# ---- axis_fan_out_sched ----
Fig. 1: axis_fan_out_sched, clock routing
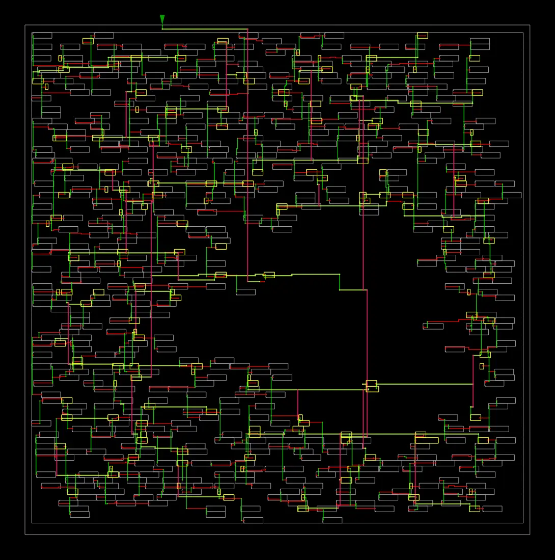

`src/rtl/axis_sched_pkg.sv`:
```
// Shared types, constants and the round-robin destination search used by
// the AXI-stream fan-out scheduler.
package axis_sched_pkg;

    typedef enum logic [0:0] {
        ST_IDLE   = 1'b0,
        ST_STREAM = 1'b1
    } sched_state_e;

    localparam int CNT_W      = 16;
    localparam int MAX_FANOUT = 32;
    localparam int DEST_IDX_W = 5;

    // Next set mask bit strictly after cur, wrapping; returns cur if it is the
    // only set bit (or if the mask is empty, which callers handle separately).
    // Unused upper mask bits are zero, so wrapping over MAX_FANOUT positions
    // gives the same answer as wrapping over the real destination count.
    function automatic logic [DEST_IDX_W-1:0] next_dest(
        input logic [MAX_FANOUT-1:0] mask,
        input logic [DEST_IDX_W-1:0] cur
    );
        logic [DEST_IDX_W-1:0] res;
        logic [DEST_IDX_W-1:0] idx;
        logic                  found;
        res   = cur;
        found = 1'b0;
        for (int k = 1; k <= MAX_FANOUT; k++) begin
            idx = cur + DEST_IDX_W'(k);
            if (!found && mask[idx]) begin
                res   = idx;
                found = 1'b1;
            end
        end
        return res;
    endfunction

    function automatic logic [DEST_IDX_W-1:0] lowest_dest(
        input logic [MAX_FANOUT-1:0] mask
    );
        return next_dest(mask, '1);
    endfunction

endpackage

```
`src/rtl/axis_skid_buffer.sv`:
```
// Two-entry registered skid stage: output register plus one overflow slot.
// Input ready depends only on the overflow slot, never on out_ready.
module axis_skid_buffer #(
    parameter int WIDTH = 8
) (
    input  logic             clk,
    input  logic             rst_n,
    input  logic             in_valid,
    output logic             in_ready,
    input  logic [WIDTH-1:0] in_data,
    output logic             out_valid,
    input  logic             out_ready,
    output logic [WIDTH-1:0] out_data
);

    logic             out_valid_q, out_valid_d;
    logic [WIDTH-1:0] out_data_q,  out_data_d;
    logic             skid_valid_q, skid_valid_d;
    logic [WIDTH-1:0] skid_data_q,  skid_data_d;
    logic             push;

    assign in_ready  = !skid_valid_q;
    assign push      = in_valid && in_ready;
    assign out_valid = out_valid_q;
    assign out_data  = out_data_q;

    always_comb begin
        out_valid_d  = out_valid_q;
        out_data_d   = out_data_q;
        skid_valid_d = skid_valid_q;
        skid_data_d  = skid_data_q;
        if (!out_valid_q || out_ready) begin
            // Output slot frees up: the older skid entry always goes first.
            if (skid_valid_q) begin
                out_valid_d  = 1'b1;
                out_data_d   = skid_data_q;
                skid_valid_d = 1'b0;
            end else begin
                out_valid_d = push;
                if (push) begin
                    out_data_d = in_data;
                end
            end
        end else if (push) begin
            skid_valid_d = 1'b1;
            skid_data_d  = in_data;
        end
    end

    always_ff @(posedge clk or negedge rst_n) begin
        if (!rst_n) begin
            out_valid_q  <= 1'b0;
            out_data_q   <= '0;
            skid_valid_q <= 1'b0;
            skid_data_q  <= '0;
        end else begin
            out_valid_q  <= out_valid_d;
            out_data_q   <= out_data_d;
            skid_valid_q <= skid_valid_d;
            skid_data_q  <= skid_data_d;
        end
    end

endmodule

```
`src/rtl/axis_fan_out_sched.sv`:
```
// Round-robin tdest scheduler for axis_fan_out: tags each accepted beat with
// the current destination and rotates over the enable mask at burst boundaries.
module axis_fan_out_sched
    import axis_sched_pkg::*;
#(
    parameter int NUM_FANOUT      = 6,
    parameter int DATA_WIDTH      = 256,
    parameter int SWITCH_ON_TLAST = 1,
    parameter int BEATS_PER_DEST  = 64
) (
    input  logic                  s_axis_clk,
    input  logic                  s_axis_rstn,
    input  logic [NUM_FANOUT-1:0] cfg_dest_mask,
    input  logic                  s_axis_tvalid,
    output logic                  s_axis_tready,
    input  logic [DATA_WIDTH-1:0] s_axis_tdata,
    input  logic                  s_axis_tlast,
    output logic                  m_axis_tvalid,
    input  logic                  m_axis_tready,
    output logic [DATA_WIDTH-1:0] m_axis_tdata,
    output logic [NUM_FANOUT-1:0] m_axis_tdest,
    output logic                  m_axis_tlast,
    output logic [NUM_FANOUT-1:0] stat_dest,
    output logic                  stat_busy
);

    localparam int PKT_W = DATA_WIDTH + NUM_FANOUT + 1;

    sched_state_e          state_q, state_d;
    logic [DEST_IDX_W-1:0] cur_dest_q, cur_dest_d;
    logic [CNT_W-1:0]      beat_cnt_q, beat_cnt_d;

    logic [MAX_FANOUT-1:0] mask_ext;
    logic [NUM_FANOUT-1:0] dest_ext;
    logic                  skid_in_ready;
    logic                  accept;
    logic                  boundary;
    logic [PKT_W-1:0]      skid_in_data;
    logic [PKT_W-1:0]      skid_out_data;

    assign mask_ext      = MAX_FANOUT'(cfg_dest_mask);
    assign dest_ext      = NUM_FANOUT'(cur_dest_q);
    assign s_axis_tready = (state_q == ST_STREAM) && skid_in_ready;
    assign accept        = s_axis_tvalid && s_axis_tready;
    assign boundary      = accept && ((SWITCH_ON_TLAST != 0) ? s_axis_tlast
                                      : (beat_cnt_q == CNT_W'(BEATS_PER_DEST - 1)));
    assign stat_dest     = dest_ext;
    assign stat_busy     = (state_q == ST_STREAM);

    always_comb begin
        state_d    = state_q;
        cur_dest_d = cur_dest_q;
        beat_cnt_d = beat_cnt_q;
        case (state_q)
            ST_IDLE: begin
                if (mask_ext != '0) begin
                    cur_dest_d = lowest_dest(mask_ext);
                    beat_cnt_d = '0;
                    state_d    = ST_STREAM;
                end
            end
            ST_STREAM: begin
                if (accept) begin
                    if (boundary) begin
                        // Mask is only looked at here, so mid-burst edits wait.
                        beat_cnt_d = '0;
                        if (mask_ext == '0) begin
                            state_d = ST_IDLE;
                        end else begin
                            cur_dest_d = next_dest(mask_ext, cur_dest_q);
                        end
                    end else begin
                        beat_cnt_d = beat_cnt_q + CNT_W'(1);
                    end
                end
            end
            default: state_d = ST_IDLE;
        endcase
    end

    always_ff @(posedge s_axis_clk or negedge s_axis_rstn) begin
        if (!s_axis_rstn) begin
            state_q    <= ST_IDLE;
            cur_dest_q <= '0;
            beat_cnt_q <= '0;
        end else begin
            state_q    <= state_d;
            cur_dest_q <= cur_dest_d;
            beat_cnt_q <= beat_cnt_d;
        end
    end

    assign skid_in_data = {s_axis_tdata, dest_ext, s_axis_tlast};

    axis_skid_buffer #(
        .WIDTH(PKT_W)
    ) u_skid (
        .clk      (s_axis_clk),
        .rst_n    (s_axis_rstn),
        .in_valid (s_axis_tvalid && (state_q == ST_STREAM)),
        .in_ready (skid_in_ready),
        .in_data  (skid_in_data),
        .out_valid(m_axis_tvalid),
        .out_ready(m_axis_tready),
        .out_data (skid_out_data)
    );

    assign {m_axis_tdata, m_axis_tdest, m_axis_tlast} = skid_out_data;

endmodule
```
`config.mk`:
```
export PLATFORM = sky130hd
export DESIGN_NAME = axis_fan_out_sched
export DESIGN_NICKNAME = d
export VERILOG_FILES = /design/src/rtl/axis_sched_pkg.sv /design/src/rtl/axis_skid_buffer.sv /design/src/rtl/axis_fan_out_sched.sv
export SDC_FILE = /design/constraint.sdc
export NUM_CORES = 1
export LEC_CHECK = 0
export ABC_CLOCK_PERIOD_IN_PS = 5000
export CORE_AREA = 3 3 238 240
export CTS_BUF_LIST = sky130_fd_sc_hd__clkbuf_8
export DETAILED_ROUTE_END_ITERATION = 12
export DIE_AREA = 0 0 241 243
export GPL_TIMING_DRIVEN = 0
export PLACE_DENSITY = 0.72
export SLEW_MARGIN = 30
export SYNTH_ARGS = -nofsm -noshare
export SYNTH_HDL_FRONTEND = slang
export SYNTH_SLANG_ARGS = --single-unit
export TNS_END_PERCENT = 50
```
`constraint.sdc`:
```
create_clock -name s_axis_clk -period 5 [get_ports s_axis_clk]
set_input_delay 1 -clock s_axis_clk [delete_from_list [all_inputs] [get_ports s_axis_clk]]
set_output_delay 1 -clock s_axis_clk [all_outputs]
set_load 0.1 [all_outputs]
```
# ---- hazard_scoreboard ----
`config.mk`:
```
export PLATFORM = sky130hd
export DESIGN_NAME = hazard_scoreboard
export DESIGN_NICKNAME = d
export VERILOG_FILES = /design/src/rtl/hazard_scoreboard.sv
export SDC_FILE = /design/constraint.sdc
export NUM_CORES = 1
export LEC_CHECK = 0
export ABC_AREA = 1
export ABC_CLOCK_PERIOD_IN_PS = 3100
export CORE_UTILIZATION = 54
export CTS_CLUSTER_DIAMETER = 30
export DETAILED_ROUTE_END_ITERATION = 10
export PLACE_DENSITY = 0.91
export SETUP_SLACK_MARGIN = 0.3
export SLEW_MARGIN = 20
export SYNTH_ARGS = -nofsm -noshare
export SYNTH_HDL_FRONTEND = slang
export SYNTH_SLANG_ARGS = --single-unit
```
`constraint.sdc`:
```
create_clock -name clk -period 3.1 [get_ports clk]
set_input_delay 0.465 -clock clk [delete_from_list [all_inputs] [get_ports clk]]
set_output_delay 0.465 -clock clk [all_outputs]
set_load 0.1 [all_outputs]
```
`src/rtl/hazard_scoreboard.sv`:
```
// RAW-hazard scoreboard between IF and ID issue: decodes IR_IF, compares its sources
// against a shift register of in-flight destinations and raises hasHazard to stall fetch.
module hazard_scoreboard #(
  parameter int DEPTH   = 3,
  parameter int FORWARD = 0,
  parameter int CNT_W   = 16
) (
  input  logic             clk,
  input  logic             rst,
  input  logic [31:0]      IR_IF,
  input  logic             in_valid,
  input  logic             flush,
  output logic             hasHazard,
  output logic             busy,
  output logic [CNT_W-1:0] hazard_count
);

  logic [DEPTH-1:0] valid_q, valid_d;
  logic [DEPTH-1:0] load_q, load_d;
  logic [4:0]       dest_q [DEPTH];
  logic [4:0]       dest_d [DEPTH];
  logic             busy_q, busy_d;
  logic [CNT_W-1:0] cnt_q, cnt_d;

  logic [5:0] opcode_s;
  logic [4:0] rs_s, rt_s, rd_s, dest_s;
  logic       use_rs_s, use_rt_s, load_s;
  logic       rs_used_s, rt_used_s, match_s, hazard_s, record_s;
  logic       ir_unused_s;

  assign opcode_s    = IR_IF[31:26];
  assign rs_s        = IR_IF[25:21];
  assign rt_s        = IR_IF[20:16];
  assign rd_s        = IR_IF[15:11];
  assign ir_unused_s = ^IR_IF[10:0];

  // Instruction decode: which sources are read, which register is written.
  always_comb begin
    use_rs_s = 1'b0;
    use_rt_s = 1'b0;
    load_s   = 1'b0;
    dest_s   = 5'd0;
    case (opcode_s)
      6'h00: begin
        use_rs_s = 1'b1;
        use_rt_s = 1'b1;
        dest_s   = rd_s;
      end
      6'h23: begin
        use_rs_s = 1'b1;
        load_s   = 1'b1;
        dest_s   = rt_s;
      end
      6'h2b, 6'h04, 6'h05: begin
        use_rs_s = 1'b1;
        use_rt_s = 1'b1;
      end
      6'h08, 6'h09, 6'h0a, 6'h0b, 6'h0c, 6'h0d, 6'h0e, 6'h0f: begin
        use_rs_s = 1'b1;
        dest_s   = rt_s;
      end
      default: begin
        use_rs_s = 1'b0;
        use_rt_s = 1'b0;
      end
    endcase
  end

  // $0 is hard-wired, so reading it can never depend on an in-flight writer.
  assign rs_used_s = use_rs_s & (rs_s != 5'd0);
  assign rt_used_s = use_rt_s & (rt_s != 5'd0);

  // Source match against the scoreboard; forwarding mode only stalls on load-use.
  always_comb begin
    match_s = 1'b0;
    if (FORWARD != 0) begin
      match_s = valid_q[0] & load_q[0] &
                ((rs_used_s & (dest_q[0] == rs_s)) | (rt_used_s & (dest_q[0] == rt_s)));
    end else begin
      for (int k = 0; k < DEPTH; k++) begin
        match_s = match_s | (valid_q[k] &
                  ((rs_used_s & (dest_q[k] == rs_s)) | (rt_used_s & (dest_q[k] == rt_s))));
      end
    end
  end

  assign hazard_s  = match_s & in_valid & ~flush;
  assign hasHazard = hazard_s;
  assign record_s  = in_valid & ~hazard_s & (dest_s != 5'd0);

  // Next scoreboard state: shift toward retirement, insert new writer or a bubble.
  always_comb begin
    valid_d = '0;
    load_d  = '0;
    for (int k = 0; k < DEPTH; k++) begin
      dest_d[k] = 5'd0;
    end
    if (flush) begin
      valid_d = '0;
    end else begin
      valid_d[0] = record_s;
      load_d[0]  = record_s & load_s;
      dest_d[0]  = dest_s;
      for (int k = 1; k < DEPTH; k++) begin
        valid_d[k] = valid_q[k-1];
        load_d[k]  = load_q[k-1];
        dest_d[k]  = dest_q[k-1];
      end
    end
    busy_d = |valid_d;
  end

  // Saturating count of stall cycles.
  always_comb begin
    if (hazard_s && (cnt_q != {CNT_W{1'b1}})) begin
      cnt_d = cnt_q + {{(CNT_W-1){1'b0}}, 1'b1};
    end else begin
      cnt_d = cnt_q;
    end
  end

  // State registers.
  always_ff @(posedge clk or posedge rst) begin
    if (rst) begin
      valid_q <= '0;
      load_q  <= '0;
      busy_q  <= 1'b0;
      cnt_q   <= '0;
      for (int k = 0; k < DEPTH; k++) begin
        dest_q[k] <= 5'd0;
      end
    end else begin
      valid_q <= valid_d;
      load_q  <= load_d;
      busy_q  <= busy_d;
      cnt_q   <= cnt_d;
      for (int k = 0; k < DEPTH; k++) begin
        dest_q[k] <= dest_d[k];
      end
    end
  end

  assign busy         = busy_q;
  assign hazard_count = cnt_q;

endmodule

```
Fig. 2: hazard_scoreboard, M1 wires
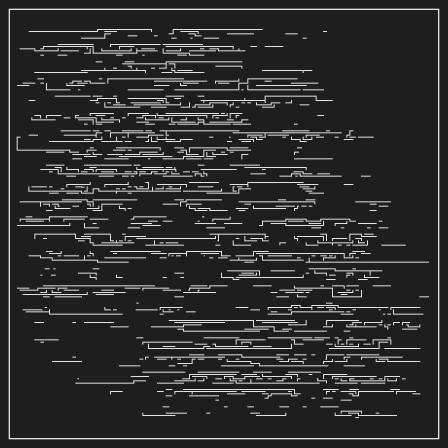
The layer carries 2,290 microns of wire. The wires run mostly horizontal. The longest straight run is 19.3 microns. The layer holds 43% of the routed length. 347 nets have wire on it.
met1 GRT Util: 31.2%
overall routed net length: 5360 microns
via count: 2,112

==> summary.txt, hazard_scoreboard <==
The following summarizes the physical implementation.

Outcome
The run finished with clean final reports.

Finish
The cell area after layout is 2860 sq um. The design has 35 sequential cells. Per the layout area report, the combinational gate area comes to 1240 sq um. In the layout the commonest cells are 91 x nand2_1, 41 x inv_1, 40 x nor2_1, 35 x dfrtp_1, 27 x xnor2_1. The final net count is 403.

The final layout report lists a filler cell count of 317.

Synthesis
Counting distinct cell types in the post-synthesis netlist gives 29. The post-synthesis cell type with the largest combined area is dfrtp_1. The most frequently used cell type in the post-synthesis netlist is nand2_1. Yosys reports that the most numerous cell types are 92 x nand2_1, 42 x inv_1, 42 x nor2_1.

The cell area that synthesis handed to floorplanning was 2320 sq um. The total of flip-flops plus latches after synthesis is 35.

Pwr
The clock group share of total power is 35.7%. The biggest slice of the total power is consumed by sequential cells. Per report_power, the Combinational row totals 0.141 mW. Internal power comes to 0.698 mW.

Detailed routing
The routed wirelength normalized by instance count is 12.9 microns.

Timing
The final count of hold timing violations is 0. The slew at the pin closest to its max-slew limit is between 0.6 and 0.7 ns.

Placed design
The total half-perimeter wirelength after legalization and detailed placement is between 4000 and 5000 microns.

Setup path
The instance count on the critical path is 11. OpenSTA lists the critical path endpoint as hasHazard. The worst flop-to-flop path endpoint is hazard_count[12]$_DFFE_PP0P_. For flop-to-flop paths, the worst setup slack is 1.07 ns. The startpoint-to-endpoint class of the critical path is input pin to output port. The critical path's largest stage delay is 0.63 ns.

Clock tree
The number of setup buffers added after CTS is 0. The root buffer cell is clkbuf_8. The cts-stage hold buffer count is 0.

Floorplanning
The area of the core is 4060 sq um. For this floorplan the total number of well-tap instances is 50. The chip occupies 4550 sq um. The initialized floorplan defines 23 standard-cell rows.

GRT
The via count of the first global-routing pass came to 1,927. The overall fraction of global-route tracks in use is between 20% and 30%.
Fig. 3: axis_fan_out_sched, met4 routing
Bar = 50 microns. Cells faint in the background.
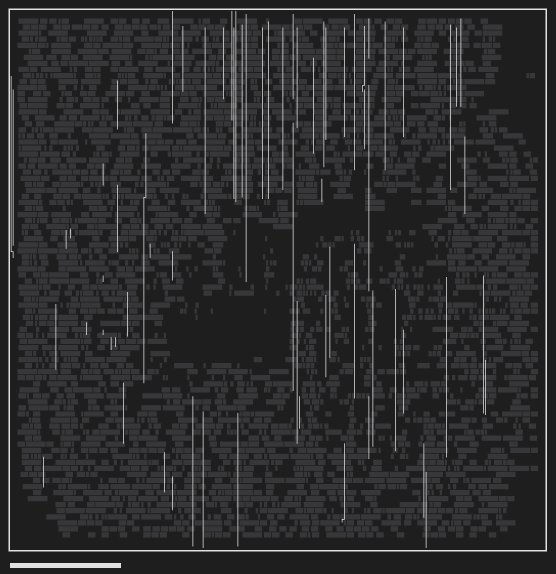
The wires run mostly vertical. The longest straight run is 120 microns. The layer holds 3.8% of the routed length. 55 nets have wire on it.
via count: 19,400
overall routed net length: 84,500 microns

Fig. 4: axis_fan_out_sched, signal wires on met2
Cells faint in the background.
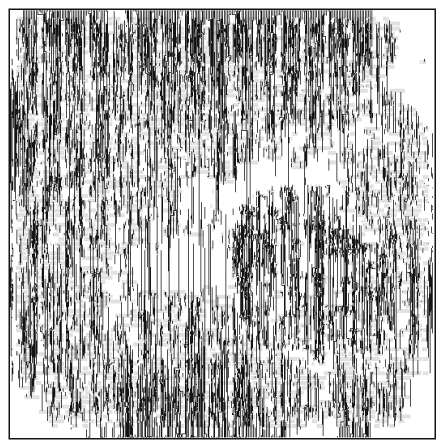
The layer carries 41.5 mm of wire. The wires run mostly vertical. The longest straight run is 102 microns. 2,704 nets have wire on it. The layer holds 49% of the routed length.
grt met2 use: 46.4%

## Picture notes: Fig. 1
clk_skew: 0.0356 ns
Late-Pin Clk Latency: 0.70 ns
total clock sinks: 532
registers: 532

==> summary.txt, axis_fan_out_sched <==
The following summarizes the physical implementation.

Outcome
The flow ran to the end, and the final reports show no timing, DRC or antenna violations.

Floorplanning
The initialized floorplan defines 86 standard-cell rows. Per the OpenROAD floorplan log, the area of the core is 54,900 sq um. For this design the top-level I/O count stands at 539. The tap cell instance count is 704. The die width is 241 microns.

Synthesis
The share of the synthesized netlist area taken by xor and xnor gates is under 10%. The number of cells produced by synthesis is 2,116. The most frequently used cell type in the post-synthesis netlist is dfrtp_1. The fraction of the mapped netlist area in adder cells is 0.663%. Of all flip-flops after synthesis, the portion carrying an async set or reset was 100%. The synthesized netlist occupies a cell area of 24,500 sq um.

Clock tree
The clock tree from TritonCTS is yes. Clock tree synthesis inserted a total of about 90 buffers. In this run the number of H-tree levels came out at 3.

Finish
The largest cell class by area is sequential cells. The post-layout utilization of the core is 59.3%. The share of final layout cell area taken by clock buffers and inverters is 5.49%. The layout report gives the multi-input gate share of total cell area as 32.6%. The sequential cell area is roughly 13,000 sq um.

Worst hold path
Checking hold timing, the worst path is listed with class input pin to async pin.

Pwr
The power attributed to combinational cells is 8.81 mW. Across the VDD grid, the largest voltage drop is 0.000311 V.

Timing
The maximum operating frequency is 204 MHz. The relative slew slack is 29.5%. The final tally of setup violations is 0. The worst path needs 4.91 ns of the cycle, external delays included. The final count of hold timing violations is 0.

Detailed routing
The first detailed-routing pass ran for 5 iterations. The detailed router used layers up to and including met5. The met1 layer wirelength in the final routing is 33,700 microns.

GRT
The via count of the first global-routing pass came to 20,000.

Setup path
The timing report gives the biggest stage delay along the critical path as roughly 0.59 ns. The startpoint of the worst setup timing path is cur_dest_q[1]$_DFFE_PN0P_. Counting both buffers and inverters, the worst setup path holds a total of 5. The critical path endpoint has a required time of 5.51 ns.

Placed design
The total half-perimeter wirelength after legalization and detailed placement is between 60,000 and 70,000 microns. Once placement completed, the tool counted placed cells totaling 3,361.

==> gallery <==
Wiring by layer.
Only two layers are drawn.
image #1
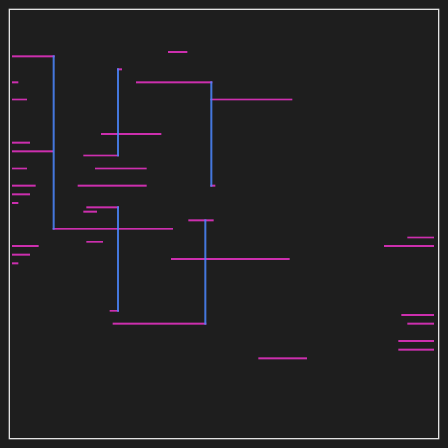
image #2
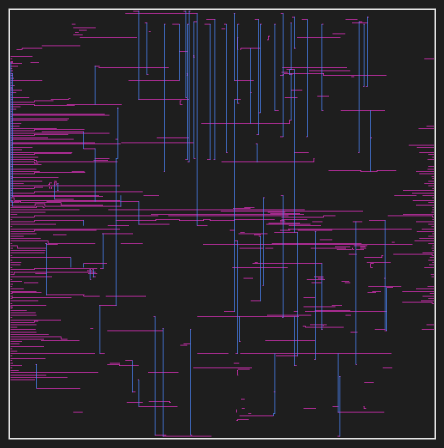
- most wire: image #2
axis_fan_out_sched: image #2
hazard_scoreboard: image #1

Key to image #1:
Blue is met4, wire length 89.8 microns. Magenta is met3, wire length 198 microns.


# ---- la_scanctrl ----
### src/rtl/la_scanctrl_pkg.sv
// la_scanctrl_pkg: shared definitions for the scan-chain driver.
//   scan_state_t : sequencer phases. The encoding is fixed because test
//                  logic elsewhere decodes the phase directly.
//   phase_se()   : the scan-enable level the chain needs during a phase.
package la_scanctrl_pkg;

  typedef enum logic [1:0] {
    IDLE   = 2'd0,
    LOAD   = 2'd1,
    CAPT   = 2'd2,
    UNLOAD = 2'd3
  } scan_state_t;

  // Shift phases run the chain in scan mode. Capture and idle run it in
  // functional mode.
  function automatic logic phase_se(input scan_state_t st);
    logic se_v;
    case (st)
      LOAD:    se_v = 1'b1;
      UNLOAD:  se_v = 1'b1;
      CAPT:    se_v = 1'b0;
      IDLE:    se_v = 1'b0;
      default: se_v = 1'b0;
    endcase
    return se_v;
  endfunction

endpackage

### src/rtl/la_scanctrl_shreg.sv
// la_scanctrl_shreg: W-bit shift register with parallel load. It shifts
// toward the MSB and takes new data in at bit 0.
//   clk   in   clock
//   rst   in   synchronous reset, active-high, clears the register
//   load  in   parallel load from din (has priority over shift)
//   shift in   shift one place: q <= {q[W-2:0], sin}
//   din   in   W  parallel load data
//   sin   in   serial input
//   q     out  W  register contents; q[W-1] is the serial output
module la_scanctrl_shreg #(
  parameter int W = 8
) (
  input  logic         clk,
  input  logic         rst,
  input  logic         load,
  input  logic         shift,
  input  logic [W-1:0] din,
  input  logic         sin,
  output logic [W-1:0] q
);

  logic [W-1:0] q_r;

  // Shift register storage: reset, parallel load, or shift.
  always_ff @(posedge clk) begin
    if (rst) begin
      q_r <= '0;
    end else if (load) begin
      q_r <= din;
    end else if (shift) begin
      q_r <= {q_r[W-2:0], sin};
    end else begin
      q_r <= q_r;
    end
  end

  assign q = q_r;

endmodule

### src/rtl/la_scanctrl.sv
// la_scanctrl: scan-chain driver. It loads an N-bit pattern into an external
// scan chain, runs CAPCYCLES functional capture cycles, and unloads the
// response as a parallel word.
//   clk     in   clock, shared with the scan chain
//   rst     in   synchronous reset, active-high
//   start   in   request one load/capture/unload sequence
//   pattern in   N  pattern to load, sampled on an accepted start
//   ready   out  idle and able to accept start
//   se      out  scan enable to the chain (registered)
//   si      out  scan data into chain head, flop 0 (registered)
//   so      in   scan data from chain tail, flop N-1
//   done    out  one-cycle pulse, result valid
//   result  out  N  captured response, result[i] = flop i after capture
module la_scanctrl
  import la_scanctrl_pkg::*;
#(
  parameter int N         = 8,
  parameter int CAPCYCLES = 1,
  parameter int CW        = $clog2(N + 1),
  parameter     PROP      = "DEFAULT"
) (
  input  logic         clk,
  input  logic         rst,
  input  logic         start,
  input  logic [N-1:0] pattern,
  output logic         ready,
  output logic         se,
  output logic         si,
  input  logic         so,
  output logic         done,
  output logic [N-1:0] result
);

  localparam logic [CW-1:0] CNT_ONE   = CW'(1);
  localparam logic [CW-1:0] LOAD_LAST = CW'(N - 1);
  localparam logic [CW-1:0] CAPT_LAST = CW'(CAPCYCLES - 1);
  localparam logic [CW-1:0] UNLD_LAST = CW'(N - 1);
  localparam int unused_prop_bits = $bits(PROP);

  scan_state_t  state_r;
  logic [CW-1:0] cnt_r;
  logic          se_r;
  logic          ready_r;
  logic          done_r;
  logic [N-1:0]  result_r;

  logic          accept_s;
  logic          load_shift_s;
  logic          unload_shift_s;
  logic [N-1:0]  load_q_s;
  logic [N-1:0]  unload_q_s;
  logic          unused_s;

  assign accept_s       = (state_r == IDLE) && start;
  assign load_shift_s   = (state_r == LOAD);
  assign unload_shift_s = (state_r == UNLOAD);

  // Load path. The MSB register drives si directly, so the first pattern bit
  // is already on si in the cycle after acceptance. Zeros shift in behind
  // the pattern, so si returns to 0 once the pattern is out and stays there.
  la_scanctrl_shreg #(.W(N)) u_load (
    .clk   (clk),
    .rst   (rst),
    .load  (accept_s),
    .shift (load_shift_s),
    .din   (pattern),
    .sin   (1'b0),
    .q     (load_q_s)
  );

  // Unload path. The shift happens on the same edge that clocks the chain,
  // so it captures so as the chain tail presented it before the shift.
  la_scanctrl_shreg #(.W(N)) u_unload (
    .clk   (clk),
    .rst   (rst),
    .load  (accept_s),
    .shift (unload_shift_s),
    .din   ({N{1'b0}}),
    .sin   (so),
    .q     (unload_q_s)
  );

  // Only the MSB of the load path and the low N-1 bits of the unload path
  // carry meaning. The remaining bits are intentionally left unused.
  assign unused_s = ^{load_q_s[N-2:0], unload_q_s[N-1]};

  // Sequencer: phase, phase cycle counter and all registered outputs.
  always_ff @(posedge clk) begin
    if (rst) begin
      state_r  <= IDLE;
      cnt_r    <= '0;
      se_r     <= 1'b0;
      ready_r  <= 1'b1;
      done_r   <= 1'b0;
      result_r <= '0;
    end else begin
      done_r <= 1'b0;
      case (state_r)
        IDLE: begin
          if (start) begin
            state_r <= LOAD;
            cnt_r   <= '0;
            se_r    <= phase_se(LOAD);
            ready_r <= 1'b0;
          end
        end
        LOAD: begin
          if (cnt_r == LOAD_LAST) begin
            state_r <= CAPT;
            cnt_r   <= '0;
            se_r    <= phase_se(CAPT);
          end else begin
            cnt_r <= cnt_r + CNT_ONE;
          end
        end
        CAPT: begin
          if (cnt_r == CAPT_LAST) begin
            state_r <= UNLOAD;
            cnt_r   <= '0;
            se_r    <= phase_se(UNLOAD);
          end else begin
            cnt_r <= cnt_r + CNT_ONE;
          end
        end
        UNLOAD: begin
          if (cnt_r == UNLD_LAST) begin
            // The Nth sample is still on so at this edge, so it is merged in
            // directly instead of waiting one cycle for the shift register.
            state_r  <= IDLE;
            cnt_r    <= '0;
            se_r     <= phase_se(IDLE);
            ready_r  <= 1'b1;
            done_r   <= 1'b1;
            result_r <= {unload_q_s[N-2:0], so};
          end else begin
            cnt_r <= cnt_r + CNT_ONE;
          end
        end
        default: begin
          state_r <= IDLE;
          cnt_r   <= '0;
          se_r    <= 1'b0;
          ready_r <= 1'b1;
        end
      endcase
    end
  end

  assign ready  = ready_r;
  assign se     = se_r;
  assign si     = load_q_s[N-1];
  assign done   = done_r;
  assign result = result_r;

endmodule

### config.mk
export PLATFORM = sky130hd
export DESIGN_NAME = la_scanctrl
export DESIGN_NICKNAME = d
export VERILOG_FILES = /design/src/rtl/la_scanctrl_pkg.sv /design/src/rtl/la_scanctrl_shreg.sv /design/src/rtl/la_scanctrl.sv
export SDC_FILE = /design/constraint.sdc
export NUM_CORES = 1
export LEC_CHECK = 0
export ABC_AREA = 1
export CORE_MARGIN = 1.5
export CORE_UTILIZATION = 52
export DETAILED_ROUTE_END_ITERATION = 7
export GPL_ROUTABILITY_DRIVEN = 1
export HOLD_SLACK_MARGIN = 0.12
export PLACE_DENSITY = 0.79
export SLEW_MARGIN = 0
export SYNTH_ARGS = -nofsm -noshare
export SYNTH_HDL_FRONTEND = slang
export SYNTH_SLANG_ARGS = --single-unit
### constraint.sdc
create_clock -name clk -period 1.77 [get_ports clk]
set_input_delay 0.354 -clock clk [delete_from_list [all_inputs] [get_ports clk]]
set_output_delay 0.354 -clock clk [all_outputs]
set_load 0.02 [all_outputs]
# ---- adc78h90_scanner ----
==> config.mk <==
export PLATFORM = sky130hd
export DESIGN_NAME = adc78h90_scanner
export DESIGN_NICKNAME = d
export VERILOG_FILES = /design/src/rtl/adc78h90_scanner.sv
export SDC_FILE = /design/constraint.sdc
export NUM_CORES = 1
export LEC_CHECK = 0
export CAP_MARGIN = 20
export CORE_MARGIN = 4
export CORE_UTILIZATION = 35
export DETAILED_ROUTE_END_ITERATION = 10
export PLACE_DENSITY = 0.58
export REMOVE_ABC_BUFFERS = 1
export SYNTH_ARGS = -nofsm -noshare
export SYNTH_HDL_FRONTEND = slang
export SYNTH_SLANG_ARGS = --single-unit
export TNS_END_PERCENT = 5
==> constraint.sdc <==
create_clock -name clk -period 7.2 [get_ports clk]
set_input_delay 0.72 -clock clk [delete_from_list [all_inputs] [get_ports clk]]
set_output_delay 0.72 -clock clk [all_outputs]
set_load 0.01 [all_outputs]
==> src/rtl/adc78h90_scanner.sv <==
// adc78h90_scanner
//   SPI master for the ADC78H90 housekeeping ADC. It scans channels
//   0..NCH-1 in a round-robin and presents one 12-bit conversion per frame,
//   marked by a single-cycle valid strobe.
//
//   Frame: SETUP (CS low, SCLK high) -> 16 SCLK periods -> HOLD -> GAP.
//   The address sent in a frame selects the conversion that is returned in
//   the next frame. For that reason the first frame after leaving IDLE is
//   discarded.
//
// Ports
//   clk          system clock, all logic on posedge
//   rst          synchronous active-high reset
//   scan_en      run continuous scan (sampled in IDLE and on the last GAP cycle)
//   ADCCLK       SPI SCLK, idles high
//   nADCCS       SPI chip select, active low
//   ADCMOSI      control word to the ADC, MSB first
//   ADCMISO      conversion data from the ADC
//   result       last conversion, unsigned straight binary
//   result_chan  channel that result belongs to
//   result_valid 1-clk strobe when result/result_chan update
//   busy         high while CS is low or the inter-frame gap is counting
module adc78h90_scanner #(
   parameter int CLK_DIV = 5,
   parameter int NCH     = 4,
   parameter int GAP     = 16
) (
   input  logic        clk,
   input  logic        rst,
   input  logic        scan_en,
   output logic        ADCCLK,
   output logic        nADCCS,
   output logic        ADCMOSI,
   input  logic        ADCMISO,
   output logic [11:0] result,
   output logic [2:0]  result_chan,
   output logic        result_valid,
   output logic        busy
);

   localparam int              GW       = (GAP > 1) ? $clog2(GAP) : 1;
   localparam logic [7:0]      DIV_LAST = 8'(CLK_DIV - 1);
   localparam logic [GW-1:0]   GAP_LAST = GW'(GAP - 1);
   localparam logic [2:0]      CH_LAST  = 3'(NCH - 1);

   typedef enum logic [2:0] {
      S_IDLE,
      S_SETUP,
      S_SHIFT,
      S_HOLD,
      S_GAP
   } state_t;

   function automatic logic [15:0] ctrl_word(input logic [2:0] addr);
      return {2'b00, addr, 11'b0};
   endfunction

   function automatic logic [2:0] next_chan(input logic [2:0] c);
      return (c == CH_LAST) ? 3'd0 : c + 3'd1;
   endfunction

   state_t          state_q;
   logic [7:0]      div_q;        // clk count inside the current half-period
   logic [3:0]      bit_q;        // SCLK period index n within SHIFT
   logic            hi_q;         // 0 = low half of SCLK period, 1 = high half
   logic [GW-1:0]   gap_q;
   logic [2:0]      chan_q;       // address sent in the current/next frame
   logic [2:0]      prev_chan_q;  // address sent in the previous frame
   logic            first_q;      // current frame returns stale data
   logic [15:0]     word_q;
   logic [11:0]     sr_q;         // only the last 12 bits received matter
   logic            miso_q;
   logic            sclk_q;
   logic            ncs_q;
   logic            mosi_q;
   logic [11:0]     result_q;
   logic [2:0]      rchan_q;
   logic            rvalid_q;
   logic            busy_q;
   logic [15:0]     start_word;

   assign start_word = ctrl_word(chan_q);

   always_ff @(posedge clk) begin
      miso_q <= ADCMISO;
      if (rst) begin
         state_q     <= S_IDLE;
         div_q       <= 8'd0;
         bit_q       <= 4'd0;
         hi_q        <= 1'b0;
         gap_q       <= '0;
         chan_q      <= 3'd0;
         prev_chan_q <= 3'd0;
         first_q     <= 1'b1;
         sclk_q      <= 1'b1;
         ncs_q       <= 1'b1;
         mosi_q      <= 1'b0;
         result_q    <= 12'd0;
         rchan_q     <= 3'd0;
         rvalid_q    <= 1'b0;
         busy_q      <= 1'b0;
      end else begin
         rvalid_q <= 1'b0;
         case (state_q)
            S_IDLE: begin
               if (scan_en) begin
                  state_q <= S_SETUP;
                  ncs_q   <= 1'b0;
                  busy_q  <= 1'b1;
                  word_q  <= start_word;
                  mosi_q  <= start_word[15];
                  div_q   <= 8'd0;
               end
            end

            S_SETUP: begin
               if (div_q == DIV_LAST) begin
                  state_q <= S_SHIFT;
                  sclk_q  <= 1'b0;
                  mosi_q  <= word_q[15];
                  bit_q   <= 4'd0;
                  hi_q    <= 1'b0;
                  div_q   <= 8'd0;
               end else begin
                  div_q <= div_q + 8'd1;
               end
            end

            S_SHIFT: begin
               if (!hi_q) begin
                  if (div_q == DIV_LAST) begin
                     // Rising SCLK edge: capture the bit the ADC put out on the last fall.
                     sclk_q <= 1'b1;
                     sr_q   <= {sr_q[10:0], miso_q};
                     hi_q   <= 1'b1;
                     div_q  <= 8'd0;
                  end else begin
                     div_q <= div_q + 8'd1;
                  end
               end else begin
                  // First clk after the 16th rising edge: the word is complete.
                  if (div_q == 8'd0 && bit_q == 4'd15 && !first_q) begin
                     rvalid_q <= 1'b1;
                     result_q <= sr_q;
                     rchan_q  <= prev_chan_q;
                  end
                  if (div_q == DIV_LAST) begin
                     div_q <= 8'd0;
                     if (bit_q == 4'd15) begin
                        state_q <= S_HOLD;
                     end else begin
                        bit_q  <= bit_q + 4'd1;
                        sclk_q <= 1'b0;
                        hi_q   <= 1'b0;
                        mosi_q <= word_q[4'd14 - bit_q];
                     end
                  end else begin
                     div_q <= div_q + 8'd1;
                  end
               end
            end

            S_HOLD: begin
               if (div_q == DIV_LAST) begin
                  state_q     <= S_GAP;
                  ncs_q       <= 1'b1;
                  gap_q       <= '0;
                  div_q       <= 8'd0;
                  prev_chan_q <= chan_q;
                  chan_q      <= next_chan(chan_q);
                  first_q     <= 1'b0;
               end else begin
                  div_q <= div_q + 8'd1;
               end
            end

            S_GAP: begin
               if (gap_q == GAP_LAST) begin
                  if (scan_en) begin
                     state_q <= S_SETUP;
                     ncs_q   <= 1'b0;
                     word_q  <= start_word;
                     mosi_q  <= start_word[15];
                     div_q   <= 8'd0;
                  end else begin
                     // Leaving the scan: the next start must begin a fresh pipeline.
                     state_q <= S_IDLE;
                     busy_q  <= 1'b0;
                     chan_q  <= 3'd0;
                     first_q <= 1'b1;
                  end
               end else begin
                  gap_q <= gap_q + GW'(1);
               end
            end

            default: state_q <= S_IDLE;
         endcase
      end
   end

   assign ADCCLK       = sclk_q;
   assign nADCCS       = ncs_q;
   assign ADCMOSI      = mosi_q;
   assign result       = result_q;
   assign result_chan  = rchan_q;
   assign result_valid = rvalid_q;
   assign busy         = busy_q;

endmodule

# ---- btn_conditioner ----
File: src/rtl/btn_pkg.sv
// Shared definitions for push-button conditioning: FSM encoding, width helper
// and default 25 MHz timing.
package btn_pkg;

   typedef logic [1:0] btn_state_t;

   localparam btn_state_t StReleased   = 2'd0;
   localparam btn_state_t StPressChk   = 2'd1;
   localparam btn_state_t StPressed    = 2'd2;
   localparam btn_state_t StReleaseChk = 2'd3;

   localparam int unsigned DEF_SYNC_STAGES     = 2;
   localparam int unsigned DEF_DEBOUNCE_CYCLES = 250000;    // 10 ms
   localparam int unsigned DEF_REPEAT_DELAY    = 12500000;  // 500 ms
   localparam int unsigned DEF_REPEAT_PERIOD   = 2500000;   // 100 ms

   // Bits needed to hold values 0 .. v-1.
   function automatic int unsigned clog2(input longint unsigned v);
      int unsigned r;
      r = 0;
      for (int i = 0; i < 63; i++) begin
         if ((64'd1 << i) < v) r = i + 1;
      end
      return r;
   endfunction

endpackage

File: src/rtl/btn_sync.sv
// Multi-flop synchroniser for an asynchronous pad; clears to 0 on reset.
module btn_sync #(
   parameter int unsigned STAGES = 2
) (
   input  logic clk,
   input  logic rst,
   input  logic d,
   output logic q
);

   logic [STAGES-1:0] chain_q;

   always_ff @(posedge clk or posedge rst) begin
      if (rst) chain_q <= '0;
      else     chain_q <= {chain_q[STAGES-2:0], d};
   end

   assign q = chain_q[STAGES-1];

endmodule

File: src/rtl/btn_conditioner.sv
// Push-button conditioner: synchronise, debounce, and generate press/release
// and typematic auto-repeat strobes in the pixel-clock domain.
module btn_conditioner
   import btn_pkg::*;
#(
   parameter int unsigned SYNC_STAGES     = DEF_SYNC_STAGES,
   parameter int unsigned DEBOUNCE_CYCLES = DEF_DEBOUNCE_CYCLES,
   parameter int unsigned REPEAT_DELAY    = DEF_REPEAT_DELAY,
   parameter int unsigned REPEAT_PERIOD   = DEF_REPEAT_PERIOD,
   parameter bit          ACTIVE_LOW      = 1'b0
) (
   input  logic CLK_25MHZ,
   input  logic RESET,
   input  logic BTN_RAW,
   output logic BTN,
   output logic BTN_PRESS,
   output logic BTN_RELEASE,
   output logic BTN_REPEAT
);

   localparam int unsigned CNT_W   = clog2(longint'(DEBOUNCE_CYCLES) + 1);
   localparam int unsigned RPT_MAX = (REPEAT_DELAY > REPEAT_PERIOD) ? REPEAT_DELAY
                                                                    : REPEAT_PERIOD;
   localparam int unsigned RPT_W   = clog2(longint'(RPT_MAX) + 1);

   logic raw_pol;
   logic sync_lvl;

   // Invert before the synchroniser so its reset value means "not pressed".
   assign raw_pol = ACTIVE_LOW ? ~BTN_RAW : BTN_RAW;

   btn_sync #(
      .STAGES(SYNC_STAGES)
   ) u_sync (
      .clk(CLK_25MHZ),
      .rst(RESET),
      .d  (raw_pol),
      .q  (sync_lvl)
   );

   btn_state_t        state_q, state_d;
   logic [CNT_W-1:0]  cnt_q, cnt_d;
   logic [RPT_W-1:0]  rpt_q, rpt_d;
   logic [RPT_W-1:0]  rpt_inc, rpt_lim;
   logic              first_q, first_d;
   logic              btn_q, btn_d;
   logic              press_q, press_d;
   logic              release_q, release_d;
   logic              repeat_q, repeat_d;

   always_comb begin
      state_d   = state_q;
      cnt_d     = cnt_q;
      rpt_d     = rpt_q;
      first_d   = first_q;
      btn_d     = btn_q;
      press_d   = 1'b0;
      release_d = 1'b0;
      repeat_d  = 1'b0;
      rpt_inc   = rpt_q + RPT_W'(1);
      rpt_lim   = first_q ? RPT_W'(REPEAT_DELAY) : RPT_W'(REPEAT_PERIOD);

      case (state_q)
         StReleased: begin
            btn_d = 1'b0;
            if (sync_lvl) begin
               state_d = StPressChk;
               cnt_d   = CNT_W'(1);
            end
         end
         StPressChk: begin
            if (!sync_lvl) begin
               state_d = StReleased;
            end else if (cnt_q == CNT_W'(DEBOUNCE_CYCLES)) begin
               state_d = StPressed;
               btn_d   = 1'b1;
               press_d = 1'b1;
               rpt_d   = '0;
               first_d = 1'b1;
            end else begin
               cnt_d = cnt_q + CNT_W'(1);
            end
         end
         StPressed: begin
            // Leaving PRESSED takes priority, so a repeat due now is dropped.
            if (!sync_lvl) begin
               state_d = StReleaseChk;
               cnt_d   = CNT_W'(1);
            end else if (REPEAT_DELAY != 0) begin
               if (rpt_inc == rpt_lim) begin
                  repeat_d = 1'b1;
                  rpt_d    = '0;
                  first_d  = 1'b0;
               end else begin
                  rpt_d = rpt_inc;
               end
            end
         end
         StReleaseChk: begin
            if (sync_lvl) begin
               state_d = StPressed;
            end else if (cnt_q == CNT_W'(DEBOUNCE_CYCLES)) begin
               state_d   = StReleased;
               btn_d     = 1'b0;
               release_d = 1'b1;
            end else begin
               cnt_d = cnt_q + CNT_W'(1);
            end
         end
         default: begin
            state_d = StReleased;
            btn_d   = 1'b0;
         end
      endcase
   end

   always_ff @(posedge CLK_25MHZ or posedge RESET) begin
      if (RESET) begin
         state_q   <= StReleased;
         cnt_q     <= '0;
         rpt_q     <= '0;
         first_q   <= 1'b0;
         btn_q     <= 1'b0;
         press_q   <= 1'b0;
         release_q <= 1'b0;
         repeat_q  <= 1'b0;
      end else begin
         state_q   <= state_d;
         cnt_q     <= cnt_d;
         rpt_q     <= rpt_d;
         first_q   <= first_d;
         btn_q     <= btn_d;
         press_q   <= press_d;
         release_q <= release_d;
         repeat_q  <= repeat_d;
      end
   end

   assign BTN         = btn_q;
   assign BTN_PRESS   = press_q;
   assign BTN_RELEASE = release_q;
   assign BTN_REPEAT  = repeat_q;

endmodule

File: config.mk
export PLATFORM = sky130hd
export DESIGN_NAME = btn_conditioner
export DESIGN_NICKNAME = d
export VERILOG_FILES = /design/src/rtl/btn_pkg.sv /design/src/rtl/btn_sync.sv /design/src/rtl/btn_conditioner.sv
export SDC_FILE = /design/constraint.sdc
export NUM_CORES = 1
export LEC_CHECK = 0
export CAP_MARGIN = 20
export CORE_MARGIN = 2
export CORE_UTILIZATION = 45
export CTS_CLUSTER_DIAMETER = 60
export DETAILED_ROUTE_END_ITERATION = 16
export GPL_ROUTABILITY_DRIVEN = 0
export GPL_TIMING_DRIVEN = 0
export PLACE_DENSITY_LB_ADDON = 0.25
export SYNTH_ARGS = -nofsm -noshare
export SYNTH_HDL_FRONTEND = slang
export SYNTH_SLANG_ARGS = --single-unit
File: constraint.sdc
create_clock -name CLK_25MHZ -period 3.63 [get_ports CLK_25MHZ]
set_input_delay 0.726 -clock CLK_25MHZ [delete_from_list [all_inputs] [get_ports CLK_25MHZ]]
set_output_delay 0.726 -clock CLK_25MHZ [all_outputs]
set_load 0.005 [all_outputs]
Fig. 5: la_scanctrl, wiring by layer
Only two layers are drawn.
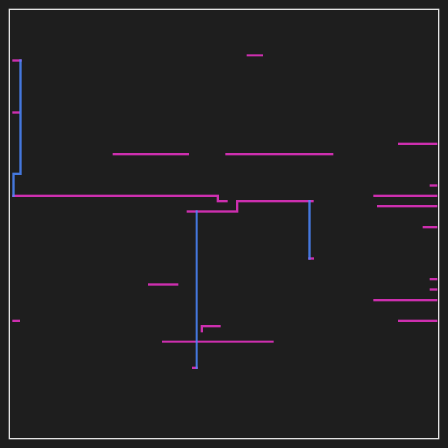
Blue is met4, wire length 46.5 microns. Magenta is met3, wire length 132 microns.
overall routed net length: 2910 microns
Overall Global Routing Usage: 21.0%
via count: 1,258

Fig. 6: la_scanctrl, M1 wires
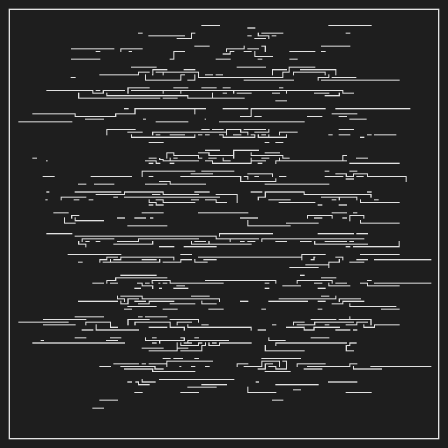
The layer carries 1,340 microns of wire. The longest straight run is 27.6 microns. 202 nets have wire on it.
met1 GRT Util: 24.7%

==> summary.txt, la_scanctrl <==
The following summarizes the physical implementation.

Outcome
The flow ran to the end, and the final reports show no timing, DRC or antenna violations.

Timing
Summed over all failing endpoints, the final setup total negative slack is 0 ns.

Placed design
After its last routability iteration, the placer logged a weighted congestion of 0.846. The worst setup slack after placement is 0.156 ns.

Setup path
Tracing the worst setup path back leads to its startpoint at ready$_SDFFE_PP1P_. On the critical path the largest part of the delay comes from buffers and inverters. The master of the slowest instance on the critical path is clkdlybuf4s50_1.

Finish
Of the cells placed in the final design, the portion with a size suffix greater than 1 is 13.5%. By instance count after routing, the leading logic cell types are 53 x nand2_1, 32 x dfxtp_1, 23 x clkdlybuf4s50_1, 17 x nand3_1, 13 x a21oi_1. According to the cell report, the number of logic gates is about 130. The final layout report lists a filler cell count of 244.

The area of combinational cells with multiple inputs is 701 sq um. Summing all non-filler instances in the final layout gives an area of 1770 sq um.

Pwr
Sequential cells account for 40.8% of the total power.

Floorplanning
Per the OpenROAD floorplan log, the area of the core is 2710 sq um. The floorplan report gives the top-level pin count as 24.

Synthesis
The yosys cell count is 179. The simple-gate portion of the synthesized area is a little under 30%. The number of enable flip-flop cells is 0.

Clock tree
Counting every sink on the clock net gives 32.

Detailed routing
The number of DRC violations after detailed routing is 0.

Worst hold path
The instance count along the most critical hold path is 2. Note that the worst hold path type here is flip-flop to flip-flop.
Fig. 7: btn_conditioner, wiring by layer
Only two layers are drawn.
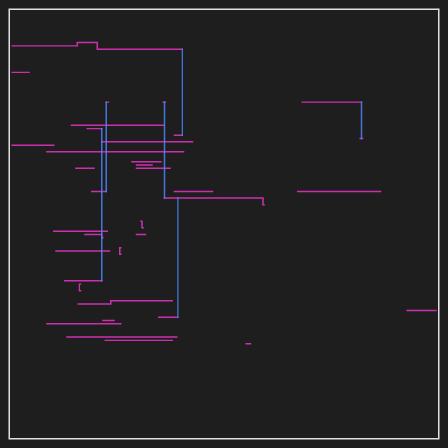
Blue is met4, wire length 119 microns. Magenta is met3, wire length 327 microns.
via count: 2,722
WL per Instance: 15.4 microns
overall routed net length: 7170 microns

Fig. 8: btn_conditioner, signal wires on met2
Cells faint in the background.
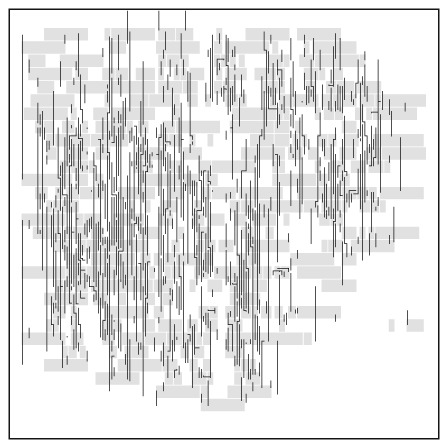
The layer carries 3,350 microns of wire. 309 nets have wire on it. The layer holds 47% of the routed length.
grt met2 use: 31.0%

==> summary.txt, btn_conditioner <==
The following summarizes the physical implementation.

Outcome
The run finished with clean final reports.

Detailed routing
The number of violations reported at the end of detailed-routing iteration 0 is 180. The detailed-route vias per instance is between 5 and 6. The count of nets left with antenna violations once routing finished came out at 0.

Setup path
The kind of cell with the highest combined delay on the critical path is simple AND/OR/NAND/NOR gates. By startpoint and endpoint, the worst setup path is classified as flip-flop to flip-flop. The register-to-register path setup slack is 0.24 ns.

The startpoint of the worst setup timing path is rpt_q[0]$_DFFE_PP0P_.

Synthesis
The post-synth design cell area is 3170 sq um. The multiplexer share of the synthesized area is less than 1%. The number of enable flip-flop cells is 0. Yosys reported a register bit count of 51.

Job
The number of maximum-capacitance violations recorded for the run is 0.

Timing
The final tally of setup violations is 0.

Finish
The largest cell class by area is combinational gates. The number of sequential cells reported for the layout is 51. Counting only logic cells after layout, the most numerous master is dfrtp_1. The cell area after layout is 3480 sq um. Non-clock buffering takes up 5.72% of total cell area after layout. After layout the clock buffers and inverters come to 2.84% of cell area.

Pwr
The sequential share of power is between 50% and 60%. In this run, the clock network consumes 35.5% of the power. The power attributed to combinational cells is between 0.05 and 0.06 mW.

Summing internal, switching and leakage power gives between 0.9 and 1 mW. The power density normalized to cell area is around 290 nW/um^2. The total net switching power is 0.242 mW.

Combinational cells account for 5.7% of the total power.

GRT
The via count of the first global-routing pass is 2,543. Recorded from the global router log, the overflow total was 0.

Clock tree
The clock tree from TritonCTS is yes.

Floorplanning
The starting density of the core is 46.7%.
Fig. 9: adc78h90_scanner, clock routing
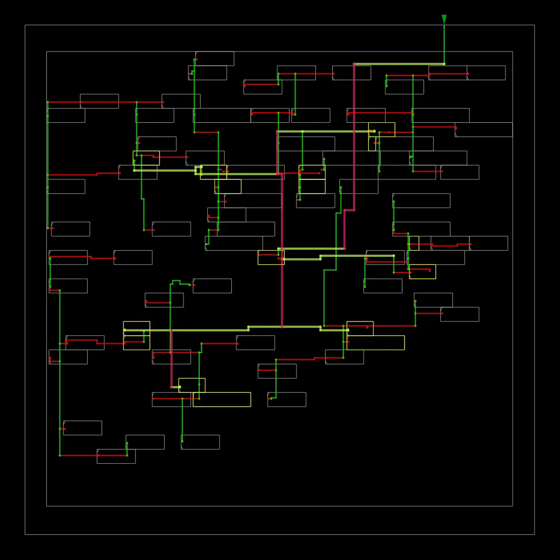
Late-Pin Clk Latency: 0.34 ns
clk_skew: 0.00867 ns
total clock sinks: 63
clk_buf instances: 13
clock buffers created by TritonCTS: 9

==> summary.txt, adc78h90_scanner <==
The following summarizes the physical implementation.

Floorplanning
In this run the count of I/O pins placed on the die edge is 24. The floorplan step defined a core boundary enclosing 7770 sq um.

Pwr
The analysis attributes to net switching a power of 0.160 mW. The clock group share of total power is 46.7%. Combinational power for this build is 0.0368 mW. The internal power contribution is 0.599 mW. Summed over all sequential cells, the power is 0.368 mW. Combinational cells account for 4.9% of the total power. The maximum ir drop on the vdd rail is 0.000103 V.

Synthesis
The share of synthesized area occupied by flip-flops and latches is 50.3%.

Detailed routing
The detailed-routed wire length on met2 is 2790 microns. The uppermost layer routed is met4. The number of DRC violations after detailed routing is 0.

Finish
For this run, combinational gates with multiple inputs come to 198. The layout has 7 inverters outside the clock class. The cell area after layout is 3310 sq um.

Setup path
The end of the critical path is div_q[6]$_SDFFE_PP0P_. The instance count on the critical path is 5. The number of cells on the worst reg-to-reg path is 4. The master of the slowest instance on the critical path is or4_1. The data arrival at the endpoint of the critical path is 2.56 ns. The startpoint of the worst setup timing path is scan_en. The startpoint-to-endpoint class of the critical path is input pin to flip-flop.

GRT
The overall fraction of global-route tracks in use is 12.5%. The first global-routing pass estimated just under 10,000 microns of wire.

Outcome
The run finished with clean final reports.

Clock tree
The clock passes through at most 2 buffers.

Placed design
The worst setup slack after placement is 4.56 ns.

Job
In this run the maximum-capacitance check reported violations numbering 0.

Timing
The final clock period utilization by the worst path is 31.8%. The final critical delay including setup and external delays is around 2.3 ns. The final count of hold timing violations is 0.

Worst hold path
Along the worst hold path, the cell count comes to 0.

# ---- reg_bus_arbiter ----
Fig. 10: reg_bus_arbiter, wiring by layer
Only two layers are drawn.
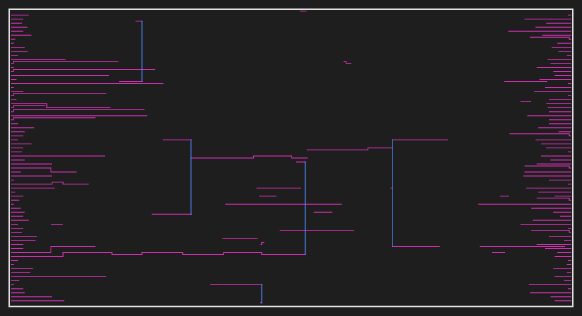

==> config.mk <==
export PLATFORM = sky130hd
export DESIGN_NAME = reg_bus_arbiter
export DESIGN_NICKNAME = d
export VERILOG_FILES = /design/src/rtl/reg_arb_pkg.sv /design/src/rtl/rr_pick.sv /design/src/rtl/reg_bus_arbiter.sv
export SDC_FILE = /design/constraint.sdc
export NUM_CORES = 1
export LEC_CHECK = 0
export CAP_MARGIN = 30
export CORE_AREA = 2 2 188 98
export CTS_BUF_LIST = sky130_fd_sc_hd__clkbuf_2 sky130_fd_sc_hd__clkbuf_4 sky130_fd_sc_hd__clkbuf_8
export CTS_CLUSTER_SIZE = 40
export DETAILED_ROUTE_END_ITERATION = 10
export DIE_AREA = 0 0 190 100
export PLACE_DENSITY = 0.78
export RECOVER_POWER = 25
export SLEW_MARGIN = 20
export SYNTH_ARGS = -nofsm -noshare
export SYNTH_HDL_FRONTEND = slang
export SYNTH_SLANG_ARGS = --single-unit
==> constraint.sdc <==
create_clock -name clk -period 3.4 [get_ports clk]
set_clock_uncertainty 0.15 [all_clocks]
set_input_delay 0.68 -clock clk [delete_from_list [all_inputs] [get_ports clk]]
set_output_delay 0.68 -clock clk [all_outputs]
set_load 0.02 [all_outputs]
==> src/rtl/reg_arb_pkg.sv <==
// Shared types for the register-bus arbiter: FSM states and watchdog sizing.
// No logic of its own; latency and backpressure are defined by the users.
// The watchdog only ever holds 0..TIMEOUT-1, so it needs $clog2(TIMEOUT) bits.
package reg_arb_pkg;

    typedef enum logic [1:0] {
        IDLE = 2'd0,
        BUSY = 2'd1,
        RESP = 2'd2
    } arb_state_e;

    function automatic int wdog_width(input int timeout);
        return (timeout > 1) ? $clog2(timeout) : 1;
    endfunction

endpackage

==> src/rtl/rr_pick.sv <==
// Round-robin picker: rotate requests past last_grant, take the lowest set bit, rotate back.
// Latency: purely combinational, zero cycles.
// Backpressure: none; gnt is all-zero when no request is pending.
module rr_pick #(
    parameter int N_REQ = 4,
    parameter int IW    = 2
) (
    input  logic [N_REQ-1:0] req,
    input  logic [IW-1:0]    last_grant,
    output logic [N_REQ-1:0] gnt,
    output logic [IW-1:0]    gnt_idx
);

    function automatic int wrap(input int v);
        return (v >= N_REQ) ? v - N_REQ : v;
    endfunction

    logic [N_REQ-1:0] rot;
    logic             found;
    int               off;

    always_comb begin
        rot   = '0;
        found = 1'b0;
        off   = 0;
        for (int j = 0; j < N_REQ; j++) begin
            rot[j] = req[IW'(wrap(int'(last_grant) + 1 + j))];
        end
        for (int j = 0; j < N_REQ; j++) begin
            if (!found && rot[j]) begin
                found = 1'b1;
                off   = j;
            end
        end
        gnt_idx = IW'(wrap(int'(last_grant) + 1 + off));
        gnt     = found ? (N_REQ'(1) << gnt_idx) : '0;
    end

endmodule

==> src/rtl/reg_bus_arbiter.sv <==
// Round-robin sequencer sharing one register bus between N_REQ requesters, with ack watchdog.
// Latency: accept T -> bus_valid T+1; ack A -> rsp_valid A+1 -> next accept A+2.
// Backpressure: one transaction in flight; req_ready is low outside IDLE, requests hold until accepted.
module reg_bus_arbiter
    import reg_arb_pkg::*;
#(
    parameter int N_REQ   = 4,
    parameter int ADDR_W  = 16,
    parameter int DATA_W  = 32,
    parameter int TIMEOUT = 255
) (
    input  logic                       clk,
    input  logic                       rst_n,
    input  logic [N_REQ-1:0]           req_valid,
    input  logic [N_REQ-1:0]           req_write,
    input  logic [N_REQ*ADDR_W-1:0]    req_addr,
    input  logic [N_REQ*DATA_W-1:0]    req_wdata,
    output logic [N_REQ-1:0]           req_ready,
    output logic [N_REQ-1:0]           rsp_valid,
    output logic [DATA_W-1:0]          rsp_rdata,
    output logic                       rsp_err,
    output logic                       bus_valid,
    output logic                       bus_write,
    output logic [ADDR_W-1:0]          bus_addr,
    output logic [DATA_W-1:0]          bus_wdata,
    input  logic                       bus_ack,
    input  logic [DATA_W-1:0]          bus_rdata,
    input  logic                       bus_err,
    output logic                       stat_timeout
);

    localparam int              IW      = $clog2(N_REQ);
    localparam int              WW      = wdog_width(TIMEOUT);
    localparam logic [WW-1:0]   WD_LAST = WW'(TIMEOUT - 1);
    localparam logic [IW-1:0]   LG_RST  = IW'(N_REQ - 1);

    arb_state_e       state;
    logic [IW-1:0]    last_grant;
    logic [IW-1:0]    owner;
    logic [WW-1:0]    wdog;
    logic [N_REQ-1:0] pick_gnt;
    logic [IW-1:0]    pick_idx;

    rr_pick #(
        .N_REQ (N_REQ),
        .IW    (IW)
    ) u_pick (
        .req        (req_valid),
        .last_grant (last_grant),
        .gnt        (pick_gnt),
        .gnt_idx    (pick_idx)
    );

    // Gated by rst_n so every output reads zero while reset is held.
    assign req_ready = (state == IDLE && rst_n) ? pick_gnt : '0;

    always_ff @(posedge clk or negedge rst_n) begin
        if (!rst_n) begin
            state        <= IDLE;
            last_grant   <= LG_RST;
            owner        <= '0;
            wdog         <= '0;
            bus_valid    <= 1'b0;
            bus_write    <= 1'b0;
            bus_addr     <= '0;
            bus_wdata    <= '0;
            rsp_valid    <= '0;
            rsp_rdata    <= '0;
            rsp_err      <= 1'b0;
            stat_timeout <= 1'b0;
        end else begin
            rsp_valid <= '0;
            case (state)
                IDLE: begin
                    if (|pick_gnt) begin
                        owner     <= pick_idx;
                        bus_valid <= 1'b1;
                        bus_write <= req_write[pick_idx];
                        bus_addr  <= req_addr[int'(pick_idx)*ADDR_W +: ADDR_W];
                        bus_wdata <= req_wdata[int'(pick_idx)*DATA_W +: DATA_W];
                        wdog      <= '0;
                        state     <= BUSY;
                    end
                end
                BUSY: begin
                    // An ack on the last allowed cycle beats the watchdog.
                    if (bus_ack) begin
                        bus_valid <= 1'b0;
                        rsp_valid <= N_REQ'(1) << owner;
                        rsp_rdata <= bus_rdata;
                        rsp_err   <= bus_err;
                        state     <= RESP;
                    end else if (wdog == WD_LAST) begin
                        bus_valid    <= 1'b0;
                        rsp_valid    <= N_REQ'(1) << owner;
                        rsp_rdata    <= '0;
                        rsp_err      <= 1'b1;
                        stat_timeout <= 1'b1;
                        state        <= RESP;
                    end else begin
                        wdog <= wdog + WW'(1);
                    end
                end
                RESP: begin
                    last_grant <= owner;
                    state      <= IDLE;
                end
                default: state <= IDLE;
            endcase
        end
    end

endmodule

# ---- hazard_forward_controller ----
===== src/rtl/hazard_forward_controller.sv =====
// -----------------------------------------------------------------------------
// hazard_forward_controller
//
// Sequencing controller for the ID/EX boundary of a 5-stage pipeline. Every
// cycle it:
//   * selects the ALU operand sources (register file, EX/MEM or MEM/WB),
//   * detects load-use and branch-operand hazards for the instruction in ID,
//     freezing PC and IF/ID and injecting a bubble while a hazard is pending,
//   * drives the PC-source selects for branch / jump / jr redirects and
//     flushes IF/ID when a redirect is taken.
// A small stall FSM stretches a branch-after-load hazard over
// LOAD_BRANCH_STALL cycles. Single-cycle hazards need no STALL state.
//
// Optional build macro: HAZARD_PERF_CNT_EN
//   defined   -> saturating stall / flush performance counters are built.
//   undefined -> stall_cycles_o and flush_count_o are tied to zero.
//
// Ports
//   clk_i                 clock, all state updates on the rising edge
//   reset_i               synchronous active-high reset
//   id_rs_i, id_rt_i      source registers of the ID instruction
//   id_uses_rt_i          ID instruction reads rt
//   id_branch_i           ID instruction is a conditional branch
//   id_jump_i, id_jr_i    ID instruction is j / jr
//   id_branch_equal_i     ID comparator result (rs == rt)
//   idex_rs_i, idex_rt_i  source registers of the EX instruction
//   idex_dest_i           destination of the EX instruction
//   idex_mem_read_i       EX instruction is a load
//   idex_reg_write_i      EX instruction writes the register file
//   exmem_dest_i          destination of the MEM instruction
//   exmem_mem_read_i      MEM instruction is a load
//   exmem_reg_write_i     MEM instruction writes the register file
//   memwb_dest_i          destination of the WB instruction
//   memwb_reg_write_i     WB instruction writes the register file
//   fwd_a_o, fwd_b_o      0 = regfile, 1 = EX/MEM forward, 2 = MEM/WB forward
//   stall_mux_sel_o       0 = bubble (zero control), 1 = pass control word
//   pc_write_o            PC write enable
//   ifid_write_o          IF/ID write enable
//   ifid_flush_o          zero the IF/ID instruction
//   pc_sel_branch_o       1st PC mux: take branch target
//   pc_sel_jump_o         2nd PC mux: take jump target
//   pc_sel_jr_o           3rd PC mux: take register target
//   stall_cycles_o        bubble cycles counted (perf counter)
//   flush_count_o         IF/ID flush cycles counted (perf counter)
// -----------------------------------------------------------------------------
module hazard_forward_controller #(
  parameter int REG_ADDR_W        = 5,
  parameter int LOAD_BRANCH_STALL = 2,
  parameter int CNT_W             = 32
) (
  input  logic                  clk_i,
  input  logic                  reset_i,
  input  logic [REG_ADDR_W-1:0] id_rs_i,
  input  logic [REG_ADDR_W-1:0] id_rt_i,
  input  logic                  id_uses_rt_i,
  input  logic                  id_branch_i,
  input  logic                  id_jump_i,
  input  logic                  id_jr_i,
  input  logic                  id_branch_equal_i,
  input  logic [REG_ADDR_W-1:0] idex_rs_i,
  input  logic [REG_ADDR_W-1:0] idex_rt_i,
  input  logic [REG_ADDR_W-1:0] idex_dest_i,
  input  logic                  idex_mem_read_i,
  input  logic                  idex_reg_write_i,
  input  logic [REG_ADDR_W-1:0] exmem_dest_i,
  input  logic                  exmem_mem_read_i,
  input  logic                  exmem_reg_write_i,
  input  logic [REG_ADDR_W-1:0] memwb_dest_i,
  input  logic                  memwb_reg_write_i,
  output logic [1:0]            fwd_a_o,
  output logic [1:0]            fwd_b_o,
  output logic                  stall_mux_sel_o,
  output logic                  pc_write_o,
  output logic                  ifid_write_o,
  output logic                  ifid_flush_o,
  output logic                  pc_sel_branch_o,
  output logic                  pc_sel_jump_o,
  output logic                  pc_sel_jr_o,
  output logic [CNT_W-1:0]      stall_cycles_o,
  output logic [CNT_W-1:0]      flush_count_o
);

  // Wide enough to hold LOAD_BRANCH_STALL - 1, never narrower than one bit.
  localparam int CNT_BITS = (LOAD_BRANCH_STALL > 1) ? $clog2(LOAD_BRANCH_STALL + 1) : 1;
  localparam logic [CNT_BITS-1:0] BR2_LOAD = CNT_BITS'(LOAD_BRANCH_STALL - 1);
  localparam logic [CNT_BITS-1:0] CNT_ZERO = {CNT_BITS{1'b0}};
  localparam logic [CNT_BITS-1:0] CNT_ONE  = CNT_BITS'(1);

  typedef enum logic [0:0] {
    ST_RUN   = 1'b0,
    ST_STALL = 1'b1
  } state_e;

  state_e              state_q, state_d;
  logic [CNT_BITS-1:0] cnt_q, cnt_d;

  logic [1:0] fwd_a_s, fwd_b_s;
  logic       dep_ex_s, dep_mem_s, ctl_s;
  logic       lu_s, br1_s, br2_s, hazard_s;
  logic       stall_mux_sel_s, pc_write_s, ifid_write_s, ifid_flush_s;
  logic       pc_sel_branch_s, pc_sel_jump_s, pc_sel_jr_s;

  // Forward select for one operand: the younger producer (EX/MEM) wins and
  // register 0 is hard-wired, so it never forwards. Code 3 is unreachable.
  function automatic logic [1:0] fwd_sel(
    input logic [REG_ADDR_W-1:0] src,
    input logic                  exmem_we,
    input logic [REG_ADDR_W-1:0] exmem_dst,
    input logic                  memwb_we,
    input logic [REG_ADDR_W-1:0] memwb_dst
  );
    logic [1:0] sel;
    if (exmem_we && (exmem_dst != {REG_ADDR_W{1'b0}}) && (exmem_dst == src)) begin
      sel = 2'd1;
    end else if (memwb_we && (memwb_dst != {REG_ADDR_W{1'b0}}) && (memwb_dst == src)) begin
      sel = 2'd2;
    end else begin
      sel = 2'd0;
    end
    return sel;
  endfunction

  // True when the ID instruction reads register x (and x is not r0).
  function automatic logic dep_match(
    input logic [REG_ADDR_W-1:0] x,
    input logic [REG_ADDR_W-1:0] rs,
    input logic [REG_ADDR_W-1:0] rt,
    input logic                  uses_rt
  );
    return (x != {REG_ADDR_W{1'b0}}) && ((x == rs) || (uses_rt && (x == rt)));
  endfunction

  // Operand forwarding selects, independent of the stall FSM.
  always_comb begin
    fwd_a_s = fwd_sel(idex_rs_i, exmem_reg_write_i, exmem_dest_i, memwb_reg_write_i, memwb_dest_i);
    fwd_b_s = fwd_sel(idex_rt_i, exmem_reg_write_i, exmem_dest_i, memwb_reg_write_i, memwb_dest_i);
  end

  // Hazard classification of the ID instruction against EX and MEM.
  always_comb begin
    dep_ex_s  = dep_match(idex_dest_i, id_rs_i, id_rt_i, id_uses_rt_i);
    dep_mem_s = dep_match(exmem_dest_i, id_rs_i, id_rt_i, id_uses_rt_i);
    ctl_s     = id_branch_i | id_jr_i;
    lu_s      = idex_mem_read_i & dep_ex_s;
    // Branch operands are compared in ID, so an ALU result still in EX or a
    // load still in MEM is not yet available to the comparator.
    br1_s     = ctl_s & ((idex_reg_write_i & ~idex_mem_read_i & dep_ex_s) |
                         (exmem_mem_read_i & dep_mem_s));
    br2_s     = ctl_s & idex_mem_read_i & dep_ex_s;
    hazard_s  = lu_s | br1_s | br2_s;
  end

  // Stall FSM next-state and pipeline control outputs.
  always_comb begin
    state_d         = state_q;
    cnt_d           = cnt_q;
    stall_mux_sel_s = 1'b0;
    pc_write_s      = 1'b0;
    ifid_write_s    = 1'b0;
    ifid_flush_s    = 1'b0;
    pc_sel_branch_s = 1'b0;
    pc_sel_jump_s   = 1'b0;
    pc_sel_jr_s     = 1'b0;
    case (state_q)
      ST_RUN: begin
        if (hazard_s) begin
          // Hazard cycle is itself the first bubble; only BR2 needs more.
          cnt_d = br2_s ? BR2_LOAD : CNT_ZERO;
          if (cnt_d != CNT_ZERO) begin
            state_d = ST_STALL;
          end else begin
            state_d = ST_RUN;
          end
        end else begin
          stall_mux_sel_s = 1'b1;
          pc_write_s      = 1'b1;
          ifid_write_s    = 1'b1;
          pc_sel_branch_s = id_branch_i & id_branch_equal_i;
          pc_sel_jump_s   = id_jump_i;
          pc_sel_jr_s     = id_jr_i;
          ifid_flush_s    = (id_branch_i & id_branch_equal_i) | id_jump_i | id_jr_i;
          state_d         = ST_RUN;
        end
      end
      ST_STALL: begin
        // No hazard re-evaluation here; the count alone decides the exit.
        cnt_d = cnt_q - CNT_ONE;
        if (cnt_q <= CNT_ONE) begin
          state_d = ST_RUN;
        end else begin
          state_d = ST_STALL;
        end
      end
      default: begin
        state_d = ST_RUN;
        cnt_d   = CNT_ZERO;
      end
    endcase
  end

  // Stall FSM state and countdown registers.
  always_ff @(posedge clk_i) begin
    if (reset_i) begin
      state_q <= ST_RUN;
      cnt_q   <= CNT_ZERO;
    end else begin
      state_q <= state_d;
      cnt_q   <= cnt_d;
    end
  end

  // Output stage: reset forces a safe frozen-and-flushed pipeline.
  always_comb begin
    if (reset_i) begin
      fwd_a_o         = 2'd0;
      fwd_b_o         = 2'd0;
      stall_mux_sel_o = 1'b0;
      pc_write_o      = 1'b0;
      ifid_write_o    = 1'b0;
      ifid_flush_o    = 1'b1;
      pc_sel_branch_o = 1'b0;
      pc_sel_jump_o   = 1'b0;
      pc_sel_jr_o     = 1'b0;
    end else begin
      fwd_a_o         = fwd_a_s;
      fwd_b_o         = fwd_b_s;
      stall_mux_sel_o = stall_mux_sel_s;
      pc_write_o      = pc_write_s;
      ifid_write_o    = ifid_write_s;
      ifid_flush_o    = ifid_flush_s;
      pc_sel_branch_o = pc_sel_branch_s;
      pc_sel_jump_o   = pc_sel_jump_s;
      pc_sel_jr_o     = pc_sel_jr_s;
    end
  end

`ifdef HAZARD_PERF_CNT_EN
  logic [CNT_W-1:0] stall_cycles_q;
  logic [CNT_W-1:0] flush_count_q;

  // Saturating counters of bubble cycles and IF/ID flush cycles.
  always_ff @(posedge clk_i) begin
    if (reset_i) begin
      stall_cycles_q <= {CNT_W{1'b0}};
      flush_count_q  <= {CNT_W{1'b0}};
    end else begin
      if (!stall_mux_sel_s && (stall_cycles_q != {CNT_W{1'b1}})) begin
        stall_cycles_q <= stall_cycles_q + CNT_W'(1);
      end else begin
        stall_cycles_q <= stall_cycles_q;
      end
      if (ifid_flush_s && (flush_count_q != {CNT_W{1'b1}})) begin
        flush_count_q <= flush_count_q + CNT_W'(1);
      end else begin
        flush_count_q <= flush_count_q;
      end
    end
  end

  assign stall_cycles_o = reset_i ? {CNT_W{1'b0}} : stall_cycles_q;
  assign flush_count_o  = reset_i ? {CNT_W{1'b0}} : flush_count_q;
`else
  assign stall_cycles_o = {CNT_W{1'b0}};
  assign flush_count_o  = {CNT_W{1'b0}};
`endif

endmodule

===== config.mk =====
export PLATFORM = sky130hd
export DESIGN_NAME = hazard_forward_controller
export DESIGN_NICKNAME = d
export VERILOG_FILES = /design/src/rtl/hazard_forward_controller.sv
export SDC_FILE = /design/constraint.sdc
export NUM_CORES = 1
export LEC_CHECK = 0
export CORE_MARGIN = 3
export CORE_UTILIZATION = 36
export CTS_BUF_LIST = sky130_fd_sc_hd__clkbuf_2 sky130_fd_sc_hd__clkbuf_4 sky130_fd_sc_hd__clkbuf_8
export DETAILED_ROUTE_END_ITERATION = 12
export HOLD_SLACK_MARGIN = 0.06
export PLACE_DENSITY = 0.91
export SLEW_MARGIN = 0
export SYNTH_ARGS = -nofsm -noshare
export SYNTH_HDL_FRONTEND = slang
export SYNTH_SLANG_ARGS = --single-unit

===== constraint.sdc =====
create_clock -name clk_i -period 6.4 [get_ports clk_i]
set_input_delay 1.92 -clock clk_i [delete_from_list [all_inputs] [get_ports clk_i]]
set_output_delay 1.92 -clock clk_i [all_outputs]
set_load 0.005 [all_outputs]

Fig. 11: reg_bus_arbiter, signal wires on met2
Cells faint in the background.
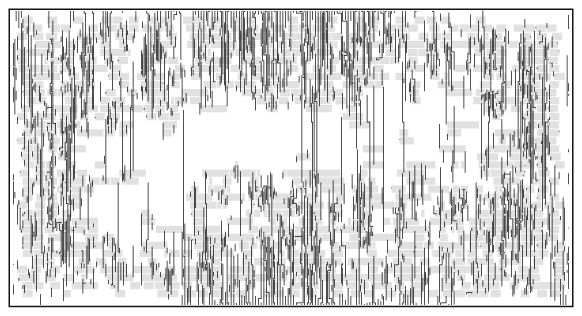
The longest straight run is 49.0 microns. The layer holds 43% of the routed length. 974 nets have wire on it.
overall routed net length: 21,600 microns
grt met2 use: 33.8%

Fig. 12: reg_bus_arbiter, clock routing
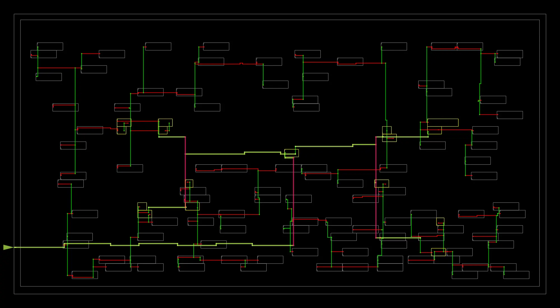
registers: 102
clock network power consumption: 0.821 mW
total clock sinks: 102

## Picture notes: Fig. 10
Magenta is met3, wire length 1,830 microns. Blue is met4, wire length 119 microns.
Overall Global Routing Usage: 22.3%
via count: 5,839

==> summary.txt, reg_bus_arbiter <==
The following summarizes the physical implementation.

Pwr
The share of total power consumed by net switching is 43.8%. The clock group share of total power is 8.5%. The maximum ir drop on the vdd rail is approximately 0.00090 V. The internal power contribution is about 5.5 mW. The proportion of power drawn by combinational gates is 69.6%.

Detailed routing
The highest metal layer carrying signal wires in the routed design is met4. The number of violations reported at the end of detailed-routing iteration 0 is between 200 and 250. The met1 layer wirelength in the final routing is 10,300 microns. The number of DRC violations after detailed routing is 0. The wire length on met3 is 1830 microns. After detailed routing, the average wire length per cell comes to 18.9 microns.

Floorplanning
The chip footprint is ~19,000 sq um.

Finish
The registers reported with the highest flop counts are bus_wdata: 32 flops, rsp_rdata: 32 flops, bus_addr: 16 flops. The sequential cell area is 2550 sq um. The proportion of cell area occupied by multi-input gates is 34.5%. The cell area after layout is ~10,000 sq um.

The fraction of layout cells with a size suffix above 1 is 10.7%. The largest cell class by area is buffers. The count of clock-net buffers in the final layout is 11. The most common logic cells in the final layout are 318 x clkdlybuf4s50_1, 144 x mux2i_1, 100 x dfrtp_1, 80 x a22o_1, 60 x nor2_1. In the final layout, the multi-input gates occupy about 3500 sq um.

The fraction of cell area in non-clock buffers is 35.2%.

Worst hold path
The startpoint of the worst hold path is stat_timeout$_DFFE_PN0P_. According to the hold report, the worst path is of the flip-flop to flip-flop type.

Synthesis
The number of enable flip-flop cells is 0. The post-synth design cell area is between 6000 and 7000 sq um. Of the total synthesized cell area, the portion taken by AND, OR, NAND and NOR gates is between 7 and 8%.

The proportion of netlist area held by the largest area contributor is 39.7%. After synthesis, the cell types taking the most area are dfrtp_1 40%, mux2i_1 23%, a22o_1 11%.

GRT
The first-pass GRT wire length is 32,900 microns. The met3 track utilization from global routing is 7.83%. Global routing put the most usage on met2.

Job
The number of warnings the tools reported is 28. The max-capacitance violation count is 1.

Setup path
Per STA, the highest per-stage delay on the worst path measures 0.43 ns. The startpoint of the worst setup timing path is req_valid[2]. The cell sequence reported for the critical path is dlygate4sd2_1 > nor2_1 > or4_4 > nand3_4 > ha_4 > xnor2_4 > xnor2_4 > xnor2_4 > and3_4 > buf_6.

The combined buffer and inverter count along the critical path is 2. STA classifies the critical path startpoint as an input pin. The data arrival at the endpoint of the critical path is roughly 2.5 ns.

Outcome
The checks that failed: capacitance limit, slew limit. The run finished, with violations left.

Timing
For reference, the final report shows the hold violation count at 0. The relative slew slack is -74.5%. Subtracting the final worst setup slack from the clock period gives roughly 3.3 ns.

The final max-slew violation count recorded for this run is ~49.

Placed design
The area of placed instances is about 9900 sq um.

Clock tree
The count of instances resized after the clock tree is built is 44. The cts-stage hold buffer count is 0.
Fig. 13: hazard_forward_controller, sizing map
Bar = 20 microns.
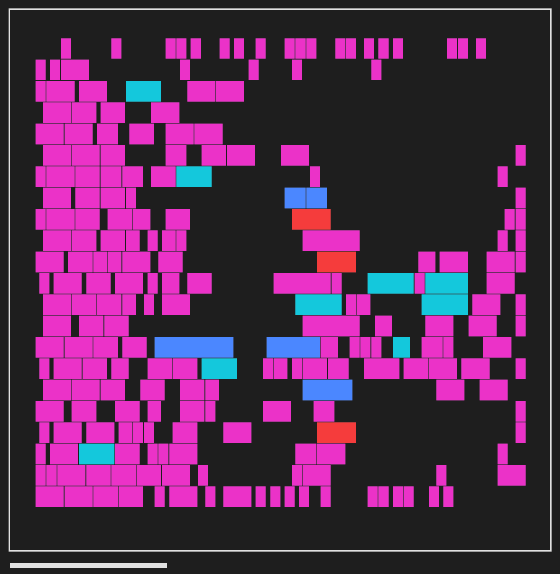
Red is drive 6 and up, cells 3, share 1.3%, most used clkbuf_8. Cyan is drive 2, cells 9, share 3.9%. Blue is drive 3 to 4, cells 5, share 2.2%. Magenta is drive 1 or less, cells 212, share 93%, most used conb_1.
worst setup margin: 0.438 ns
Non-CTS buffers: 58

Fig. 14: hazard_forward_controller, signal wires on met2
Cells faint in the background.
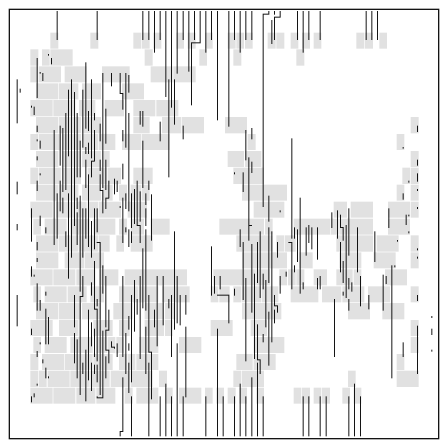
The layer carries 1,670 microns of wire. 256 nets have wire on it. The layer holds 54% of the routed length. The wires run mostly vertical.
grt met2 use: 23.5%
via count: 1,165

==> summary.txt, hazard_forward_controller <==
The following summarizes the physical implementation.

Outcome
The flow ran to the end, and the final reports show no timing, DRC or antenna violations.

Floorplanning
The area of the core is 3740 sq um. Pin placement for this block handled between 100 and 150 I/O pins. The horizontal die dimension reported for this design is 68.8 microns.

Pwr
The share of total power dissipated in the clock network is 34.2%. The share of total power consumed by net switching is 33.3%. The power dissipated in the clock network is slightly above 0.06 mW. The worst VDD IR drop from the latest analysis is roughly 0.000047 V. Dividing total power by cell area gives a power density of 99.7 nW/um^2.

GRT
The via count of the first global-routing pass was 1,064. The met3 track utilization from global routing is 2.11%. The pin count of the biggest net entering global routing is 9.

Setup path
The instance count on the critical path is 6. The slowest stage of the critical path belongs to the cell clkdlybuf4s50_1. Per STA, the worst path accumulates the most delay in the family buffers and inverters. The end of the critical path is stall_mux_sel_o.

The worst setup path is captured at an output port. The data arrival at the endpoint of the critical path is 4.04 ns.

Timing
The tightest hold path in the finished design has a slack of 0.504 ns. The count of final max-slew check failures is 0. For the final routed database, the setup TNS stands at 0 ns. Counting endpoints that fail hold in the final report gives 0.

Clock tree
The post-CTS setup-driven buffer insertion count is 0.

Synthesis
The simple-gate portion of the synthesized area is 19.6%. The area reported by Yosys stat is 1420 sq um. Counting distinct cell types in the post-synthesis netlist gives 37.

The fraction of the mapped netlist area in adder cells is less than 1%.

Placed design
Once placement finished, the instance area stood at 1740 sq um.

Finish
The fraction of cell area in non-clock buffers is approximately a third. The share of final layout cell area taken by clock buffers and inverters is 2.73%. The area taken by multi-input combinational cells is reported as 1030 sq um.

The layout stage reports a final design area of 1780 sq um. The fraction of layout cells with a size suffix above 1 is 7.42%.

Worst hold path
The startpoint identified for the worst hold timing path is cnt_q[1]$_SDFFE_PP0P_. The capture endpoint of the worst hold path is cnt_q[1]$_SDFFE_PP0P_.

Job
The max-capacitance violation count is 0.

Detailed routing
The met1 layer wirelength in the final routing is ~1100 microns.

# ---- piece_move_check ----
Fig. 15: piece_move_check, wiring by layer
Only two layers are drawn.
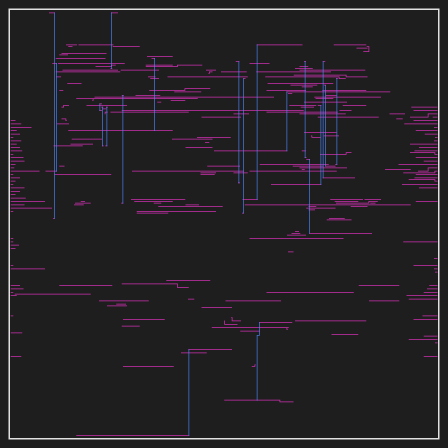

===== src/rtl/tetris_pkg.sv =====
// Shared types and default board dimensions for the piece movement logic.
package tetris_pkg;

    localparam int ROWS_DEF = 20;
    localparam int COLS_DEF = 10;

    typedef enum logic [1:0] {
        DIR_LEFT  = 2'd0,
        DIR_RIGHT = 2'd1,
        DIR_DOWN  = 2'd2,
        DIR_HOLD  = 2'd3
    } move_dir_t;

    typedef enum logic [1:0] {
        IDLE  = 2'd0,
        CHECK = 2'd1,
        DONE  = 2'd2
    } state_t;

endpackage


===== src/rtl/cell_step.sv =====
// Combinational evaluation of one piece cell: candidate position after the
// move, bounds check and occupancy lookup against the settled board.
module cell_step
    import tetris_pkg::*;
#(
    parameter int ROWS = ROWS_DEF,
    parameter int COLS = COLS_DEF
) (
    input  logic [1:ROWS][1:COLS] board,
    input  logic [3:0]            x,
    input  logic [4:0]            y,
    input  move_dir_t             dir,
    output logic [4:0]            cand_x,
    output logic [5:0]            cand_y,
    output logic                  blocked
);

    logic in_bounds;
    logic occupied;

    // Candidate coordinates use one extra bit so edge cells never wrap back
    // into range; the board is only consulted for in-bounds candidates.
    always_comb begin
        cand_x   = {1'b0, x};
        cand_y   = {1'b0, y};
        occupied = 1'b0;
        case (dir)
            DIR_LEFT:  cand_x = {1'b0, x} - 5'd1;
            DIR_RIGHT: cand_x = {1'b0, x} + 5'd1;
            DIR_DOWN:  cand_y = {1'b0, y} + 6'd1;
            default:   ;
        endcase
        in_bounds = (cand_x >= 5'd1) && (cand_x <= 5'(COLS)) &&
                    (cand_y >= 6'd1) && (cand_y <= 6'(ROWS));
        for (int r = 1; r <= ROWS; r++) begin
            for (int c = 1; c <= COLS; c++) begin
                if (in_bounds && (cand_y == 6'(r)) && (cand_x == 5'(c))) begin
                    occupied = board[r][c];
                end
            end
        end
        // A zero input coordinate marks an invalid cell, whatever the move.
        blocked = (x == 4'd0) || (y == 5'd0) || !in_bounds || occupied;
    end

endmodule


===== src/rtl/piece_move_check.sv =====
// Checks whether the active piece may move one step LEFT/RIGHT/DOWN (or HOLD)
// by evaluating its four cells sequentially through one shared cell_step.
module piece_move_check
    import tetris_pkg::*;
#(
    parameter int ROWS = ROWS_DEF,
    parameter int COLS = COLS_DEF
) (
    input  logic                  clk,
    input  logic                  reset_n,
    input  logic [1:ROWS][1:COLS] board,
    input  logic [3:0]            ixpos1,
    input  logic [3:0]            ixpos2,
    input  logic [3:0]            ixpos3,
    input  logic [3:0]            ixpos4,
    input  logic [4:0]            iypos1,
    input  logic [4:0]            iypos2,
    input  logic [4:0]            iypos3,
    input  logic [4:0]            iypos4,
    input  logic                  move_req,
    input  logic [1:0]            move_dir,
    output logic                  busy,
    output logic                  done,
    output logic                  move_ok,
    output logic                  lock_req,
    output logic [3:0]            oxpos1,
    output logic [3:0]            oxpos2,
    output logic [3:0]            oxpos3,
    output logic [3:0]            oxpos4,
    output logic [4:0]            oypos1,
    output logic [4:0]            oypos2,
    output logic [4:0]            oypos3,
    output logic [4:0]            oypos4
);

    state_t     state_reg, state_next;
    move_dir_t  dir_reg;
    logic [1:0] idx_reg;
    logic       last_reg;
    logic       blocked_reg;
    logic       move_ok_reg;
    logic       lock_req_reg;

    logic [3:0] in_x [4];
    logic [4:0] in_y [4];
    logic [3:0] x_reg [4];
    logic [4:0] y_reg [4];
    logic [3:0] cx_reg [4];
    logic [4:0] cy_reg [4];
    logic [3:0] ox_reg [4];
    logic [4:0] oy_reg [4];

    logic [4:0] step_cx;
    logic [5:0] step_cy;
    logic       step_blocked;

    assign in_x[0] = ixpos1;
    assign in_x[1] = ixpos2;
    assign in_x[2] = ixpos3;
    assign in_x[3] = ixpos4;
    assign in_y[0] = iypos1;
    assign in_y[1] = iypos2;
    assign in_y[2] = iypos3;
    assign in_y[3] = iypos4;

    assign oxpos1 = ox_reg[0];
    assign oxpos2 = ox_reg[1];
    assign oxpos3 = ox_reg[2];
    assign oxpos4 = ox_reg[3];
    assign oypos1 = oy_reg[0];
    assign oypos2 = oy_reg[1];
    assign oypos3 = oy_reg[2];
    assign oypos4 = oy_reg[3];

    assign busy     = (state_reg != IDLE);
    assign done     = (state_reg == DONE);
    assign move_ok  = move_ok_reg;
    assign lock_req = lock_req_reg;

    cell_step #(
        .ROWS (ROWS),
        .COLS (COLS)
    ) u_cell_step (
        .board   (board),
        .x       (x_reg[idx_reg]),
        .y       (y_reg[idx_reg]),
        .dir     (dir_reg),
        .cand_x  (step_cx),
        .cand_y  (step_cy),
        .blocked (step_blocked)
    );

    // Next-state logic: four evaluation cycles then one commit cycle in CHECK.
    always_comb begin
        state_next = state_reg;
        case (state_reg)
            IDLE:    if (move_req) state_next = CHECK;
            CHECK:   if (last_reg) state_next = DONE;
            DONE:    state_next = IDLE;
            default: state_next = IDLE;
        endcase
    end

    // State, capture, per-cell evaluation and result registers.
    always_ff @(posedge clk) begin
        if (!reset_n) begin
            state_reg    <= IDLE;
            dir_reg      <= DIR_HOLD;
            idx_reg      <= 2'd0;
            last_reg     <= 1'b0;
            blocked_reg  <= 1'b0;
            move_ok_reg  <= 1'b0;
            lock_req_reg <= 1'b0;
            for (int i = 0; i < 4; i++) begin
                x_reg[i]  <= '0;
                y_reg[i]  <= '0;
                cx_reg[i] <= '0;
                cy_reg[i] <= '0;
                ox_reg[i] <= '0;
                oy_reg[i] <= '0;
            end
        end else begin
            state_reg <= state_next;
            case (state_reg)
                IDLE: begin
                    if (move_req) begin
                        for (int i = 0; i < 4; i++) begin
                            x_reg[i] <= in_x[i];
                            y_reg[i] <= in_y[i];
                        end
                        dir_reg     <= move_dir_t'(move_dir);
                        blocked_reg <= 1'b0;
                        idx_reg     <= 2'd0;
                        last_reg    <= 1'b0;
                    end
                end
                CHECK: begin
                    if (!last_reg) begin
                        // Board is sampled here, so later board changes only
                        // influence cells that have not been evaluated yet.
                        blocked_reg     <= blocked_reg | step_blocked;
                        cx_reg[idx_reg] <= step_cx[3:0];
                        cy_reg[idx_reg] <= step_cy[4:0];
                        idx_reg         <= idx_reg + 2'd1;
                        last_reg        <= (idx_reg == 2'd3);
                    end else begin
                        move_ok_reg  <= !blocked_reg;
                        lock_req_reg <= blocked_reg && (dir_reg == DIR_DOWN);
                        for (int i = 0; i < 4; i++) begin
                            ox_reg[i] <= blocked_reg ? x_reg[i] : cx_reg[i];
                            oy_reg[i] <= blocked_reg ? y_reg[i] : cy_reg[i];
                        end
                    end
                end
                default: ;
            endcase
        end
    end

endmodule


===== config.mk =====
export PLATFORM = sky130hd
export DESIGN_NAME = piece_move_check
export DESIGN_NICKNAME = d
export VERILOG_FILES = /design/src/rtl/tetris_pkg.sv /design/src/rtl/cell_step.sv /design/src/rtl/piece_move_check.sv
export SDC_FILE = /design/constraint.sdc
export NUM_CORES = 1
export LEC_CHECK = 0
export CAP_MARGIN = 0
export CORE_MARGIN = 1.5
export CORE_UTILIZATION = 30
export CTS_BUF_LIST = sky130_fd_sc_hd__clkbuf_8 sky130_fd_sc_hd__clkbuf_16
export CTS_CLUSTER_SIZE = 16
export DETAILED_ROUTE_END_ITERATION = 10
export SYNTH_ARGS = -nofsm -noshare
export SYNTH_HDL_FRONTEND = slang
export SYNTH_SLANG_ARGS = --single-unit

===== constraint.sdc =====
create_clock -name clk -period 4.55 [get_ports clk]
set_clock_uncertainty 0.2 [all_clocks]
set_input_delay 0.6825 -clock clk [delete_from_list [all_inputs] [get_ports clk]]
set_output_delay 0.6825 -clock clk [all_outputs]
set_load 0.05 [all_outputs]

# ---- hd_data_pattern ----
### src/rtl/hd_data_pattern.sv
// Incrementing-pattern generator (drive-to-host) and checker (host-to-drive) for the faux SATA drive model.
// Generator word is registered and advances the cycle after a strobe; the checker updates error/rd_count one cycle after a strobe. There is no backpressure: each strobe is consumed in the cycle it is asserted. Defining HD_DATA_ERR_CAPTURE_EN adds first-mismatch capture outputs.
module hd_data_pattern #(
   parameter int unsigned           DATA_WIDTH  = 32,
   parameter logic [DATA_WIDTH-1:0] START_VALUE = '0
) (
   input  logic                  clk,
   input  logic                  rst,
   input  logic                  wr_enable,
   input  logic                  hd_write_to_host,
   output logic [DATA_WIDTH-1:0] hd_data_to_host,
   output logic [23:0]           wr_count,
   input  logic                  rd_enable,
   input  logic                  hd_read_from_host,
   input  logic [DATA_WIDTH-1:0] hd_data_from_host,
   output logic [23:0]           rd_count,
   output logic                  error
`ifdef HD_DATA_ERR_CAPTURE_EN
   ,
   output logic [DATA_WIDTH-1:0] err_expected,
   output logic [DATA_WIDTH-1:0] err_actual,
   output logic [23:0]           err_index
`endif
);

   logic [DATA_WIDTH-1:0] expected;
   logic                  rd_enable_d;
   logic                  rise;
   logic                  accept;
   logic                  mismatch;
   logic                  error_base;

   always_ff @(posedge clk or posedge rst) begin
      if (rst) begin
         hd_data_to_host <= START_VALUE;
         wr_count        <= 24'd0;
      end else if (!wr_enable) begin
         hd_data_to_host <= START_VALUE;
         wr_count        <= 24'd0;
      end else if (hd_write_to_host) begin
         hd_data_to_host <= hd_data_to_host + DATA_WIDTH'(1);
         wr_count        <= wr_count + 24'd1;
      end
   end

   // A rise clears the sticky error, but a mismatch in the same cycle still sets it.
   always_comb begin
      rise       = rd_enable & ~rd_enable_d;
      accept     = rd_enable & hd_read_from_host;
      mismatch   = accept && (hd_data_from_host != expected);
      error_base = rise ? 1'b0 : error;
   end

   always_ff @(posedge clk or posedge rst) begin
      if (rst) begin
         rd_enable_d <= 1'b0;
         expected    <= START_VALUE;
         rd_count    <= 24'd0;
         error       <= 1'b0;
      end else begin
         rd_enable_d <= rd_enable;
         if (!rd_enable) begin
            expected <= START_VALUE;
         end else if (accept) begin
            expected <= expected + DATA_WIDTH'(1);
         end
         if (rise) begin
            rd_count <= accept ? 24'd1 : 24'd0;
         end else if (accept) begin
            rd_count <= rd_count + 24'd1;
         end
         error <= error_base | mismatch;
      end
   end

`ifdef HD_DATA_ERR_CAPTURE_EN
   // Capture only on the 0->1 transition so the first bad word since the last rise is kept.
   always_ff @(posedge clk or posedge rst) begin
      if (rst) begin
         err_expected <= '0;
         err_actual   <= '0;
         err_index    <= 24'd0;
      end else if (!error_base && mismatch) begin
         err_expected <= expected;
         err_actual   <= hd_data_from_host;
         err_index    <= rise ? 24'd0 : rd_count;
      end
   end
`endif

endmodule

### config.mk
export PLATFORM = sky130hd
export DESIGN_NAME = hd_data_pattern
export DESIGN_NICKNAME = d
export VERILOG_FILES = /design/src/rtl/hd_data_pattern.sv
export SDC_FILE = /design/constraint.sdc
export NUM_CORES = 1
export LEC_CHECK = 0
export CELL_PAD_IN_SITES_DETAIL_PLACEMENT = 1
export CELL_PAD_IN_SITES_GLOBAL_PLACEMENT = 2
export CORE_MARGIN = 3
export CORE_UTILIZATION = 40
export DETAILED_ROUTE_END_ITERATION = 16
export DONT_BUFFER_PORTS = 1
export GPL_TIMING_DRIVEN = 1
export PLACE_DENSITY = 0.79
export SETUP_SLACK_MARGIN = 0.02
export SYNTH_ARGS = -nofsm -noshare
export SYNTH_HDL_FRONTEND = slang
export SYNTH_SLANG_ARGS = --single-unit
export TNS_END_PERCENT = 5
### constraint.sdc
create_clock -name clk -period 4.59 [get_ports clk]
set_input_delay 0.459 -clock clk [delete_from_list [all_inputs] [get_ports clk]]
set_output_delay 0.459 -clock clk [all_outputs]
set_load 0.01 [all_outputs]
# ---- mem_arb ----
[config.mk]
export PLATFORM = sky130hd
export DESIGN_NAME = mem_arb
export DESIGN_NICKNAME = d
export VERILOG_FILES = /design/src/rtl/mem_arb.sv
export SDC_FILE = /design/constraint.sdc
export NUM_CORES = 1
export LEC_CHECK = 0
export ABC_CLOCK_PERIOD_IN_PS = 1300
export CAP_MARGIN = 10
export CORE_MARGIN = 3
export CORE_UTILIZATION = 30
export CTS_CLUSTER_DIAMETER = 40
export DETAILED_ROUTE_END_ITERATION = 12
export PLACE_DENSITY_LB_ADDON = 0.1
export SLEW_MARGIN = 20
export SYNTH_ARGS = -nofsm -noshare
export SYNTH_HDL_FRONTEND = slang
export SYNTH_SLANG_ARGS = --single-unit
[constraint.sdc]
create_clock -name clk -period 1.3 [get_ports clk]
set_input_delay 0.26 -clock clk [delete_from_list [all_inputs] [get_ports clk]]
set_output_delay 0.26 -clock clk [all_outputs]
set_load 0.02 [all_outputs]
[src/rtl/mem_arb.sv]
// rtl/mem_arb.sv - two-requester round-robin arbiter in front of a single-port memory
//
// Ports:
//   clk, rst_n               clock, asynchronous active-low reset
//   reqN, weN, addrN, wdataN requester N command (held until gntN)
//   gntN                     one-cycle pulse: requester N command accepted (issue cycle)
//   rvalidN, rdataN          one-cycle read-completion pulse and held read data for requester N
//   busy                     FSM is not idle
//   mem_wr, mem_re           memory write / read enables (issue cycle only)
//   mem_addr, mem_din        memory address / write data (from command registers)
//   mem_dout                 registered memory read data
module mem_arb #(
  parameter int DATA_WIDTH = 2,
  parameter int ADDR_WIDTH = 2
) (
  input  logic                  clk,
  input  logic                  rst_n,
  input  logic                  req0,
  input  logic                  req1,
  input  logic                  we0,
  input  logic                  we1,
  input  logic [ADDR_WIDTH-1:0] addr0,
  input  logic [ADDR_WIDTH-1:0] addr1,
  input  logic [DATA_WIDTH-1:0] wdata0,
  input  logic [DATA_WIDTH-1:0] wdata1,
  output logic                  gnt0,
  output logic                  gnt1,
  output logic                  rvalid0,
  output logic                  rvalid1,
  output logic [DATA_WIDTH-1:0] rdata0,
  output logic [DATA_WIDTH-1:0] rdata1,
  output logic                  busy,
  output logic                  mem_wr,
  output logic                  mem_re,
  output logic [ADDR_WIDTH-1:0] mem_addr,
  output logic [DATA_WIDTH-1:0] mem_din,
  input  logic [DATA_WIDTH-1:0] mem_dout
);

  typedef enum logic [1:0] {
    IDLE  = 2'd0,
    ISSUE = 2'd1,
    RESP  = 2'd2
  } state_e;

  state_e                state_q, state_d;
  logic                  last_q, last_d;        // id granted most recently
  logic                  cmd_we_q, cmd_we_d;
  logic                  cmd_id_q, cmd_id_d;
  logic [ADDR_WIDTH-1:0] cmd_addr_q, cmd_addr_d;
  logic [DATA_WIDTH-1:0] cmd_wdata_q, cmd_wdata_d;
  logic                  gnt0_q, gnt0_d, gnt1_q, gnt1_d;
  logic                  mem_wr_q, mem_wr_d, mem_re_q, mem_re_d;
  logic                  rvalid0_q, rvalid0_d, rvalid1_q, rvalid1_d;
  logic [DATA_WIDTH-1:0] rdata0_q, rdata0_d, rdata1_q, rdata1_d;
  logic                  win_id;
  logic                  win_we;

  // On a tie the requester that did not win last time goes next.
  assign win_id = (req0 && req1) ? ~last_q : req1;
  assign win_we = win_id ? we1 : we0;

  always_ff @(posedge clk or negedge rst_n) begin
    if (!rst_n) begin
      state_q     <= IDLE;
      last_q      <= 1'b1;
      cmd_we_q    <= 1'b0;
      cmd_id_q    <= 1'b0;
      cmd_addr_q  <= '0;
      cmd_wdata_q <= '0;
      gnt0_q      <= 1'b0;
      gnt1_q      <= 1'b0;
      mem_wr_q    <= 1'b0;
      mem_re_q    <= 1'b0;
      rvalid0_q   <= 1'b0;
      rvalid1_q   <= 1'b0;
      rdata0_q    <= '0;
      rdata1_q    <= '0;
    end else begin
      state_q     <= state_d;
      last_q      <= last_d;
      cmd_we_q    <= cmd_we_d;
      cmd_id_q    <= cmd_id_d;
      cmd_addr_q  <= cmd_addr_d;
      cmd_wdata_q <= cmd_wdata_d;
      gnt0_q      <= gnt0_d;
      gnt1_q      <= gnt1_d;
      mem_wr_q    <= mem_wr_d;
      mem_re_q    <= mem_re_d;
      rvalid0_q   <= rvalid0_d;
      rvalid1_q   <= rvalid1_d;
      rdata0_q    <= rdata0_d;
      rdata1_q    <= rdata1_d;
    end
  end

  always_comb begin
    state_d     = state_q;
    last_d      = last_q;
    cmd_we_d    = cmd_we_q;
    cmd_id_d    = cmd_id_q;
    cmd_addr_d  = cmd_addr_q;
    cmd_wdata_d = cmd_wdata_q;
    gnt0_d      = 1'b0;
    gnt1_d      = 1'b0;
    mem_wr_d    = 1'b0;
    mem_re_d    = 1'b0;
    rvalid0_d   = 1'b0;
    rvalid1_d   = 1'b0;
    rdata0_d    = rdata0_q;
    rdata1_d    = rdata1_q;
    case (state_q)
      IDLE: begin
        if (req0 || req1) begin
          // Grant and memory strobes are computed here so that they come
          // straight out of flops during ISSUE.
          state_d     = ISSUE;
          last_d      = win_id;
          cmd_id_d    = win_id;
          cmd_we_d    = win_we;
          cmd_addr_d  = win_id ? addr1 : addr0;
          cmd_wdata_d = win_id ? wdata1 : wdata0;
          gnt0_d      = ~win_id;
          gnt1_d      = win_id;
          mem_wr_d    = win_we;
          mem_re_d    = ~win_we;
        end
      end
      ISSUE: begin
        state_d = cmd_we_q ? IDLE : RESP;
      end
      RESP: begin
        state_d = IDLE;
        if (cmd_id_q) begin
          rdata1_d  = mem_dout;
          rvalid1_d = 1'b1;
        end else begin
          rdata0_d  = mem_dout;
          rvalid0_d = 1'b1;
        end
      end
      default: state_d = IDLE;
    endcase
  end

  assign gnt0     = gnt0_q;
  assign gnt1     = gnt1_q;
  assign rvalid0  = rvalid0_q;
  assign rvalid1  = rvalid1_q;
  assign rdata0   = rdata0_q;
  assign rdata1   = rdata1_q;
  assign busy     = (state_q != IDLE);
  assign mem_wr   = mem_wr_q;
  assign mem_re   = mem_re_q;
  assign mem_addr = cmd_addr_q;
  assign mem_din  = cmd_wdata_q;

endmodule

Fig. 16: hd_data_pattern, met4 routing
Bar = 50 microns. Cells faint in the background.
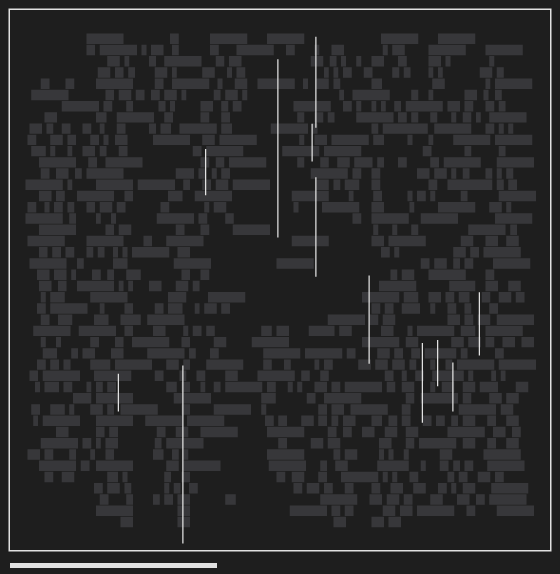
8 nets have wire on it. The wires run mostly vertical. The longest straight run is 42.8 microns. The layer carries 237 microns of wire. The layer holds 1.5% of the routed length.
overall routed net length: 15,900 microns
via count: 4,653

Fig. 17: hd_data_pattern, wiring by layer
Only two layers are drawn.
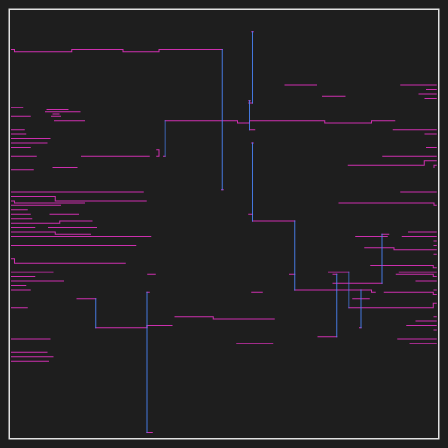
Blue is met4, wire length 237 microns. Magenta is met3, wire length 1,190 microns.
Overall Global Routing Usage: 18.8%
WL per Instance: 19.1 microns

==> summary.txt, hd_data_pattern <==
The following summarizes the physical implementation.

Setup path
The sort of element at the start of the critical path is a flip-flop. The register-to-register path setup slack is 2.47 ns. In this run the worst setup path begins at hd_data_to_host[5]$_DFFE_PP0P_. The master of the slowest instance on the critical path is nor4_1. The worst flop-to-flop path endpoint is hd_data_to_host[24]$_DFFE_PP0P_. Per STA, the highest per-stage delay on the worst path measures 0.51 ns. OpenSTA lists the critical path endpoint as hd_data_to_host[24]$_DFFE_PP0P_.

Synthesis
The fraction of registers with async set/reset is 100%. Counting flops with a built-in enable in the synthesized netlist gives 0. The main kind of combinational logic by area is simple AND/OR/NAND/NOR gates. The number of cells produced by synthesis is 635. In the synthesis report, Yosys lists the chip area as 6220 sq um.

Of the total synthesized cell area, the portion taken by AND-OR and OR-AND cells is between 2 and 2.5%. The average instance area after synthesis is 9.80 sq um. The synth_stat.txt file lists the number of cells as 635. The most frequently used cell type in the post-synthesis netlist is dfrtp_1. The proportion of netlist area held by the largest area contributor is 45.8%.

Floorplanning
The number of top-level pins is 119. The chip footprint is 17,100 sq um. Tap insertion was completed with 184 tapcells. The starting density of the core is 41.9%.

Clock tree
The count of instances resized after the clock tree is built is 0. The post-CTS setup-driven buffer insertion count is 0. The clock transition at the registers of the reported paths is 0.06 ns. The number of buffers on the longest clock path is 2. The skew report gives the latency at the later pin of the worst-skew pair as 0.42 ns. Buffers inserted during clock tree synthesis total 17.

Placed design
The worst setup slack after placement is 2.47 ns. Buffers placed on the I/O ports in this run total 0.

GRT
The total overflow reported by the global router is 0. Entering global routing, the biggest net connects 83 pins.

Job
The max-capacitance violation count is 0.

Detailed routing
The uppermost layer routed is met4. The number of violations reported at the end of detailed-routing iteration 0 is ~220. The number of DRC violations after detailed routing is 0. The count of nets left with antenna violations once routing finished came out at 0.

Timing
For the pin with the worst max-slew slack, the measured transition is approximately 1.1 ns. OpenROAD reports that the post-layout worst path occupies 46.1% of the period. In the final report, the number of pins over their slew limit comes to 0.

After routing, the total negative slack on setup checks comes to 0 ns. The final critical delay including setup and external delays is 2.12 ns.

Finish
The post-layout utilization of the core is 46.9%. Ranking logic cells in the layout by count gives the top entries 114 x dfrtp_1, 74 x and2_1, 70 x xor2_1, 55 x nand2_1, 48 x xnor2_1. After the last flow step, the layout net total stands at 676. The sequential cell area is 2850 sq um. After layout, the buffer instance count without clock buffers stands at 1. The total number of sequential cells is 114. The largest registers in the layout are expected: 32 flops, hd_data_to_host: 32 flops. Of the total standard cell area in the layout, the multi-input combinational portion is 46.6%. Counting the clock-network buffers in the layout gives 19.

Outcome
The run finished with clean final reports.

Pwr
In this run the static leakage power is 3.22 nW.
Fig. 18: mem_arb, sizing map
Bar = 20 microns.
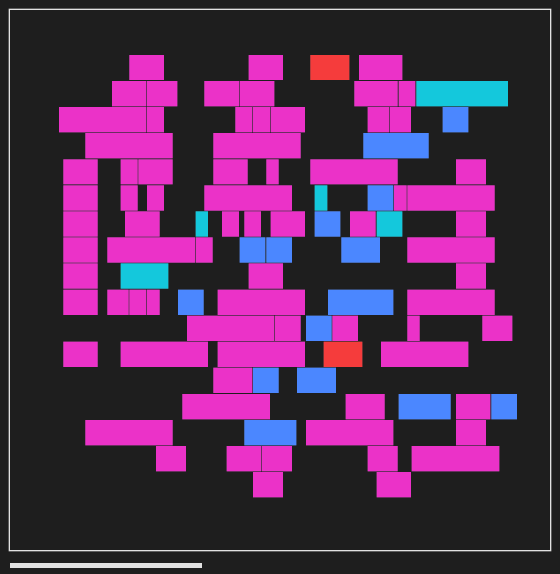
Red is drive 6 and up, cells 2, share 2.1%, most used buf_6. Blue is drive 3 to 4, cells 15, share 16%, most used buf_4. Magenta is drive 1 or less, cells 74, share 77%, most used dfrtp_1. Cyan is drive 2, cells 5, share 5.2%, most used inv_2.
Non-CTS buffers: 37
worst setup margin: 0.0448 ns
total non-filler cell area in the finished layout: 1180 sq um

==> summary.txt, mem_arb <==
The following summarizes the physical implementation.

Synthesis
After synthesis, the share of flip-flops with an asynchronous set or reset is 100%. Averaged over all synthesized cells, the footprint is 13.6 sq um. Of the total synthesized cell area, the portion taken by full adders, half adders and majority gates is 0%. Of all cell types, the one taking the most synthesized area is dfrtp_1. The simple-gate portion of the synthesized area is 11.0%. The number of warning messages in the yosys log is 0.

Per the synthesis report, the single largest cell type by area occupies 59.3% of cell area.

Placed design
The final weighted congestion of routability-driven global placement is between 0.6 and 0.7. Summing all placed instances gives a cell area of around 1100 sq um. The total half-perimeter wirelength after legalization and detailed placement is 1230 microns.

Outcome
The flow ran to the end, and the final reports show no timing, DRC or antenna violations.

Setup path
For the worst reg-to-reg path, the endpoint reported by OpenROAD is cmd_id_q$_DFFE_PN0P_. According to the timing report, the critical path is launched from last_q$_DFFE_PN1P_. The maximum net fanout on the critical path is 6.

The worst setup path is launched from a flip-flop.

Job
The max-capacitance violation count is 0.

GRT
The met2 routing resource usage after global routing is 18.5%. The routing layer with the top usage in global route is met2. The first-pass GRT wire length is 2680 microns.

Timing
The count of final max-slew check failures is 0.

Pwr
The share of total power consumed by net switching is 38.2%. In this run the static leakage power is 0.580 nW. The sequential share of power is about two fifths.

Cell internal power was estimated by the tool at 1.59 mW. The power density normalized to cell area is ~2200 nW/um^2.

Clock tree
The number of buffers on the longest clock path is 2. On the reported timing paths, the clock transition at the registers reads 0.10 ns. The number of buffers created by CTS is 3. The root buffer cell is clkbuf_4.

Finish
Per the layout report, the design carries 3 non-clock inverters. According to the cell report, the number of logic gates is 33. The finished design was reported to have a net count of 113.

Floorplanning
The die width is 56.3 microns.

Worst hold path
The instance count along the most critical hold path is 2.
Fig. 19: piece_move_check, met4 routing
Bar = 50 microns. Cells faint in the background.
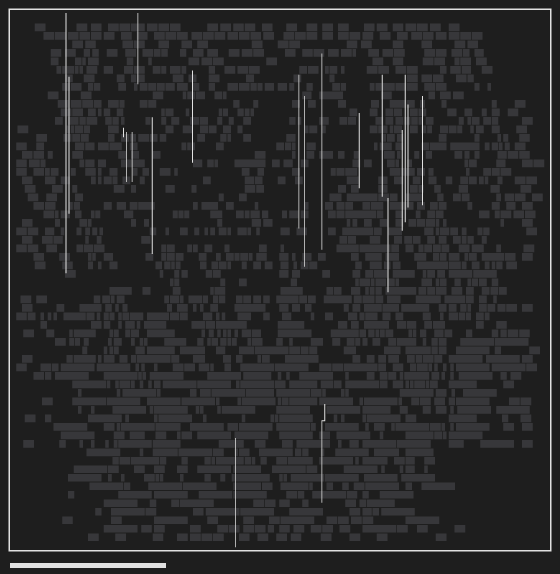
The layer holds 1.7% of the routed length. The wires run mostly vertical. The layer carries 727 microns of wire. 20 nets have wire on it. The longest straight run is 83.0 microns.
via count: 9,836
overall routed net length: 42,600 microns

Notes on Fig. 15 above:
Blue is met4, wire length 727 microns. Magenta is met3, wire length 2,820 microns.
Overall Global Routing Usage: 27.8%
WL per Instance: 24.2 microns

==> summary.txt, piece_move_check <==
The following summarizes the physical implementation.

Pwr
The share of total power consumed by net switching is approximately a third. The power attributed to combinational cells is between 1.5 and 2 mW. The internal power contribution is 2.85 mW. Summed over all nets, the switching power comes to 1.46 mW.

Detailed routing
After detailed routing, the number of remaining DRC violations is 0. The detailed-route vias per instance is around 5.6. The detailed-routed wire length on met2 is 20,200 microns.

Worst hold path
The instance count along the most critical hold path is 2. The capture endpoint of the worst hold path is move_ok$_SDFFE_PN0P_.

Synthesis
For this run, asynchronously set or reset flops after synthesis account for 0%. The post-synthesis cell type with the largest combined area is edfxtp_1. Yosys instantiated no cell more often than nor2_1.

In this run, the synthesized area fraction spent on xor and xnor cells is recorded as less than 1%.

GRT
The initial antenna violation count is 1. The first-pass GRT wire length is 62,200 microns.

Placed design
During placement, the flow inserted port buffers numbering roughly 280. The worst setup slack after placement is -0.565 ns.

Timing
The final report lists the setup-violating endpoint count as 1. The least setup slack across all paths after layout is -0.0728 ns. Per the final report, max-transition violations number 0.

Clock tree
The clock transition at the registers of the reported paths is ~0.060 ns.

Floorplanning
The starting density of the core is 30.8%. The height of the die is 173 microns.

Setup path
The data arrival at the endpoint of the critical path is around 4.8 ns. The timing report lists the critical path depth as 19 cells. The maximum net fanout on the critical path is 5.

Finish
Across the whole layout, storage elements account for ~3500 sq um. The area of combinational cells with multiple inputs is a little over 5000 sq um. The count of multi-input combinational gates is 728. The layout summary lists the proportion of cells stronger than drive strength 1 as 22.9%.

Outcome
The checks that failed: setup timing. The run finished, with violations left.

==> layout pictures side by side <==
Signal wires on met2.
Cells faint in the background.
(a)
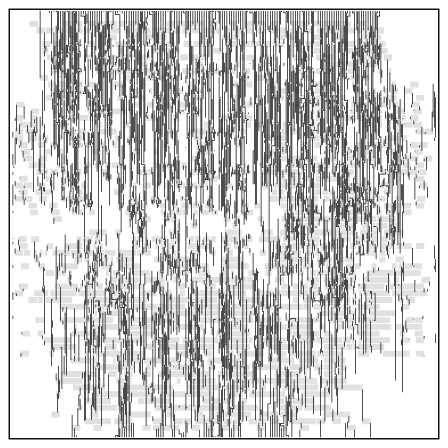
(b)
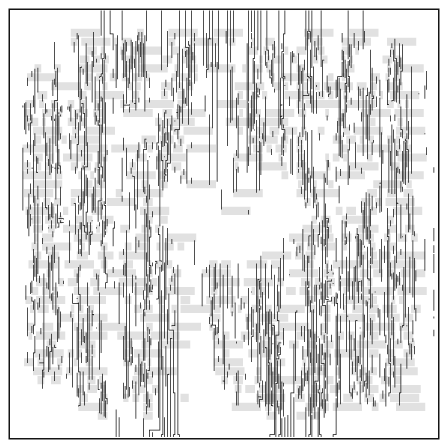
(c)
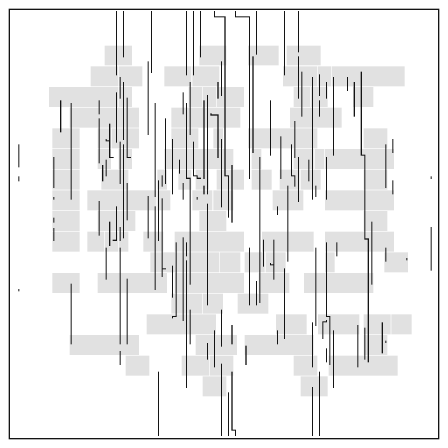
hd_data_pattern -> (b)
piece_move_check -> (a)
mem_arb -> (c)

Key to (c):
The wires run mostly vertical. The layer holds 52% of the routed length. 101 nets have wire on it.


# ---- pipe_stage_elastic ----
Fig. 20: pipe_stage_elastic, met4 routing
Bar = 50 microns. Cells faint in the background.
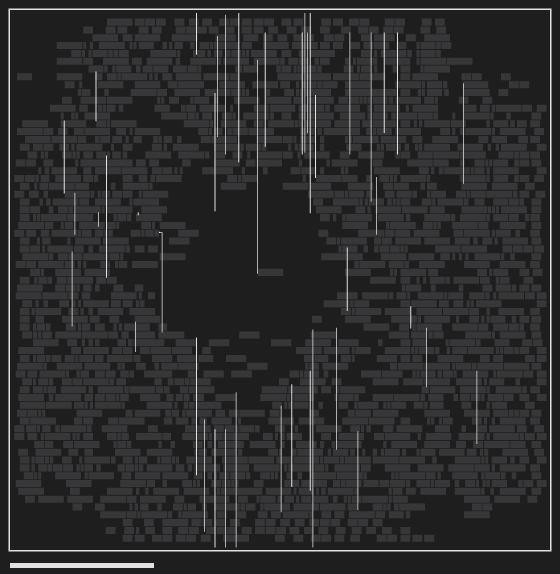

--- config.mk ---
export PLATFORM = sky130hd
export DESIGN_NAME = pipe_stage_elastic
export DESIGN_NICKNAME = d
export VERILOG_FILES = /design/src/rtl/pipe_pkg.sv /design/src/rtl/pipe_slot.sv /design/src/rtl/pipe_stage_elastic.sv
export SDC_FILE = /design/constraint.sdc
export NUM_CORES = 1
export LEC_CHECK = 0
export CAP_MARGIN = 20
export CORE_UTILIZATION = 45
export CTS_CLUSTER_DIAMETER = 200
export DETAILED_ROUTE_END_ITERATION = 6
export PLACE_DENSITY = 0.75
export SLEW_MARGIN = 20
export SYNTH_ARGS = -nofsm -noshare
export SYNTH_HDL_FRONTEND = slang
export SYNTH_SLANG_ARGS = --single-unit
--- constraint.sdc ---
create_clock -name clk_i -period 3.3 [get_ports clk_i]
set_input_delay 0.99 -clock clk_i [delete_from_list [all_inputs] [get_ports clk_i]]
set_output_delay 0.99 -clock clk_i [all_outputs]
set_load 0.01 [all_outputs]
--- src/rtl/pipe_pkg.sv ---
// Shared definitions for the elastic pipeline stage.
//   WORD_W        : width of one datapath word
//   DEF_NUM_WORDS : default number of datapath words per entry
//   DEF_CTRL_W    : default width of the control bundle
//   state_e       : occupancy state; the encoding equals the entry count
package pipe_pkg;

  localparam int WORD_W        = 32;
  localparam int DEF_NUM_WORDS = 5;
  localparam int DEF_CTRL_W    = 9;

  typedef enum logic [1:0] {
    ST_EMPTY = 2'd0,
    ST_ONE   = 2'd1,
    ST_TWO   = 2'd2
  } state_e;

endpackage

--- src/rtl/pipe_slot.sv ---
// One storage slot of the elastic stage: a load-enable register that can be
// cleared synchronously. Clear has priority over load.
//   clk_i, rst_n_i : clock, asynchronous active-low reset (clears contents)
//   load_i         : capture d_i on the next rising edge
//   clr_i          : zero the contents on the next rising edge
//   d_i / q_o      : entry in / held entry out
module pipe_slot
  import pipe_pkg::*;
#(
  parameter int W = WORD_W * DEF_NUM_WORDS + DEF_CTRL_W
) (
  input  logic         clk_i,
  input  logic         rst_n_i,
  input  logic         load_i,
  input  logic         clr_i,
  input  logic [W-1:0] d_i,
  output logic [W-1:0] q_o
);

  logic [W-1:0] data_d;
  logic [W-1:0] data_q;

  // next slot contents: clear beats load, otherwise hold
  always_comb begin
    data_d = data_q;
    if (clr_i) begin
      data_d = '0;
    end else if (load_i) begin
      data_d = d_i;
    end else begin
      data_d = data_q;
    end
  end

  // slot register
  always_ff @(posedge clk_i or negedge rst_n_i) begin
    if (!rst_n_i) begin
      data_q <= '0;
    end else begin
      data_q <= data_d;
    end
  end

  assign q_o = data_q;

endmodule

--- src/rtl/pipe_stage_elastic.sv ---
// Two-entry elastic pipeline stage (main slot + skid slot).
// The main slot always drives the outputs; the skid slot catches the one
// entry that arrives while downstream stalls, since in_ready_o is registered
// and cannot drop in the same cycle out_ready_i falls.
//   clk_i, rst_n_i          : clock, asynchronous active-low reset
//   flush_i                 : discard everything held and presented this cycle
//   in_valid_i / in_ready_o : upstream handshake (in_ready_o is a flop)
//   in_data_i, in_ctrl_i    : upstream payload, word 0 in bits 31:0
//   out_valid_o/out_ready_i : downstream handshake
//   out_data_o, out_ctrl_o  : head entry; control reads zero when not valid
//   occupancy_o             : entries held (0..2)
module pipe_stage_elastic
  import pipe_pkg::*;
#(
  parameter int NUM_WORDS = DEF_NUM_WORDS,
  parameter int CTRL_W    = DEF_CTRL_W
) (
  input  logic                        clk_i,
  input  logic                        rst_n_i,
  input  logic                        flush_i,
  input  logic                        in_valid_i,
  output logic                        in_ready_o,
  input  logic [NUM_WORDS*WORD_W-1:0] in_data_i,
  input  logic [CTRL_W-1:0]           in_ctrl_i,
  output logic                        out_valid_o,
  input  logic                        out_ready_i,
  output logic [NUM_WORDS*WORD_W-1:0] out_data_o,
  output logic [CTRL_W-1:0]           out_ctrl_o,
  output logic [1:0]                  occupancy_o
);

  localparam int DATA_W  = NUM_WORDS * WORD_W;
  localparam int ENTRY_W = DATA_W + CTRL_W;

  state_e               state_d, state_q;
  logic                 in_ready_d, in_ready_q;
  logic                 push, pop;
  logic                 main_load, main_clr, main_from_skid;
  logic                 skid_load, skid_clr;
  logic [ENTRY_W-1:0]   in_entry, main_din, main_q, skid_q;

  assign in_entry = {in_ctrl_i, in_data_i};
  assign push     = in_valid_i & in_ready_q;
  assign pop      = (state_q != ST_EMPTY) & out_ready_i;

  // next state and slot controls; every path into EMPTY clears the main
  // slot so the outputs present a zero bubble without extra gating
  always_comb begin
    state_d        = state_q;
    main_load      = 1'b0;
    main_clr       = 1'b0;
    main_from_skid = 1'b0;
    skid_load      = 1'b0;
    skid_clr       = 1'b0;
    if (flush_i) begin
      state_d  = ST_EMPTY;
      main_clr = 1'b1;
      skid_clr = 1'b1;
    end else begin
      case (state_q)
        ST_EMPTY: begin
          if (push) begin
            main_load = 1'b1;
            state_d   = ST_ONE;
          end else begin
            state_d   = ST_EMPTY;
          end
        end
        ST_ONE: begin
          if (push && pop) begin
            main_load = 1'b1;
            state_d   = ST_ONE;
          end else if (push) begin
            skid_load = 1'b1;
            state_d   = ST_TWO;
          end else if (pop) begin
            main_clr  = 1'b1;
            state_d   = ST_EMPTY;
          end else begin
            state_d   = ST_ONE;
          end
        end
        ST_TWO: begin
          // in_ready_o is low here, so only the drain case exists
          if (pop) begin
            main_load      = 1'b1;
            main_from_skid = 1'b1;
            skid_clr       = 1'b1;
            state_d        = ST_ONE;
          end else begin
            state_d        = ST_TWO;
          end
        end
        default: begin
          state_d  = ST_EMPTY;
          main_clr = 1'b1;
          skid_clr = 1'b1;
        end
      endcase
    end
    in_ready_d = (state_d != ST_TWO);
  end

  assign main_din = main_from_skid ? skid_q : in_entry;

  // state and ready registers; ready comes up one edge after reset release
  always_ff @(posedge clk_i or negedge rst_n_i) begin
    if (!rst_n_i) begin
      state_q    <= ST_EMPTY;
      in_ready_q <= 1'b0;
    end else begin
      state_q    <= state_d;
      in_ready_q <= in_ready_d;
    end
  end

  pipe_slot #(.W(ENTRY_W)) u_main (
    .clk_i   (clk_i),
    .rst_n_i (rst_n_i),
    .load_i  (main_load),
    .clr_i   (main_clr),
    .d_i     (main_din),
    .q_o     (main_q)
  );

  pipe_slot #(.W(ENTRY_W)) u_skid (
    .clk_i   (clk_i),
    .rst_n_i (rst_n_i),
    .load_i  (skid_load),
    .clr_i   (skid_clr),
    .d_i     (in_entry),
    .q_o     (skid_q)
  );

  assign in_ready_o  = in_ready_q;
  assign out_valid_o = (state_q != ST_EMPTY);
  assign occupancy_o = state_q;
  assign out_data_o  = main_q[DATA_W-1:0];
  assign out_ctrl_o  = main_q[ENTRY_W-1:DATA_W];

endmodule

# ---- cmp_arbiter ----
File: src/rtl/cmp_pkg.sv
// Shared definitions for the comparator arbiter: compare op codes and the
// illegal-code check used by the arbiter when capturing per-port errors.
package cmp_pkg;

  localparam int NREQ_DEF = 2;

  localparam logic [2:0] CMP_EQ  = 3'b001;
  localparam logic [2:0] CMP_NE  = 3'b010;
  localparam logic [2:0] CMP_LT  = 3'b011;
  localparam logic [2:0] CMP_LTU = 3'b100;
  localparam logic [2:0] CMP_GE  = 3'b101;
  localparam logic [2:0] CMP_GEU = 3'b110;

  function automatic logic cmp_ctrl_illegal(input logic [2:0] ctrl);
    return (ctrl == 3'b000) || (ctrl == 3'b111);
  endfunction

endpackage

File: src/rtl/cmp_32.sv
// Single-cycle 32-bit comparator. LT/GE are signed, LTU/GEU unsigned;
// illegal op codes produce c = 0.
module cmp_32
  import cmp_pkg::*;
(
  input  logic [31:0] a,
  input  logic [31:0] b,
  input  logic [2:0]  ctrl,
  output logic        c
);

  always_comb begin
    c = 1'b0;
    case (ctrl)
      CMP_EQ:  c = (a == b);
      CMP_NE:  c = (a != b);
      CMP_LT:  c = ($signed(a) < $signed(b));
      CMP_LTU: c = (a < b);
      CMP_GE:  c = ($signed(a) >= $signed(b));
      CMP_GEU: c = (a >= b);
      default: c = 1'b0;
    endcase
  end

endmodule

File: src/rtl/cmp_arbiter.sv
// Two-port round-robin front end for one shared cmp_32. Each port captures its
// result on grant and holds it until the consumer takes it.
module cmp_arbiter
  import cmp_pkg::*;
#(
  parameter int NREQ  = NREQ_DEF,
  parameter int CNT_W = 16
) (
  input  logic              clk,
  input  logic              rst_n,
  input  logic [NREQ-1:0]   req_valid,
  output logic [NREQ-1:0]   req_ready,
  input  logic [31:0]       req_a    [NREQ],
  input  logic [31:0]       req_b    [NREQ],
  input  logic [2:0]        req_ctrl [NREQ],
  output logic [NREQ-1:0]   resp_valid,
  input  logic [NREQ-1:0]   resp_ready,
  output logic [NREQ-1:0]   resp_c,
  output logic [NREQ-1:0]   resp_err,
  output logic [CNT_W-1:0]  cmp_count,
  output logic              dbg_prio
);

  // Handshakes: a transfer happens on a rising edge where valid and ready are
  // both high; req_ready is the grant, resp_valid doubles as the port state
  // (0 = IDLE, 1 = PEND) and only drops when resp_ready takes the result.

  logic [NREQ-1:0]  resp_valid_q, resp_valid_d;
  logic [NREQ-1:0]  resp_c_q, resp_c_d;
  logic [NREQ-1:0]  resp_err_q, resp_err_d;
  logic [CNT_W-1:0] cmp_count_q, cmp_count_d;
  logic             prio_q, prio_d;

  logic [NREQ-1:0]  elig;
  logic [NREQ-1:0]  grant;
  logic             sel;
  logic [31:0]      mux_a, mux_b;
  logic [2:0]       mux_ctrl;
  logic             cmp_c;

  always_comb begin
    elig = '0;
    for (int i = 0; i < NREQ; i++) begin
      elig[i] = rst_n & req_valid[i] & (~resp_valid_q[i] | resp_ready[i]);
    end
    grant = elig;
    if (&elig) begin
      grant = prio_q ? 2'b10 : 2'b01;
    end
    sel      = grant[1];
    mux_a    = req_a[sel];
    mux_b    = req_b[sel];
    mux_ctrl = req_ctrl[sel];
  end

  cmp_32 u_cmp (
    .a    (mux_a),
    .b    (mux_b),
    .ctrl (mux_ctrl),
    .c    (cmp_c)
  );

  always_comb begin
    prio_d = prio_q;
    if (grant[0]) begin
      prio_d = 1'b1;
    end else if (grant[1]) begin
      prio_d = 1'b0;
    end
    resp_valid_d = resp_valid_q;
    resp_c_d     = resp_c_q;
    resp_err_d   = resp_err_q;
    for (int i = 0; i < NREQ; i++) begin
      resp_valid_d[i] = grant[i] | (resp_valid_q[i] & ~resp_ready[i]);
      if (grant[i]) begin
        resp_c_d[i]   = cmp_c;
        resp_err_d[i] = cmp_ctrl_illegal(mux_ctrl);
      end
    end
    cmp_count_d = cmp_count_q;
    if ((|grant) && (cmp_count_q != '1)) begin
      cmp_count_d = cmp_count_q + CNT_W'(1);
    end
  end

  always_ff @(posedge clk) begin
    if (!rst_n) begin
      resp_valid_q <= '0;
      resp_c_q     <= '0;
      resp_err_q   <= '0;
      cmp_count_q  <= '0;
      prio_q       <= 1'b0;
    end else begin
      resp_valid_q <= resp_valid_d;
      resp_c_q     <= resp_c_d;
      resp_err_q   <= resp_err_d;
      cmp_count_q  <= cmp_count_d;
      prio_q       <= prio_d;
    end
  end

  assign req_ready  = grant;
  assign resp_valid = resp_valid_q;
  assign resp_c     = resp_c_q;
  assign resp_err   = resp_err_q;
  assign cmp_count  = cmp_count_q;
  assign dbg_prio   = prio_q;

endmodule

File: config.mk
export PLATFORM = sky130hd
export DESIGN_NAME = cmp_arbiter
export DESIGN_NICKNAME = d
export VERILOG_FILES = /design/src/rtl/cmp_pkg.sv /design/src/rtl/cmp_32.sv /design/src/rtl/cmp_arbiter.sv
export SDC_FILE = /design/constraint.sdc
export NUM_CORES = 1
export LEC_CHECK = 0
export ABC_AREA = 0
export CORE_AREA = 4 4 88 90
export CTS_CLUSTER_SIZE = 40
export DETAILED_ROUTE_END_ITERATION = 6
export DIE_AREA = 0 0 92 94
export HOLD_SLACK_MARGIN = 0.1
export PLACE_DENSITY = 0.88
export SYNTH_ARGS = -nofsm -noshare
export SYNTH_HDL_FRONTEND = slang
export SYNTH_SLANG_ARGS = --single-unit
File: constraint.sdc
create_clock -name clk -period 12.7 [get_ports clk]
set_clock_uncertainty 0.05 [all_clocks]
set_input_delay 2.54 -clock clk [delete_from_list [all_inputs] [get_ports clk]]
set_output_delay 2.54 -clock clk [all_outputs]
set_load 0.01 [all_outputs]
# ---- chunked_subtractor_flat ----
$ cat config.mk
export PLATFORM = sky130hd
export DESIGN_NAME = chunked_subtractor_flat
export DESIGN_NICKNAME = d
export VERILOG_FILES = /design/src/rtl/chunked_subtractor_pkg.sv /design/src/rtl/chunked_subtractor_if.sv /design/src/rtl/chunked_subtractor_sub_slice.sv /design/src/rtl/chunked_subtractor.sv /design/src/flat_wrapper.sv
export SDC_FILE = /design/constraint.sdc
export NUM_CORES = 1
export LEC_CHECK = 0
export CORE_MARGIN = 4
export CORE_UTILIZATION = 29
export CTS_CLUSTER_SIZE = 24
export DETAILED_ROUTE_END_ITERATION = 12
export RECOVER_POWER = 25
export SYNTH_ARGS = -nofsm -noshare
export SYNTH_HDL_FRONTEND = slang
export SYNTH_HIERARCHICAL = 1
export SYNTH_SLANG_ARGS = --single-unit
$ cat constraint.sdc
create_clock -name clk -period 5.25 [get_ports clk]
set_input_delay 0.7875 -clock clk [delete_from_list [all_inputs] [get_ports clk]]
set_output_delay 0.7875 -clock clk [all_outputs]
set_load 0.01 [all_outputs]
$ cat src/rtl/chunked_subtractor_pkg.sv
// chunked_subtractor_pkg: shared state encoding and sizing helpers for the chunked subtractor
package chunked_subtractor_pkg;
   typedef enum logic [1:0] {IDLE, BUSY, DONE} state_t;
   function automatic int ceil_div(input int n, input int d);
      return (n + d - 1) / d;
   endfunction
   // never returns 0 so a single-chunk build still gets a legal 1-bit index
   function automatic int clog2(input int v);
      int r = 1;
      while ((1 << r) < v) r++;
      return r;
   endfunction
endpackage

$ cat src/rtl/chunked_subtractor_if.sv
// chunked_subtractor_if: operand and result valid/ready channels of the chunked subtractor
interface chunked_subtractor_if #(parameter int WIDTH = 32);
   logic             in_valid, in_ready, bin, out_valid, out_ready;
   logic [WIDTH-1:0] a, b;
   logic [WIDTH:0]   diff;
   modport slave (input in_valid, a, b, bin, out_ready, output in_ready, out_valid, diff);
   modport master (output in_valid, a, b, bin, out_ready, input in_ready, out_valid, diff);
endinterface

$ cat src/rtl/chunked_subtractor_sub_slice.sv
// chunked_subtractor_sub_slice: combinational CHUNK-bit subtract with borrow in and out
module chunked_subtractor_sub_slice #(parameter int CHUNK = 8) (
   input  logic [CHUNK-1:0] i_a,
   input  logic [CHUNK-1:0] i_b,
   input  logic             i_bin,
   output logic [CHUNK-1:0] o_diff,
   output logic             o_bout
);
   logic [CHUNK:0] w_full;
   assign w_full = {1'b0, i_a} - {1'b0, i_b} - {{CHUNK{1'b0}}, i_bin};
   assign o_diff = w_full[CHUNK-1:0];
   assign o_bout = w_full[CHUNK];
endmodule

$ cat src/rtl/chunked_subtractor.sv
// chunked_subtractor: multi-cycle a-b-bin over one shared CHUNK-bit slice with a registered borrow
module chunked_subtractor
   import chunked_subtractor_pkg::*;
#(
   parameter int WIDTH   = 32,
   parameter int CHUNK   = 8,
   parameter int HAS_BIN = 0
) (
   input logic clk,
   input logic rst_n,
   chunked_subtractor_if.slave io
);
   localparam int NCHUNK = ceil_div(WIDTH, CHUNK);
   localparam int PW     = NCHUNK * CHUNK;
   localparam int IW     = clog2(NCHUNK);
   state_t           r_state, w_next;
   logic [IW-1:0]    r_idx;
   logic             r_borrow, w_bout, w_last, w_bin;
   logic [PW-1:0]    r_a, r_b, r_res;
   logic [CHUNK-1:0] w_d;
   assign w_last       = r_idx == IW'(NCHUNK - 1);
   assign w_bin        = (HAS_BIN != 0) && io.bin;
   assign io.in_ready  = r_state == IDLE;
   assign io.out_valid = r_state == DONE;
   // padded result bits are never exposed; the borrow through zero padding equals the bit WIDTH-1 borrow
   assign io.diff      = {r_borrow, r_res[WIDTH-1:0]};
   chunked_subtractor_sub_slice #(.CHUNK(CHUNK)) u_slice (
      .i_a    (r_a[r_idx*CHUNK +: CHUNK]),
      .i_b    (r_b[r_idx*CHUNK +: CHUNK]),
      .i_bin  (r_borrow),
      .o_diff (w_d),
      .o_bout (w_bout)
   );
   always_comb begin
      w_next = r_state;
      case (r_state)
         IDLE:    w_next = io.in_valid ? BUSY : IDLE;
         BUSY:    w_next = w_last ? DONE : BUSY;
         DONE:    w_next = io.out_ready ? IDLE : DONE;
         default: w_next = IDLE;
      endcase
   end
   always_ff @(posedge clk or negedge rst_n) begin
      if (!rst_n) begin
         r_state  <= IDLE;
         r_idx    <= '0;
         r_borrow <= 1'b0;
         r_a      <= '0;
         r_b      <= '0;
         r_res    <= '0;
      end else begin
         r_state <= w_next;
         if (r_state == IDLE && io.in_valid) begin
            r_a      <= PW'(io.a);
            r_b      <= PW'(io.b);
            r_borrow <= w_bin;
            r_idx    <= '0;
         end else if (r_state == BUSY) begin
            r_res[r_idx*CHUNK +: CHUNK] <= w_d;
            r_borrow                    <= w_bout;
            r_idx                       <= r_idx + 1'b1;
         end
      end
   end
endmodule

$ cat src/flat_wrapper.sv
// flat-port wrapper written by rule: the top's interface ports become plain ports
module chunked_subtractor_flat import chunked_subtractor_pkg::*;
#(
   parameter int WIDTH   = 32,
   parameter int CHUNK   = 8,
   parameter int HAS_BIN = 0
)
  (clk, rst_n, io_in_valid, io_a, io_b, io_bin, io_out_ready, io_in_ready, io_out_valid, io_diff);
  chunked_subtractor_if #(.WIDTH(WIDTH)) io_i ();
  input logic clk;
  input logic rst_n;
  input wire logic [$bits(io_i.in_valid)-1:0] io_in_valid;
  input wire logic [$bits(io_i.a)-1:0] io_a;
  input wire logic [$bits(io_i.b)-1:0] io_b;
  input wire logic [$bits(io_i.bin)-1:0] io_bin;
  input wire logic [$bits(io_i.out_ready)-1:0] io_out_ready;
  output wire logic [$bits(io_i.in_ready)-1:0] io_in_ready;
  output wire logic [$bits(io_i.out_valid)-1:0] io_out_valid;
  output wire logic [$bits(io_i.diff)-1:0] io_diff;
  assign io_i.in_valid = io_in_valid;
  assign io_i.a = io_a;
  assign io_i.b = io_b;
  assign io_i.bin = io_bin;
  assign io_i.out_ready = io_out_ready;
  assign io_in_ready = io_i.in_ready;
  assign io_out_valid = io_i.out_valid;
  assign io_diff = io_i.diff;
  chunked_subtractor #(.WIDTH(WIDTH), .CHUNK(CHUNK), .HAS_BIN(HAS_BIN)) u_core (.clk(clk), .rst_n(rst_n), .io(io_i));
endmodule
# ---- muldiv_unit ----
<file path="src/rtl/muldiv_unit.sv">
// Iterative 32-step multiply/divide unit producing the HI/LO pair.
// Shift-add multiply, restoring divide, sign fix-up in a final cycle.
module muldiv_unit #(
  parameter int WIDTH = 32,
  parameter int CNT_W = 5
) (
  input  logic             clk,
  input  logic             rst_n,
  input  logic             start,
  input  logic [1:0]       op,
  input  logic [WIDTH-1:0] operand_a,
  input  logic [WIDTH-1:0] operand_b,
  input  logic             mt_hi,
  input  logic             mt_lo,
  input  logic [WIDTH-1:0] mt_data,
  input  logic             rd_hilo,
  input  logic             abort,
  output logic             busy,
  output logic             done,
  output logic             stall,
  output logic [WIDTH-1:0] hi,
  output logic [WIDTH-1:0] lo
);

  typedef enum logic [1:0] {
    S_IDLE,
    S_CALC,
    S_FIX
  } state_e;

  state_e             state_q, state_d;
  logic [1:0]         op_q, op_d;
  logic               sign_a_q, sign_a_d;
  logic               sign_b_q, sign_b_d;
  logic [WIDTH-1:0]   opnd_q, opnd_d;
  logic [WIDTH-1:0]   a_raw_q, a_raw_d;
  logic [2*WIDTH-1:0] acc_q, acc_d;
  logic [CNT_W-1:0]   cnt_q, cnt_d;
  logic [WIDTH-1:0]   hi_q, hi_d;
  logic [WIDTH-1:0]   lo_q, lo_d;
  logic               done_q, done_d;

  logic               is_sgn;
  logic [WIDTH-1:0]   mag_a, mag_b;
  logic [WIDTH:0]     add_sum;
  logic [WIDTH:0]     shl;
  logic [WIDTH:0]     diff;
  logic [2*WIDTH-1:0] prod_fix;
  logic [WIDTH-1:0]   quo_fix, rem_fix;
  logic               neg;
  logic               is_div;

  assign is_div = op_q[1];
  assign is_sgn = ~op[0];
  assign mag_a  = (is_sgn && operand_a[WIDTH-1]) ? -operand_a : operand_a;
  assign mag_b  = (is_sgn && operand_b[WIDTH-1]) ? -operand_b : operand_b;

  // Multiply: acc = {partial, multiplier}; divide: acc = {rem, quotient}.
  assign add_sum = acc_q[0]
    ? {1'b0, acc_q[2*WIDTH-1:WIDTH]} + {1'b0, opnd_q}
    : {1'b0, acc_q[2*WIDTH-1:WIDTH]};
  assign shl  = {acc_q[2*WIDTH-1:WIDTH], acc_q[WIDTH-1]};
  assign diff = shl - {1'b0, opnd_q};

  assign neg      = sign_a_q ^ sign_b_q;
  assign prod_fix = neg ? -acc_q : acc_q;
  assign quo_fix  = neg ? -acc_q[WIDTH-1:0] : acc_q[WIDTH-1:0];
  assign rem_fix  = sign_a_q ? -acc_q[2*WIDTH-1:WIDTH]
                             : acc_q[2*WIDTH-1:WIDTH];

  always_comb begin
    state_d  = state_q;
    op_d     = op_q;
    sign_a_d = sign_a_q;
    sign_b_d = sign_b_q;
    opnd_d   = opnd_q;
    a_raw_d  = a_raw_q;
    acc_d    = acc_q;
    cnt_d    = cnt_q;
    hi_d     = hi_q;
    lo_d     = lo_q;
    done_d   = 1'b0;
    case (state_q)
      S_IDLE: begin
        if (start && !abort) begin
          state_d  = S_CALC;
          op_d     = op;
          sign_a_d = is_sgn & operand_a[WIDTH-1];
          sign_b_d = is_sgn & operand_b[WIDTH-1];
          a_raw_d  = operand_a;
          cnt_d    = '0;
          opnd_d   = op[1] ? mag_b : mag_a;
          acc_d    = op[1] ? {{WIDTH{1'b0}}, mag_a}
                           : {{WIDTH{1'b0}}, mag_b};
        end else if (!start) begin
          if (mt_hi) hi_d = mt_data;
          if (mt_lo) lo_d = mt_data;
        end
      end
      S_CALC: begin
        if (abort) begin
          state_d = S_IDLE;
        end else begin
          cnt_d = cnt_q + CNT_W'(1);
          if (cnt_q == CNT_W'(WIDTH - 1)) state_d = S_FIX;
          if (!is_div) begin
            acc_d = {add_sum, acc_q[WIDTH-1:1]};
          end else if (!diff[WIDTH]) begin
            acc_d = {diff[WIDTH-1:0], acc_q[WIDTH-2:0], 1'b1};
          end else begin
            acc_d = {shl[WIDTH-1:0], acc_q[WIDTH-2:0], 1'b0};
          end
        end
      end
      S_FIX: begin
        state_d = S_IDLE;
        if (!abort) begin
          done_d = 1'b1;
          if (!is_div) begin
            hi_d = prod_fix[2*WIDTH-1:WIDTH];
            lo_d = prod_fix[WIDTH-1:0];
          end else if (opnd_q == '0) begin
            hi_d = a_raw_q;
            lo_d = '1;
          end else begin
            hi_d = rem_fix;
            lo_d = quo_fix;
          end
        end
      end
      default: state_d = S_IDLE;
    endcase
  end

  always_ff @(posedge clk or negedge rst_n) begin
    if (!rst_n) begin
      state_q  <= S_IDLE;
      op_q     <= '0;
      sign_a_q <= 1'b0;
      sign_b_q <= 1'b0;
      opnd_q   <= '0;
      a_raw_q  <= '0;
      acc_q    <= '0;
      cnt_q    <= '0;
      hi_q     <= '0;
      lo_q     <= '0;
      done_q   <= 1'b0;
    end else begin
      state_q  <= state_d;
      op_q     <= op_d;
      sign_a_q <= sign_a_d;
      sign_b_q <= sign_b_d;
      opnd_q   <= opnd_d;
      a_raw_q  <= a_raw_d;
      acc_q    <= acc_d;
      cnt_q    <= cnt_d;
      hi_q     <= hi_d;
      lo_q     <= lo_d;
      done_q   <= done_d;
    end
  end

  assign busy  = (state_q != S_IDLE);
  assign done  = done_q;
  assign stall = busy & (start | rd_hilo | mt_hi | mt_lo);
  assign hi    = hi_q;
  assign lo    = lo_q;

endmodule

</file>
<file path="config.mk">
export PLATFORM = sky130hd
export DESIGN_NAME = muldiv_unit
export DESIGN_NICKNAME = d
export VERILOG_FILES = /design/src/rtl/muldiv_unit.sv
export SDC_FILE = /design/constraint.sdc
export NUM_CORES = 1
export LEC_CHECK = 0
export CAP_MARGIN = 20
export CELL_PAD_IN_SITES_DETAIL_PLACEMENT = 0
export CELL_PAD_IN_SITES_GLOBAL_PLACEMENT = 1
export CORE_ASPECT_RATIO = 1.4
export CORE_MARGIN = 4
export CORE_UTILIZATION = 44
export DETAILED_ROUTE_END_ITERATION = 8
export PLACE_DENSITY = 0.85
export SLEW_MARGIN = 20
export SYNTH_ARGS = -nofsm -noshare
export SYNTH_HDL_FRONTEND = slang
export SYNTH_SLANG_ARGS = --single-unit
</file>
<file path="constraint.sdc">
create_clock -name clk -period 4.5 [get_ports clk]
set_clock_uncertainty 0.1 [all_clocks]
set_input_delay 0.45 -clock clk [delete_from_list [all_inputs] [get_ports clk]]
set_output_delay 0.45 -clock clk [all_outputs]
set_load 0.01 [all_outputs]
</file>
# ---- pc_sequencer ----
[config.mk]
export PLATFORM = sky130hd
export DESIGN_NAME = pc_sequencer
export DESIGN_NICKNAME = d
export VERILOG_FILES = /design/src/rtl/pc_sequencer.sv
export SDC_FILE = /design/constraint.sdc
export NUM_CORES = 1
export LEC_CHECK = 0
export ABC_AREA = 1
export ABC_CLOCK_PERIOD_IN_PS = 1600
export CAP_MARGIN = 40
export CORE_ASPECT_RATIO = 0.8
export CORE_UTILIZATION = 42
export DETAILED_ROUTE_END_ITERATION = 10
export PLACE_DENSITY = 0.67
export SKIP_LAST_GASP = 1
export SYNTH_ARGS = -nofsm -noshare
export SYNTH_HDL_FRONTEND = slang
export SYNTH_SLANG_ARGS = --single-unit
[constraint.sdc]
create_clock -name clk -period 1.6 [get_ports clk]
set_input_delay 0.32 -clock clk [delete_from_list [all_inputs] [get_ports clk]]
set_output_delay 0.32 -clock clk [all_outputs]
set_load 0.01 [all_outputs]
[src/rtl/pc_sequencer.sv]
// pc_sequencer: multi-cycle FETCH/EXEC/WB sequencer owning the program counter
module pc_sequencer #(
  parameter int PC_WIDTH    = 16,
  parameter int RESET_PC    = 0,
  parameter int MEM_TIMEOUT = 15,
  parameter int CNT_WIDTH   = 16
) (
  input  logic                 clk,
  input  logic                 rst,
  input  logic                 run,
  input  logic                 step,
  input  logic                 halt_req,
  input  logic                 clear,
  input  logic                 mem_ready,
  input  logic                 pc_load_en,
  input  logic [PC_WIDTH-1:0]  pc_target,
  output logic [PC_WIDTH-1:0]  pc,
  output logic                 fetch_req,
  output logic                 ir_load,
  output logic                 exec_en,
  output logic                 wb_en,
  output logic [2:0]           state,
  output logic                 halted,
  output logic                 fault,
  output logic [CNT_WIDTH-1:0] instr_count
);
  typedef enum logic [2:0] {IDLE = 3'd0, FETCH = 3'd1, EXEC = 3'd2, WB = 3'd3, HALT = 3'd4} state_t;
  state_t st, nxt;
  logic [7:0] tmo_cnt;
  logic single, tmo;
  assign state     = st;
  assign fetch_req = st == FETCH;
  assign exec_en   = st == EXEC;
  assign wb_en     = st == WB;
  assign halted    = st == HALT;
  assign tmo       = st == FETCH && !mem_ready && tmo_cnt == 8'(MEM_TIMEOUT - 1);
  always_comb begin
    nxt = st;
    case (st)
      IDLE:    nxt = halt_req ? HALT : (run || step) ? FETCH : IDLE;
      FETCH:   nxt = mem_ready ? EXEC : tmo ? HALT : FETCH;
      EXEC:    nxt = WB;
      WB:      nxt = halt_req ? HALT : single ? IDLE : run ? FETCH : IDLE;
      HALT:    nxt = (clear && !halt_req) ? IDLE : HALT;
      default: nxt = IDLE;
    endcase
  end
  always_ff @(posedge clk or posedge rst) begin
    if (rst) begin
      st          <= IDLE;
      pc          <= PC_WIDTH'(RESET_PC);
      ir_load     <= 1'b0;
      fault       <= 1'b0;
      single      <= 1'b0;
      tmo_cnt     <= '0;
      instr_count <= '0;
    end else begin
      st      <= nxt;
      ir_load <= st == FETCH && mem_ready;
      tmo_cnt <= (st == FETCH && !mem_ready && !tmo) ? tmo_cnt + 8'd1 : 8'd0;
      if (tmo)
        fault <= 1'b1;
      else if (st == HALT && nxt == IDLE)
        fault <= 1'b0;
      if (st == IDLE && !halt_req && !run && step)
        single <= 1'b1;
      else if (st == WB || st == HALT)
        single <= 1'b0;
      if (st == WB) begin
        pc          <= pc_load_en ? pc_target : pc + PC_WIDTH'(1);
        instr_count <= &instr_count ? instr_count : instr_count + CNT_WIDTH'(1);
      end
    end
  end
endmodule
Fig. 21: muldiv_unit, sizing map
Bar = 50 microns.
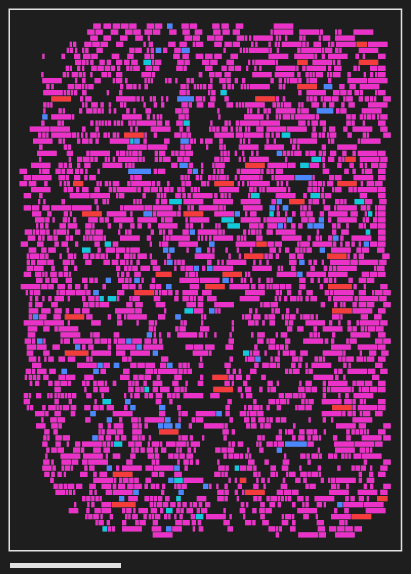
Red is drive 6 and up, cells 36, share 1.5%, most used clkbuf_16. Magenta is drive 1 or less, cells 2,230, share 94%, most used nand2_1. Cyan is drive 2, cells 31, share 1.3%, most used mux2_2. Blue is drive 3 to 4, cells 79, share 3.3%, most used buf_4.
worst setup margin: 0.589 ns
total non-filler cell area in the finished layout: 20,400 sq um
Non-CTS buffers: 236
Syn-to-layout area delta: 17.9%

==> summary.txt, muldiv_unit <==
The following summarizes the physical implementation.

Outcome
The flow ran to the end, and the final reports show no timing, DRC or antenna violations.

GRT
The initial antenna violation count is 2. For this run, global-route usage on met1 was measured as 39.9%. Global routing consumed, over all layers together, 33.0% of the routing resources.

Synthesis
The number of warning messages in the yosys log is 0. By count the netlist is led by 326 x nand2_1, 224 x o21ai_0, 218 x a21oi_1. The number of cells produced by synthesis is 2,266.

Of the total synthesized cell area, the portion taken by XOR and XNOR cells is 10.2%. Summing every instance area after synthesis gives between 15,000 and 20,000 sq um. The area share of and-or/or-and cells after synthesis is 25.4%. The synthesized netlist was found by Yosys to have 2,266 cells.

Setup path
The worst register-to-register path depth is 13. On the worst path, the slowest cell contributes a delay of 0.53 ns. STA classifies the critical path endpoint as a flip-flop.

Job
The number of warnings the tools reported is 29.

Floorplanning
The tap cell instance count is 522. The die is 243 microns tall. The die is about 180 microns wide. The area of the core is 38,600 sq um.

Timing
Final hold analysis gives a worst-case slack of 0.358 ns. The relative slew slack is approximately a quarter. At the pin with the least slew margin, the transition time is 1.13 ns. Setup repair after global routing left no endpoint under its margin.

Placed design
The HPWL after detailed placement is ~57,000 microns.

Detailed routing
The pre-antenna-repair detailed-routing pass consisted of 5 iterations. Once detail routing completed, the nets flagged for antenna violations numbered 0. The met1 layer wirelength in the final routing is 27,900 microns. The wire length on met3 is 4840 microns.

Clock tree
Per the CTS log, the buffer count on the longest clock path is 3.

Finish
The count of multi-input combinational gates is approximately 1,800.
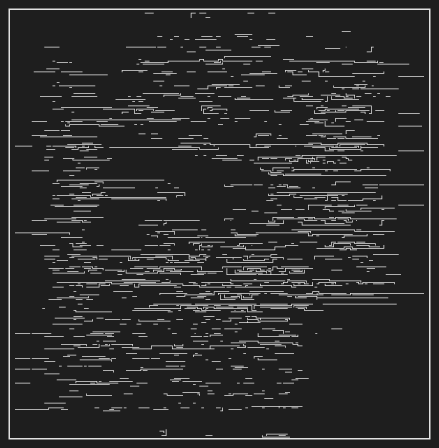
Fig. 22. M1 wires (cmp_arbiter).
The layer holds 38% of the routed length. The longest straight run is 23.9 microns. The layer carries 3,160 microns of wire.
met1 GRT Util: 20.2%
via count: 2,896

Fig. 23: cmp_arbiter, sizing map
Bar = 20 microns.
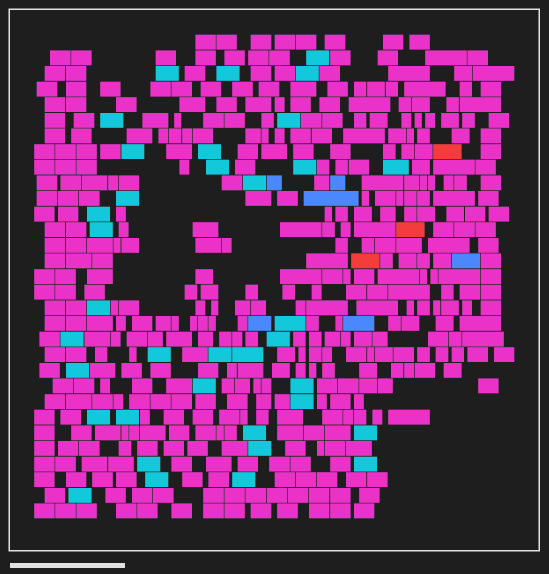
Blue is drive 3 to 4, cells 6, share 1.3%, most used buf_4. Magenta is drive 1 or less, cells 415, share 90%, most used clkdlybuf4s50_1. Cyan is drive 2, cells 36, share 7.8%, most used mux2_2. Red is drive 6 and up, cells 3, share 0.65%, most used clkbuf_8.
Non-CTS buffers: 166
worst setup margin: 5.23 ns
Syn-to-layout area delta: 64.1%

==> summary.txt, cmp_arbiter <==
The following summarizes the physical implementation.

Timing
Looking at the max-slew report, the worst-margin pin has a slew of roughly 0.77 ns.

Synthesis
The synth_stat.txt file lists the number of cells as 304. The number of enable flip-flop cells is 0. The number of nets in the synthesized netlist is between 400 and 500.

Before any placement, the netlist area is recorded as 2750 sq um. The fraction of registers with async set/reset is 0%. In this run the biggest area consumer among cell types represents 16.8% of the synthesized area.

Outcome
The flow ran to the end, and the final reports show no timing, DRC or antenna violations.

Floorplanning
Pin placement for this block handled 165 I/O pins. The chip footprint is 8650 sq um. The tap cell instance count is 99.

Setup path
The end of the critical path is req_ready[1]. The longest incremental delay of any stage on the critical path is reported as 0.95 ns. The most frequent cell on the critical path is clkdlybuf4s50_1.

Worst hold path
In the hold timing report, the worst path depth is 1.

Finish
Leaving out filler cells and counting taps, the final layout contains 559. Leaving out fill and tap cells, the most frequent cells in the layout are 164 x clkdlybuf4s50_1, 34 x mux2i_1, 33 x mux2_2, 33 x ha_1, 23 x dfxtp_1.

GRT
The global router reports that the layer with the highest usage is met2.

Detailed routing
Summed over all nets, wire length on met2 after detailed routing comes to 4600 microns.
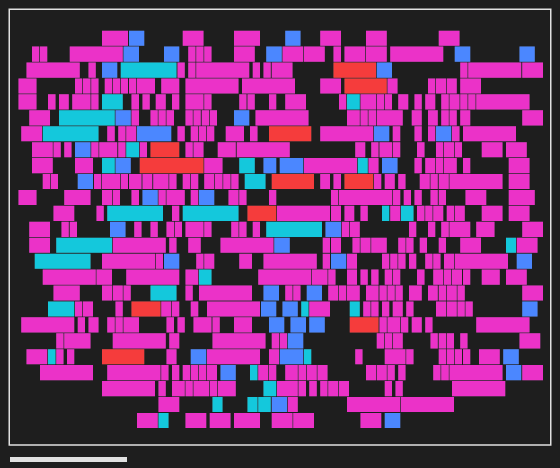
Fig. 24. Sizing map (pc_sequencer).
Bar = 20 microns.
Magenta is drive 1 or less, cells 407, share 83%, most used nand2_1. Red is drive 6 and up, cells 11, share 2.2%. Blue is drive 3 to 4, cells 44, share 8.9%, most used buf_4. Cyan is drive 2, cells 31, share 6.3%, most used dfrtp_2.
worst setup margin: -0.0387 ns
Non-CTS buffers: 109
total non-filler cell area in the finished layout: 3950 sq um
Syn-to-layout area delta: 44.5%

==> summary.txt, pc_sequencer <==
The following summarizes the physical implementation.

Floorplanning
The die width is ~90 microns. The area of the core is between 6000 and 7000 sq um. At the floorplan stage, the core utilization is reported as 44.8%.

Worst hold path
The kind of path behind the tightest hold check is input pin to async pin.

Synthesis
The synthesis report lists the most area-consuming cells as dfrtp_1 42%, nand2_1 17%, nor2_1 7.7%. By instance count, the leading cell after synthesis is nand2_1. The number of enable flip-flop cells is 0. The number of nets at floorplan is 413. After synthesis, the most frequently instantiated cells are 122 x nand2_1, 56 x nor2_1, 46 x dfrtp_1.

Finish
The layout has 531 filler cells. The post-layout utilization of the core is 64.8%. In the final layout, the share of cells above drive strength 1 is about 17%.

Registers represent a cell area share of between 20 and 30%.

Setup path
Together, buffers and inverters on the worst path number 3. The instance count on the critical path is 5. For the worst reg-to-reg path, the startpoint reported by OpenROAD is state[2]$_DFF_PP0_.

Timing
The least setup slack across all paths after layout is -0.0387 ns. Per the final report, max-transition violations number 0. Setup repair after global routing could not meet its margin everywhere. The final clock period utilization by the worst path is 102%. The final tally of setup violations is 1. The final critical delay including setup and external delays is 1.64 ns.

GRT
In the global route stage, met2 resource usage came out at a little over a third. The first-pass GRT wire length is between 10,000 and 15,000 microns.

Outcome
The final reports fail on setup timing. The flow ran to the end, but the final reports show violations.

Clock tree
The number of levels the H-tree was split into is 2. The clock transition at the registers of the reported paths is 0.09 ns.

Detailed routing
The detailed-route vias per instance is 4.99. After detailed routing, the total wire length is roughly 7000 microns.
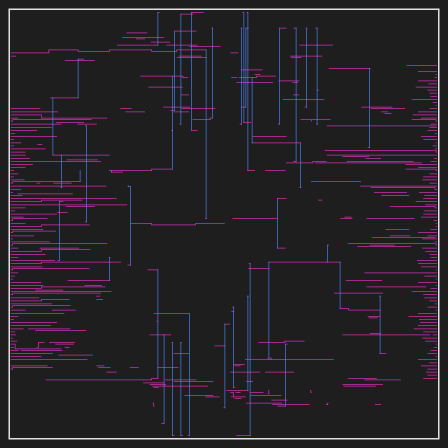
Fig. 25. Wiring by layer (pipe_stage_elastic).
Only two layers are drawn.
Magenta is met3, wire length 3,970 microns. Blue is met4, wire length 1,490 microns.
via count: 13,100
Overall Global Routing Usage: 26.0%
overall routed net length: 46,300 microns

Fig. 26: pipe_stage_elastic, clock routing
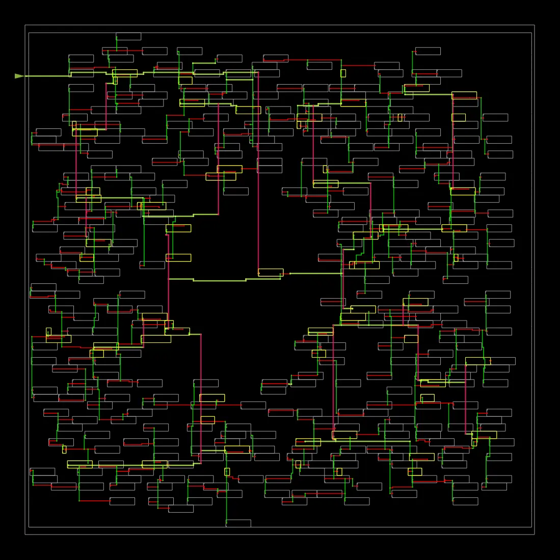
Late-Pin Clk Latency: 0.51 ns
total clock sinks: 341

## Picture notes: Fig. 20
The longest straight run is 75.5 microns. The layer carries 1,490 microns of wire. The layer holds 3.2% of the routed length. 31 nets have wire on it.

==> summary.txt, pipe_stage_elastic <==
The following summarizes the physical implementation.

Outcome
The flow ran to the end, and the final reports show no timing, DRC or antenna violations.

Clock tree
Looking at the clock tree report, the maximum root-to-sink buffer count equals 3. Hold repair after CTS inserted 0 buffers. The clock transition at the registers of the reported paths is 0.06 ns.

Timing
The count of final max-slew check failures is 0. The final clock period utilization by the worst path is around nine tenths. The final tally of setup violations is 0. The post-route clock skew is 0.0136 ns.

Synthesis
The synthesized design devotes to its leading area cell type 54.9% of total area. The synthesized netlist devotes ~8.9% of its cell area to simple gates. The cell-mix breakdown from Yosys lists the compound-gate area share as 30.6%. The synthesized instance count is 1,381. For this run, the chip area from Yosys synthesis comes to between 15,000 and 20,000 sq um.

The synthesized netlist devotes 0.0805% of its cell area to adder and majority cells. The main kind of combinational logic by area is AND-OR/OR-AND gates.

Setup path
The critical path's largest stage delay is 0.57 ns. OpenSTA lists the critical path startpoint as occupancy_o[1]$_DFF_PN0_. In this run the worst setup path terminates at out_valid_o.

STA classifies the critical path startpoint as a flip-flop.

Finish
The final net count is 1,816. Per the final report, the share of cell area in clock cells is 6.04%. After the flow finishes, the layout carries non-filler instances totaling roughly 2,100.

4 antenna diodes ended up in the layout.

Placed design
The number of instances in the placed design is 2,050.

Detailed routing
The routed wirelength normalized by instance count is 21.8 microns. The number of nets still failing antenna checks after routing is 0. The detailed router reports a met3 wire length of 3970 microns.

GRT
The via count of the first global-routing pass was 13,000. The total overflow reported by the global router is 0. The routing layer with the top usage in global route is met2.

Job
The number of warnings the tools reported is 30.

Worst hold path
Note that the worst hold path type here is input pin to async pin.
Fig. 27: chunked_subtractor_flat, sizing map
Bar = 50 microns.
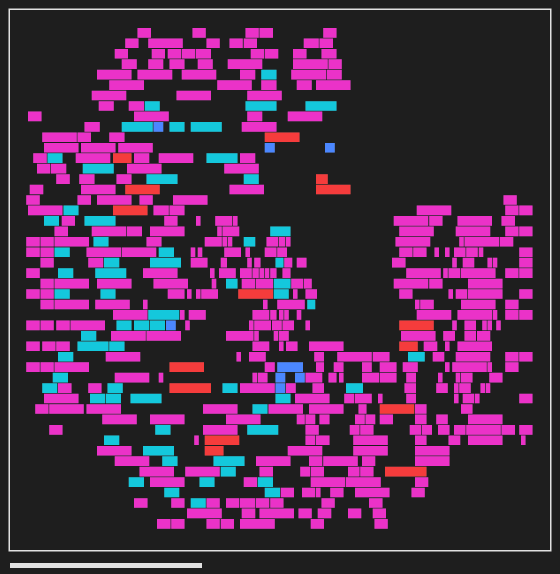
Magenta is drive 1 or less, cells 397, share 82%. Cyan is drive 2, cells 63, share 13%, most used mux2_2. Red is drive 6 and up, cells 15, share 3.1%, most used clkbuf_16. Blue is drive 3 to 4, cells 8, share 1.7%, most used buf_4.
Non-CTS buffers: 108
Syn-to-layout area delta: 30.0%
total non-filler cell area in the finished layout: 6630 sq um
worst setup margin: 1.38 ns

Fig. 28: chunked_subtractor_flat, met4 routing
Bar = 50 microns. Cells faint in the background.
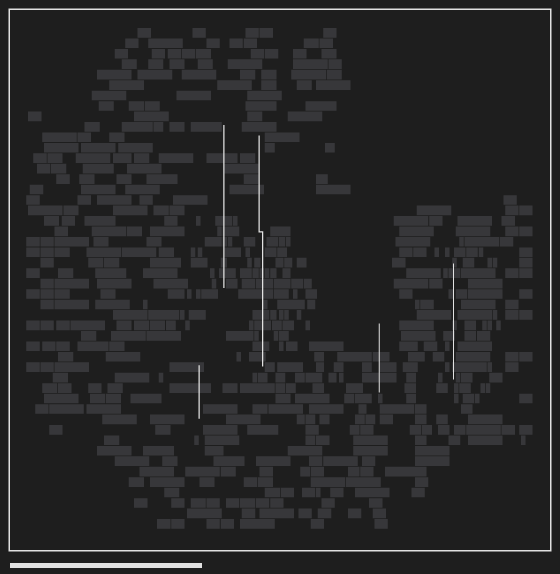
The layer carries 164 microns of wire. The longest straight run is 42.2 microns.
overall routed net length: 12,100 microns
via count: 3,359

==> summary.txt, chunked_subtractor_flat <==
The following summarizes the physical implementation.

Outcome
The run finished, with violations left. The final reports fail on capacitance limit, slew limit.

Detailed routing
The detailed-router iteration count before antenna repair is 4. The number of violations reported at the end of detailed-routing iteration 0 is between 80 and 90. The uppermost layer routed is met4. Per the detail_route report, routed wire per instance is 17.1 microns.

The wire length on met3 is 618 microns.

Clock tree
CTS reports a maximum clock tree buffer depth of 2. The number of buffers created by CTS is 9. The clock latency on the worst-skew pair is approximately 0.34 ns. The clock tree from TritonCTS is yes.

The number of gates resized after CTS was 0. The root buffer cell is clkbuf_16.

Timing
The pin closest to its max-slew limit shows a slew of 3.67 ns. Per the final timing report, the hold violations number 0. The final max-slew violation count recorded for this run is 69.

Timing would allow up to 258 MHz. Post-route period utilization is reported as 73.7%. The worst hold margin is 0.484 ns.

After routing, the total negative slack on setup checks comes to 0 ns.

Finish
The number of multi-input combinational cells in the layout is 218. The sequential cell area is 2530 sq um. The final antenna diode tally reported by the flow is 0. The final report gives the core utilization as 38.5%. The design has 101 sequential cells. The total of fill cells in the finished design is 1,645. The share of final layout cell area taken by clock buffers and inverters is 5.17%.

Of the total standard cell area in the layout, the multi-input combinational portion is 34.2%.

Synthesis
The synthesis report names the predominant flop master as dfrtp_1. The synthesis report lists the Yosys warning total as 6. The multiplexer share of the synthesized area is 21.6%. The post-synthesis cell type with the largest combined area is dfrtp_1.

The share of the synthesized netlist area taken by xor and xnor gates is 0.859%. The number of enable flip-flop cells is 0. The area recorded from the Yosys report for this design is 5100 sq um. The post-synth design cell area is 5100 sq um.

Setup path
The maximum net fanout on the critical path is 10. Broken down by cell family, the worst path's largest delay share belongs to flip-flops. Per the STA report, the cell with the highest stage delay on the worst path is dfrtp_1. The critical path capture point type is a flip-flop. The worst flop-to-flop path endpoint is u_core/r_res[5]$_DFFE_PN0P_.

Placed design
After its last routability iteration, the placer logged a weighted congestion of 0.803. The worst setup slack after placement is 1.35 ns. The number of instances in the placed design is 692.

Floorplanning
The height of the die is 141 microns. Once the floorplan was initialized, standard cells occupied 29.6% of the core. The chip footprint is 19,800 sq um.

GRT
The overall fraction of global-route tracks in use is 12.5%. The initial antenna violation count was 0. The first global-routing pass estimated 19,400 microns of wire.

Looking at the global route congestion table, the highest-usage layer is met2.

Job
The tool flagged a number of max-cap violations equal to 1.

Worst hold path
The kind of path behind the tightest hold check is flip-flop to flip-flop. The capture endpoint of the worst hold path is u_core/r_b[19]$_DFFE_PN0P_. Along the worst hold path, the cell count comes to 1.

# ---- cordic_ci_issuer ----
Fig. 29: cordic_ci_issuer, sizing map
Bar = 50 microns.
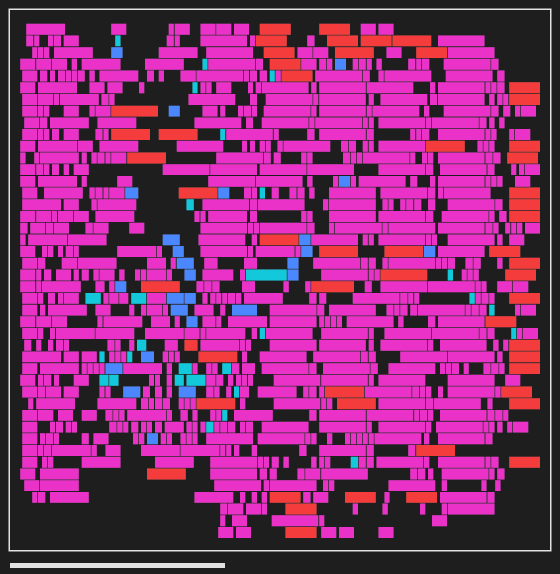

[src/rtl/cordic_ci_issuer.sv]
// Issues IEEE-754 angle words one at a time to a CORDIC custom-instruction slave
// and queues each result (or a quiet NaN on timeout) in a small result FIFO.
module cordic_ci_issuer #(
  parameter int TIMEOUT_CYCLES = 64,
  parameter int OUT_DEPTH      = 4
) (
  input  logic        clk,
  input  logic        rst,
  input  logic        in_valid,
  input  logic [31:0] in_data,
  output logic        in_ready,
  input  logic        pause,
  output logic        ci_clk_en,
  output logic        ci_start,
  output logic [31:0] ci_dataa,
  input  logic [31:0] ci_result,
  input  logic        ci_done,
  output logic        out_valid,
  output logic [31:0] out_data,
  input  logic        out_ready,
  output logic        busy,
  output logic        timeout_err,
  input  logic        err_clr
);
  localparam int DATA_W = 32;
  localparam int AW     = $clog2(OUT_DEPTH);
  localparam int CW     = AW + 1;
  localparam int CNT_W  = 10;
  localparam logic [CNT_W-1:0]  WAIT_LIMIT = CNT_W'(TIMEOUT_CYCLES - 1);
  localparam logic [CW-1:0]     FIFO_FULL  = CW'(OUT_DEPTH);
  localparam logic [DATA_W-1:0] QNAN       = 32'h7FC0_0000;

  typedef enum logic [1:0] {S_IDLE, S_ISSUE, S_WAIT} state_t;

  state_t            state_q, state_d;
  logic [DATA_W-1:0] operand_q, operand_d;
  logic [CNT_W-1:0]  wait_cnt_q, wait_cnt_d;
  logic              err_q, err_d;
  logic [AW-1:0]     wr_ptr_q, wr_ptr_d;
  logic [AW-1:0]     rd_ptr_q, rd_ptr_d;
  logic [CW-1:0]     fifo_cnt_q, fifo_cnt_d;
  logic [DATA_W-1:0] fifo_mem_q [OUT_DEPTH];
  logic [DATA_W-1:0] fifo_mem_d [OUT_DEPTH];

  logic              push, pop, err_set;
  logic [DATA_W-1:0] push_data;

  // in_ready also drops during reset so nothing is accepted while rst is high.
  assign ci_clk_en   = ~pause;
  assign in_ready    = ~rst & (state_q == S_IDLE) & ~pause & (fifo_cnt_q != FIFO_FULL);
  assign ci_start    = (state_q == S_ISSUE) & ~pause;
  assign ci_dataa    = operand_q;
  assign busy        = (state_q != S_IDLE);
  assign timeout_err = err_q;
  assign out_valid   = (fifo_cnt_q != '0);
  assign out_data    = out_valid ? fifo_mem_q[rd_ptr_q] : '0;
  assign pop         = out_valid & out_ready;

  always_comb begin
    state_d    = state_q;
    operand_d  = operand_q;
    wait_cnt_d = wait_cnt_q;
    push       = 1'b0;
    push_data  = ci_result;
    err_set    = 1'b0;
    case (state_q)
      S_IDLE: begin
        if (in_valid && in_ready) begin
          operand_d = in_data;
          state_d   = S_ISSUE;
        end
      end
      S_ISSUE: begin
        if (!pause) begin
          wait_cnt_d = '0;
          state_d    = S_WAIT;
        end
      end
      S_WAIT: begin
        // A completion on the limit cycle takes priority over the timeout.
        if (!pause) begin
          if (ci_done) begin
            push    = 1'b1;
            state_d = S_IDLE;
          end else if (wait_cnt_q == WAIT_LIMIT) begin
            push      = 1'b1;
            push_data = QNAN;
            err_set   = 1'b1;
            state_d   = S_IDLE;
          end else begin
            wait_cnt_d = wait_cnt_q + CNT_W'(1);
          end
        end
      end
      default: state_d = S_IDLE;
    endcase
    err_d = err_set | (err_q & ~err_clr);
  end

  always_comb begin
    fifo_mem_d = fifo_mem_q;
    wr_ptr_d   = wr_ptr_q;
    rd_ptr_d   = rd_ptr_q;
    fifo_cnt_d = fifo_cnt_q;
    if (push) begin
      fifo_mem_d[wr_ptr_q] = push_data;
      wr_ptr_d             = wr_ptr_q + AW'(1);
    end
    if (pop) rd_ptr_d = rd_ptr_q + AW'(1);
    case ({push, pop})
      2'b10:   fifo_cnt_d = fifo_cnt_q + CW'(1);
      2'b01:   fifo_cnt_d = fifo_cnt_q - CW'(1);
      default: fifo_cnt_d = fifo_cnt_q;
    endcase
  end

  always_ff @(posedge clk or posedge rst) begin
    if (rst) begin
      state_q    <= S_IDLE;
      operand_q  <= '0;
      wait_cnt_q <= '0;
      err_q      <= 1'b0;
      wr_ptr_q   <= '0;
      rd_ptr_q   <= '0;
      fifo_cnt_q <= '0;
    end else begin
      state_q    <= state_d;
      operand_q  <= operand_d;
      wait_cnt_q <= wait_cnt_d;
      err_q      <= err_d;
      wr_ptr_q   <= wr_ptr_d;
      rd_ptr_q   <= rd_ptr_d;
      fifo_cnt_q <= fifo_cnt_d;
    end
  end

  // Storage is data only; emptiness is tracked by fifo_cnt_q.
  always_ff @(posedge clk) begin
    fifo_mem_q <= fifo_mem_d;
  end
endmodule

[config.mk]
export PLATFORM = sky130hd
export DESIGN_NAME = cordic_ci_issuer
export DESIGN_NICKNAME = d
export VERILOG_FILES = /design/src/rtl/cordic_ci_issuer.sv
export SDC_FILE = /design/constraint.sdc
export NUM_CORES = 1
export LEC_CHECK = 0
export ABC_AREA = 1
export CAP_MARGIN = 25
export CORE_MARGIN = 2
export CORE_UTILIZATION = 52
export CTS_CLUSTER_SIZE = 8
export DETAILED_ROUTE_END_ITERATION = 16
export HOLD_SLACK_MARGIN = 0.1
export PLACE_DENSITY = 0.8
export SLEW_MARGIN = 20
export SYNTH_ARGS = -nofsm -noshare
export SYNTH_HDL_FRONTEND = slang
export SYNTH_SLANG_ARGS = --single-unit
[constraint.sdc]
create_clock -name clk -period 4.1 [get_ports clk]
set_input_delay 0.82 -clock clk [delete_from_list [all_inputs] [get_ports clk]]
set_output_delay 0.82 -clock clk [all_outputs]
set_load 0.05 [all_outputs]
# ---- csa_operand_packer ----
**src/rtl/csa_operand_packer.sv**
```systemverilog
// Packs a stream of W-bit operands into N-lane frames, with early close on in_last.
// An assembly stage feeds an output register, and a completed frame can be parked in the assembly stage.
module csa_operand_packer #(
   parameter int N = 5,
   parameter int W = 4,
   localparam int CW = $clog2(N + 1)
) (
   input  logic           clk,
   input  logic           rst,
   input  logic           in_valid,
   output logic           in_ready,
   input  logic [W-1:0]   in_data,
   input  logic           in_last,
   output logic           out_valid,
   input  logic           out_ready,
   output logic [W*N-1:0] out_data,
   output logic [CW-1:0]  out_count
);

   localparam int CNTW = (N > 1) ? $clog2(N) : 1;

   logic [CNTW-1:0]  cnt;
   logic [W*N-1:0]   asm_data;
   logic             asm_full;
   logic [CW-1:0]    held_count;

   logic [W*N-1:0]   asm_written;
   logic [W*N-1:0]   load_src;
   logic [W*N-1:0]   load_frame;
   logic [CW-1:0]    load_count;
   logic             accept;
   logic             complete;
   logic             out_free;
   logic             load_out;

   assign in_ready   = !asm_full;
   assign accept     = in_valid && !asm_full;
   assign complete   = accept && ((cnt == CNTW'(N - 1)) || in_last);
   assign out_free   = !out_valid || out_ready;
   assign load_out   = out_free && (asm_full || complete);
   assign load_src   = asm_full ? asm_data : asm_written;
   assign load_count = asm_full ? held_count : (CW'(cnt) + CW'(1));

   // Stale lanes from an earlier, longer frame are masked by the frame count on the way out.
   for (genvar gi = 0; gi < N; gi++) begin : g_lane
      assign asm_written[gi*W +: W] = (accept && (cnt == CNTW'(gi))) ? in_data
                                                                     : asm_data[gi*W +: W];
      assign load_frame[gi*W +: W]  = (CW'(gi) < load_count) ? load_src[gi*W +: W]
                                                             : '0;
   end

   always_ff @(posedge clk or posedge rst) begin
      if (rst) begin
         cnt        <= '0;
         asm_data   <= '0;
         asm_full   <= 1'b0;
         held_count <= '0;
         out_valid  <= 1'b0;
         out_data   <= '0;
         out_count  <= '0;
      end else begin
         asm_data <= asm_written;
         if (accept) begin
            cnt <= complete ? '0 : cnt + CNTW'(1);
         end

         if (load_out) begin
            out_data  <= load_frame;
            out_count <= load_count;
            out_valid <= 1'b1;
         end else if (out_ready) begin
            out_valid <= 1'b0;
         end

         if (asm_full && out_free) begin
            asm_full <= 1'b0;
         end else if (complete && !out_free) begin
            asm_full   <= 1'b1;
            held_count <= load_count;
         end
      end
   end

endmodule

```
**config.mk**
```make
export PLATFORM = sky130hd
export DESIGN_NAME = csa_operand_packer
export DESIGN_NICKNAME = d
export VERILOG_FILES = /design/src/rtl/csa_operand_packer.sv
export SDC_FILE = /design/constraint.sdc
export NUM_CORES = 1
export LEC_CHECK = 0
export ABC_AREA = 1
export CAP_MARGIN = 0
export CORE_UTILIZATION = 56
export DETAILED_ROUTE_END_ITERATION = 10
export HOLD_SLACK_MARGIN = 0.03
export PLACE_DENSITY = 0.82
export SYNTH_ARGS = -nofsm -noshare
export SYNTH_HDL_FRONTEND = slang
export SYNTH_SLANG_ARGS = --single-unit
```
**constraint.sdc**
```tcl
create_clock -name clk -period 3 [get_ports clk]
set_input_delay 0.3 -clock clk [delete_from_list [all_inputs] [get_ports clk]]
set_output_delay 0.3 -clock clk [all_outputs]
set_load 0.05 [all_outputs]
```
# ---- pipeline_ir_sequencer ----
--- config.mk ---
export PLATFORM = sky130hd
export DESIGN_NAME = pipeline_ir_sequencer
export DESIGN_NICKNAME = d
export VERILOG_FILES = /design/src/rtl/pipeline_ir_sequencer.sv
export SDC_FILE = /design/constraint.sdc
export NUM_CORES = 1
export LEC_CHECK = 0
export CAP_MARGIN = 20
export CORE_ASPECT_RATIO = 0.8
export CORE_MARGIN = 2
export CORE_UTILIZATION = 41
export DETAILED_ROUTE_END_ITERATION = 16
export GPL_TIMING_DRIVEN = 1
export MAX_ROUTING_LAYER = met4
export PLACE_DENSITY_LB_ADDON = 0.05
export SETUP_SLACK_MARGIN = 0.1
export SYNTH_ARGS = -nofsm -noshare
export SYNTH_HDL_FRONTEND = slang
export SYNTH_SLANG_ARGS = --single-unit
--- constraint.sdc ---
create_clock -name clk -period 2.5 [get_ports clk]
set_clock_uncertainty 0.1 [all_clocks]
set_input_delay 0.625 -clock clk [delete_from_list [all_inputs] [get_ports clk]]
set_output_delay 0.625 -clock clk [all_outputs]
set_load 0.005 [all_outputs]
--- src/rtl/pipeline_ir_sequencer.sv ---
// Instruction-register sequencer for the 5-stage pipeline: moves fetched words through
// OF/EX/MA/RW, stalls for one cycle on load-use hazards and flushes on taken branches.
module pipeline_ir_sequencer #(
   parameter int              IR_W   = 32,
   parameter logic [IR_W-1:0] NOP_IR = 32'h6800_0000,
   parameter int              CNT_W  = 16
) (
   input  logic             clk,
   input  logic             reset_n,
   input  logic             if_valid,
   input  logic [IR_W-1:0]  if_ir,
   input  logic             branch_taken,
   output logic             if_ready,
   output logic [IR_W-1:0]  of_ir,
   output logic [IR_W-1:0]  ex_ir,
   output logic [IR_W-1:0]  ma_ir,
   output logic [IR_W-1:0]  rw_ir,
   output logic             stall,
   output logic             flush,
   output logic [CNT_W-1:0] stall_cnt,
   output logic [CNT_W-1:0] flush_cnt
);

   localparam logic [4:0] OP_ALU_MAX = 5'b01100;
   localparam logic [4:0] OP_NOT     = 5'b01000;
   localparam logic [4:0] OP_MOV     = 5'b01001;
   localparam logic [4:0] OP_NOP     = 5'b01101;
   localparam logic [4:0] OP_LD      = 5'b01110;
   localparam logic [4:0] OP_ST      = 5'b01111;
   localparam logic [4:0] OP_BEQ     = 5'b10000;
   localparam logic [4:0] OP_BGT     = 5'b10001;
   localparam logic [4:0] OP_B       = 5'b10010;
   localparam logic [4:0] OP_CALL    = 5'b10011;
   localparam logic [4:0] OP_RET     = 5'b10100;

   localparam logic [CNT_W-1:0] CNT_ONE = {{(CNT_W-1){1'b0}}, 1'b1};
   localparam logic [CNT_W-1:0] CNT_MAX = {CNT_W{1'b1}};

   logic [IR_W-1:0]  of_ir_q, of_ir_d;
   logic [IR_W-1:0]  ex_ir_q, ex_ir_d;
   logic [IR_W-1:0]  ma_ir_q, ma_ir_d;
   logic [IR_W-1:0]  rw_ir_q, rw_ir_d;
   logic [CNT_W-1:0] stall_cnt_q, stall_cnt_d;
   logic [CNT_W-1:0] flush_cnt_q, flush_cnt_d;

   logic [4:0] of_op;
   logic [4:0] ex_op;
   logic [3:0] ld_rd;
   logic       uses_rs1;
   logic       uses_rs2;
   logic       uses_rd;
   logic       src_hit;
   logic       stall_int;

   // Which registers the OF instruction reads, compared against the destination of a
   // load sitting in EX; store data counts because there is no MA-to-EX store bypass.
   always_comb begin
      of_op    = of_ir_q[31:27];
      ex_op    = ex_ir_q[31:27];
      ld_rd    = ex_ir_q[25:22];
      uses_rs1 = 1'b1;
      case (of_op)
         OP_NOP, OP_B, OP_BEQ, OP_BGT, OP_CALL, OP_RET, OP_MOV, OP_NOT: uses_rs1 = 1'b0;
         default: uses_rs1 = 1'b1;
      endcase
      uses_rs2  = !of_ir_q[26] && (of_op <= OP_ALU_MAX);
      uses_rd   = (of_op == OP_ST);
      src_hit   = (uses_rs1 && (of_ir_q[21:18] == ld_rd)) ||
                  (uses_rs2 && (of_ir_q[17:14] == ld_rd)) ||
                  (uses_rd  && (of_ir_q[25:22] == ld_rd));
      stall_int = (ex_op == OP_LD) && src_hit && !branch_taken;
   end

   // Flush outranks stall; a stall injects a bubble into EX while OF holds its word.
   always_comb begin
      rw_ir_d     = ma_ir_q;
      ma_ir_d     = ex_ir_q;
      ex_ir_d     = of_ir_q;
      of_ir_d     = if_valid ? if_ir : NOP_IR;
      stall_cnt_d = stall_cnt_q;
      flush_cnt_d = flush_cnt_q;
      if (branch_taken) begin
         ex_ir_d = NOP_IR;
         of_ir_d = NOP_IR;
         if (flush_cnt_q != CNT_MAX) flush_cnt_d = flush_cnt_q + CNT_ONE;
      end else if (stall_int) begin
         ex_ir_d = NOP_IR;
         of_ir_d = of_ir_q;
         if (stall_cnt_q != CNT_MAX) stall_cnt_d = stall_cnt_q + CNT_ONE;
      end
   end

   always_ff @(posedge clk or negedge reset_n) begin
      if (!reset_n) begin
         of_ir_q     <= NOP_IR;
         ex_ir_q     <= NOP_IR;
         ma_ir_q     <= NOP_IR;
         rw_ir_q     <= NOP_IR;
         stall_cnt_q <= '0;
         flush_cnt_q <= '0;
      end else begin
         of_ir_q     <= of_ir_d;
         ex_ir_q     <= ex_ir_d;
         ma_ir_q     <= ma_ir_d;
         rw_ir_q     <= rw_ir_d;
         stall_cnt_q <= stall_cnt_d;
         flush_cnt_q <= flush_cnt_d;
      end
   end

   assign of_ir     = of_ir_q;
   assign ex_ir     = ex_ir_q;
   assign ma_ir     = ma_ir_q;
   assign rw_ir     = rw_ir_q;
   assign stall     = stall_int;
   assign flush     = branch_taken;
   assign if_ready  = !stall_int;
   assign stall_cnt = stall_cnt_q;
   assign flush_cnt = flush_cnt_q;

endmodule

# ---- sel_debounce_toggle ----
File: config.mk
export PLATFORM = sky130hd
export DESIGN_NAME = sel_debounce_toggle
export DESIGN_NICKNAME = d
export VERILOG_FILES = /design/src/rtl/sel_debounce_toggle.sv
export SDC_FILE = /design/constraint.sdc
export NUM_CORES = 1
export LEC_CHECK = 0
export CORE_MARGIN = 10
export CORE_UTILIZATION = 45
export CTS_CLUSTER_DIAMETER = 60
export DETAILED_ROUTE_END_ITERATION = 6
export PLACE_DENSITY = 0.69
export SETUP_SLACK_MARGIN = 0.5
export SYNTH_ARGS = -nofsm -noshare
export SYNTH_HDL_FRONTEND = slang
export SYNTH_SLANG_ARGS = --single-unit
File: constraint.sdc
create_clock -name clk -period 4.6 [get_ports clk]
set_clock_uncertainty 0.15 [all_clocks]
set_input_delay 0.92 -clock clk [delete_from_list [all_inputs] [get_ports clk]]
set_output_delay 0.92 -clock clk [all_outputs]
set_load 0.01 [all_outputs]
File: src/rtl/sel_debounce_toggle.sv
// Button conditioner: 2-flop synchronizer, debounce counter and press FSM toggling sel.
// Define SEL_LONG_PRESS_EN to build the long-press detector (forces sel to 0, strobes long_pulse).
module sel_debounce_toggle #(
    parameter int unsigned DEBOUNCE_CYCLES = 1000000,
    parameter int unsigned LONG_CYCLES     = 100000000
) (
    input  logic clk,
    input  logic reset,
    input  logic btn_in,
    output logic sel,
    output logic toggle_pulse,
    output logic long_pulse
);
    localparam int unsigned      CNT_W    = $clog2(DEBOUNCE_CYCLES);
    localparam logic [CNT_W-1:0] CNT_LAST = CNT_W'(DEBOUNCE_CYCLES - 1);

    if (DEBOUNCE_CYCLES < 2 || LONG_CYCLES <= DEBOUNCE_CYCLES) begin : g_bad_params
        $error("sel_debounce_toggle: need DEBOUNCE_CYCLES >= 2 and LONG_CYCLES > DEBOUNCE_CYCLES");
    end

    logic             s1;
    logic             btn_sync;
    logic             btn_stable;
    logic [CNT_W-1:0] cnt;
    logic             commit;
    logic             rise;
    logic             fall;

    always_ff @(posedge clk) begin
        if (reset) begin
            s1         <= 1'b0;
            btn_sync   <= 1'b0;
            btn_stable <= 1'b0;
            cnt        <= '0;
        end else begin
            s1       <= btn_in;
            btn_sync <= s1;
            if (btn_sync == btn_stable) begin
                cnt <= '0;
            end else if (cnt == CNT_LAST) begin
                btn_stable <= btn_sync;
                cnt        <= '0;
            end else begin
                cnt <= cnt + CNT_W'(1);
            end
        end
    end

    // Commit events coincide with the edge on which btn_stable flips.
    assign commit = (btn_sync != btn_stable) && (cnt == CNT_LAST);
    assign rise   = commit && btn_sync;
    assign fall   = commit && !btn_sync;

`ifdef SEL_LONG_PRESS_EN
    typedef enum logic [1:0] {IDLE, HELD, LONG} state_t;
    localparam int unsigned       HOLD_W    = $clog2(LONG_CYCLES);
    localparam logic [HOLD_W-1:0] HOLD_LAST = HOLD_W'(LONG_CYCLES - 1);
    logic [HOLD_W-1:0] hold_cnt;
    logic [HOLD_W-1:0] hold_cnt_nxt;
    logic              long_nxt;
`else
    typedef enum logic {IDLE, HELD} state_t;
`endif

    state_t state;
    state_t state_nxt;
    logic   sel_nxt;
    logic   toggle_nxt;

    always_ff @(posedge clk) begin
        if (reset) begin
            state        <= IDLE;
            sel          <= 1'b0;
            toggle_pulse <= 1'b0;
`ifdef SEL_LONG_PRESS_EN
            long_pulse   <= 1'b0;
            hold_cnt     <= '0;
`endif
        end else begin
            state        <= state_nxt;
            sel          <= sel_nxt;
            toggle_pulse <= toggle_nxt;
`ifdef SEL_LONG_PRESS_EN
            long_pulse   <= long_nxt;
            hold_cnt     <= hold_cnt_nxt;
`endif
        end
    end

`ifndef SEL_LONG_PRESS_EN
    assign long_pulse = 1'b0;
`endif

    always_comb begin
        state_nxt  = state;
        sel_nxt    = sel;
        toggle_nxt = 1'b0;
`ifdef SEL_LONG_PRESS_EN
        long_nxt     = 1'b0;
        hold_cnt_nxt = hold_cnt;
`endif
        case (state)
            IDLE: begin
                if (rise) begin
                    sel_nxt    = !sel;
                    toggle_nxt = 1'b1;
                    state_nxt  = HELD;
`ifdef SEL_LONG_PRESS_EN
                    hold_cnt_nxt = '0;
`endif
                end
            end
            HELD: begin
`ifdef SEL_LONG_PRESS_EN
                if (hold_cnt != '1) begin
                    hold_cnt_nxt = hold_cnt + HOLD_W'(1);
                end
`endif
                // A fall on the same edge as the long-count hit takes priority.
                if (fall) begin
                    state_nxt = IDLE;
                end
`ifdef SEL_LONG_PRESS_EN
                else if (hold_cnt == HOLD_LAST) begin
                    sel_nxt    = 1'b0;
                    toggle_nxt = sel;
                    long_nxt   = 1'b1;
                    state_nxt  = LONG;
                end
`endif
            end
`ifdef SEL_LONG_PRESS_EN
            LONG: begin
                if (fall) begin
                    state_nxt = IDLE;
                end
            end
`endif
            default: state_nxt = IDLE;
        endcase
    end
endmodule

# ---- cmd_sender ----
**src/rtl/uart_pkg.sv**
```systemverilog
// Shared definitions for the 16-bit command link: baud constants, the byte-sequencing
// state enum and the 2-bit command field encodings used in veer/stop words.
package uart_pkg;

  localparam int BAUD_DIV_DEFAULT = 5208;
  localparam int FAST_SIM_BAUD    = 16;
  localparam int BAUD_CNT_W       = 13;
  localparam int BIT_CNT_W        = 4;

  localparam logic [BIT_CNT_W-1:0] STOP_BIT_IDX = 4'd9;

  typedef enum logic [1:0] {
    IDLE    = 2'd0,
    SEND_HI = 2'd1,
    GAP     = 2'd2,
    SEND_LO = 2'd3
  } tx_state_e;

  localparam logic [1:0] CMD_STOP       = 2'b00;
  localparam logic [1:0] CMD_VEER_RIGHT = 2'b01;
  localparam logic [1:0] CMD_VEER_LEFT  = 2'b10;
  localparam logic [1:0] CMD_REVERSE    = 2'b11;

  // Field idx of a veer/stop command word; field 0 is the LSB pair, consumed first.
  function automatic logic [1:0] cmd_field(input logic [15:0] word, input int idx);
    return word[2*idx +: 2];
  endfunction

  function automatic int effective_baud(input int baud_div, input int fast_sim);
    return (fast_sim != 0) ? FAST_SIM_BAUD : baud_div;
  endfunction

endpackage

```
**src/rtl/uart_tx.sv**
```systemverilog
// Single-byte UART transmitter: start bit, 8 data bits LSB first, stop bit.
// tx_done is high during the last clock of the stop bit so the sequencer can act on that edge.
module uart_tx
  import uart_pkg::*;
#(
  parameter int BAUD_DIV = BAUD_DIV_DEFAULT
) (
  input  logic       clk,
  input  logic       rst,
  input  logic       trmt,
  input  logic [7:0] tx_data,
  output logic       TX,
  output logic       tx_done
);

  localparam logic [BAUD_CNT_W-1:0] BAUD_LAST = BAUD_CNT_W'(BAUD_DIV - 1);

  logic                  busy_q, busy_d;
  logic [BAUD_CNT_W-1:0] baud_q, baud_d;
  logic [BIT_CNT_W-1:0]  bit_q, bit_d;
  logic [8:0]            shift_q, shift_d;
  logic                  tx_q, tx_d;
  logic                  baud_wrap;

  assign baud_wrap = busy_q && (baud_q == BAUD_LAST);
  assign tx_done   = baud_wrap && (bit_q == STOP_BIT_IDX);
  assign TX        = tx_q;

  always_comb begin
    busy_d  = busy_q;
    baud_d  = baud_q;
    bit_d   = bit_q;
    shift_d = shift_q;
    tx_d    = tx_q;
    if (trmt && !busy_q) begin
      // The stop bit rides along at shift[8] so the shifter yields it after the data.
      busy_d  = 1'b1;
      baud_d  = '0;
      bit_d   = '0;
      shift_d = {1'b1, tx_data};
      tx_d    = 1'b0;
    end else if (baud_wrap) begin
      baud_d = '0;
      if (bit_q == STOP_BIT_IDX) begin
        busy_d = 1'b0;
        bit_d  = '0;
        tx_d   = 1'b1;
      end else begin
        bit_d   = bit_q + 4'd1;
        tx_d    = shift_q[0];
        shift_d = {1'b1, shift_q[8:1]};
      end
    end else if (busy_q) begin
      baud_d = baud_q + 13'd1;
    end else begin
      tx_d = 1'b1;
    end
  end

  always_ff @(posedge clk) begin
    if (rst) begin
      busy_q  <= 1'b0;
      baud_q  <= '0;
      bit_q   <= '0;
      shift_q <= '1;
      tx_q    <= 1'b1;
    end else begin
      busy_q  <= busy_d;
      baud_q  <= baud_d;
      bit_q   <= bit_d;
      shift_q <= shift_d;
      tx_q    <= tx_d;
    end
  end

endmodule

```
**src/rtl/cmd_sender.sv**
```systemverilog
// Sends a 16-bit command as two UART bytes, high byte first, with a one-clock idle gap
// between the bytes. tx_busy and cmd_snt are registered; TX comes straight from uart_tx's flop.
module cmd_sender
  import uart_pkg::*;
#(
  parameter int BAUD_DIV = BAUD_DIV_DEFAULT,
  parameter int FAST_SIM = 0
) (
  input  logic        clk,
  input  logic        rst,
  input  logic [15:0] cmd,
  input  logic        snd_cmd,
  output logic        TX,
  output logic        tx_busy,
  output logic        cmd_snt
);

  localparam int EFF_DIV = effective_baud(BAUD_DIV, FAST_SIM);

  tx_state_e   state_q, state_d;
  logic [15:0] hold_q, hold_d;
  logic        tx_busy_q, tx_busy_d;
  logic        cmd_snt_q, cmd_snt_d;
  logic        trmt;
  logic [7:0]  tx_data;
  logic        tx_done;

  assign tx_busy = tx_busy_q;
  assign cmd_snt = cmd_snt_q;

  always_comb begin
    state_d   = state_q;
    hold_d    = hold_q;
    tx_busy_d = tx_busy_q;
    cmd_snt_d = cmd_snt_q;
    trmt      = 1'b0;
    tx_data   = hold_q[15:8];
    case (state_q)
      IDLE: begin
        // trmt is combinational here so the start bit appears on the acceptance edge.
        if (snd_cmd) begin
          trmt      = 1'b1;
          tx_data   = cmd[15:8];
          hold_d    = cmd;
          cmd_snt_d = 1'b0;
          tx_busy_d = 1'b1;
          state_d   = SEND_HI;
        end else begin
          tx_busy_d = 1'b0;
        end
      end
      SEND_HI: begin
        if (tx_done) begin
          state_d = GAP;
        end else begin
          state_d = SEND_HI;
        end
      end
      GAP: begin
        trmt    = 1'b1;
        tx_data = hold_q[7:0];
        state_d = SEND_LO;
      end
      SEND_LO: begin
        // A request already pending at completion is accepted next cycle, so cmd_snt
        // is left low to avoid a one-cycle blip between back-to-back commands.
        if (tx_done) begin
          state_d   = IDLE;
          tx_busy_d = 1'b0;
          cmd_snt_d = ~snd_cmd;
        end else begin
          state_d = SEND_LO;
        end
      end
      default: begin
        state_d   = IDLE;
        tx_busy_d = 1'b0;
      end
    endcase
  end

  always_ff @(posedge clk) begin
    if (rst) begin
      state_q   <= IDLE;
      hold_q    <= '0;
      tx_busy_q <= 1'b0;
      cmd_snt_q <= 1'b0;
    end else begin
      state_q   <= state_d;
      hold_q    <= hold_d;
      tx_busy_q <= tx_busy_d;
      cmd_snt_q <= cmd_snt_d;
    end
  end

  uart_tx #(
    .BAUD_DIV(EFF_DIV)
  ) u_uart_tx (
    .clk    (clk),
    .rst    (rst),
    .trmt   (trmt),
    .tx_data(tx_data),
    .TX     (TX),
    .tx_done(tx_done)
  );

endmodule

```
**config.mk**
```make
export PLATFORM = sky130hd
export DESIGN_NAME = cmd_sender
export DESIGN_NICKNAME = d
export VERILOG_FILES = /design/src/rtl/uart_pkg.sv /design/src/rtl/uart_tx.sv /design/src/rtl/cmd_sender.sv
export SDC_FILE = /design/constraint.sdc
export NUM_CORES = 1
export LEC_CHECK = 0
export CAP_MARGIN = 20
export CELL_PAD_IN_SITES_DETAIL_PLACEMENT = 1
export CELL_PAD_IN_SITES_GLOBAL_PLACEMENT = 1
export CORE_MARGIN = 10
export CORE_UTILIZATION = 40
export DETAILED_ROUTE_END_ITERATION = 16
export PLACE_DENSITY = 0.79
export SETUP_SLACK_MARGIN = 0.02
export SLEW_MARGIN = 20
export SYNTH_ARGS = -nofsm -noshare
export SYNTH_HDL_FRONTEND = slang
export SYNTH_SLANG_ARGS = --single-unit
```
**constraint.sdc**
```tcl
create_clock -name clk -period 2 [get_ports clk]
set_input_delay 0.5 -clock clk [delete_from_list [all_inputs] [get_ports clk]]
set_output_delay 0.5 -clock clk [all_outputs]
set_load 0.05 [all_outputs]
```
Fig. 30: csa_operand_packer, sizing map
Bar = 20 microns.
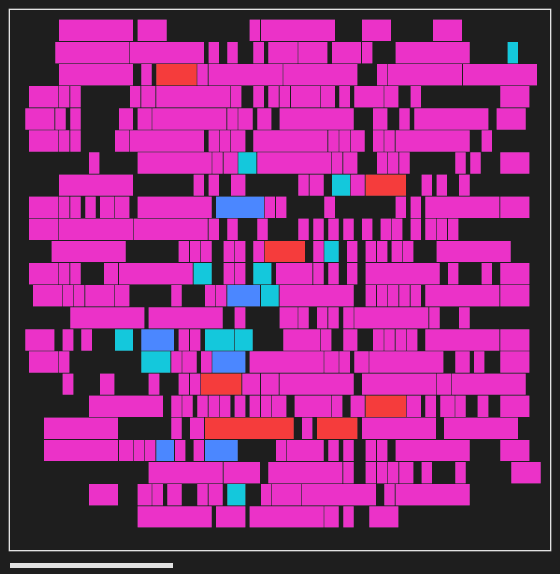
Magenta is drive 1 or less, cells 286, share 92%, most used nand2_1. Blue is drive 3 to 4, cells 6, share 1.9%, most used nand2_4. Red is drive 6 and up, cells 7, share 2.3%, most used clkbuf_8. Cyan is drive 2, cells 12, share 3.9%, most used nand2_2.
Syn-to-layout area delta: 19.8%
Non-CTS buffers: 33
worst setup margin: 0.905 ns

Fig. 31: csa_operand_packer, signal wires on met2
Cells faint in the background.
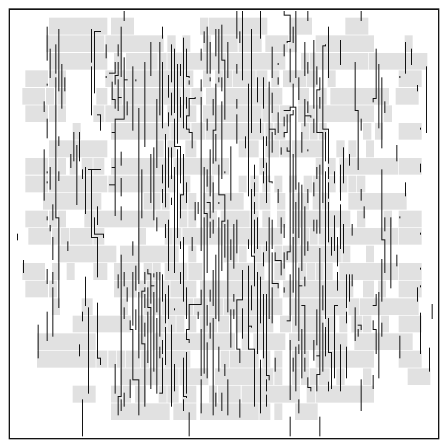
The layer holds 48% of the routed length. The longest straight run is 27.2 microns. The layer carries 2,170 microns of wire. The wires run mostly vertical. 256 nets have wire on it.
grt met2 use: 36.9%
via count: 1,818
overall routed net length: 4530 microns

==> summary.txt, csa_operand_packer <==
The following summarizes the physical implementation.

Finish
The fraction of cell area in multi-input combinational cells is reported as 30.8%. The number of antenna diodes is 0. The largest registers in the layout are asm_data: 20 flops, out_data: 20 flops. Across the whole layout, storage elements make up approximately 46% of the cell area. Measured on the final layout, buffering overhead outside the clock network stands at 11.9%.

In the final layout, the fill cell count is between 300 and 400.

Detailed routing
The uppermost layer routed is met4. The number of nets still failing antenna checks after routing is 0. The detailed-routed wire length on met2 is around 2200 microns. The wire length on met3 is 188 microns.

Outcome
The flow ran to the end, and the final reports show no timing, DRC or antenna violations.

Placed design
The area of placed instances is 2670 sq um. Including well taps, the total number of placed cells is 353. The worst setup slack after placement is 0.908 ns. Once detailed placement completed, the half-perimeter wirelength came to 3160 microns.

Setup path
Per STA, the worst path accumulates the most delay in the family buffers and inverters. The endpoint identified for the worst register-to-register timing path is out_data[0]$_DFFE_PP0P_. The end of the critical path is in_ready.

Clock tree
Per the CTS log, the maximum H-tree level is 2. The clock reaches the later pin of the worst-skew pair after ~0.3 ns. TritonCTS built the clock tree. Looking at the clock tree report, the maximum root-to-sink buffer count equals 2.

Clock tree synthesis found a total of 51 sinks.

Timing
The slew check shows that the tightest pin keeps a relative margin of 32.8%. The final critical delay including setup and external delays is roughly 2.1 ns. The maximum operating frequency is 477 MHz.

Floorplanning
The number of core rows is 23. In this run the full chip footprint comes out at 4410 sq um. Pin placement for this block handled 34 I/O pins.

Worst hold path
The capture endpoint of the worst hold path is asm_data[8]$_DFF_PP0_. The startpoint of the worst hold path is asm_data[8]$_DFF_PP0_.

Pwr
The clock group share of total power is 15.0%. The top power group is combinational logic.

Synthesis
The average instance area after synthesis is 8.45 sq um. The simple-gate portion of the synthesized area is 30.1%. The multiplexer share of the synthesized area is 0%. The synthesis stat section lists a flop and latch total of 51. The most frequently used cell type in the post-synthesis netlist is nand2_1. The synthesized design contains 0 enable-type register cells.
Fig. 32: cmd_sender, signal wires on met2
Cells faint in the background.
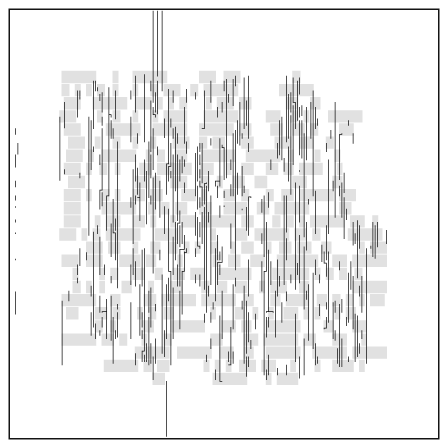
The wires run mostly vertical. The layer holds 45% of the routed length. 239 nets have wire on it. The layer carries 2,180 microns of wire.
overall routed net length: 4800 microns
grt met2 use: 22.3%
via count: 1,719

==> summary.txt, cmd_sender <==
The following summarizes the physical implementation.

Placed design
The area of placed instances is 2260 sq um. OpenSTA, run right after detailed placement, puts the worst setup slack at -0.0948 ns.

Timing
The final count of hold timing violations is 0. For the pin with the worst max-slew slack, the measured transition is 0.361 ns. Final hold analysis gives a worst-case slack of 0.457 ns. The least setup slack across all paths after layout is 0.166 ns. The relative slew slack is 75.8%. Per the timing report, the achievable frequency comes out to 545 MHz. Pins over their slew limit in the final report were tallied at 0.

Setup repair after global routing could not meet its margin everywhere.

Setup path
Per the timing report, the biggest fanout along the worst path comes to 6. The OpenROAD report gives the critical path a required time of 2.18 ns. The register-to-register path setup slack is 0.17 ns. STA puts the critical path data arrival time at 2.02 ns.

Finish
The largest register by flop count is u_uart_tx.baud_q. The largest cell class by area is combinational gates. The flop share of the area is 33.2%.

The number of ordinary inverters in the final layout is 5. The clock buffers instantiated in the layout total 5. The fraction of cell area in non-clock buffers is 16.0%. Ranking logic cells in the layout by count gives the top entries 40 x nand2_1, 39 x dfxtp_1, 26 x buf_4, 22 x nor2_1, 18 x clkdlybuf4s50_1.

Pwr
The power attributed to combinational cells is 0.198 mW. Power spread over the standard cell area amounts to 662 nW/um^2.

GRT
On met3, the global router reports a usage of between 3 and 4%. The total overflow reported by the global router is 0. The routing layer with the top usage in global route is met2. The met1 demand-to-capacity share in global routing is between 15 and 20%.

Clock tree
Per the CTS log, the buffer count on the longest clock path is 2. The root buffer cell is clkbuf_8. TritonCTS built the clock tree. The cts-stage hold buffer count is 0. On the worst setup and hold paths after CTS, the clock-pin slew comes to ~0.080 ns.

Synthesis
After technology mapping, the gate count stands at 231. The fraction of the mapped netlist area in adder cells is 0.663%. At floorplan, the net count of the design was reported as 251. A synthesized cell averages 8.17 sq um.

Outcome
The flow ran to the end, and the final reports show no timing, DRC or antenna violations.

Detailed routing
The DRC violation total left in the routed layout is recorded as 0. TritonRoute output was used to compute an average wire per cell of 15.0 microns. The detailed-route vias per instance is 5.37.
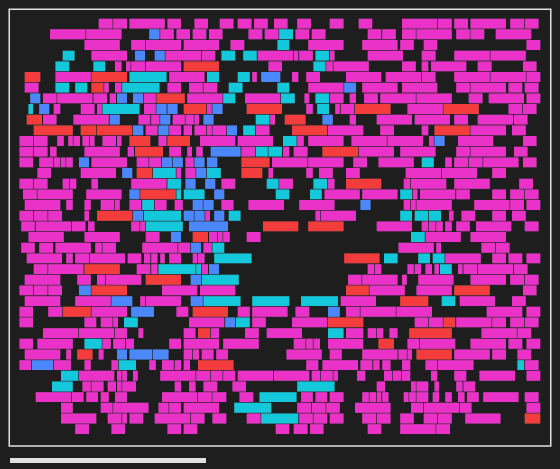
Fig. 33. Sizing map (pipeline_ir_sequencer).
Bar = 50 microns.
Magenta is drive 1 or less, cells 542, share 76%, most used clkdlybuf4s50_1. Cyan is drive 2, cells 72, share 10%, most used o21ai_2. Red is drive 6 and up, cells 47, share 6.6%, most used clkbuf_16. Blue is drive 3 to 4, cells 54, share 7.6%, most used buf_4.
worst setup margin: -0.305 ns
Non-CTS buffers: 257
total non-filler cell area in the finished layout: 9360 sq um

==> summary.txt, pipeline_ir_sequencer <==
The following summarizes the physical implementation.

Floorplanning
During tapcell insertion the tool placed 184 well taps.

Setup path
The critical path capture point type is an output port.

Timing
Setup slack on the critical path of the routed design comes to -0.305 ns. The final tally of setup violations is 3. The max-slew check reports its worst relative slack as approximately 32%. The slew at the pin closest to its max-slew limit is 1.01 ns.

Job
The number of warnings the tools reported is 28. The max-capacitance violation count is 0.

Synthesis
The total of flip-flops plus latches after synthesis is 160. Summing the areas of all fa, ha and maj instances in the mapped netlist gives 0.427% of the synthesized area. By area, the combinational part of the netlist is dominated by simple AND/OR/NAND/NOR gates.

Worst hold path
The startpoint of the worst hold path is ma_ir[27]$_DFF_PN1_.

Finish
Per the cell usage report, the commonest logic cells after layout are 191 x clkdlybuf4s50_1, 145 x dfrtp_1, 40 x buf_4, 35 x nor3_1, 33 x inv_1. The finished layout reports a core utilization of 66.4%. The area of combinational cells with multiple inputs is 1720 sq um.

Outcome
The flow ran to the end, but the final reports show violations. The checks that failed: setup timing.

Pwr
The top power group is sequential cells.

Detailed routing
The first detailed-routing pass ran for 4 iterations.

Placed design
The final weighted congestion of routability-driven global placement is roughly 0.87.
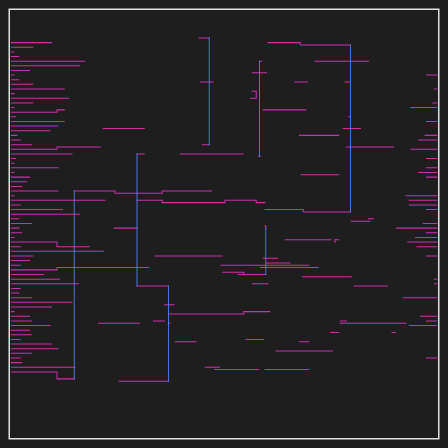
Fig. 34. Wiring by layer (cordic_ci_issuer).
Only two layers are drawn.
Blue is met4, wire length 243 microns. Magenta is met3, wire length 1,360 microns.
WL per Instance: 14.9 microns
overall routed net length: 16,100 microns

Notes on Fig. 29 above:
Cyan is drive 2, cells 28, share 3.1%, most used inv_2. Red is drive 6 and up, cells 53, share 5.9%, most used buf_12. Blue is drive 3 to 4, cells 26, share 2.9%, most used buf_4. Magenta is drive 1 or less, cells 790, share 88%, most used nor2_1.
Non-CTS buffers: 153
worst setup margin: 0.674 ns
total non-filler cell area in the finished layout: 10,200 sq um
Syn-to-layout area delta: 32.6%

==> summary.txt, cordic_ci_issuer <==
The following summarizes the physical implementation.

GRT
Summed over all layers, the global routing overflow is 0. The first-pass GRT wire length is between 20,000 and 30,000 microns.

Synthesis
The fraction of the mapped netlist area in adder cells is 1.24%. After technology mapping, the gate count stands at 746. The area share of and-or/or-and cells after synthesis is 8.98%. The post-synthesis cell type with the largest combined area is edfxtp_1. The multiplexer share of the synthesized area is 0%. The share of the synthesized netlist area taken by xor and xnor gates is 0.684%.

Finish
There are 180 flip-flops and latches. Excluding fillers, the count of instances in the completed layout stands at 1,081. Measured on the final layout, buffering overhead outside the clock network stands at 18.1%. Per the cell usage report, the commonest logic cells after layout are 139 x nor2_1, 128 x edfxtp_1, 116 x nand2_1, 108 x clkdlybuf4s50_1, 85 x o21ai_0. In the final layout, flip-flops and latches occupy 5150 sq um.

Setup path
The worst flop-to-flop path endpoint is fifo_cnt_q[1]$_DFFE_PP0P_. In this design, the stage delay of the slowest critical-path cell is a little over 0.8 ns.

Job
The max-capacitance violation count is 0.

Pwr
The clock group share of total power is around 18%. The largest share of the power goes to combinational logic. The total power is roughly 8.4 mW. The sequential share of power is roughly 28%.

Placed design
The placement summary gives the final routability congestion estimate as 0.818.

Clock tree
The number of buffers created by CTS is 17. The later pin in the worst-skew pair is clocked with a latency of 0.43 ns.

Detailed routing
For this block, the via count after detailed routing is 5,559. The number of nets still failing antenna checks after routing is 0. Dividing the detail-routed via count by the number of cells gives between 5 and 6.

Floorplanning
The area of the core is 14,500 sq um.

Outcome
The flow ran to the end, and the final reports show no timing, DRC or antenna violations.
Fig. 35: sel_debounce_toggle, wiring by layer
Only two layers are drawn.
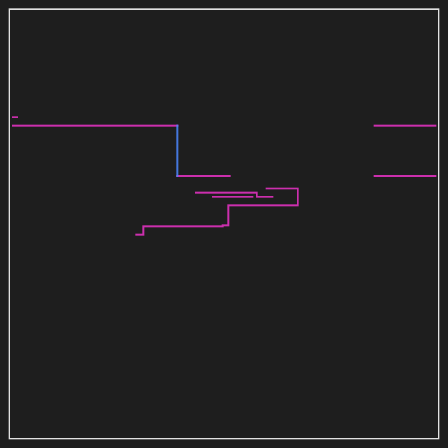
Blue is met4, wire length 8.20 microns. Magenta is met3, wire length 114 microns.
Overall Global Routing Usage: 8.24%
WL per Instance: 12.8 microns

Fig. 36: sel_debounce_toggle, M1 wires
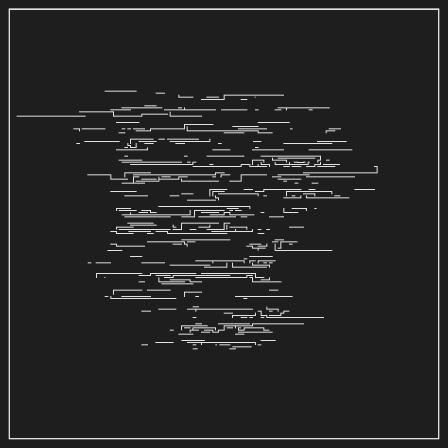
The layer carries 961 microns of wire. The wires run mostly horizontal. 120 nets have wire on it. The longest straight run is 14.7 microns. The layer holds 49% of the routed length.
overall routed net length: 1970 microns
via count: 846
met1 GRT Util: 10.1%

==> summary.txt, sel_debounce_toggle <==
The following summarizes the physical implementation.

Finish
The area of combinational cells with multiple inputs is ~560 sq um. Sequential cells make up between 40% and 50% of the cell area. Once layout is complete, the cells apart from fillers number 154.

Synthesis
Synthesis inferred 25 register bits. The area reported by Yosys stat is 1100 sq um. The multiplexer share of the synthesized area is 0%. The number of nets at floorplan is 127.

The post-synth count of flops with an enable pin is 0. Before any placement, the netlist area is recorded as 1100 sq um.

Detailed routing
The detailed router put a total of 960 microns of wire on met1. The number of DRC violations after detailed routing is 0. Wire segments on met3 add up to 113 microns in the final route.

Pwr
The power consumed by sequential cells is 0.218 mW. Ranked by power, first place goes to sequential cells. The flow reports power dissipated in the clock network as 0.0985 mW. Summed over all combinational cells, the power is 0.00549 mW. The proportion of power drawn by combinational gates is between 1.5 and 2%.

Timing
The final critical delay including setup and external delays is 2.45 ns. The final count of hold timing violations is 0. The least setup slack across all paths after layout is 2.15 ns. In the final timing run, aggregate negative setup slack is 0 ns.

Floorplanning
The die covers 4820 sq um. The number of core rows is 17.

GRT
The first-pass GRT wire length is between 3000 and 4000 microns. For this run the aggregate overflow at the end of global routing stands at 0. The initial antenna violation count was 0.

Setup path
The number of buffers and inverters on the critical path is 0. In this run the worst setup path terminates at cnt[8]$_SDFF_PP0_. The sort of element at the start of the critical path is a flip-flop. The startpoint of the worst setup timing path is cnt[12]$_SDFF_PP0_.

According to the timing report, the data required time at the worst endpoint equals 4.65 ns. The maximum net fanout on the critical path is 19. The cell sequence reported for the critical path is or4_4 > or4_4 > o21ai_2 > nor2_1.

Placed design
Summing all placed instances gives a cell area of 1140 sq um. Per the placement log, port buffering inserted 4 buffers. The total half-perimeter wirelength after legalization and detailed placement is 1360 microns.

Outcome
The run finished with clean final reports.

Clock tree
Clock tree synthesis found a total of 25 sinks.

==> layout pictures side by side <==
Clock routing.
panel A
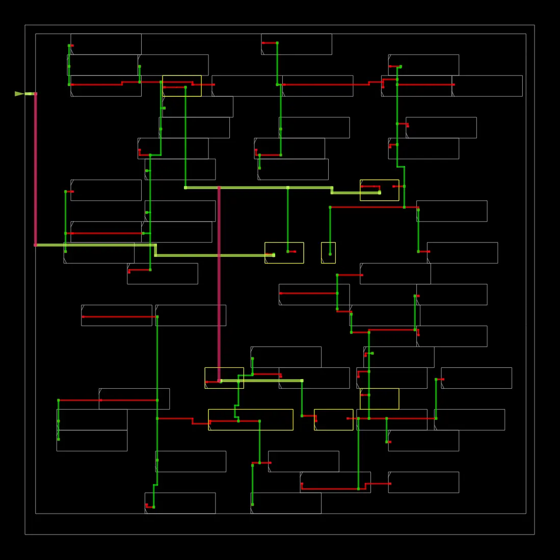
panel B
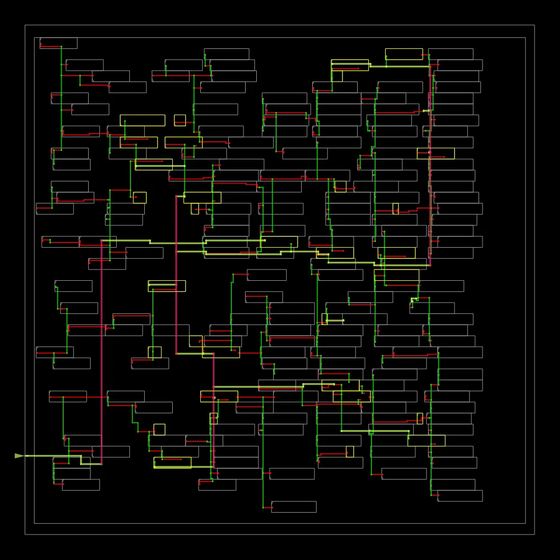
panel C
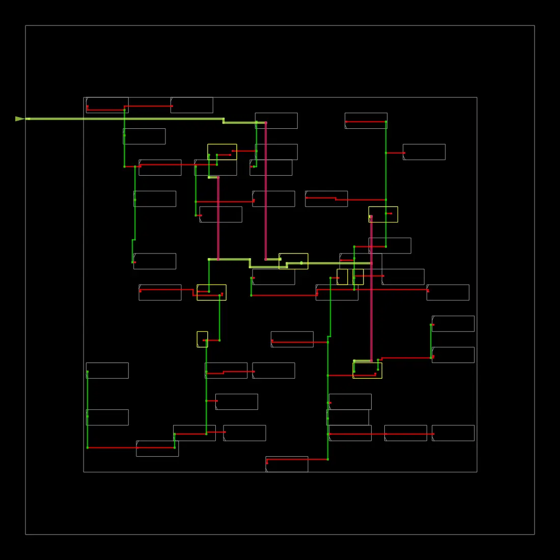
panel D
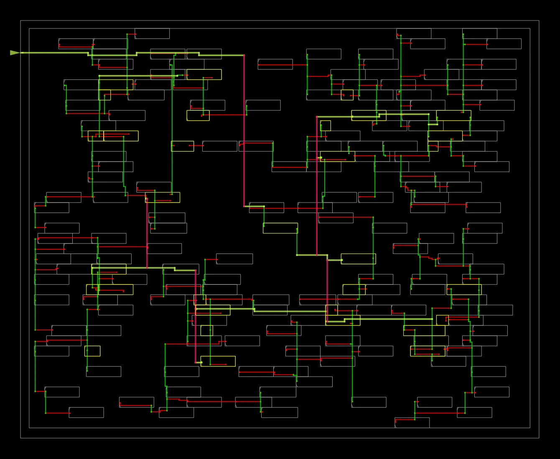
panel B -> cordic_ci_issuer
panel C -> cmd_sender
panel D -> pipeline_ir_sequencer
panel A -> csa_operand_packer


# ---- eth_tx_arbiter ----
File: src/rtl/eth_tx_arbiter.sv
// eth_tx_arbiter: shares the MAC TX datapath between the ARP response, ARP
// request and UDP frame sources. Grants one source per frame, strobes the
// framer, waits for tx_done (or a watchdog timeout), then holds the
// inter-frame gap before arbitrating again.
module eth_tx_arbiter #(
  parameter int IFG_CYCLES     = 12,
  parameter int TIMEOUT_CYCLES = 4096,
  parameter int ARP_BURST_MAX  = 4
) (
  input  logic       aclk,
  input  logic       aresetn,
  input  logic       arp_resp_req,
  input  logic       arp_rq_req,
  input  logic       udp_tx_req,
  input  logic       tx_done,
  output logic       tx_start,
  output logic [1:0] tx_sel,
  output logic       arp_resp_grant,
  output logic       arp_rq_grant,
  output logic       udp_tx_grant,
  output logic       arp_resp_end,
  output logic       arp_rq_end,
  output logic       udp_tx_end,
  output logic       tx_abort,
  output logic       busy
);

  localparam int TO_W    = $clog2(TIMEOUT_CYCLES);
  localparam int IFG_W   = (IFG_CYCLES > 1) ? $clog2(IFG_CYCLES) : 1;
  localparam int BURST_W = $clog2(ARP_BURST_MAX + 1);

  localparam logic [TO_W-1:0]    TO_LAST   = TO_W'(TIMEOUT_CYCLES - 1);
  localparam logic [IFG_W-1:0]   IFG_LAST  = IFG_W'(IFG_CYCLES - 1);
  localparam logic [BURST_W-1:0] BURST_MAX = BURST_W'(ARP_BURST_MAX);

  localparam logic [1:0] SEL_RESP = 2'd0;
  localparam logic [1:0] SEL_RQ   = 2'd1;
  localparam logic [1:0] SEL_UDP  = 2'd2;
  localparam logic [1:0] SEL_NONE = 2'd3;

  typedef enum logic [1:0] {
    ST_IDLE = 2'd0,
    ST_BUSY = 2'd1,
    ST_IFG  = 2'd2
  } state_t;

  // Grant/end vectors are ordered {udp, arp_rq, arp_resp}
  state_t               state, state_nxt;
  logic [2:0]           grant, grant_nxt;
  logic [2:0]           end_pls, end_nxt;
  logic [1:0]           sel, sel_nxt;
  logic                 start_r, start_nxt;
  logic                 abort_r, abort_nxt;
  logic                 busy_r, busy_nxt;
  logic                 rq_pending, rq_pend_nxt;
  logic [BURST_W-1:0]   burst_cnt, burst_nxt;
  logic [IFG_W-1:0]     ifg_cnt, ifg_nxt;
  logic [TO_W-1:0]      to_cnt, to_nxt;
  logic                 rq_req;
  logic                 rq_grant;
  logic                 pick_udp;

  // A fresh pulse is served in the same arbitration as a latched one
  assign rq_req = rq_pending | arp_rq_req;

  // Next-state, arbitration, counters and registered output values
  always_comb begin
    state_nxt = state;
    grant_nxt = grant;
    sel_nxt   = sel;
    end_nxt   = 3'b000;
    start_nxt = 1'b0;
    abort_nxt = 1'b0;
    busy_nxt  = busy_r;
    burst_nxt = burst_cnt;
    ifg_nxt   = ifg_cnt;
    to_nxt    = to_cnt;
    rq_grant  = 1'b0;
    pick_udp  = 1'b0;

    case (state)
      ST_IDLE: begin
        busy_nxt = 1'b0;
        if (arp_resp_req || rq_req || udp_tx_req) begin
          state_nxt = ST_BUSY;
          start_nxt = 1'b1;
          busy_nxt  = 1'b1;
          to_nxt    = '0;
          if (udp_tx_req && (burst_cnt == BURST_MAX)) begin
            pick_udp = 1'b1;
          end else if (arp_resp_req) begin
            grant_nxt = 3'b001;
            sel_nxt   = SEL_RESP;
          end else if (rq_req) begin
            grant_nxt = 3'b010;
            sel_nxt   = SEL_RQ;
            rq_grant  = 1'b1;
          end else begin
            pick_udp = 1'b1;
          end
          if (pick_udp) begin
            grant_nxt = 3'b100;
            sel_nxt   = SEL_UDP;
          end
          // Count ARP wins only while UDP is actually waiting
          if (pick_udp || !udp_tx_req) begin
            burst_nxt = '0;
          end else if (burst_cnt != BURST_MAX) begin
            burst_nxt = burst_cnt + 1'b1;
          end
        end
      end

      ST_BUSY: begin
        // tx_done takes precedence over a coincident timeout
        if (tx_done || (to_cnt == TO_LAST)) begin
          end_nxt   = grant;
          abort_nxt = ~tx_done;
          grant_nxt = 3'b000;
          sel_nxt   = SEL_NONE;
          state_nxt = ST_IFG;
          ifg_nxt   = '0;
        end else begin
          to_nxt = to_cnt + 1'b1;
        end
      end

      ST_IFG: begin
        if (ifg_cnt == IFG_LAST) begin
          state_nxt = ST_IDLE;
          busy_nxt  = 1'b0;
        end else begin
          ifg_nxt = ifg_cnt + 1'b1;
        end
      end

      default: begin
        state_nxt = ST_IDLE;
        grant_nxt = 3'b000;
        sel_nxt   = SEL_NONE;
        busy_nxt  = 1'b0;
      end
    endcase

    rq_pend_nxt = rq_grant ? 1'b0 : (rq_pending | arp_rq_req);
  end

  // State and output registers; reset drops any frame in flight
  always_ff @(posedge aclk or negedge aresetn) begin
    if (!aresetn) begin
      state      <= ST_IDLE;
      grant      <= 3'b000;
      end_pls    <= 3'b000;
      sel        <= SEL_NONE;
      start_r    <= 1'b0;
      abort_r    <= 1'b0;
      busy_r     <= 1'b0;
      rq_pending <= 1'b0;
      burst_cnt  <= '0;
      ifg_cnt    <= '0;
      to_cnt     <= '0;
    end else begin
      state      <= state_nxt;
      grant      <= grant_nxt;
      end_pls    <= end_nxt;
      sel        <= sel_nxt;
      start_r    <= start_nxt;
      abort_r    <= abort_nxt;
      busy_r     <= busy_nxt;
      rq_pending <= rq_pend_nxt;
      burst_cnt  <= burst_nxt;
      ifg_cnt    <= ifg_nxt;
      to_cnt     <= to_nxt;
    end
  end

  assign tx_start       = start_r;
  assign tx_sel         = sel;
  assign arp_resp_grant = grant[0];
  assign arp_rq_grant   = grant[1];
  assign udp_tx_grant   = grant[2];
  assign arp_resp_end   = end_pls[0];
  assign arp_rq_end     = end_pls[1];
  assign udp_tx_end     = end_pls[2];
  assign tx_abort       = abort_r;
  assign busy           = busy_r;

endmodule
File: config.mk
export PLATFORM = sky130hd
export DESIGN_NAME = eth_tx_arbiter
export DESIGN_NICKNAME = d
export VERILOG_FILES = /design/src/rtl/eth_tx_arbiter.sv
export SDC_FILE = /design/constraint.sdc
export NUM_CORES = 1
export LEC_CHECK = 0
export CAP_MARGIN = 0
export CORE_ASPECT_RATIO = 1.4
export CORE_UTILIZATION = 30
export CTS_BUF_LIST = sky130_fd_sc_hd__clkbuf_2 sky130_fd_sc_hd__clkbuf_4 sky130_fd_sc_hd__clkbuf_8
export DETAILED_ROUTE_END_ITERATION = 16
export PLACE_DENSITY = 0.49
export SETUP_SLACK_MARGIN = 0.2
export SKIP_CTS_REPAIR_TIMING = 1
export SYNTH_ARGS = -nofsm -noshare
export SYNTH_HDL_FRONTEND = slang
export SYNTH_SLANG_ARGS = --single-unit
File: constraint.sdc
create_clock -name aclk -period 2.9 [get_ports aclk]
set_input_delay 0.435 -clock aclk [delete_from_list [all_inputs] [get_ports aclk]]
set_output_delay 0.435 -clock aclk [all_outputs]
set_load 0.02 [all_outputs]
# ---- insn_fetch ----
`src/rtl/insn_fetch.sv`:
```
// -----------------------------------------------------------------------------
// insn_fetch: instruction fetch unit in front of the control decoder.
//
// Generates the PC and drives a synchronous instruction ROM. Fetched words go
// into a small FIFO whose head is presented to the decoder over a valid/ready
// handshake. A redirect (or reset) reloads the PC and flushes both the FIFO and
// any fetch still in flight.
//
// Build option:
//   FETCH_BUF_EN defined   -> 2-entry queue, one instruction per cycle.
//   FETCH_BUF_EN undefined -> 1-entry output register, at most one
//                             instruction every two cycles.
//
// Ports:
//   clock        in   sole clock, rising edge
//   reset        in   synchronous, active-high; flushes and loads RESET_PC
//   imem_addr    out  ROM word address (the current PC)
//   imem_q       in   ROM data for the address presented before the last edge
//   redirect     in   load redirect_pc and flush all pending fetches
//   redirect_pc  in   redirect target
//   dec_ready    in   decoder accepts the head instruction this cycle
//   insn_valid   out  insn/insn_pc/opcode/alu_op carry a valid instruction
//   insn         out  instruction word (0 when not valid)
//   insn_pc      out  word address of insn (0 when not valid)
//   opcode       out  insn[31:27]
//   alu_op       out  insn[6:2] for opcode 0, otherwise 0
// -----------------------------------------------------------------------------
module insn_fetch #(
    parameter int unsigned       ADDR_W   = 12,
    parameter logic [ADDR_W-1:0] RESET_PC = '0
) (
    input  logic              clock,
    input  logic              reset,
    output logic [ADDR_W-1:0] imem_addr,
    input  logic [31:0]       imem_q,
    input  logic              redirect,
    input  logic [ADDR_W-1:0] redirect_pc,
    input  logic              dec_ready,
    output logic              insn_valid,
    output logic [31:0]       insn,
    output logic [ADDR_W-1:0] insn_pc,
    output logic [4:0]        opcode,
    output logic [4:0]        alu_op
);

`ifdef FETCH_BUF_EN
    localparam int unsigned Depth = 2;
`else
    localparam int unsigned Depth = 1;
`endif

    // StFlush: edge with reset/redirect just happened; StFill: queue empty;
    // StRun: queue holds at least one instruction.
    typedef enum logic [1:0] {StFlush, StFill, StRun} state_e;

    state_e            state_q, state_d;
    logic [ADDR_W-1:0] pc_q, pc_d;
    logic              inflight_q, inflight_d;
    logic [ADDR_W-1:0] inflight_pc_q, inflight_pc_d;
    logic [1:0]        occ_q, occ_d;
    // Two physical slots; slot 0 is always the head. The unbuffered build
    // never writes slot 1.
    logic [31:0]       buf_insn_q [2];
    logic [31:0]       buf_insn_d [2];
    logic [ADDR_W-1:0] buf_pc_q   [2];
    logic [ADDR_W-1:0] buf_pc_d   [2];

    logic              pop;
    logic              issue;
    logic              wr_idx;
    logic [2:0]        slots_used;

    always_comb begin
        state_d       = state_q;
        pc_d          = pc_q;
        inflight_d    = inflight_q;
        inflight_pc_d = inflight_pc_q;
        occ_d         = occ_q;
        buf_insn_d    = buf_insn_q;
        buf_pc_d      = buf_pc_q;
        issue         = 1'b0;

        pop        = (occ_q != 2'd0) && dec_ready;
        // Slot for the returning fetch after the head leaves: occ - pop,
        // which is always 0 or 1 when a fetch is in flight.
        wr_idx     = occ_q[0] ^ pop;
        // Counting the departing head lets a released stall refill with no bubble.
        slots_used = {1'b0, occ_q} + {2'b00, inflight_q} - {2'b00, pop};

        if (redirect) begin
            // Redirect wins over a simultaneous handshake; the in-flight word is dropped.
            pc_d       = redirect_pc;
            inflight_d = 1'b0;
            occ_d      = 2'd0;
            state_d    = StFlush;
        end else begin
            issue = slots_used < 3'(Depth);

            if (pop) begin
                buf_insn_d[0] = buf_insn_q[1];
                buf_pc_d[0]   = buf_pc_q[1];
            end
            if (inflight_q) begin
                buf_insn_d[wr_idx] = imem_q;
                buf_pc_d[wr_idx]   = inflight_pc_q;
            end
            occ_d = occ_q + {1'b0, inflight_q} - {1'b0, pop};

            inflight_d = issue;
            if (issue) begin
                inflight_pc_d = pc_q;
                pc_d          = pc_q + ADDR_W'(1);
            end

            state_d = (occ_d != 2'd0) ? StRun : StFill;
        end
    end

    always_ff @(posedge clock) begin
        if (reset) begin
            state_q       <= StFlush;
            pc_q          <= RESET_PC;
            inflight_q    <= 1'b0;
            inflight_pc_q <= '0;
            occ_q         <= 2'd0;
            buf_insn_q[0] <= '0;
            buf_insn_q[1] <= '0;
            buf_pc_q[0]   <= '0;
            buf_pc_q[1]   <= '0;
        end else begin
            state_q       <= state_d;
            pc_q          <= pc_d;
            inflight_q    <= inflight_d;
            inflight_pc_q <= inflight_pc_d;
            occ_q         <= occ_d;
            buf_insn_q[0] <= buf_insn_d[0];
            buf_insn_q[1] <= buf_insn_d[1];
            buf_pc_q[0]   <= buf_pc_d[0];
            buf_pc_q[1]   <= buf_pc_d[1];
        end
    end

    assign insn_valid = (state_q == StRun);

    // Outputs read as zero whenever nothing valid is presented.
    always_comb begin
        imem_addr = pc_q;
        insn      = '0;
        insn_pc   = '0;
        opcode    = '0;
        alu_op    = '0;
        if (insn_valid) begin
            insn    = buf_insn_q[0];
            insn_pc = buf_pc_q[0];
            opcode  = buf_insn_q[0][31:27];
            if (buf_insn_q[0][31:27] == 5'd0) begin
                alu_op = buf_insn_q[0][6:2];
            end
        end
    end

endmodule

```
`config.mk`:
```
export PLATFORM = sky130hd
export DESIGN_NAME = insn_fetch
export DESIGN_NICKNAME = d
export VERILOG_FILES = /design/src/rtl/insn_fetch.sv
export SDC_FILE = /design/constraint.sdc
export NUM_CORES = 1
export LEC_CHECK = 0
export ABC_AREA = 1
export CAP_MARGIN = 20
export CORE_ASPECT_RATIO = 1.2
export CORE_MARGIN = 1
export CORE_UTILIZATION = 56
export CTS_CLUSTER_DIAMETER = 50
export DETAILED_ROUTE_END_ITERATION = 10
export PLACE_DENSITY_LB_ADDON = 0.25
export RECOVER_POWER = 25
export SKIP_LAST_GASP = 1
export SLEW_MARGIN = 20
export SYNTH_ARGS = -nofsm -noshare
export SYNTH_HDL_FRONTEND = slang
export SYNTH_SLANG_ARGS = --single-unit
```
`constraint.sdc`:
```
create_clock -name clock -period 3.5 [get_ports clock]
set_input_delay 0.7 -clock clock [delete_from_list [all_inputs] [get_ports clock]]
set_output_delay 0.7 -clock clock [all_outputs]
set_load 0.01 [all_outputs]
```
# ---- stopwatch_lap_counter ----
[config.mk]
export PLATFORM = sky130hd
export DESIGN_NAME = stopwatch_lap_counter
export DESIGN_NICKNAME = d
export VERILOG_FILES = /design/src/rtl/stopwatch_lap_counter_pkg.sv /design/src/rtl/stopwatch_lap_counter_bcd_digit.sv /design/src/rtl/stopwatch_lap_counter.sv
export SDC_FILE = /design/constraint.sdc
export NUM_CORES = 1
export LEC_CHECK = 0
export CAP_MARGIN = 20
export CORE_MARGIN = 1.5
export CORE_UTILIZATION = 45
export DETAILED_ROUTE_END_ITERATION = 6
export GPL_ROUTABILITY_DRIVEN = 1
export PLACE_DENSITY_LB_ADDON = 0.15
export SYNTH_ARGS = -nofsm -noshare
export SYNTH_HDL_FRONTEND = slang
export SYNTH_SLANG_ARGS = --single-unit
export TNS_END_PERCENT = 5
[constraint.sdc]
create_clock -name clk -period 4.2 [get_ports clk]
set_input_delay 0.63 -clock clk [delete_from_list [all_inputs] [get_ports clk]]
set_output_delay 0.63 -clock clk [all_outputs]
set_load 0.02 [all_outputs]
[src/rtl/stopwatch_lap_counter_pkg.sv]
// Shared constants and helpers for the stopwatch lap counter: BCD digit
// geometry, digit limits and the default parameter values of the top.
package stopwatch_lap_counter_pkg;

  localparam int DIGIT_W = 4;
  localparam logic [DIGIT_W-1:0] DIGIT_MAX = 4'd9;
  localparam logic [DIGIT_W-1:0] TEN_SEC_MAX = 4'd5;

  localparam int DEF_MIN_DIGITS = 1;
  localparam int DEF_TICK_DIV = 1;
  localparam int DEF_SATURATE = 0;

  // Preset digits above the digit's range are forced to its maximum.
  function automatic logic [DIGIT_W-1:0] clamp_digit(
    input logic [DIGIT_W-1:0] value,
    input logic [DIGIT_W-1:0] max_val
  );
    if (value > max_val) begin
      clamp_digit = max_val;
    end else begin
      clamp_digit = value;
    end
  endfunction

endpackage

[src/rtl/stopwatch_lap_counter_bcd_digit.sv]
// One up/down BCD digit with a parameterised maximum, synchronous preset
// and carry/borrow chaining to the next more significant digit.
module bcd_digit
  import stopwatch_lap_counter_pkg::*;
#(
  parameter logic [DIGIT_W-1:0] MAX_VAL = DIGIT_MAX
) (
  input  logic               clk,
  input  logic               reset,
  input  logic               load_i,
  input  logic [DIGIT_W-1:0] load_val_i,
  input  logic               up_i,
  input  logic               cin_i,
  output logic [DIGIT_W-1:0] q_o,
  output logic [DIGIT_W-1:0] d_o,
  output logic               term_o,
  output logic               cout_o
);

  logic [DIGIT_W-1:0] val_q;
  logic [DIGIT_W-1:0] val_d;

  // term_o: digit sits at its rollover value for the current direction.
  assign term_o = up_i ? (val_q == MAX_VAL) : (val_q == 4'd0);
  assign cout_o = cin_i && term_o;

  // Next digit value: preset beats stepping; stepping wraps within 0..MAX_VAL.
  always_comb begin
    val_d = val_q;
    if (load_i) begin
      val_d = clamp_digit(load_val_i, MAX_VAL);
    end else if (cin_i) begin
      if (up_i) begin
        if (val_q == MAX_VAL) begin
          val_d = 4'd0;
        end else begin
          val_d = val_q + 4'd1;
        end
      end else begin
        if (val_q == 4'd0) begin
          val_d = MAX_VAL;
        end else begin
          val_d = val_q - 4'd1;
        end
      end
    end else begin
      val_d = val_q;
    end
  end

  // Digit state register.
  always_ff @(posedge clk or negedge reset) begin
    if (!reset) begin
      val_q <= 4'd0;
    end else begin
      val_q <= val_d;
    end
  end

  assign q_o = val_q;
  assign d_o = val_d;

endmodule

[src/rtl/stopwatch_lap_counter.sv]
// Stopwatch with tenth-second prescaler, BCD digit chain, optional
// saturation, wrap cascade pulse and a lap/split display freeze.
module stopwatch_lap_counter
  import stopwatch_lap_counter_pkg::*;
#(
  parameter int MIN_DIGITS = DEF_MIN_DIGITS,
  parameter int TICK_DIV = DEF_TICK_DIV,
  parameter int SATURATE = DEF_SATURATE
) (
  input  logic                            clk,
  input  logic                            reset,
  input  logic                            enable,
  input  logic                            up,
  input  logic                            load,
  input  logic [DIGIT_W*(MIN_DIGITS+3)-1:0] loadValue,
  input  logic                            lap,
  output logic [DIGIT_W*MIN_DIGITS-1:0]   minute,
  output logic [DIGIT_W-1:0]              tenSecond,
  output logic [DIGIT_W-1:0]              oneSecond,
  output logic [DIGIT_W-1:0]              tenthSecond,
  output logic                            cascade,
  output logic                            atLimit,
  output logic                            lapActive
);

  localparam int NDIG = MIN_DIGITS + 3;
  localparam int CW = DIGIT_W * NDIG;
  localparam int PW = (TICK_DIV > 1) ? $clog2(TICK_DIV) : 1;
  localparam logic [PW-1:0] PRESC_LAST = PW'(TICK_DIV - 1);

  logic [PW-1:0]   presc_q;
  logic [PW-1:0]   presc_d;
  logic            tick_s;
  logic            step_s;
  logic            at_limit_s;
  logic            wrap_s;
  logic [NDIG-1:0] term_s;
  logic [CW-1:0]   cnt_q_s;
  logic [CW-1:0]   cnt_d_s;
  logic [CW-1:0]   lap_q;
  logic [CW-1:0]   lap_d;
  logic            lap_active_q;
  logic            lap_active_d;
  logic [CW-1:0]   disp_q;
  logic [CW-1:0]   disp_d;
  logic            cascade_q;

  assign tick_s = enable && (presc_q == PRESC_LAST);
  assign at_limit_s = &term_s;
  // A saturating counter simply refuses to step when already at its terminal.
  assign step_s = tick_s && !load && !((SATURATE != 0) && at_limit_s);

  for (genvar i = 0; i < NDIG; i++) begin : g_dig
    localparam logic [DIGIT_W-1:0] MAXV = (i == 2) ? TEN_SEC_MAX : DIGIT_MAX;
    logic cin_s;
    logic cout_s;

    if (i == 0) begin : g_lsd
      assign cin_s = step_s;
    end else begin : g_chain
      assign cin_s = g_dig[i-1].cout_s;
    end

    bcd_digit #(
      .MAX_VAL(MAXV)
    ) u_digit (
      .clk       (clk),
      .reset     (reset),
      .load_i    (load),
      .load_val_i(loadValue[i*DIGIT_W +: DIGIT_W]),
      .up_i      (up),
      .cin_i     (cin_s),
      .q_o       (cnt_q_s[i*DIGIT_W +: DIGIT_W]),
      .d_o       (cnt_d_s[i*DIGIT_W +: DIGIT_W]),
      .term_o    (term_s[i]),
      .cout_o    (cout_s)
    );
  end

  assign wrap_s = g_dig[NDIG-1].cout_s;

  // Prescaler: preset clears it, otherwise it cycles 0..TICK_DIV-1 while enabled.
  always_comb begin
    presc_d = presc_q;
    if (load) begin
      presc_d = '0;
    end else if (tick_s) begin
      presc_d = '0;
    end else if (enable) begin
      presc_d = presc_q + PW'(1);
    end else begin
      presc_d = presc_q;
    end
  end

  // Lap toggle and display source: the display register follows the
  // next-state values so it changes on the same edge as the count.
  always_comb begin
    lap_d = lap_q;
    lap_active_d = lap_active_q;
    disp_d = cnt_d_s;
    if (lap) begin
      lap_active_d = !lap_active_q;
      if (!lap_active_q) begin
        lap_d = cnt_q_s;
      end else begin
        lap_d = lap_q;
      end
    end else begin
      lap_active_d = lap_active_q;
    end
    if (lap_active_d) begin
      disp_d = lap_d;
    end else begin
      disp_d = cnt_d_s;
    end
  end

  // Top-level state registers.
  always_ff @(posedge clk or negedge reset) begin
    if (!reset) begin
      presc_q      <= '0;
      lap_q        <= '0;
      lap_active_q <= 1'b0;
      disp_q       <= '0;
      cascade_q    <= 1'b0;
    end else begin
      presc_q      <= presc_d;
      lap_q        <= lap_d;
      lap_active_q <= lap_active_d;
      disp_q       <= disp_d;
      cascade_q    <= wrap_s;
    end
  end

  assign minute      = disp_q[CW-1 -: DIGIT_W*MIN_DIGITS];
  assign tenSecond   = disp_q[2*DIGIT_W +: DIGIT_W];
  assign oneSecond   = disp_q[DIGIT_W +: DIGIT_W];
  assign tenthSecond = disp_q[0 +: DIGIT_W];
  assign cascade     = cascade_q;
  assign atLimit     = at_limit_s;
  assign lapActive   = lap_active_q;

endmodule

# ---- systolic_scheduler ----
## src/rtl/systolic_scheduler.sv

```systemverilog
// Sequencer for a ROWS x COLS weight-stationary systolic array: weight load, row-staggered
// multiply wavefront, input-vector feed strobes and a one-cycle completion pulse.
module systolic_scheduler #(
  parameter int ROWS         = 4,
  parameter int COLS         = 4,
  parameter int STAGE_CYCLES = 4,
  parameter int VEC_W        = 8
) (
  input  logic             clk,
  input  logic             reset,
  input  logic             enable,
  input  logic             start,
  input  logic [VEC_W-1:0] num_vectors,
  input  logic             abort,
  output logic             ready,
  output logic             busy,
  output logic [ROWS-1:0]  load_weight,
  output logic [ROWS-1:0]  enable_mult,
  output logic             feed_valid,
  output logic             done
);

  // Compute time is tracked as (step, phase) with t = step*STAGE_CYCLES + phase, so the
  // largest step (N+ROWS+COLS-2) bounds the counter and covers the full T without wrap.
  localparam int STEP_MAX = (2**VEC_W - 1) + ROWS + COLS - 2;
  localparam int STEP_W   = $clog2(STEP_MAX + 1);
  localparam int PHASE_W  = (STAGE_CYCLES > 1) ? $clog2(STAGE_CYCLES) : 1;

  localparam logic [PHASE_W-1:0] PHASE_LAST = PHASE_W'(STAGE_CYCLES - 1);
  localparam logic [STEP_W-1:0]  LOAD_LAST  = STEP_W'(ROWS - 1);

  typedef enum logic [1:0] {
    S_IDLE,
    S_LOAD,
    S_COMPUTE,
    S_DONE
  } state_t;

  state_t             state, state_d;
  logic [STEP_W-1:0]  step, step_d;
  logic [PHASE_W-1:0] phase, phase_d;
  logic [VEC_W-1:0]   n_q, n_d;
  logic [STEP_W-1:0]  last_step;

  logic [ROWS-1:0]    load_weight_d;
  logic [ROWS-1:0]    enable_mult_d;
  logic               feed_valid_d;

  // Final wavefront step is N+ROWS+COLS-3; only consulted in COMPUTE, where N >= 1.
  assign last_step = STEP_W'(n_q) + STEP_W'(ROWS + COLS - 3);

  // NOTE: every variable gets its hold value first so no path through this block infers a latch.
  always_comb begin
    state_d = state;
    step_d  = step;
    phase_d = phase;
    n_d     = n_q;
    if (enable) begin
      if (abort) begin
        state_d = S_IDLE;
        step_d  = '0;
        phase_d = '0;
      end else begin
        unique case (state)
          S_IDLE: begin
            if (start) begin
              state_d = S_LOAD;
              step_d  = '0;
              phase_d = '0;
              n_d     = num_vectors;
            end
          end
          S_LOAD: begin
            if (step == LOAD_LAST) begin
              step_d  = '0;
              phase_d = '0;
              state_d = (n_q == '0) ? S_DONE : S_COMPUTE;
            end else begin
              step_d = step + 1'b1;
            end
          end
          S_COMPUTE: begin
            if (phase == PHASE_LAST) begin
              phase_d = '0;
              if (step == last_step) begin
                state_d = S_DONE;
                step_d  = '0;
              end else begin
                step_d = step + 1'b1;
              end
            end else begin
              phase_d = phase + 1'b1;
            end
          end
          S_DONE:  state_d = S_IDLE;
          default: state_d = S_IDLE;
        endcase
      end
    end
  end

  // Strobes are decoded from the next state so they land in registers aligned with it.
  // enable_mult[r] spans steps [r, N+r+COLS-1), i.e. t in [r*S, (N+r+COLS-1)*S).
  always_comb begin
    load_weight_d = '0;
    enable_mult_d = '0;
    feed_valid_d  = 1'b0;
    if (state_d == S_LOAD) begin
      load_weight_d = ROWS'(1) << step_d;
    end
    if (state_d == S_COMPUTE) begin
      for (int r = 0; r < ROWS; r++) begin
        enable_mult_d[r] = (step_d >= STEP_W'(r)) &&
                           (step_d < STEP_W'(n_d) + STEP_W'(r + COLS - 1));
      end
      feed_valid_d = (phase_d == '0) && (step_d < STEP_W'(n_d));
    end
  end

  // NOTE: sequential state uses non-blocking assignments so all registers update together.
  always_ff @(posedge clk) begin
    if (reset) begin
      state       <= S_IDLE;
      step        <= '0;
      phase       <= '0;
      n_q         <= '0;
      ready       <= 1'b1;
      busy        <= 1'b0;
      load_weight <= '0;
      enable_mult <= '0;
      feed_valid  <= 1'b0;
      done        <= 1'b0;
    end else begin
      state       <= state_d;
      step        <= step_d;
      phase       <= phase_d;
      n_q         <= n_d;
      ready       <= (state_d == S_IDLE);
      busy        <= (state_d == S_LOAD) || (state_d == S_COMPUTE);
      load_weight <= load_weight_d;
      enable_mult <= enable_mult_d;
      feed_valid  <= feed_valid_d;
      done        <= (state_d == S_DONE);
    end
  end

endmodule

```

## config.mk

```make
export PLATFORM = sky130hd
export DESIGN_NAME = systolic_scheduler
export DESIGN_NICKNAME = d
export VERILOG_FILES = /design/src/rtl/systolic_scheduler.sv
export SDC_FILE = /design/constraint.sdc
export NUM_CORES = 1
export LEC_CHECK = 0
export ABC_AREA = 1
export ABC_CLOCK_PERIOD_IN_PS = 3400
export CAP_MARGIN = 15
export CORE_MARGIN = 1
export CORE_UTILIZATION = 40
export CTS_BUF_LIST = sky130_fd_sc_hd__clkbuf_8
export CTS_CLUSTER_DIAMETER = 120
export CTS_CLUSTER_SIZE = 16
export DETAILED_ROUTE_END_ITERATION = 12
export HOLD_SLACK_MARGIN = 0.02
export SYNTH_ARGS = -nofsm -noshare
export SYNTH_HDL_FRONTEND = slang
export SYNTH_SLANG_ARGS = --single-unit
```

## constraint.sdc

```tcl
create_clock -name clk -period 3.4 [get_ports clk]
set_clock_uncertainty 0.15 [all_clocks]
set_input_delay 0.68 -clock clk [delete_from_list [all_inputs] [get_ports clk]]
set_output_delay 0.68 -clock clk [all_outputs]
set_load 0.01 [all_outputs]
```

Fig. 37: stopwatch_lap_counter, sizing map
Bar = 20 microns.
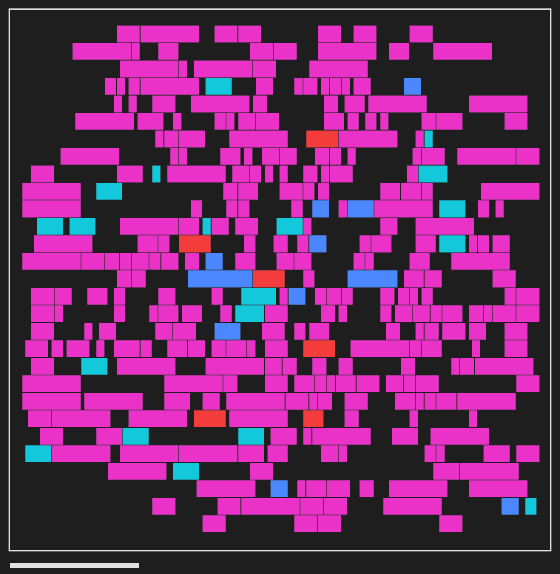
Magenta is drive 1 or less, cells 294, share 89%, most used dfrtp_1. Blue is drive 3 to 4, cells 11, share 3.3%, most used buf_4. Red is drive 6 and up, cells 6, share 1.8%, most used clkbuf_8. Cyan is drive 2, cells 19, share 5.8%, most used mux2_2.
Non-CTS buffers: 46
Syn-to-layout area delta: 18.1%
total non-filler cell area in the finished layout: 3480 sq um

Fig. 38: stopwatch_lap_counter, wiring by layer
Only two layers are drawn.
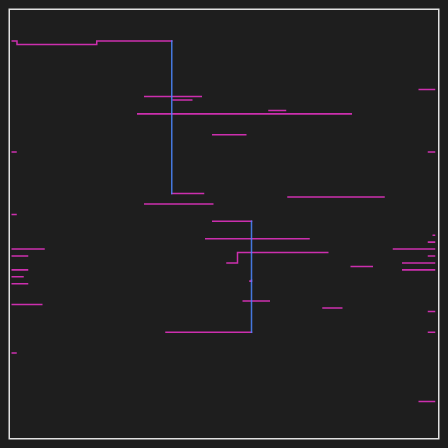
Magenta is met3, wire length 275 microns. Blue is met4, wire length 51.7 microns.
overall routed net length: 6550 microns
via count: 2,367
Overall Global Routing Usage: 19.7%
WL per Instance: 16.1 microns

==> summary.txt, stopwatch_lap_counter <==
The following summarizes the physical implementation.

Floorplanning
According to the floorplan report, the total die area is 7050 sq um. The height of the die is 84.0 microns. The area of the core is 6350 sq um. The horizontal die dimension reported for this design is 84.0 microns. The floorplan step records an initial core utilization of 46.4%.

Finish
The largest cell class by area is combinational gates. The number of antenna diodes is 0. The post-layout utilization of the core is 54.9%. The flop share of the area is 36.6%.

At the end of the flow, the number of nets in the layout was 351. The fraction of final cell area spent on non-clock buffers in this run is 12.6%. Per the layout area report, the combinational fraction of cell area is 44.5%. The count of clock-net buffers in the final layout is 6.

Synthesis
The area reported by Yosys stat is slightly below 3000 sq um. The multiplexer share of the synthesized area is 10.9%. Before any placement, the netlist area is recorded as 2950 sq um. The proportion of netlist area held by the largest area contributor is 43.3%.

The synthesized netlist devotes 0% of its cell area to adder and majority cells. The number of library cell types mapped by synthesis is 64. The main kind of combinational logic by area is AND-OR/OR-AND gates.

Per Yosys stat, the portion of area used by sequential elements is roughly 43%. The synthesis report gives the async set-or-reset register share as 100%. Dividing the synthesized area by the synthesized cell count gives between 9 and 10 sq um. The share of the synthesized netlist area taken by xor and xnor gates is around 2.7%.

Detailed routing
Detailed-route iteration 0 reported a violation count of approximately 170. The detailed-routed wire length on met2 is 3090 microns. The wire length on met3 is 274 microns. The met1 layer wirelength in the final routing is 3140 microns.

Placed design
The area of placed instances is between 3000 and 4000 sq um. In the placement report, post-DP HPWL is listed as ~4500 microns.

Setup path
The startpoint of the worst-slack reg-to-reg timing path is g_dig[0].u_digit.q_o[0]$_DFF_PN0_. The startpoint-to-endpoint class of the critical path is input pin to output port. The data arrival at the endpoint of the critical path is 3.16 ns.

The worst register-to-register path has a depth of 5. The end of the critical path is atLimit. The instance count on the critical path is 7. The worst flop-to-flop path endpoint is disp_q[13]$_DFF_PN0_.

Among all stages on the critical path, the maximum delay recorded is 0.65 ns. The combined buffer and inverter count along the critical path is 3.

Pwr
The power attributed to combinational cells is 0.686 mW. The clock group share of total power is 16.8%. Summed over all nets, the switching power comes to 0.613 mW.

The flow reports power dissipated in sequential cells as 0.729 mW. Summed over all cells, the static leakage comes to 1.41 nW. The share of total power consumed by net switching is 36.0%.

The power density normalized to cell area is 488 nW/um^2. The sequential share of power is 42.9%.

GRT
On met2, the global router reports a usage of 30.9%. The initial antenna violation count is 0. The total overflow reported by the global router is 0.

The via count of the first global-routing pass came to 2,228. In the global route stage, met1 resource usage came out at roughly 28%.

Clock tree
The clock tree has to reach 51 sinks. Buffers added to address setup during post-CTS repair amount to 0. Per the skew report, the later register of the worst-skew pair sees a clock latency of about 0.31 ns.

After clock tree synthesis, the repair step resized 0 gates.

Timing
The final critical delay including setup and external delays is 3.79 ns. Endpoints with negative setup slack in the final report add up to 0. The slew at the pin closest to its max-slew limit is 0.868 ns.

Outcome
The flow ran to the end, and the final reports show no timing, DRC or antenna violations.
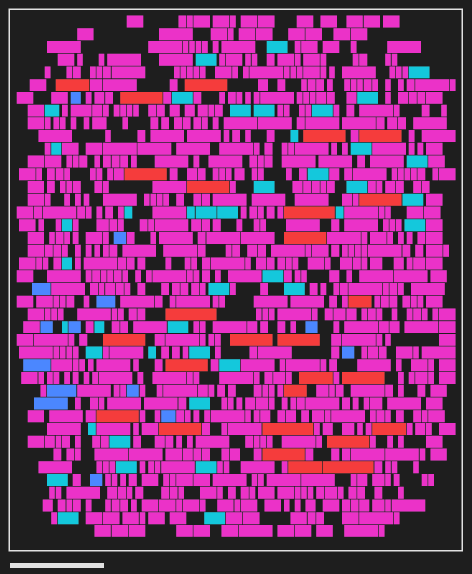
Fig. 39. Sizing map (insn_fetch).
Bar = 20 microns.
Red is drive 6 and up, cells 27, share 2.9%, most used clkbuf_16. Cyan is drive 2, cells 43, share 4.6%, most used o211ai_2. Magenta is drive 1 or less, cells 855, share 91%, most used nand2_1. Blue is drive 3 to 4, cells 14, share 1.5%, most used buf_4.
total non-filler cell area in the finished layout: 7690 sq um
Syn-to-layout area delta: 28.4%
worst setup margin: 0.430 ns

Fig. 40: insn_fetch, signal wires on met2
Cells faint in the background.
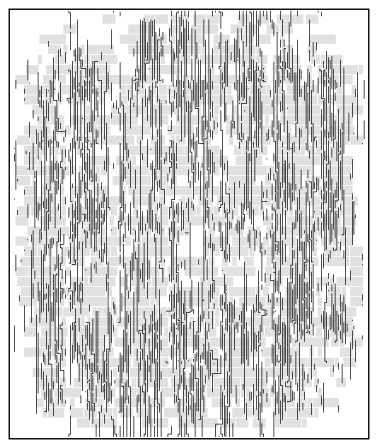
The wires run mostly vertical. The layer holds 52% of the routed length. The longest straight run is 38.2 microns. 806 nets have wire on it. The layer carries 7,900 microns of wire.
grt met2 use: 51.3%
via count: 5,748
overall routed net length: 15,200 microns

==> summary.txt, insn_fetch <==
The following summarizes the physical implementation.

Outcome
The run finished, with violations left. The final reports fail on capacitance limit, slew limit.

Floorplanning
Once the floorplan was initialized, standard cells occupied 57.3% of the core. The die width is 96.4 microns. The chip footprint is 11,100 sq um.

Synthesis
A synthesized cell averages 7.12 sq um. The commonest cells after synthesis are 181 x nand2_1, 117 x dfxtp_1, 114 x inv_1. The post-synthesis cell type with the largest combined area is dfxtp_1.

The post-synth design cell area is 5990 sq um. The number of library cell types mapped by synthesis is 34.

Placed design
Per the post-place timing report, worst setup slack is 0.114 ns. Note, the detailed placer reported a final HPWL of 9860 microns. Once placement completed, the tool counted placed cells totaling 1,037. Routability-driven placement finished with a final weighted congestion of 0.846.

Setup path
Among cell families on the critical path, the largest total delay comes from buffers and inverters. The critical path's largest stage delay is 0.66 ns. According to the timing report, the critical path is launched from dec_ready. The instance count on the critical path is 12.

Clock tree
The clock transition at the registers of the reported paths is around 0.05 ns. CTS placed an instance of clkbuf_16 at the clock tree root. After clock tree synthesis, the flow added hold-fix buffers numbering 0. The number of buffers created by CTS is 17.

The count of instances resized after the clock tree is built is 0.

Timing
The count of final max-slew check failures is 19. Per the final timing report, the hold violations number 0. The slew at the pin closest to its max-slew limit is 1.62 ns.

Finish
The area of combinational cells with multiple inputs is between 2000 and 3000 sq um. The post-layout utilization of the core is 73.5%. There are about 120 flip-flops and latches. The top cell types in the final layout, fill and taps aside, are 182 x nand2_1, 117 x dfxtp_1, 114 x inv_1, 100 x clkdlybuf4s50_1, 70 x nor2_1.

Pwr
The highest supply drop recorded on VDD is 0.000376 V. Total power normalized to cell area comes to 472 nW/um^2.

Detailed routing
The wire length on met3 is 767 microns. The detail route stage leaves a number of antenna-violating nets equal to 0.

GRT
The first global-routing pass estimated around 25,000 microns of wire. The met1 demand-to-capacity share in global routing is 31.6%.

Job
Per the run summary, max-cap violations total 1.

Worst hold path
The type recorded for the worst min-delay path is flip-flop to flip-flop.
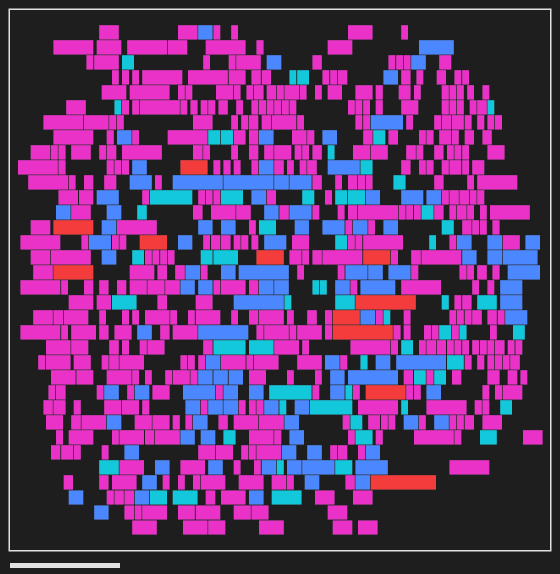
Fig. 41. Sizing map (systolic_scheduler).
Bar = 20 microns.
Red is drive 6 and up, cells 11, share 1.6%, most used clkbuf_8. Blue is drive 3 to 4, cells 109, share 16%, most used buf_4. Cyan is drive 2, cells 59, share 8.8%, most used inv_2. Magenta is drive 1 or less, cells 495, share 73%, most used nand2_1.
Syn-to-layout area delta: 38.9%
worst setup margin: 0.151 ns
total non-filler cell area in the finished layout: 5110 sq um

Fig. 42: systolic_scheduler, signal wires on met2
Cells faint in the background.
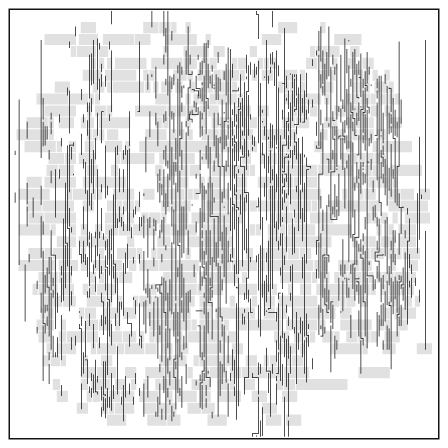
The longest straight run is 41.1 microns. The wires run mostly vertical.
grt met2 use: 43.6%
via count: 4,064
overall routed net length: 11,900 microns

==> summary.txt, systolic_scheduler <==
The following summarizes the physical implementation.

Floorplanning
The number of top-level pins is 25.

Placed design
The total half-perimeter wirelength after legalization and detailed placement is 9110 microns.

Setup path
The startpoint of the worst-slack reg-to-reg timing path is n_q[0]$_SDFF_PP0_. The cell sequence reported for the critical path is inv_2 > ha_4 > inv_1 > nand2_1 > nand3_2 > nor2_2 > nand3_2 > nor2_4 > nand3_4 > nand2_1 > nand2_1 > nand2_1 > nand2_1 > nand2_2 > nand2_4 > buf_4 > ha_1 > a21oi_2 > nor2_1 > a211oi_2 > o21ai_0 > nand2_1 > nand4_1 > nor2_1. The startpoint-to-endpoint class of the critical path is flip-flop to flip-flop.

Pwr
The static leakage power is approximately 2.5 nW. Looking at the power breakdown, combinational cells take between 20% and 30% of the total.

GRT
Summed over all layers, the global routing overflow is 0.

Clock tree
The tree is rooted in a clkbuf_8. TritonCTS built the clock tree.

Detailed routing
The DRC violation total left in the routed layout is recorded as 1. The number of violations reported at the end of detailed-routing iteration 0 is 219. The detailed-routed wire length on met2 is 5530 microns.

Finish
The fraction of layout cells with a size suffix above 1 is 26.6%. The register with the most flip-flops in the final layout is step.

Outcome
The checks that failed: DRC. The run finished, with violations left.

Timing
The final clock period utilization by the worst path is 95.6%. For the pin with the worst max-slew slack, the measured transition is 0.569 ns.

Synthesis
The number of different library cells used by synthesis comes to between 40 and 50.
Fig. 43: eth_tx_arbiter, wiring by layer
Only two layers are drawn.
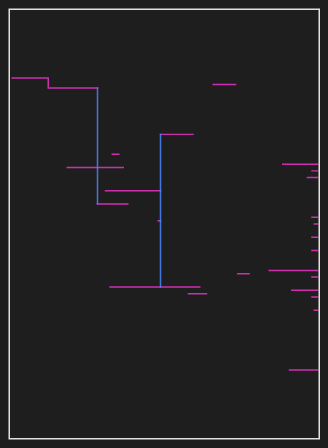
Blue is met4, wire length 55.1 microns. Magenta is met3, wire length 124 microns.
WL per Instance: 13.9 microns
via count: 1,283
Overall Global Routing Usage: 13.7%
overall routed net length: 3420 microns

==> summary.txt, eth_tx_arbiter <==
The following summarizes the physical implementation.

Synthesis
A synthesized cell averages 9.84 sq um. The main kind of combinational logic by area is simple AND/OR/NAND/NOR gates. The biggest area contributor in the post-synthesis netlist is dfrtp_1.

Per the synthesis report, the single largest cell type by area occupies 49.3% of cell area. The post-synth design cell area is roughly 1600 sq um. The area reported by Yosys stat is between 1500 and 2000 sq um. The number of nets at floorplan is 170. The multiplexer share of the synthesized area is 1.27%. For reference, compound AND-OR and OR-AND cells occupy 18.3% of the area reported after synthesis.

Clock tree
For this design, the sink count on the clock tree is 33. The number of levels the H-tree was split into is 2. The root buffer cell is clkbuf_8. Per the skew report, the later register of the worst-skew pair sees a clock latency of 0.28 ns.

Detailed routing
Per the detail_route log, met2 wirelength is 1740 microns. The routed design uses 124 microns of met3 wire. In the routed design, unresolved DRC markers number 0. Per the post-route antenna check, the number of violating nets is 0.

Setup path
The instance count on the critical path is 5. Data arrives at the worst endpoint at 2.16 ns. The critical path goes through clkdlybuf4s50_1 > or3_1 > o21ai_2 > nand2_1 > o221ai_1.

Max fanout on the critical path was recorded as 8. The critical path capture point type is a flip-flop. According to the timing report, the critical path is captured at to_cnt[10]$_DFFE_PN0P_. The worst register-to-register path has a depth of 5. The sort of element at the start of the critical path is an input pin. For the worst reg-to-reg path, the startpoint reported by OpenROAD is to_cnt[0]$_DFFE_PN0P_. The worst-case reg-to-reg setup slack stands at 1.01 ns. The slowest stage of the critical path is the clkdlybuf4s50_1 cell.

Timing
The final timing report lists a max-slew violation count of 0. The maximum operating frequency is 511 MHz. The final clock period utilization by the worst path is 67.5%. The final count of hold timing violations is 0. The final tally of setup violations is 0. The relative slew slack is between 60 and 70%.

Floorplanning
According to the floorplan log, the row count is 30.

Placed design
The number of instances in the placed design is 238. Once placement finished, the instance area stood at 1800 sq um.

GRT
met2 is the most crowded layer. The first global-routing pass estimated 5870 microns of wire. Global routing used 15.4% of the available met1 tracks. Routing resource usage on met2 recorded by global route was 24.6%.

Outcome
The run finished with clean final reports.

Pwr
After layout, the design draws a total of 1.75 mW. The power attributed to combinational cells is between 0.5 and 0.6 mW. Looking at the power breakdown, sequential logic takes 40.3% of the total. The power dissipated in the clock network is 0.459 mW. Cell internal power was estimated by the tool at ~1.1 mW. In this run, power in flip-flops and latches comes to 0.704 mW.

Finish
The registers reported with the highest flop counts are to_cnt: 12 flops, ifg_cnt: 4 flops. Counting the clock-network buffers in the layout gives 7. Per the layout area report, the register area comes to 828 sq um. The layout has 503 filler cells. The cell area after layout is 1920 sq um. The largest cell class by area is sequential cells. The layout contains a multi-input combinational cell count of approximately 120.

The layout has 8 inverters outside the clock class.

Worst hold path
The kind of path behind the tightest hold check is flip-flop to flip-flop.

==> notes/layouts.md <==
Pictures saved along the way, in no particular order.

Clock routing.
picture 1
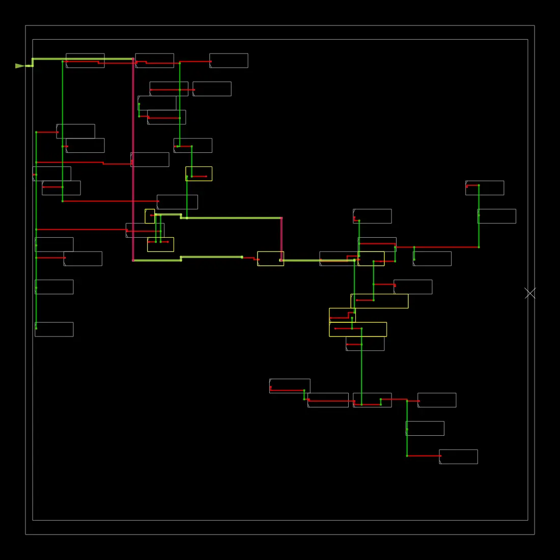
picture 2
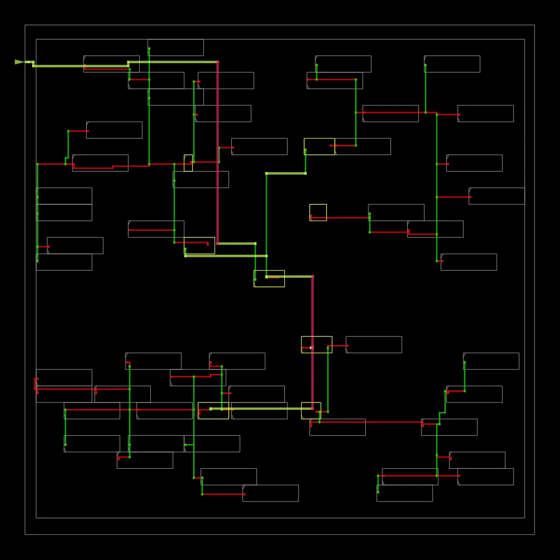
picture 3
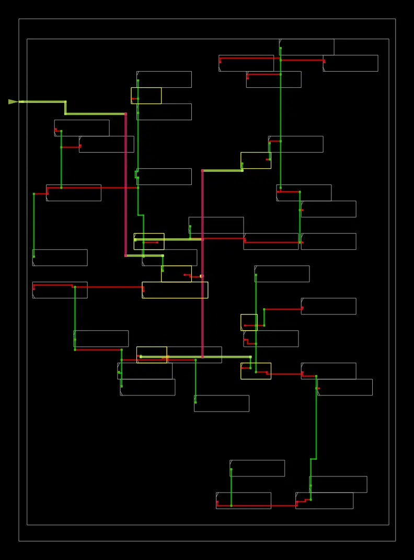
picture 4
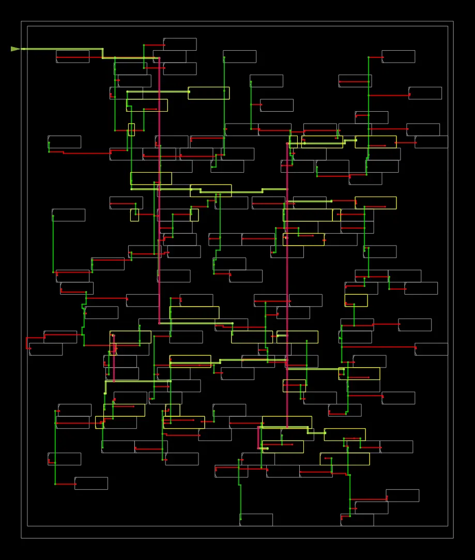
- eth_tx_arbiter = picture 3
- systolic_scheduler = picture 1
- stopwatch_lap_counter = picture 2
- insn_fetch = picture 4


# ---- ghash_ctrl ----
Fig. 44: ghash_ctrl, sizing map
Bar = 100 microns.
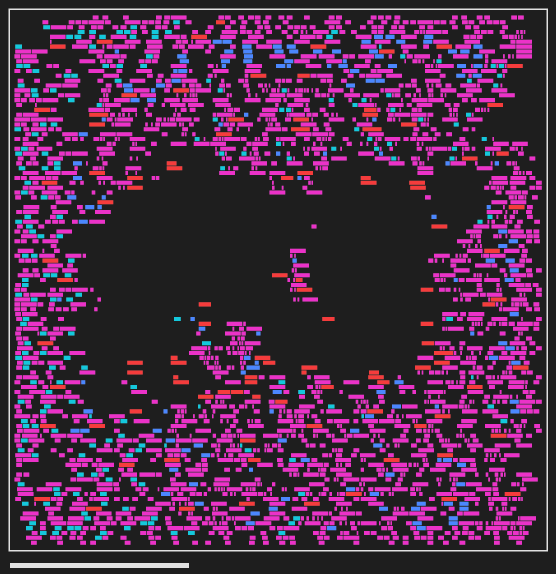
Fig. 45: ghash_ctrl, met4 routing
Bar = 100 microns. Cells faint in the background.
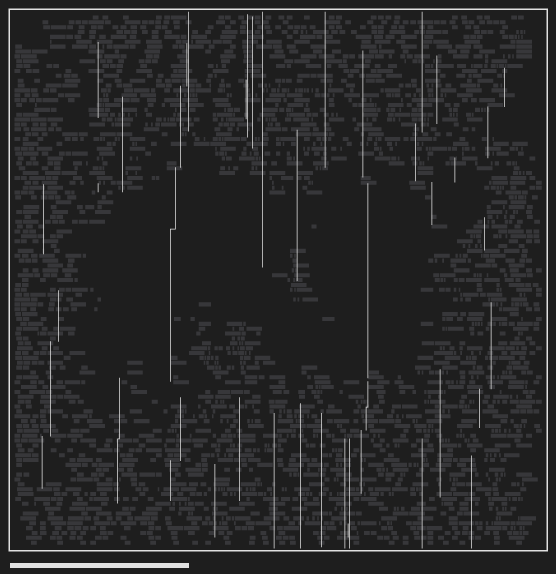
<file path="src/rtl/ghash_ctrl.sv">
// GHASH sequencing controller: feeds (Y ^ X_i) and H to an external pipelined
// GF(2^128) multiplier and folds each product back into the running hash Y.
module ghash_ctrl #(
  parameter int unsigned MUL_LAT = 4
) (
  input  logic         clk,
  input  logic         rst_n,
  input  logic         iStart,
  input  logic [127:0] iHashkey,
  input  logic         iBlkValid,
  output logic         oBlkReady,
  input  logic [127:0] iBlk,
  input  logic         iLast,
  output logic [127:0] oMulA,
  output logic [127:0] oMulB,
  input  logic [127:0] iMulResult,
  output logic [127:0] oTag,
  output logic         oTagValid,
  output logic         oBusy
);

  typedef enum logic [1:0] {
    IDLE     = 2'd0,
    WAIT_BLK = 2'd1,
    MUL      = 2'd2
  } state_t;

  localparam logic [3:0] LAT_C = 4'(MUL_LAT);

  state_t       state_q;
  logic [127:0] y_q;
  logic [127:0] h_q;
  logic [127:0] mul_a_q;
  logic [127:0] tag_q;
  logic         tag_valid_q;
  logic [3:0]   cnt_q;
  logic         last_q;
  logic         busy_q;

  // Sequencer FSM; all outputs except the ready handshake are registered.
  always_ff @(posedge clk or negedge rst_n) begin
    if (!rst_n) begin
      state_q     <= IDLE;
      y_q         <= 128'd0;
      h_q         <= 128'd0;
      mul_a_q     <= 128'd0;
      tag_q       <= 128'd0;
      tag_valid_q <= 1'b0;
      cnt_q       <= 4'd0;
      last_q      <= 1'b0;
      busy_q      <= 1'b0;
    end else begin
      tag_valid_q <= 1'b0;
      if (iStart) begin
        // A new message wins over everything, abandoning any in-flight product.
        h_q     <= iHashkey;
        y_q     <= 128'd0;
        last_q  <= 1'b0;
        cnt_q   <= 4'd0;
        state_q <= WAIT_BLK;
        busy_q  <= 1'b1;
      end else begin
        case (state_q)
          IDLE: begin
            state_q <= IDLE;
            busy_q  <= 1'b0;
          end
          WAIT_BLK: begin
            if (iBlkValid) begin
              mul_a_q <= y_q ^ iBlk;
              last_q  <= iLast;
              cnt_q   <= LAT_C;
              state_q <= MUL;
            end else begin
              state_q <= WAIT_BLK;
            end
            busy_q <= 1'b1;
          end
          MUL: begin
            if (cnt_q > 4'd1) begin
              cnt_q  <= cnt_q - 4'd1;
              busy_q <= 1'b1;
            end else begin
              y_q   <= iMulResult;
              cnt_q <= 4'd0;
              if (last_q) begin
                tag_q       <= iMulResult;
                tag_valid_q <= 1'b1;
                state_q     <= IDLE;
                busy_q      <= 1'b0;
              end else begin
                state_q <= WAIT_BLK;
                busy_q  <= 1'b1;
              end
            end
          end
          default: begin
            state_q <= IDLE;
            busy_q  <= 1'b0;
          end
        endcase
      end
    end
  end

  assign oBlkReady = (state_q == WAIT_BLK) & ~iStart;
  assign oMulA     = mul_a_q;
  assign oMulB     = h_q;
  assign oTag      = tag_q;
  assign oTagValid = tag_valid_q;
  assign oBusy     = busy_q;

endmodule
</file>
<file path="config.mk">
export PLATFORM = sky130hd
export DESIGN_NAME = ghash_ctrl
export DESIGN_NICKNAME = d
export VERILOG_FILES = /design/src/rtl/ghash_ctrl.sv
export SDC_FILE = /design/constraint.sdc
export NUM_CORES = 1
export LEC_CHECK = 0
export CORE_AREA = 2 2 298 300
export CTS_BUF_LIST = sky130_fd_sc_hd__clkbuf_16
export CTS_CLUSTER_DIAMETER = 80
export DETAILED_ROUTE_END_ITERATION = 7
export DIE_AREA = 0 0 300 302
export PLACE_DENSITY = 0.48
export SYNTH_ARGS = -nofsm -noshare
export SYNTH_HDL_FRONTEND = slang
export SYNTH_SLANG_ARGS = --single-unit
</file>
<file path="constraint.sdc">
create_clock -name clk -period 2.6 [get_ports clk]
set_clock_uncertainty 0.15 [all_clocks]
set_input_delay 0.39 -clock clk [delete_from_list [all_inputs] [get_ports clk]]
set_output_delay 0.39 -clock clk [all_outputs]
set_load 0.02 [all_outputs]
</file>
==> summary.txt <==
The following summarizes the physical implementation.

Setup path
The worst register-to-register path has a depth of 8. According to the timing report, the data required time at the worst endpoint equals 2.06 ns. The startpoint-to-endpoint class of the critical path is flip-flop to output port.

The combined buffer and inverter count along the critical path is 2. The end of the critical path is oBlkReady. The data arrival at the endpoint of the critical path is around 1.9 ns.

Clock tree
The clock latency on the worst-skew pair is ~0.58 ns.

Finish
After layout, the inverter instance count without clock inverters stands at 5. The count of clock-net buffers in the final layout is ~70. Leaving out buffers and inverters, the combinational logic in the layout accounts for 7920 sq um.

Synthesis
By area the synthesized netlist is led by dfrtp_1 60%, mux2_2 7.7%, mux2_4 7.6%. The synthesized netlist devotes 5.20% of its cell area to XOR and XNOR gates. The number of library cell types mapped by synthesis is 35. The synthesized netlist devotes 7.15% of its cell area to compound gates. The number of nets at floorplan is between 2,000 and 2,500. The number of enable flip-flop cells is 0.

Placed design
Timing analysis after detailed placement gives a worst setup slack of 0.251 ns. Buffers placed on the I/O ports in this run total between 700 and 800. The number of instances in the placed design is about 3,600.

GRT
The pin count of the biggest net entering global routing is 137. The total overflow reported by the global router is 0. Overall routing resource usage recorded by global route was ~16%. On met3, the global router reports a usage of 3.57%.

Pwr
Clock network power for this build is 9.02 mW.

Worst hold path
The worst hold path passes through 4 cells.

Outcome
The flow ran to the end, and the final reports show no timing, DRC or antenna violations.

Timing
The final critical delay including setup and external delays is 2.39 ns.

Detailed routing
Wire segments on met3 add up to 3790 microns in the final route.

Job
The stage logs contain a warning count of 34.

Floorplanning
After floorplanning, the core was divided into 109 placement rows. The share of the core area taken by cells at floorplan is 24.6%.
## Picture notes: Fig. 44
Blue is drive 3 to 4, cells 147, share 5.8%, most used mux2_4. Red is drive 6 and up, cells 105, share 4.1%, most used clkbuf_16. Magenta is drive 1 or less, cells 2,093, share 82%, most used clkdlybuf4s50_1. Cyan is drive 2, cells 196, share 7.7%, most used mux2_2.
total non-filler cell area in the finished layout: 33,000 sq um
Syn-to-layout area delta: 53.2%
Non-CTS buffers: 825

## Picture notes: Fig. 45
The wires run mostly vertical. 24 nets have wire on it. The layer holds 3.1% of the routed length. The longest straight run is 143 microns.
via count: 15,200
overall routed net length: 74,700 microns



==> layout pictures side by side <==
Clock routing.
shot_01.png
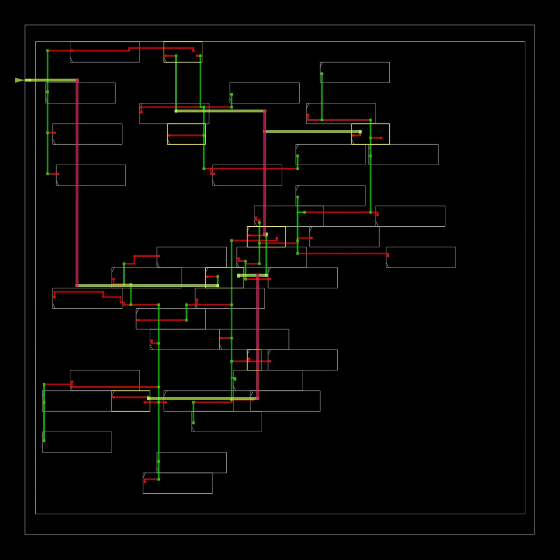
shot_02.png
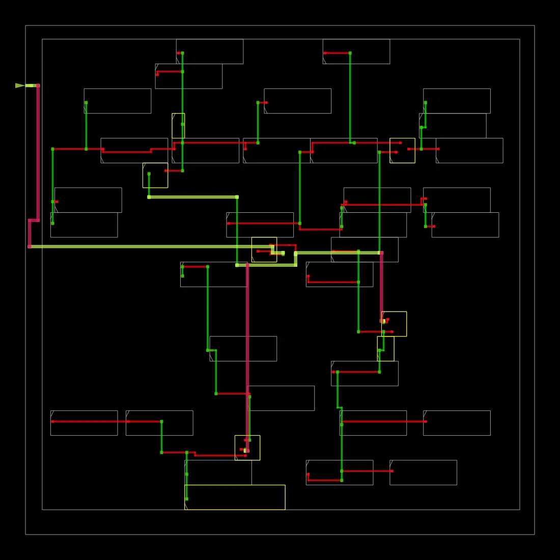
shot_03.png
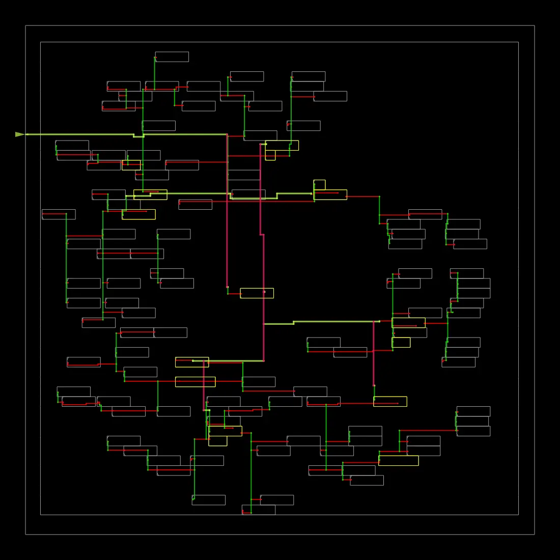
shot_04.png
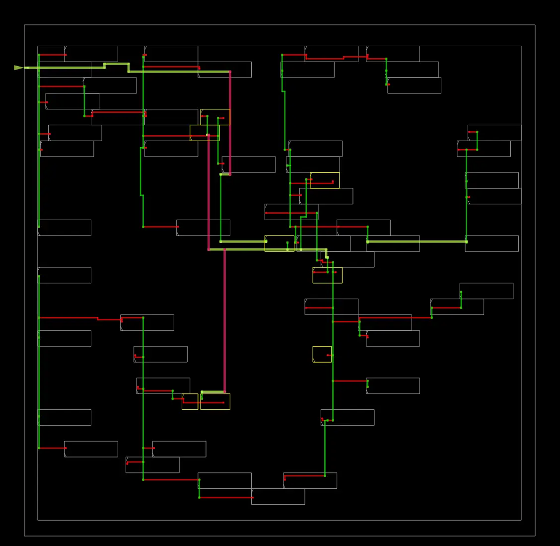
shot_05.png
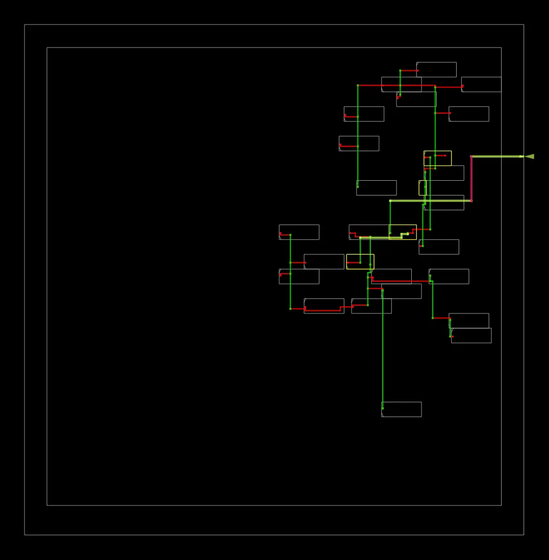
shot_06.png
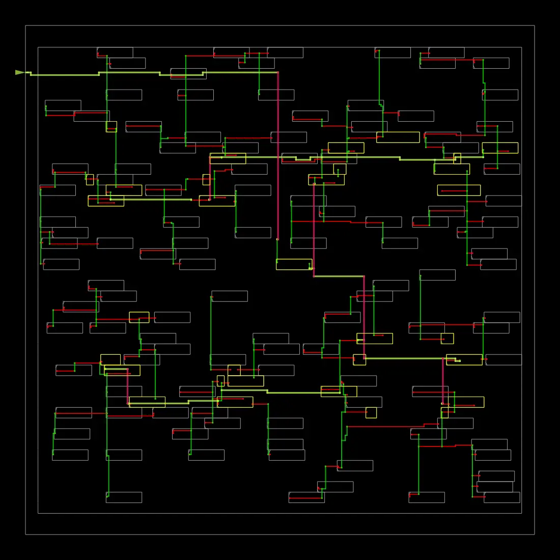
shot_02.png: la_scanctrl
shot_01.png: hazard_scoreboard
shot_06.png: hd_data_pattern
shot_04.png: btn_conditioner
shot_03.png: chunked_subtractor_flat
shot_05.png: cmp_arbiter
The one with the fewest sequential cells is shot_05.png.
The one with the most clock buffers is shot_06.png.


==> layout pictures side by side <==
Signal wires on met2.
Cells faint in the background.
Plate I
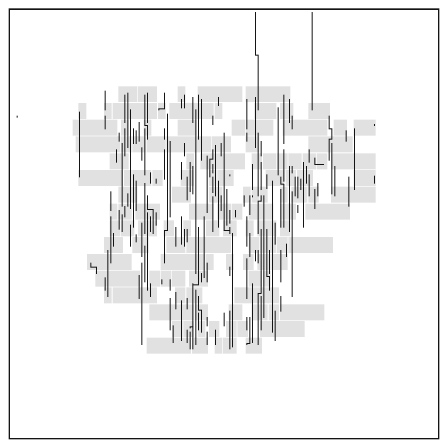
Plate II
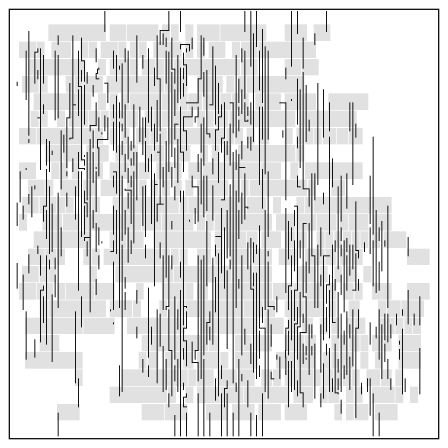
Plate III
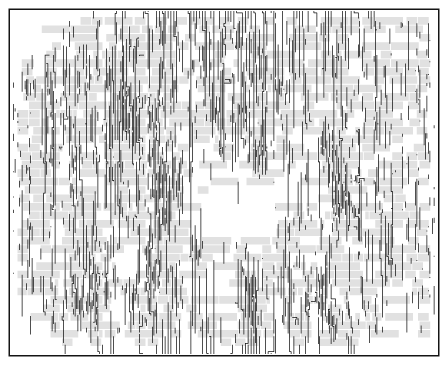
Plate IV
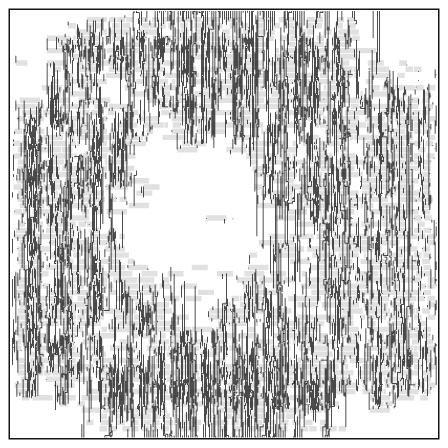
Plate V
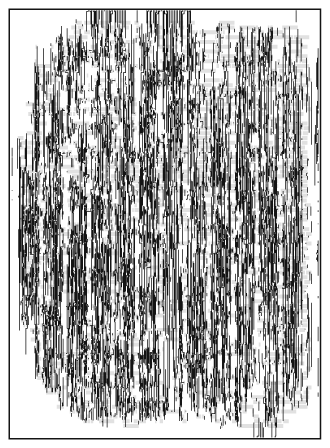
Plate VI
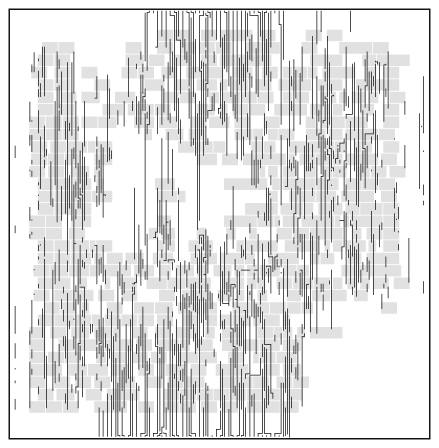
- Plate I = sel_debounce_toggle
- Plate II = hazard_scoreboard
- Plate IV = pipe_stage_elastic
- Plate V = muldiv_unit
- Plate III = pipeline_ir_sequencer
- Plate VI = cmp_arbiter

Key to Plate IV:
1,589 nets have wire on it. The longest straight run is 70.7 microns.

Power and IR drop assume default switching activity.
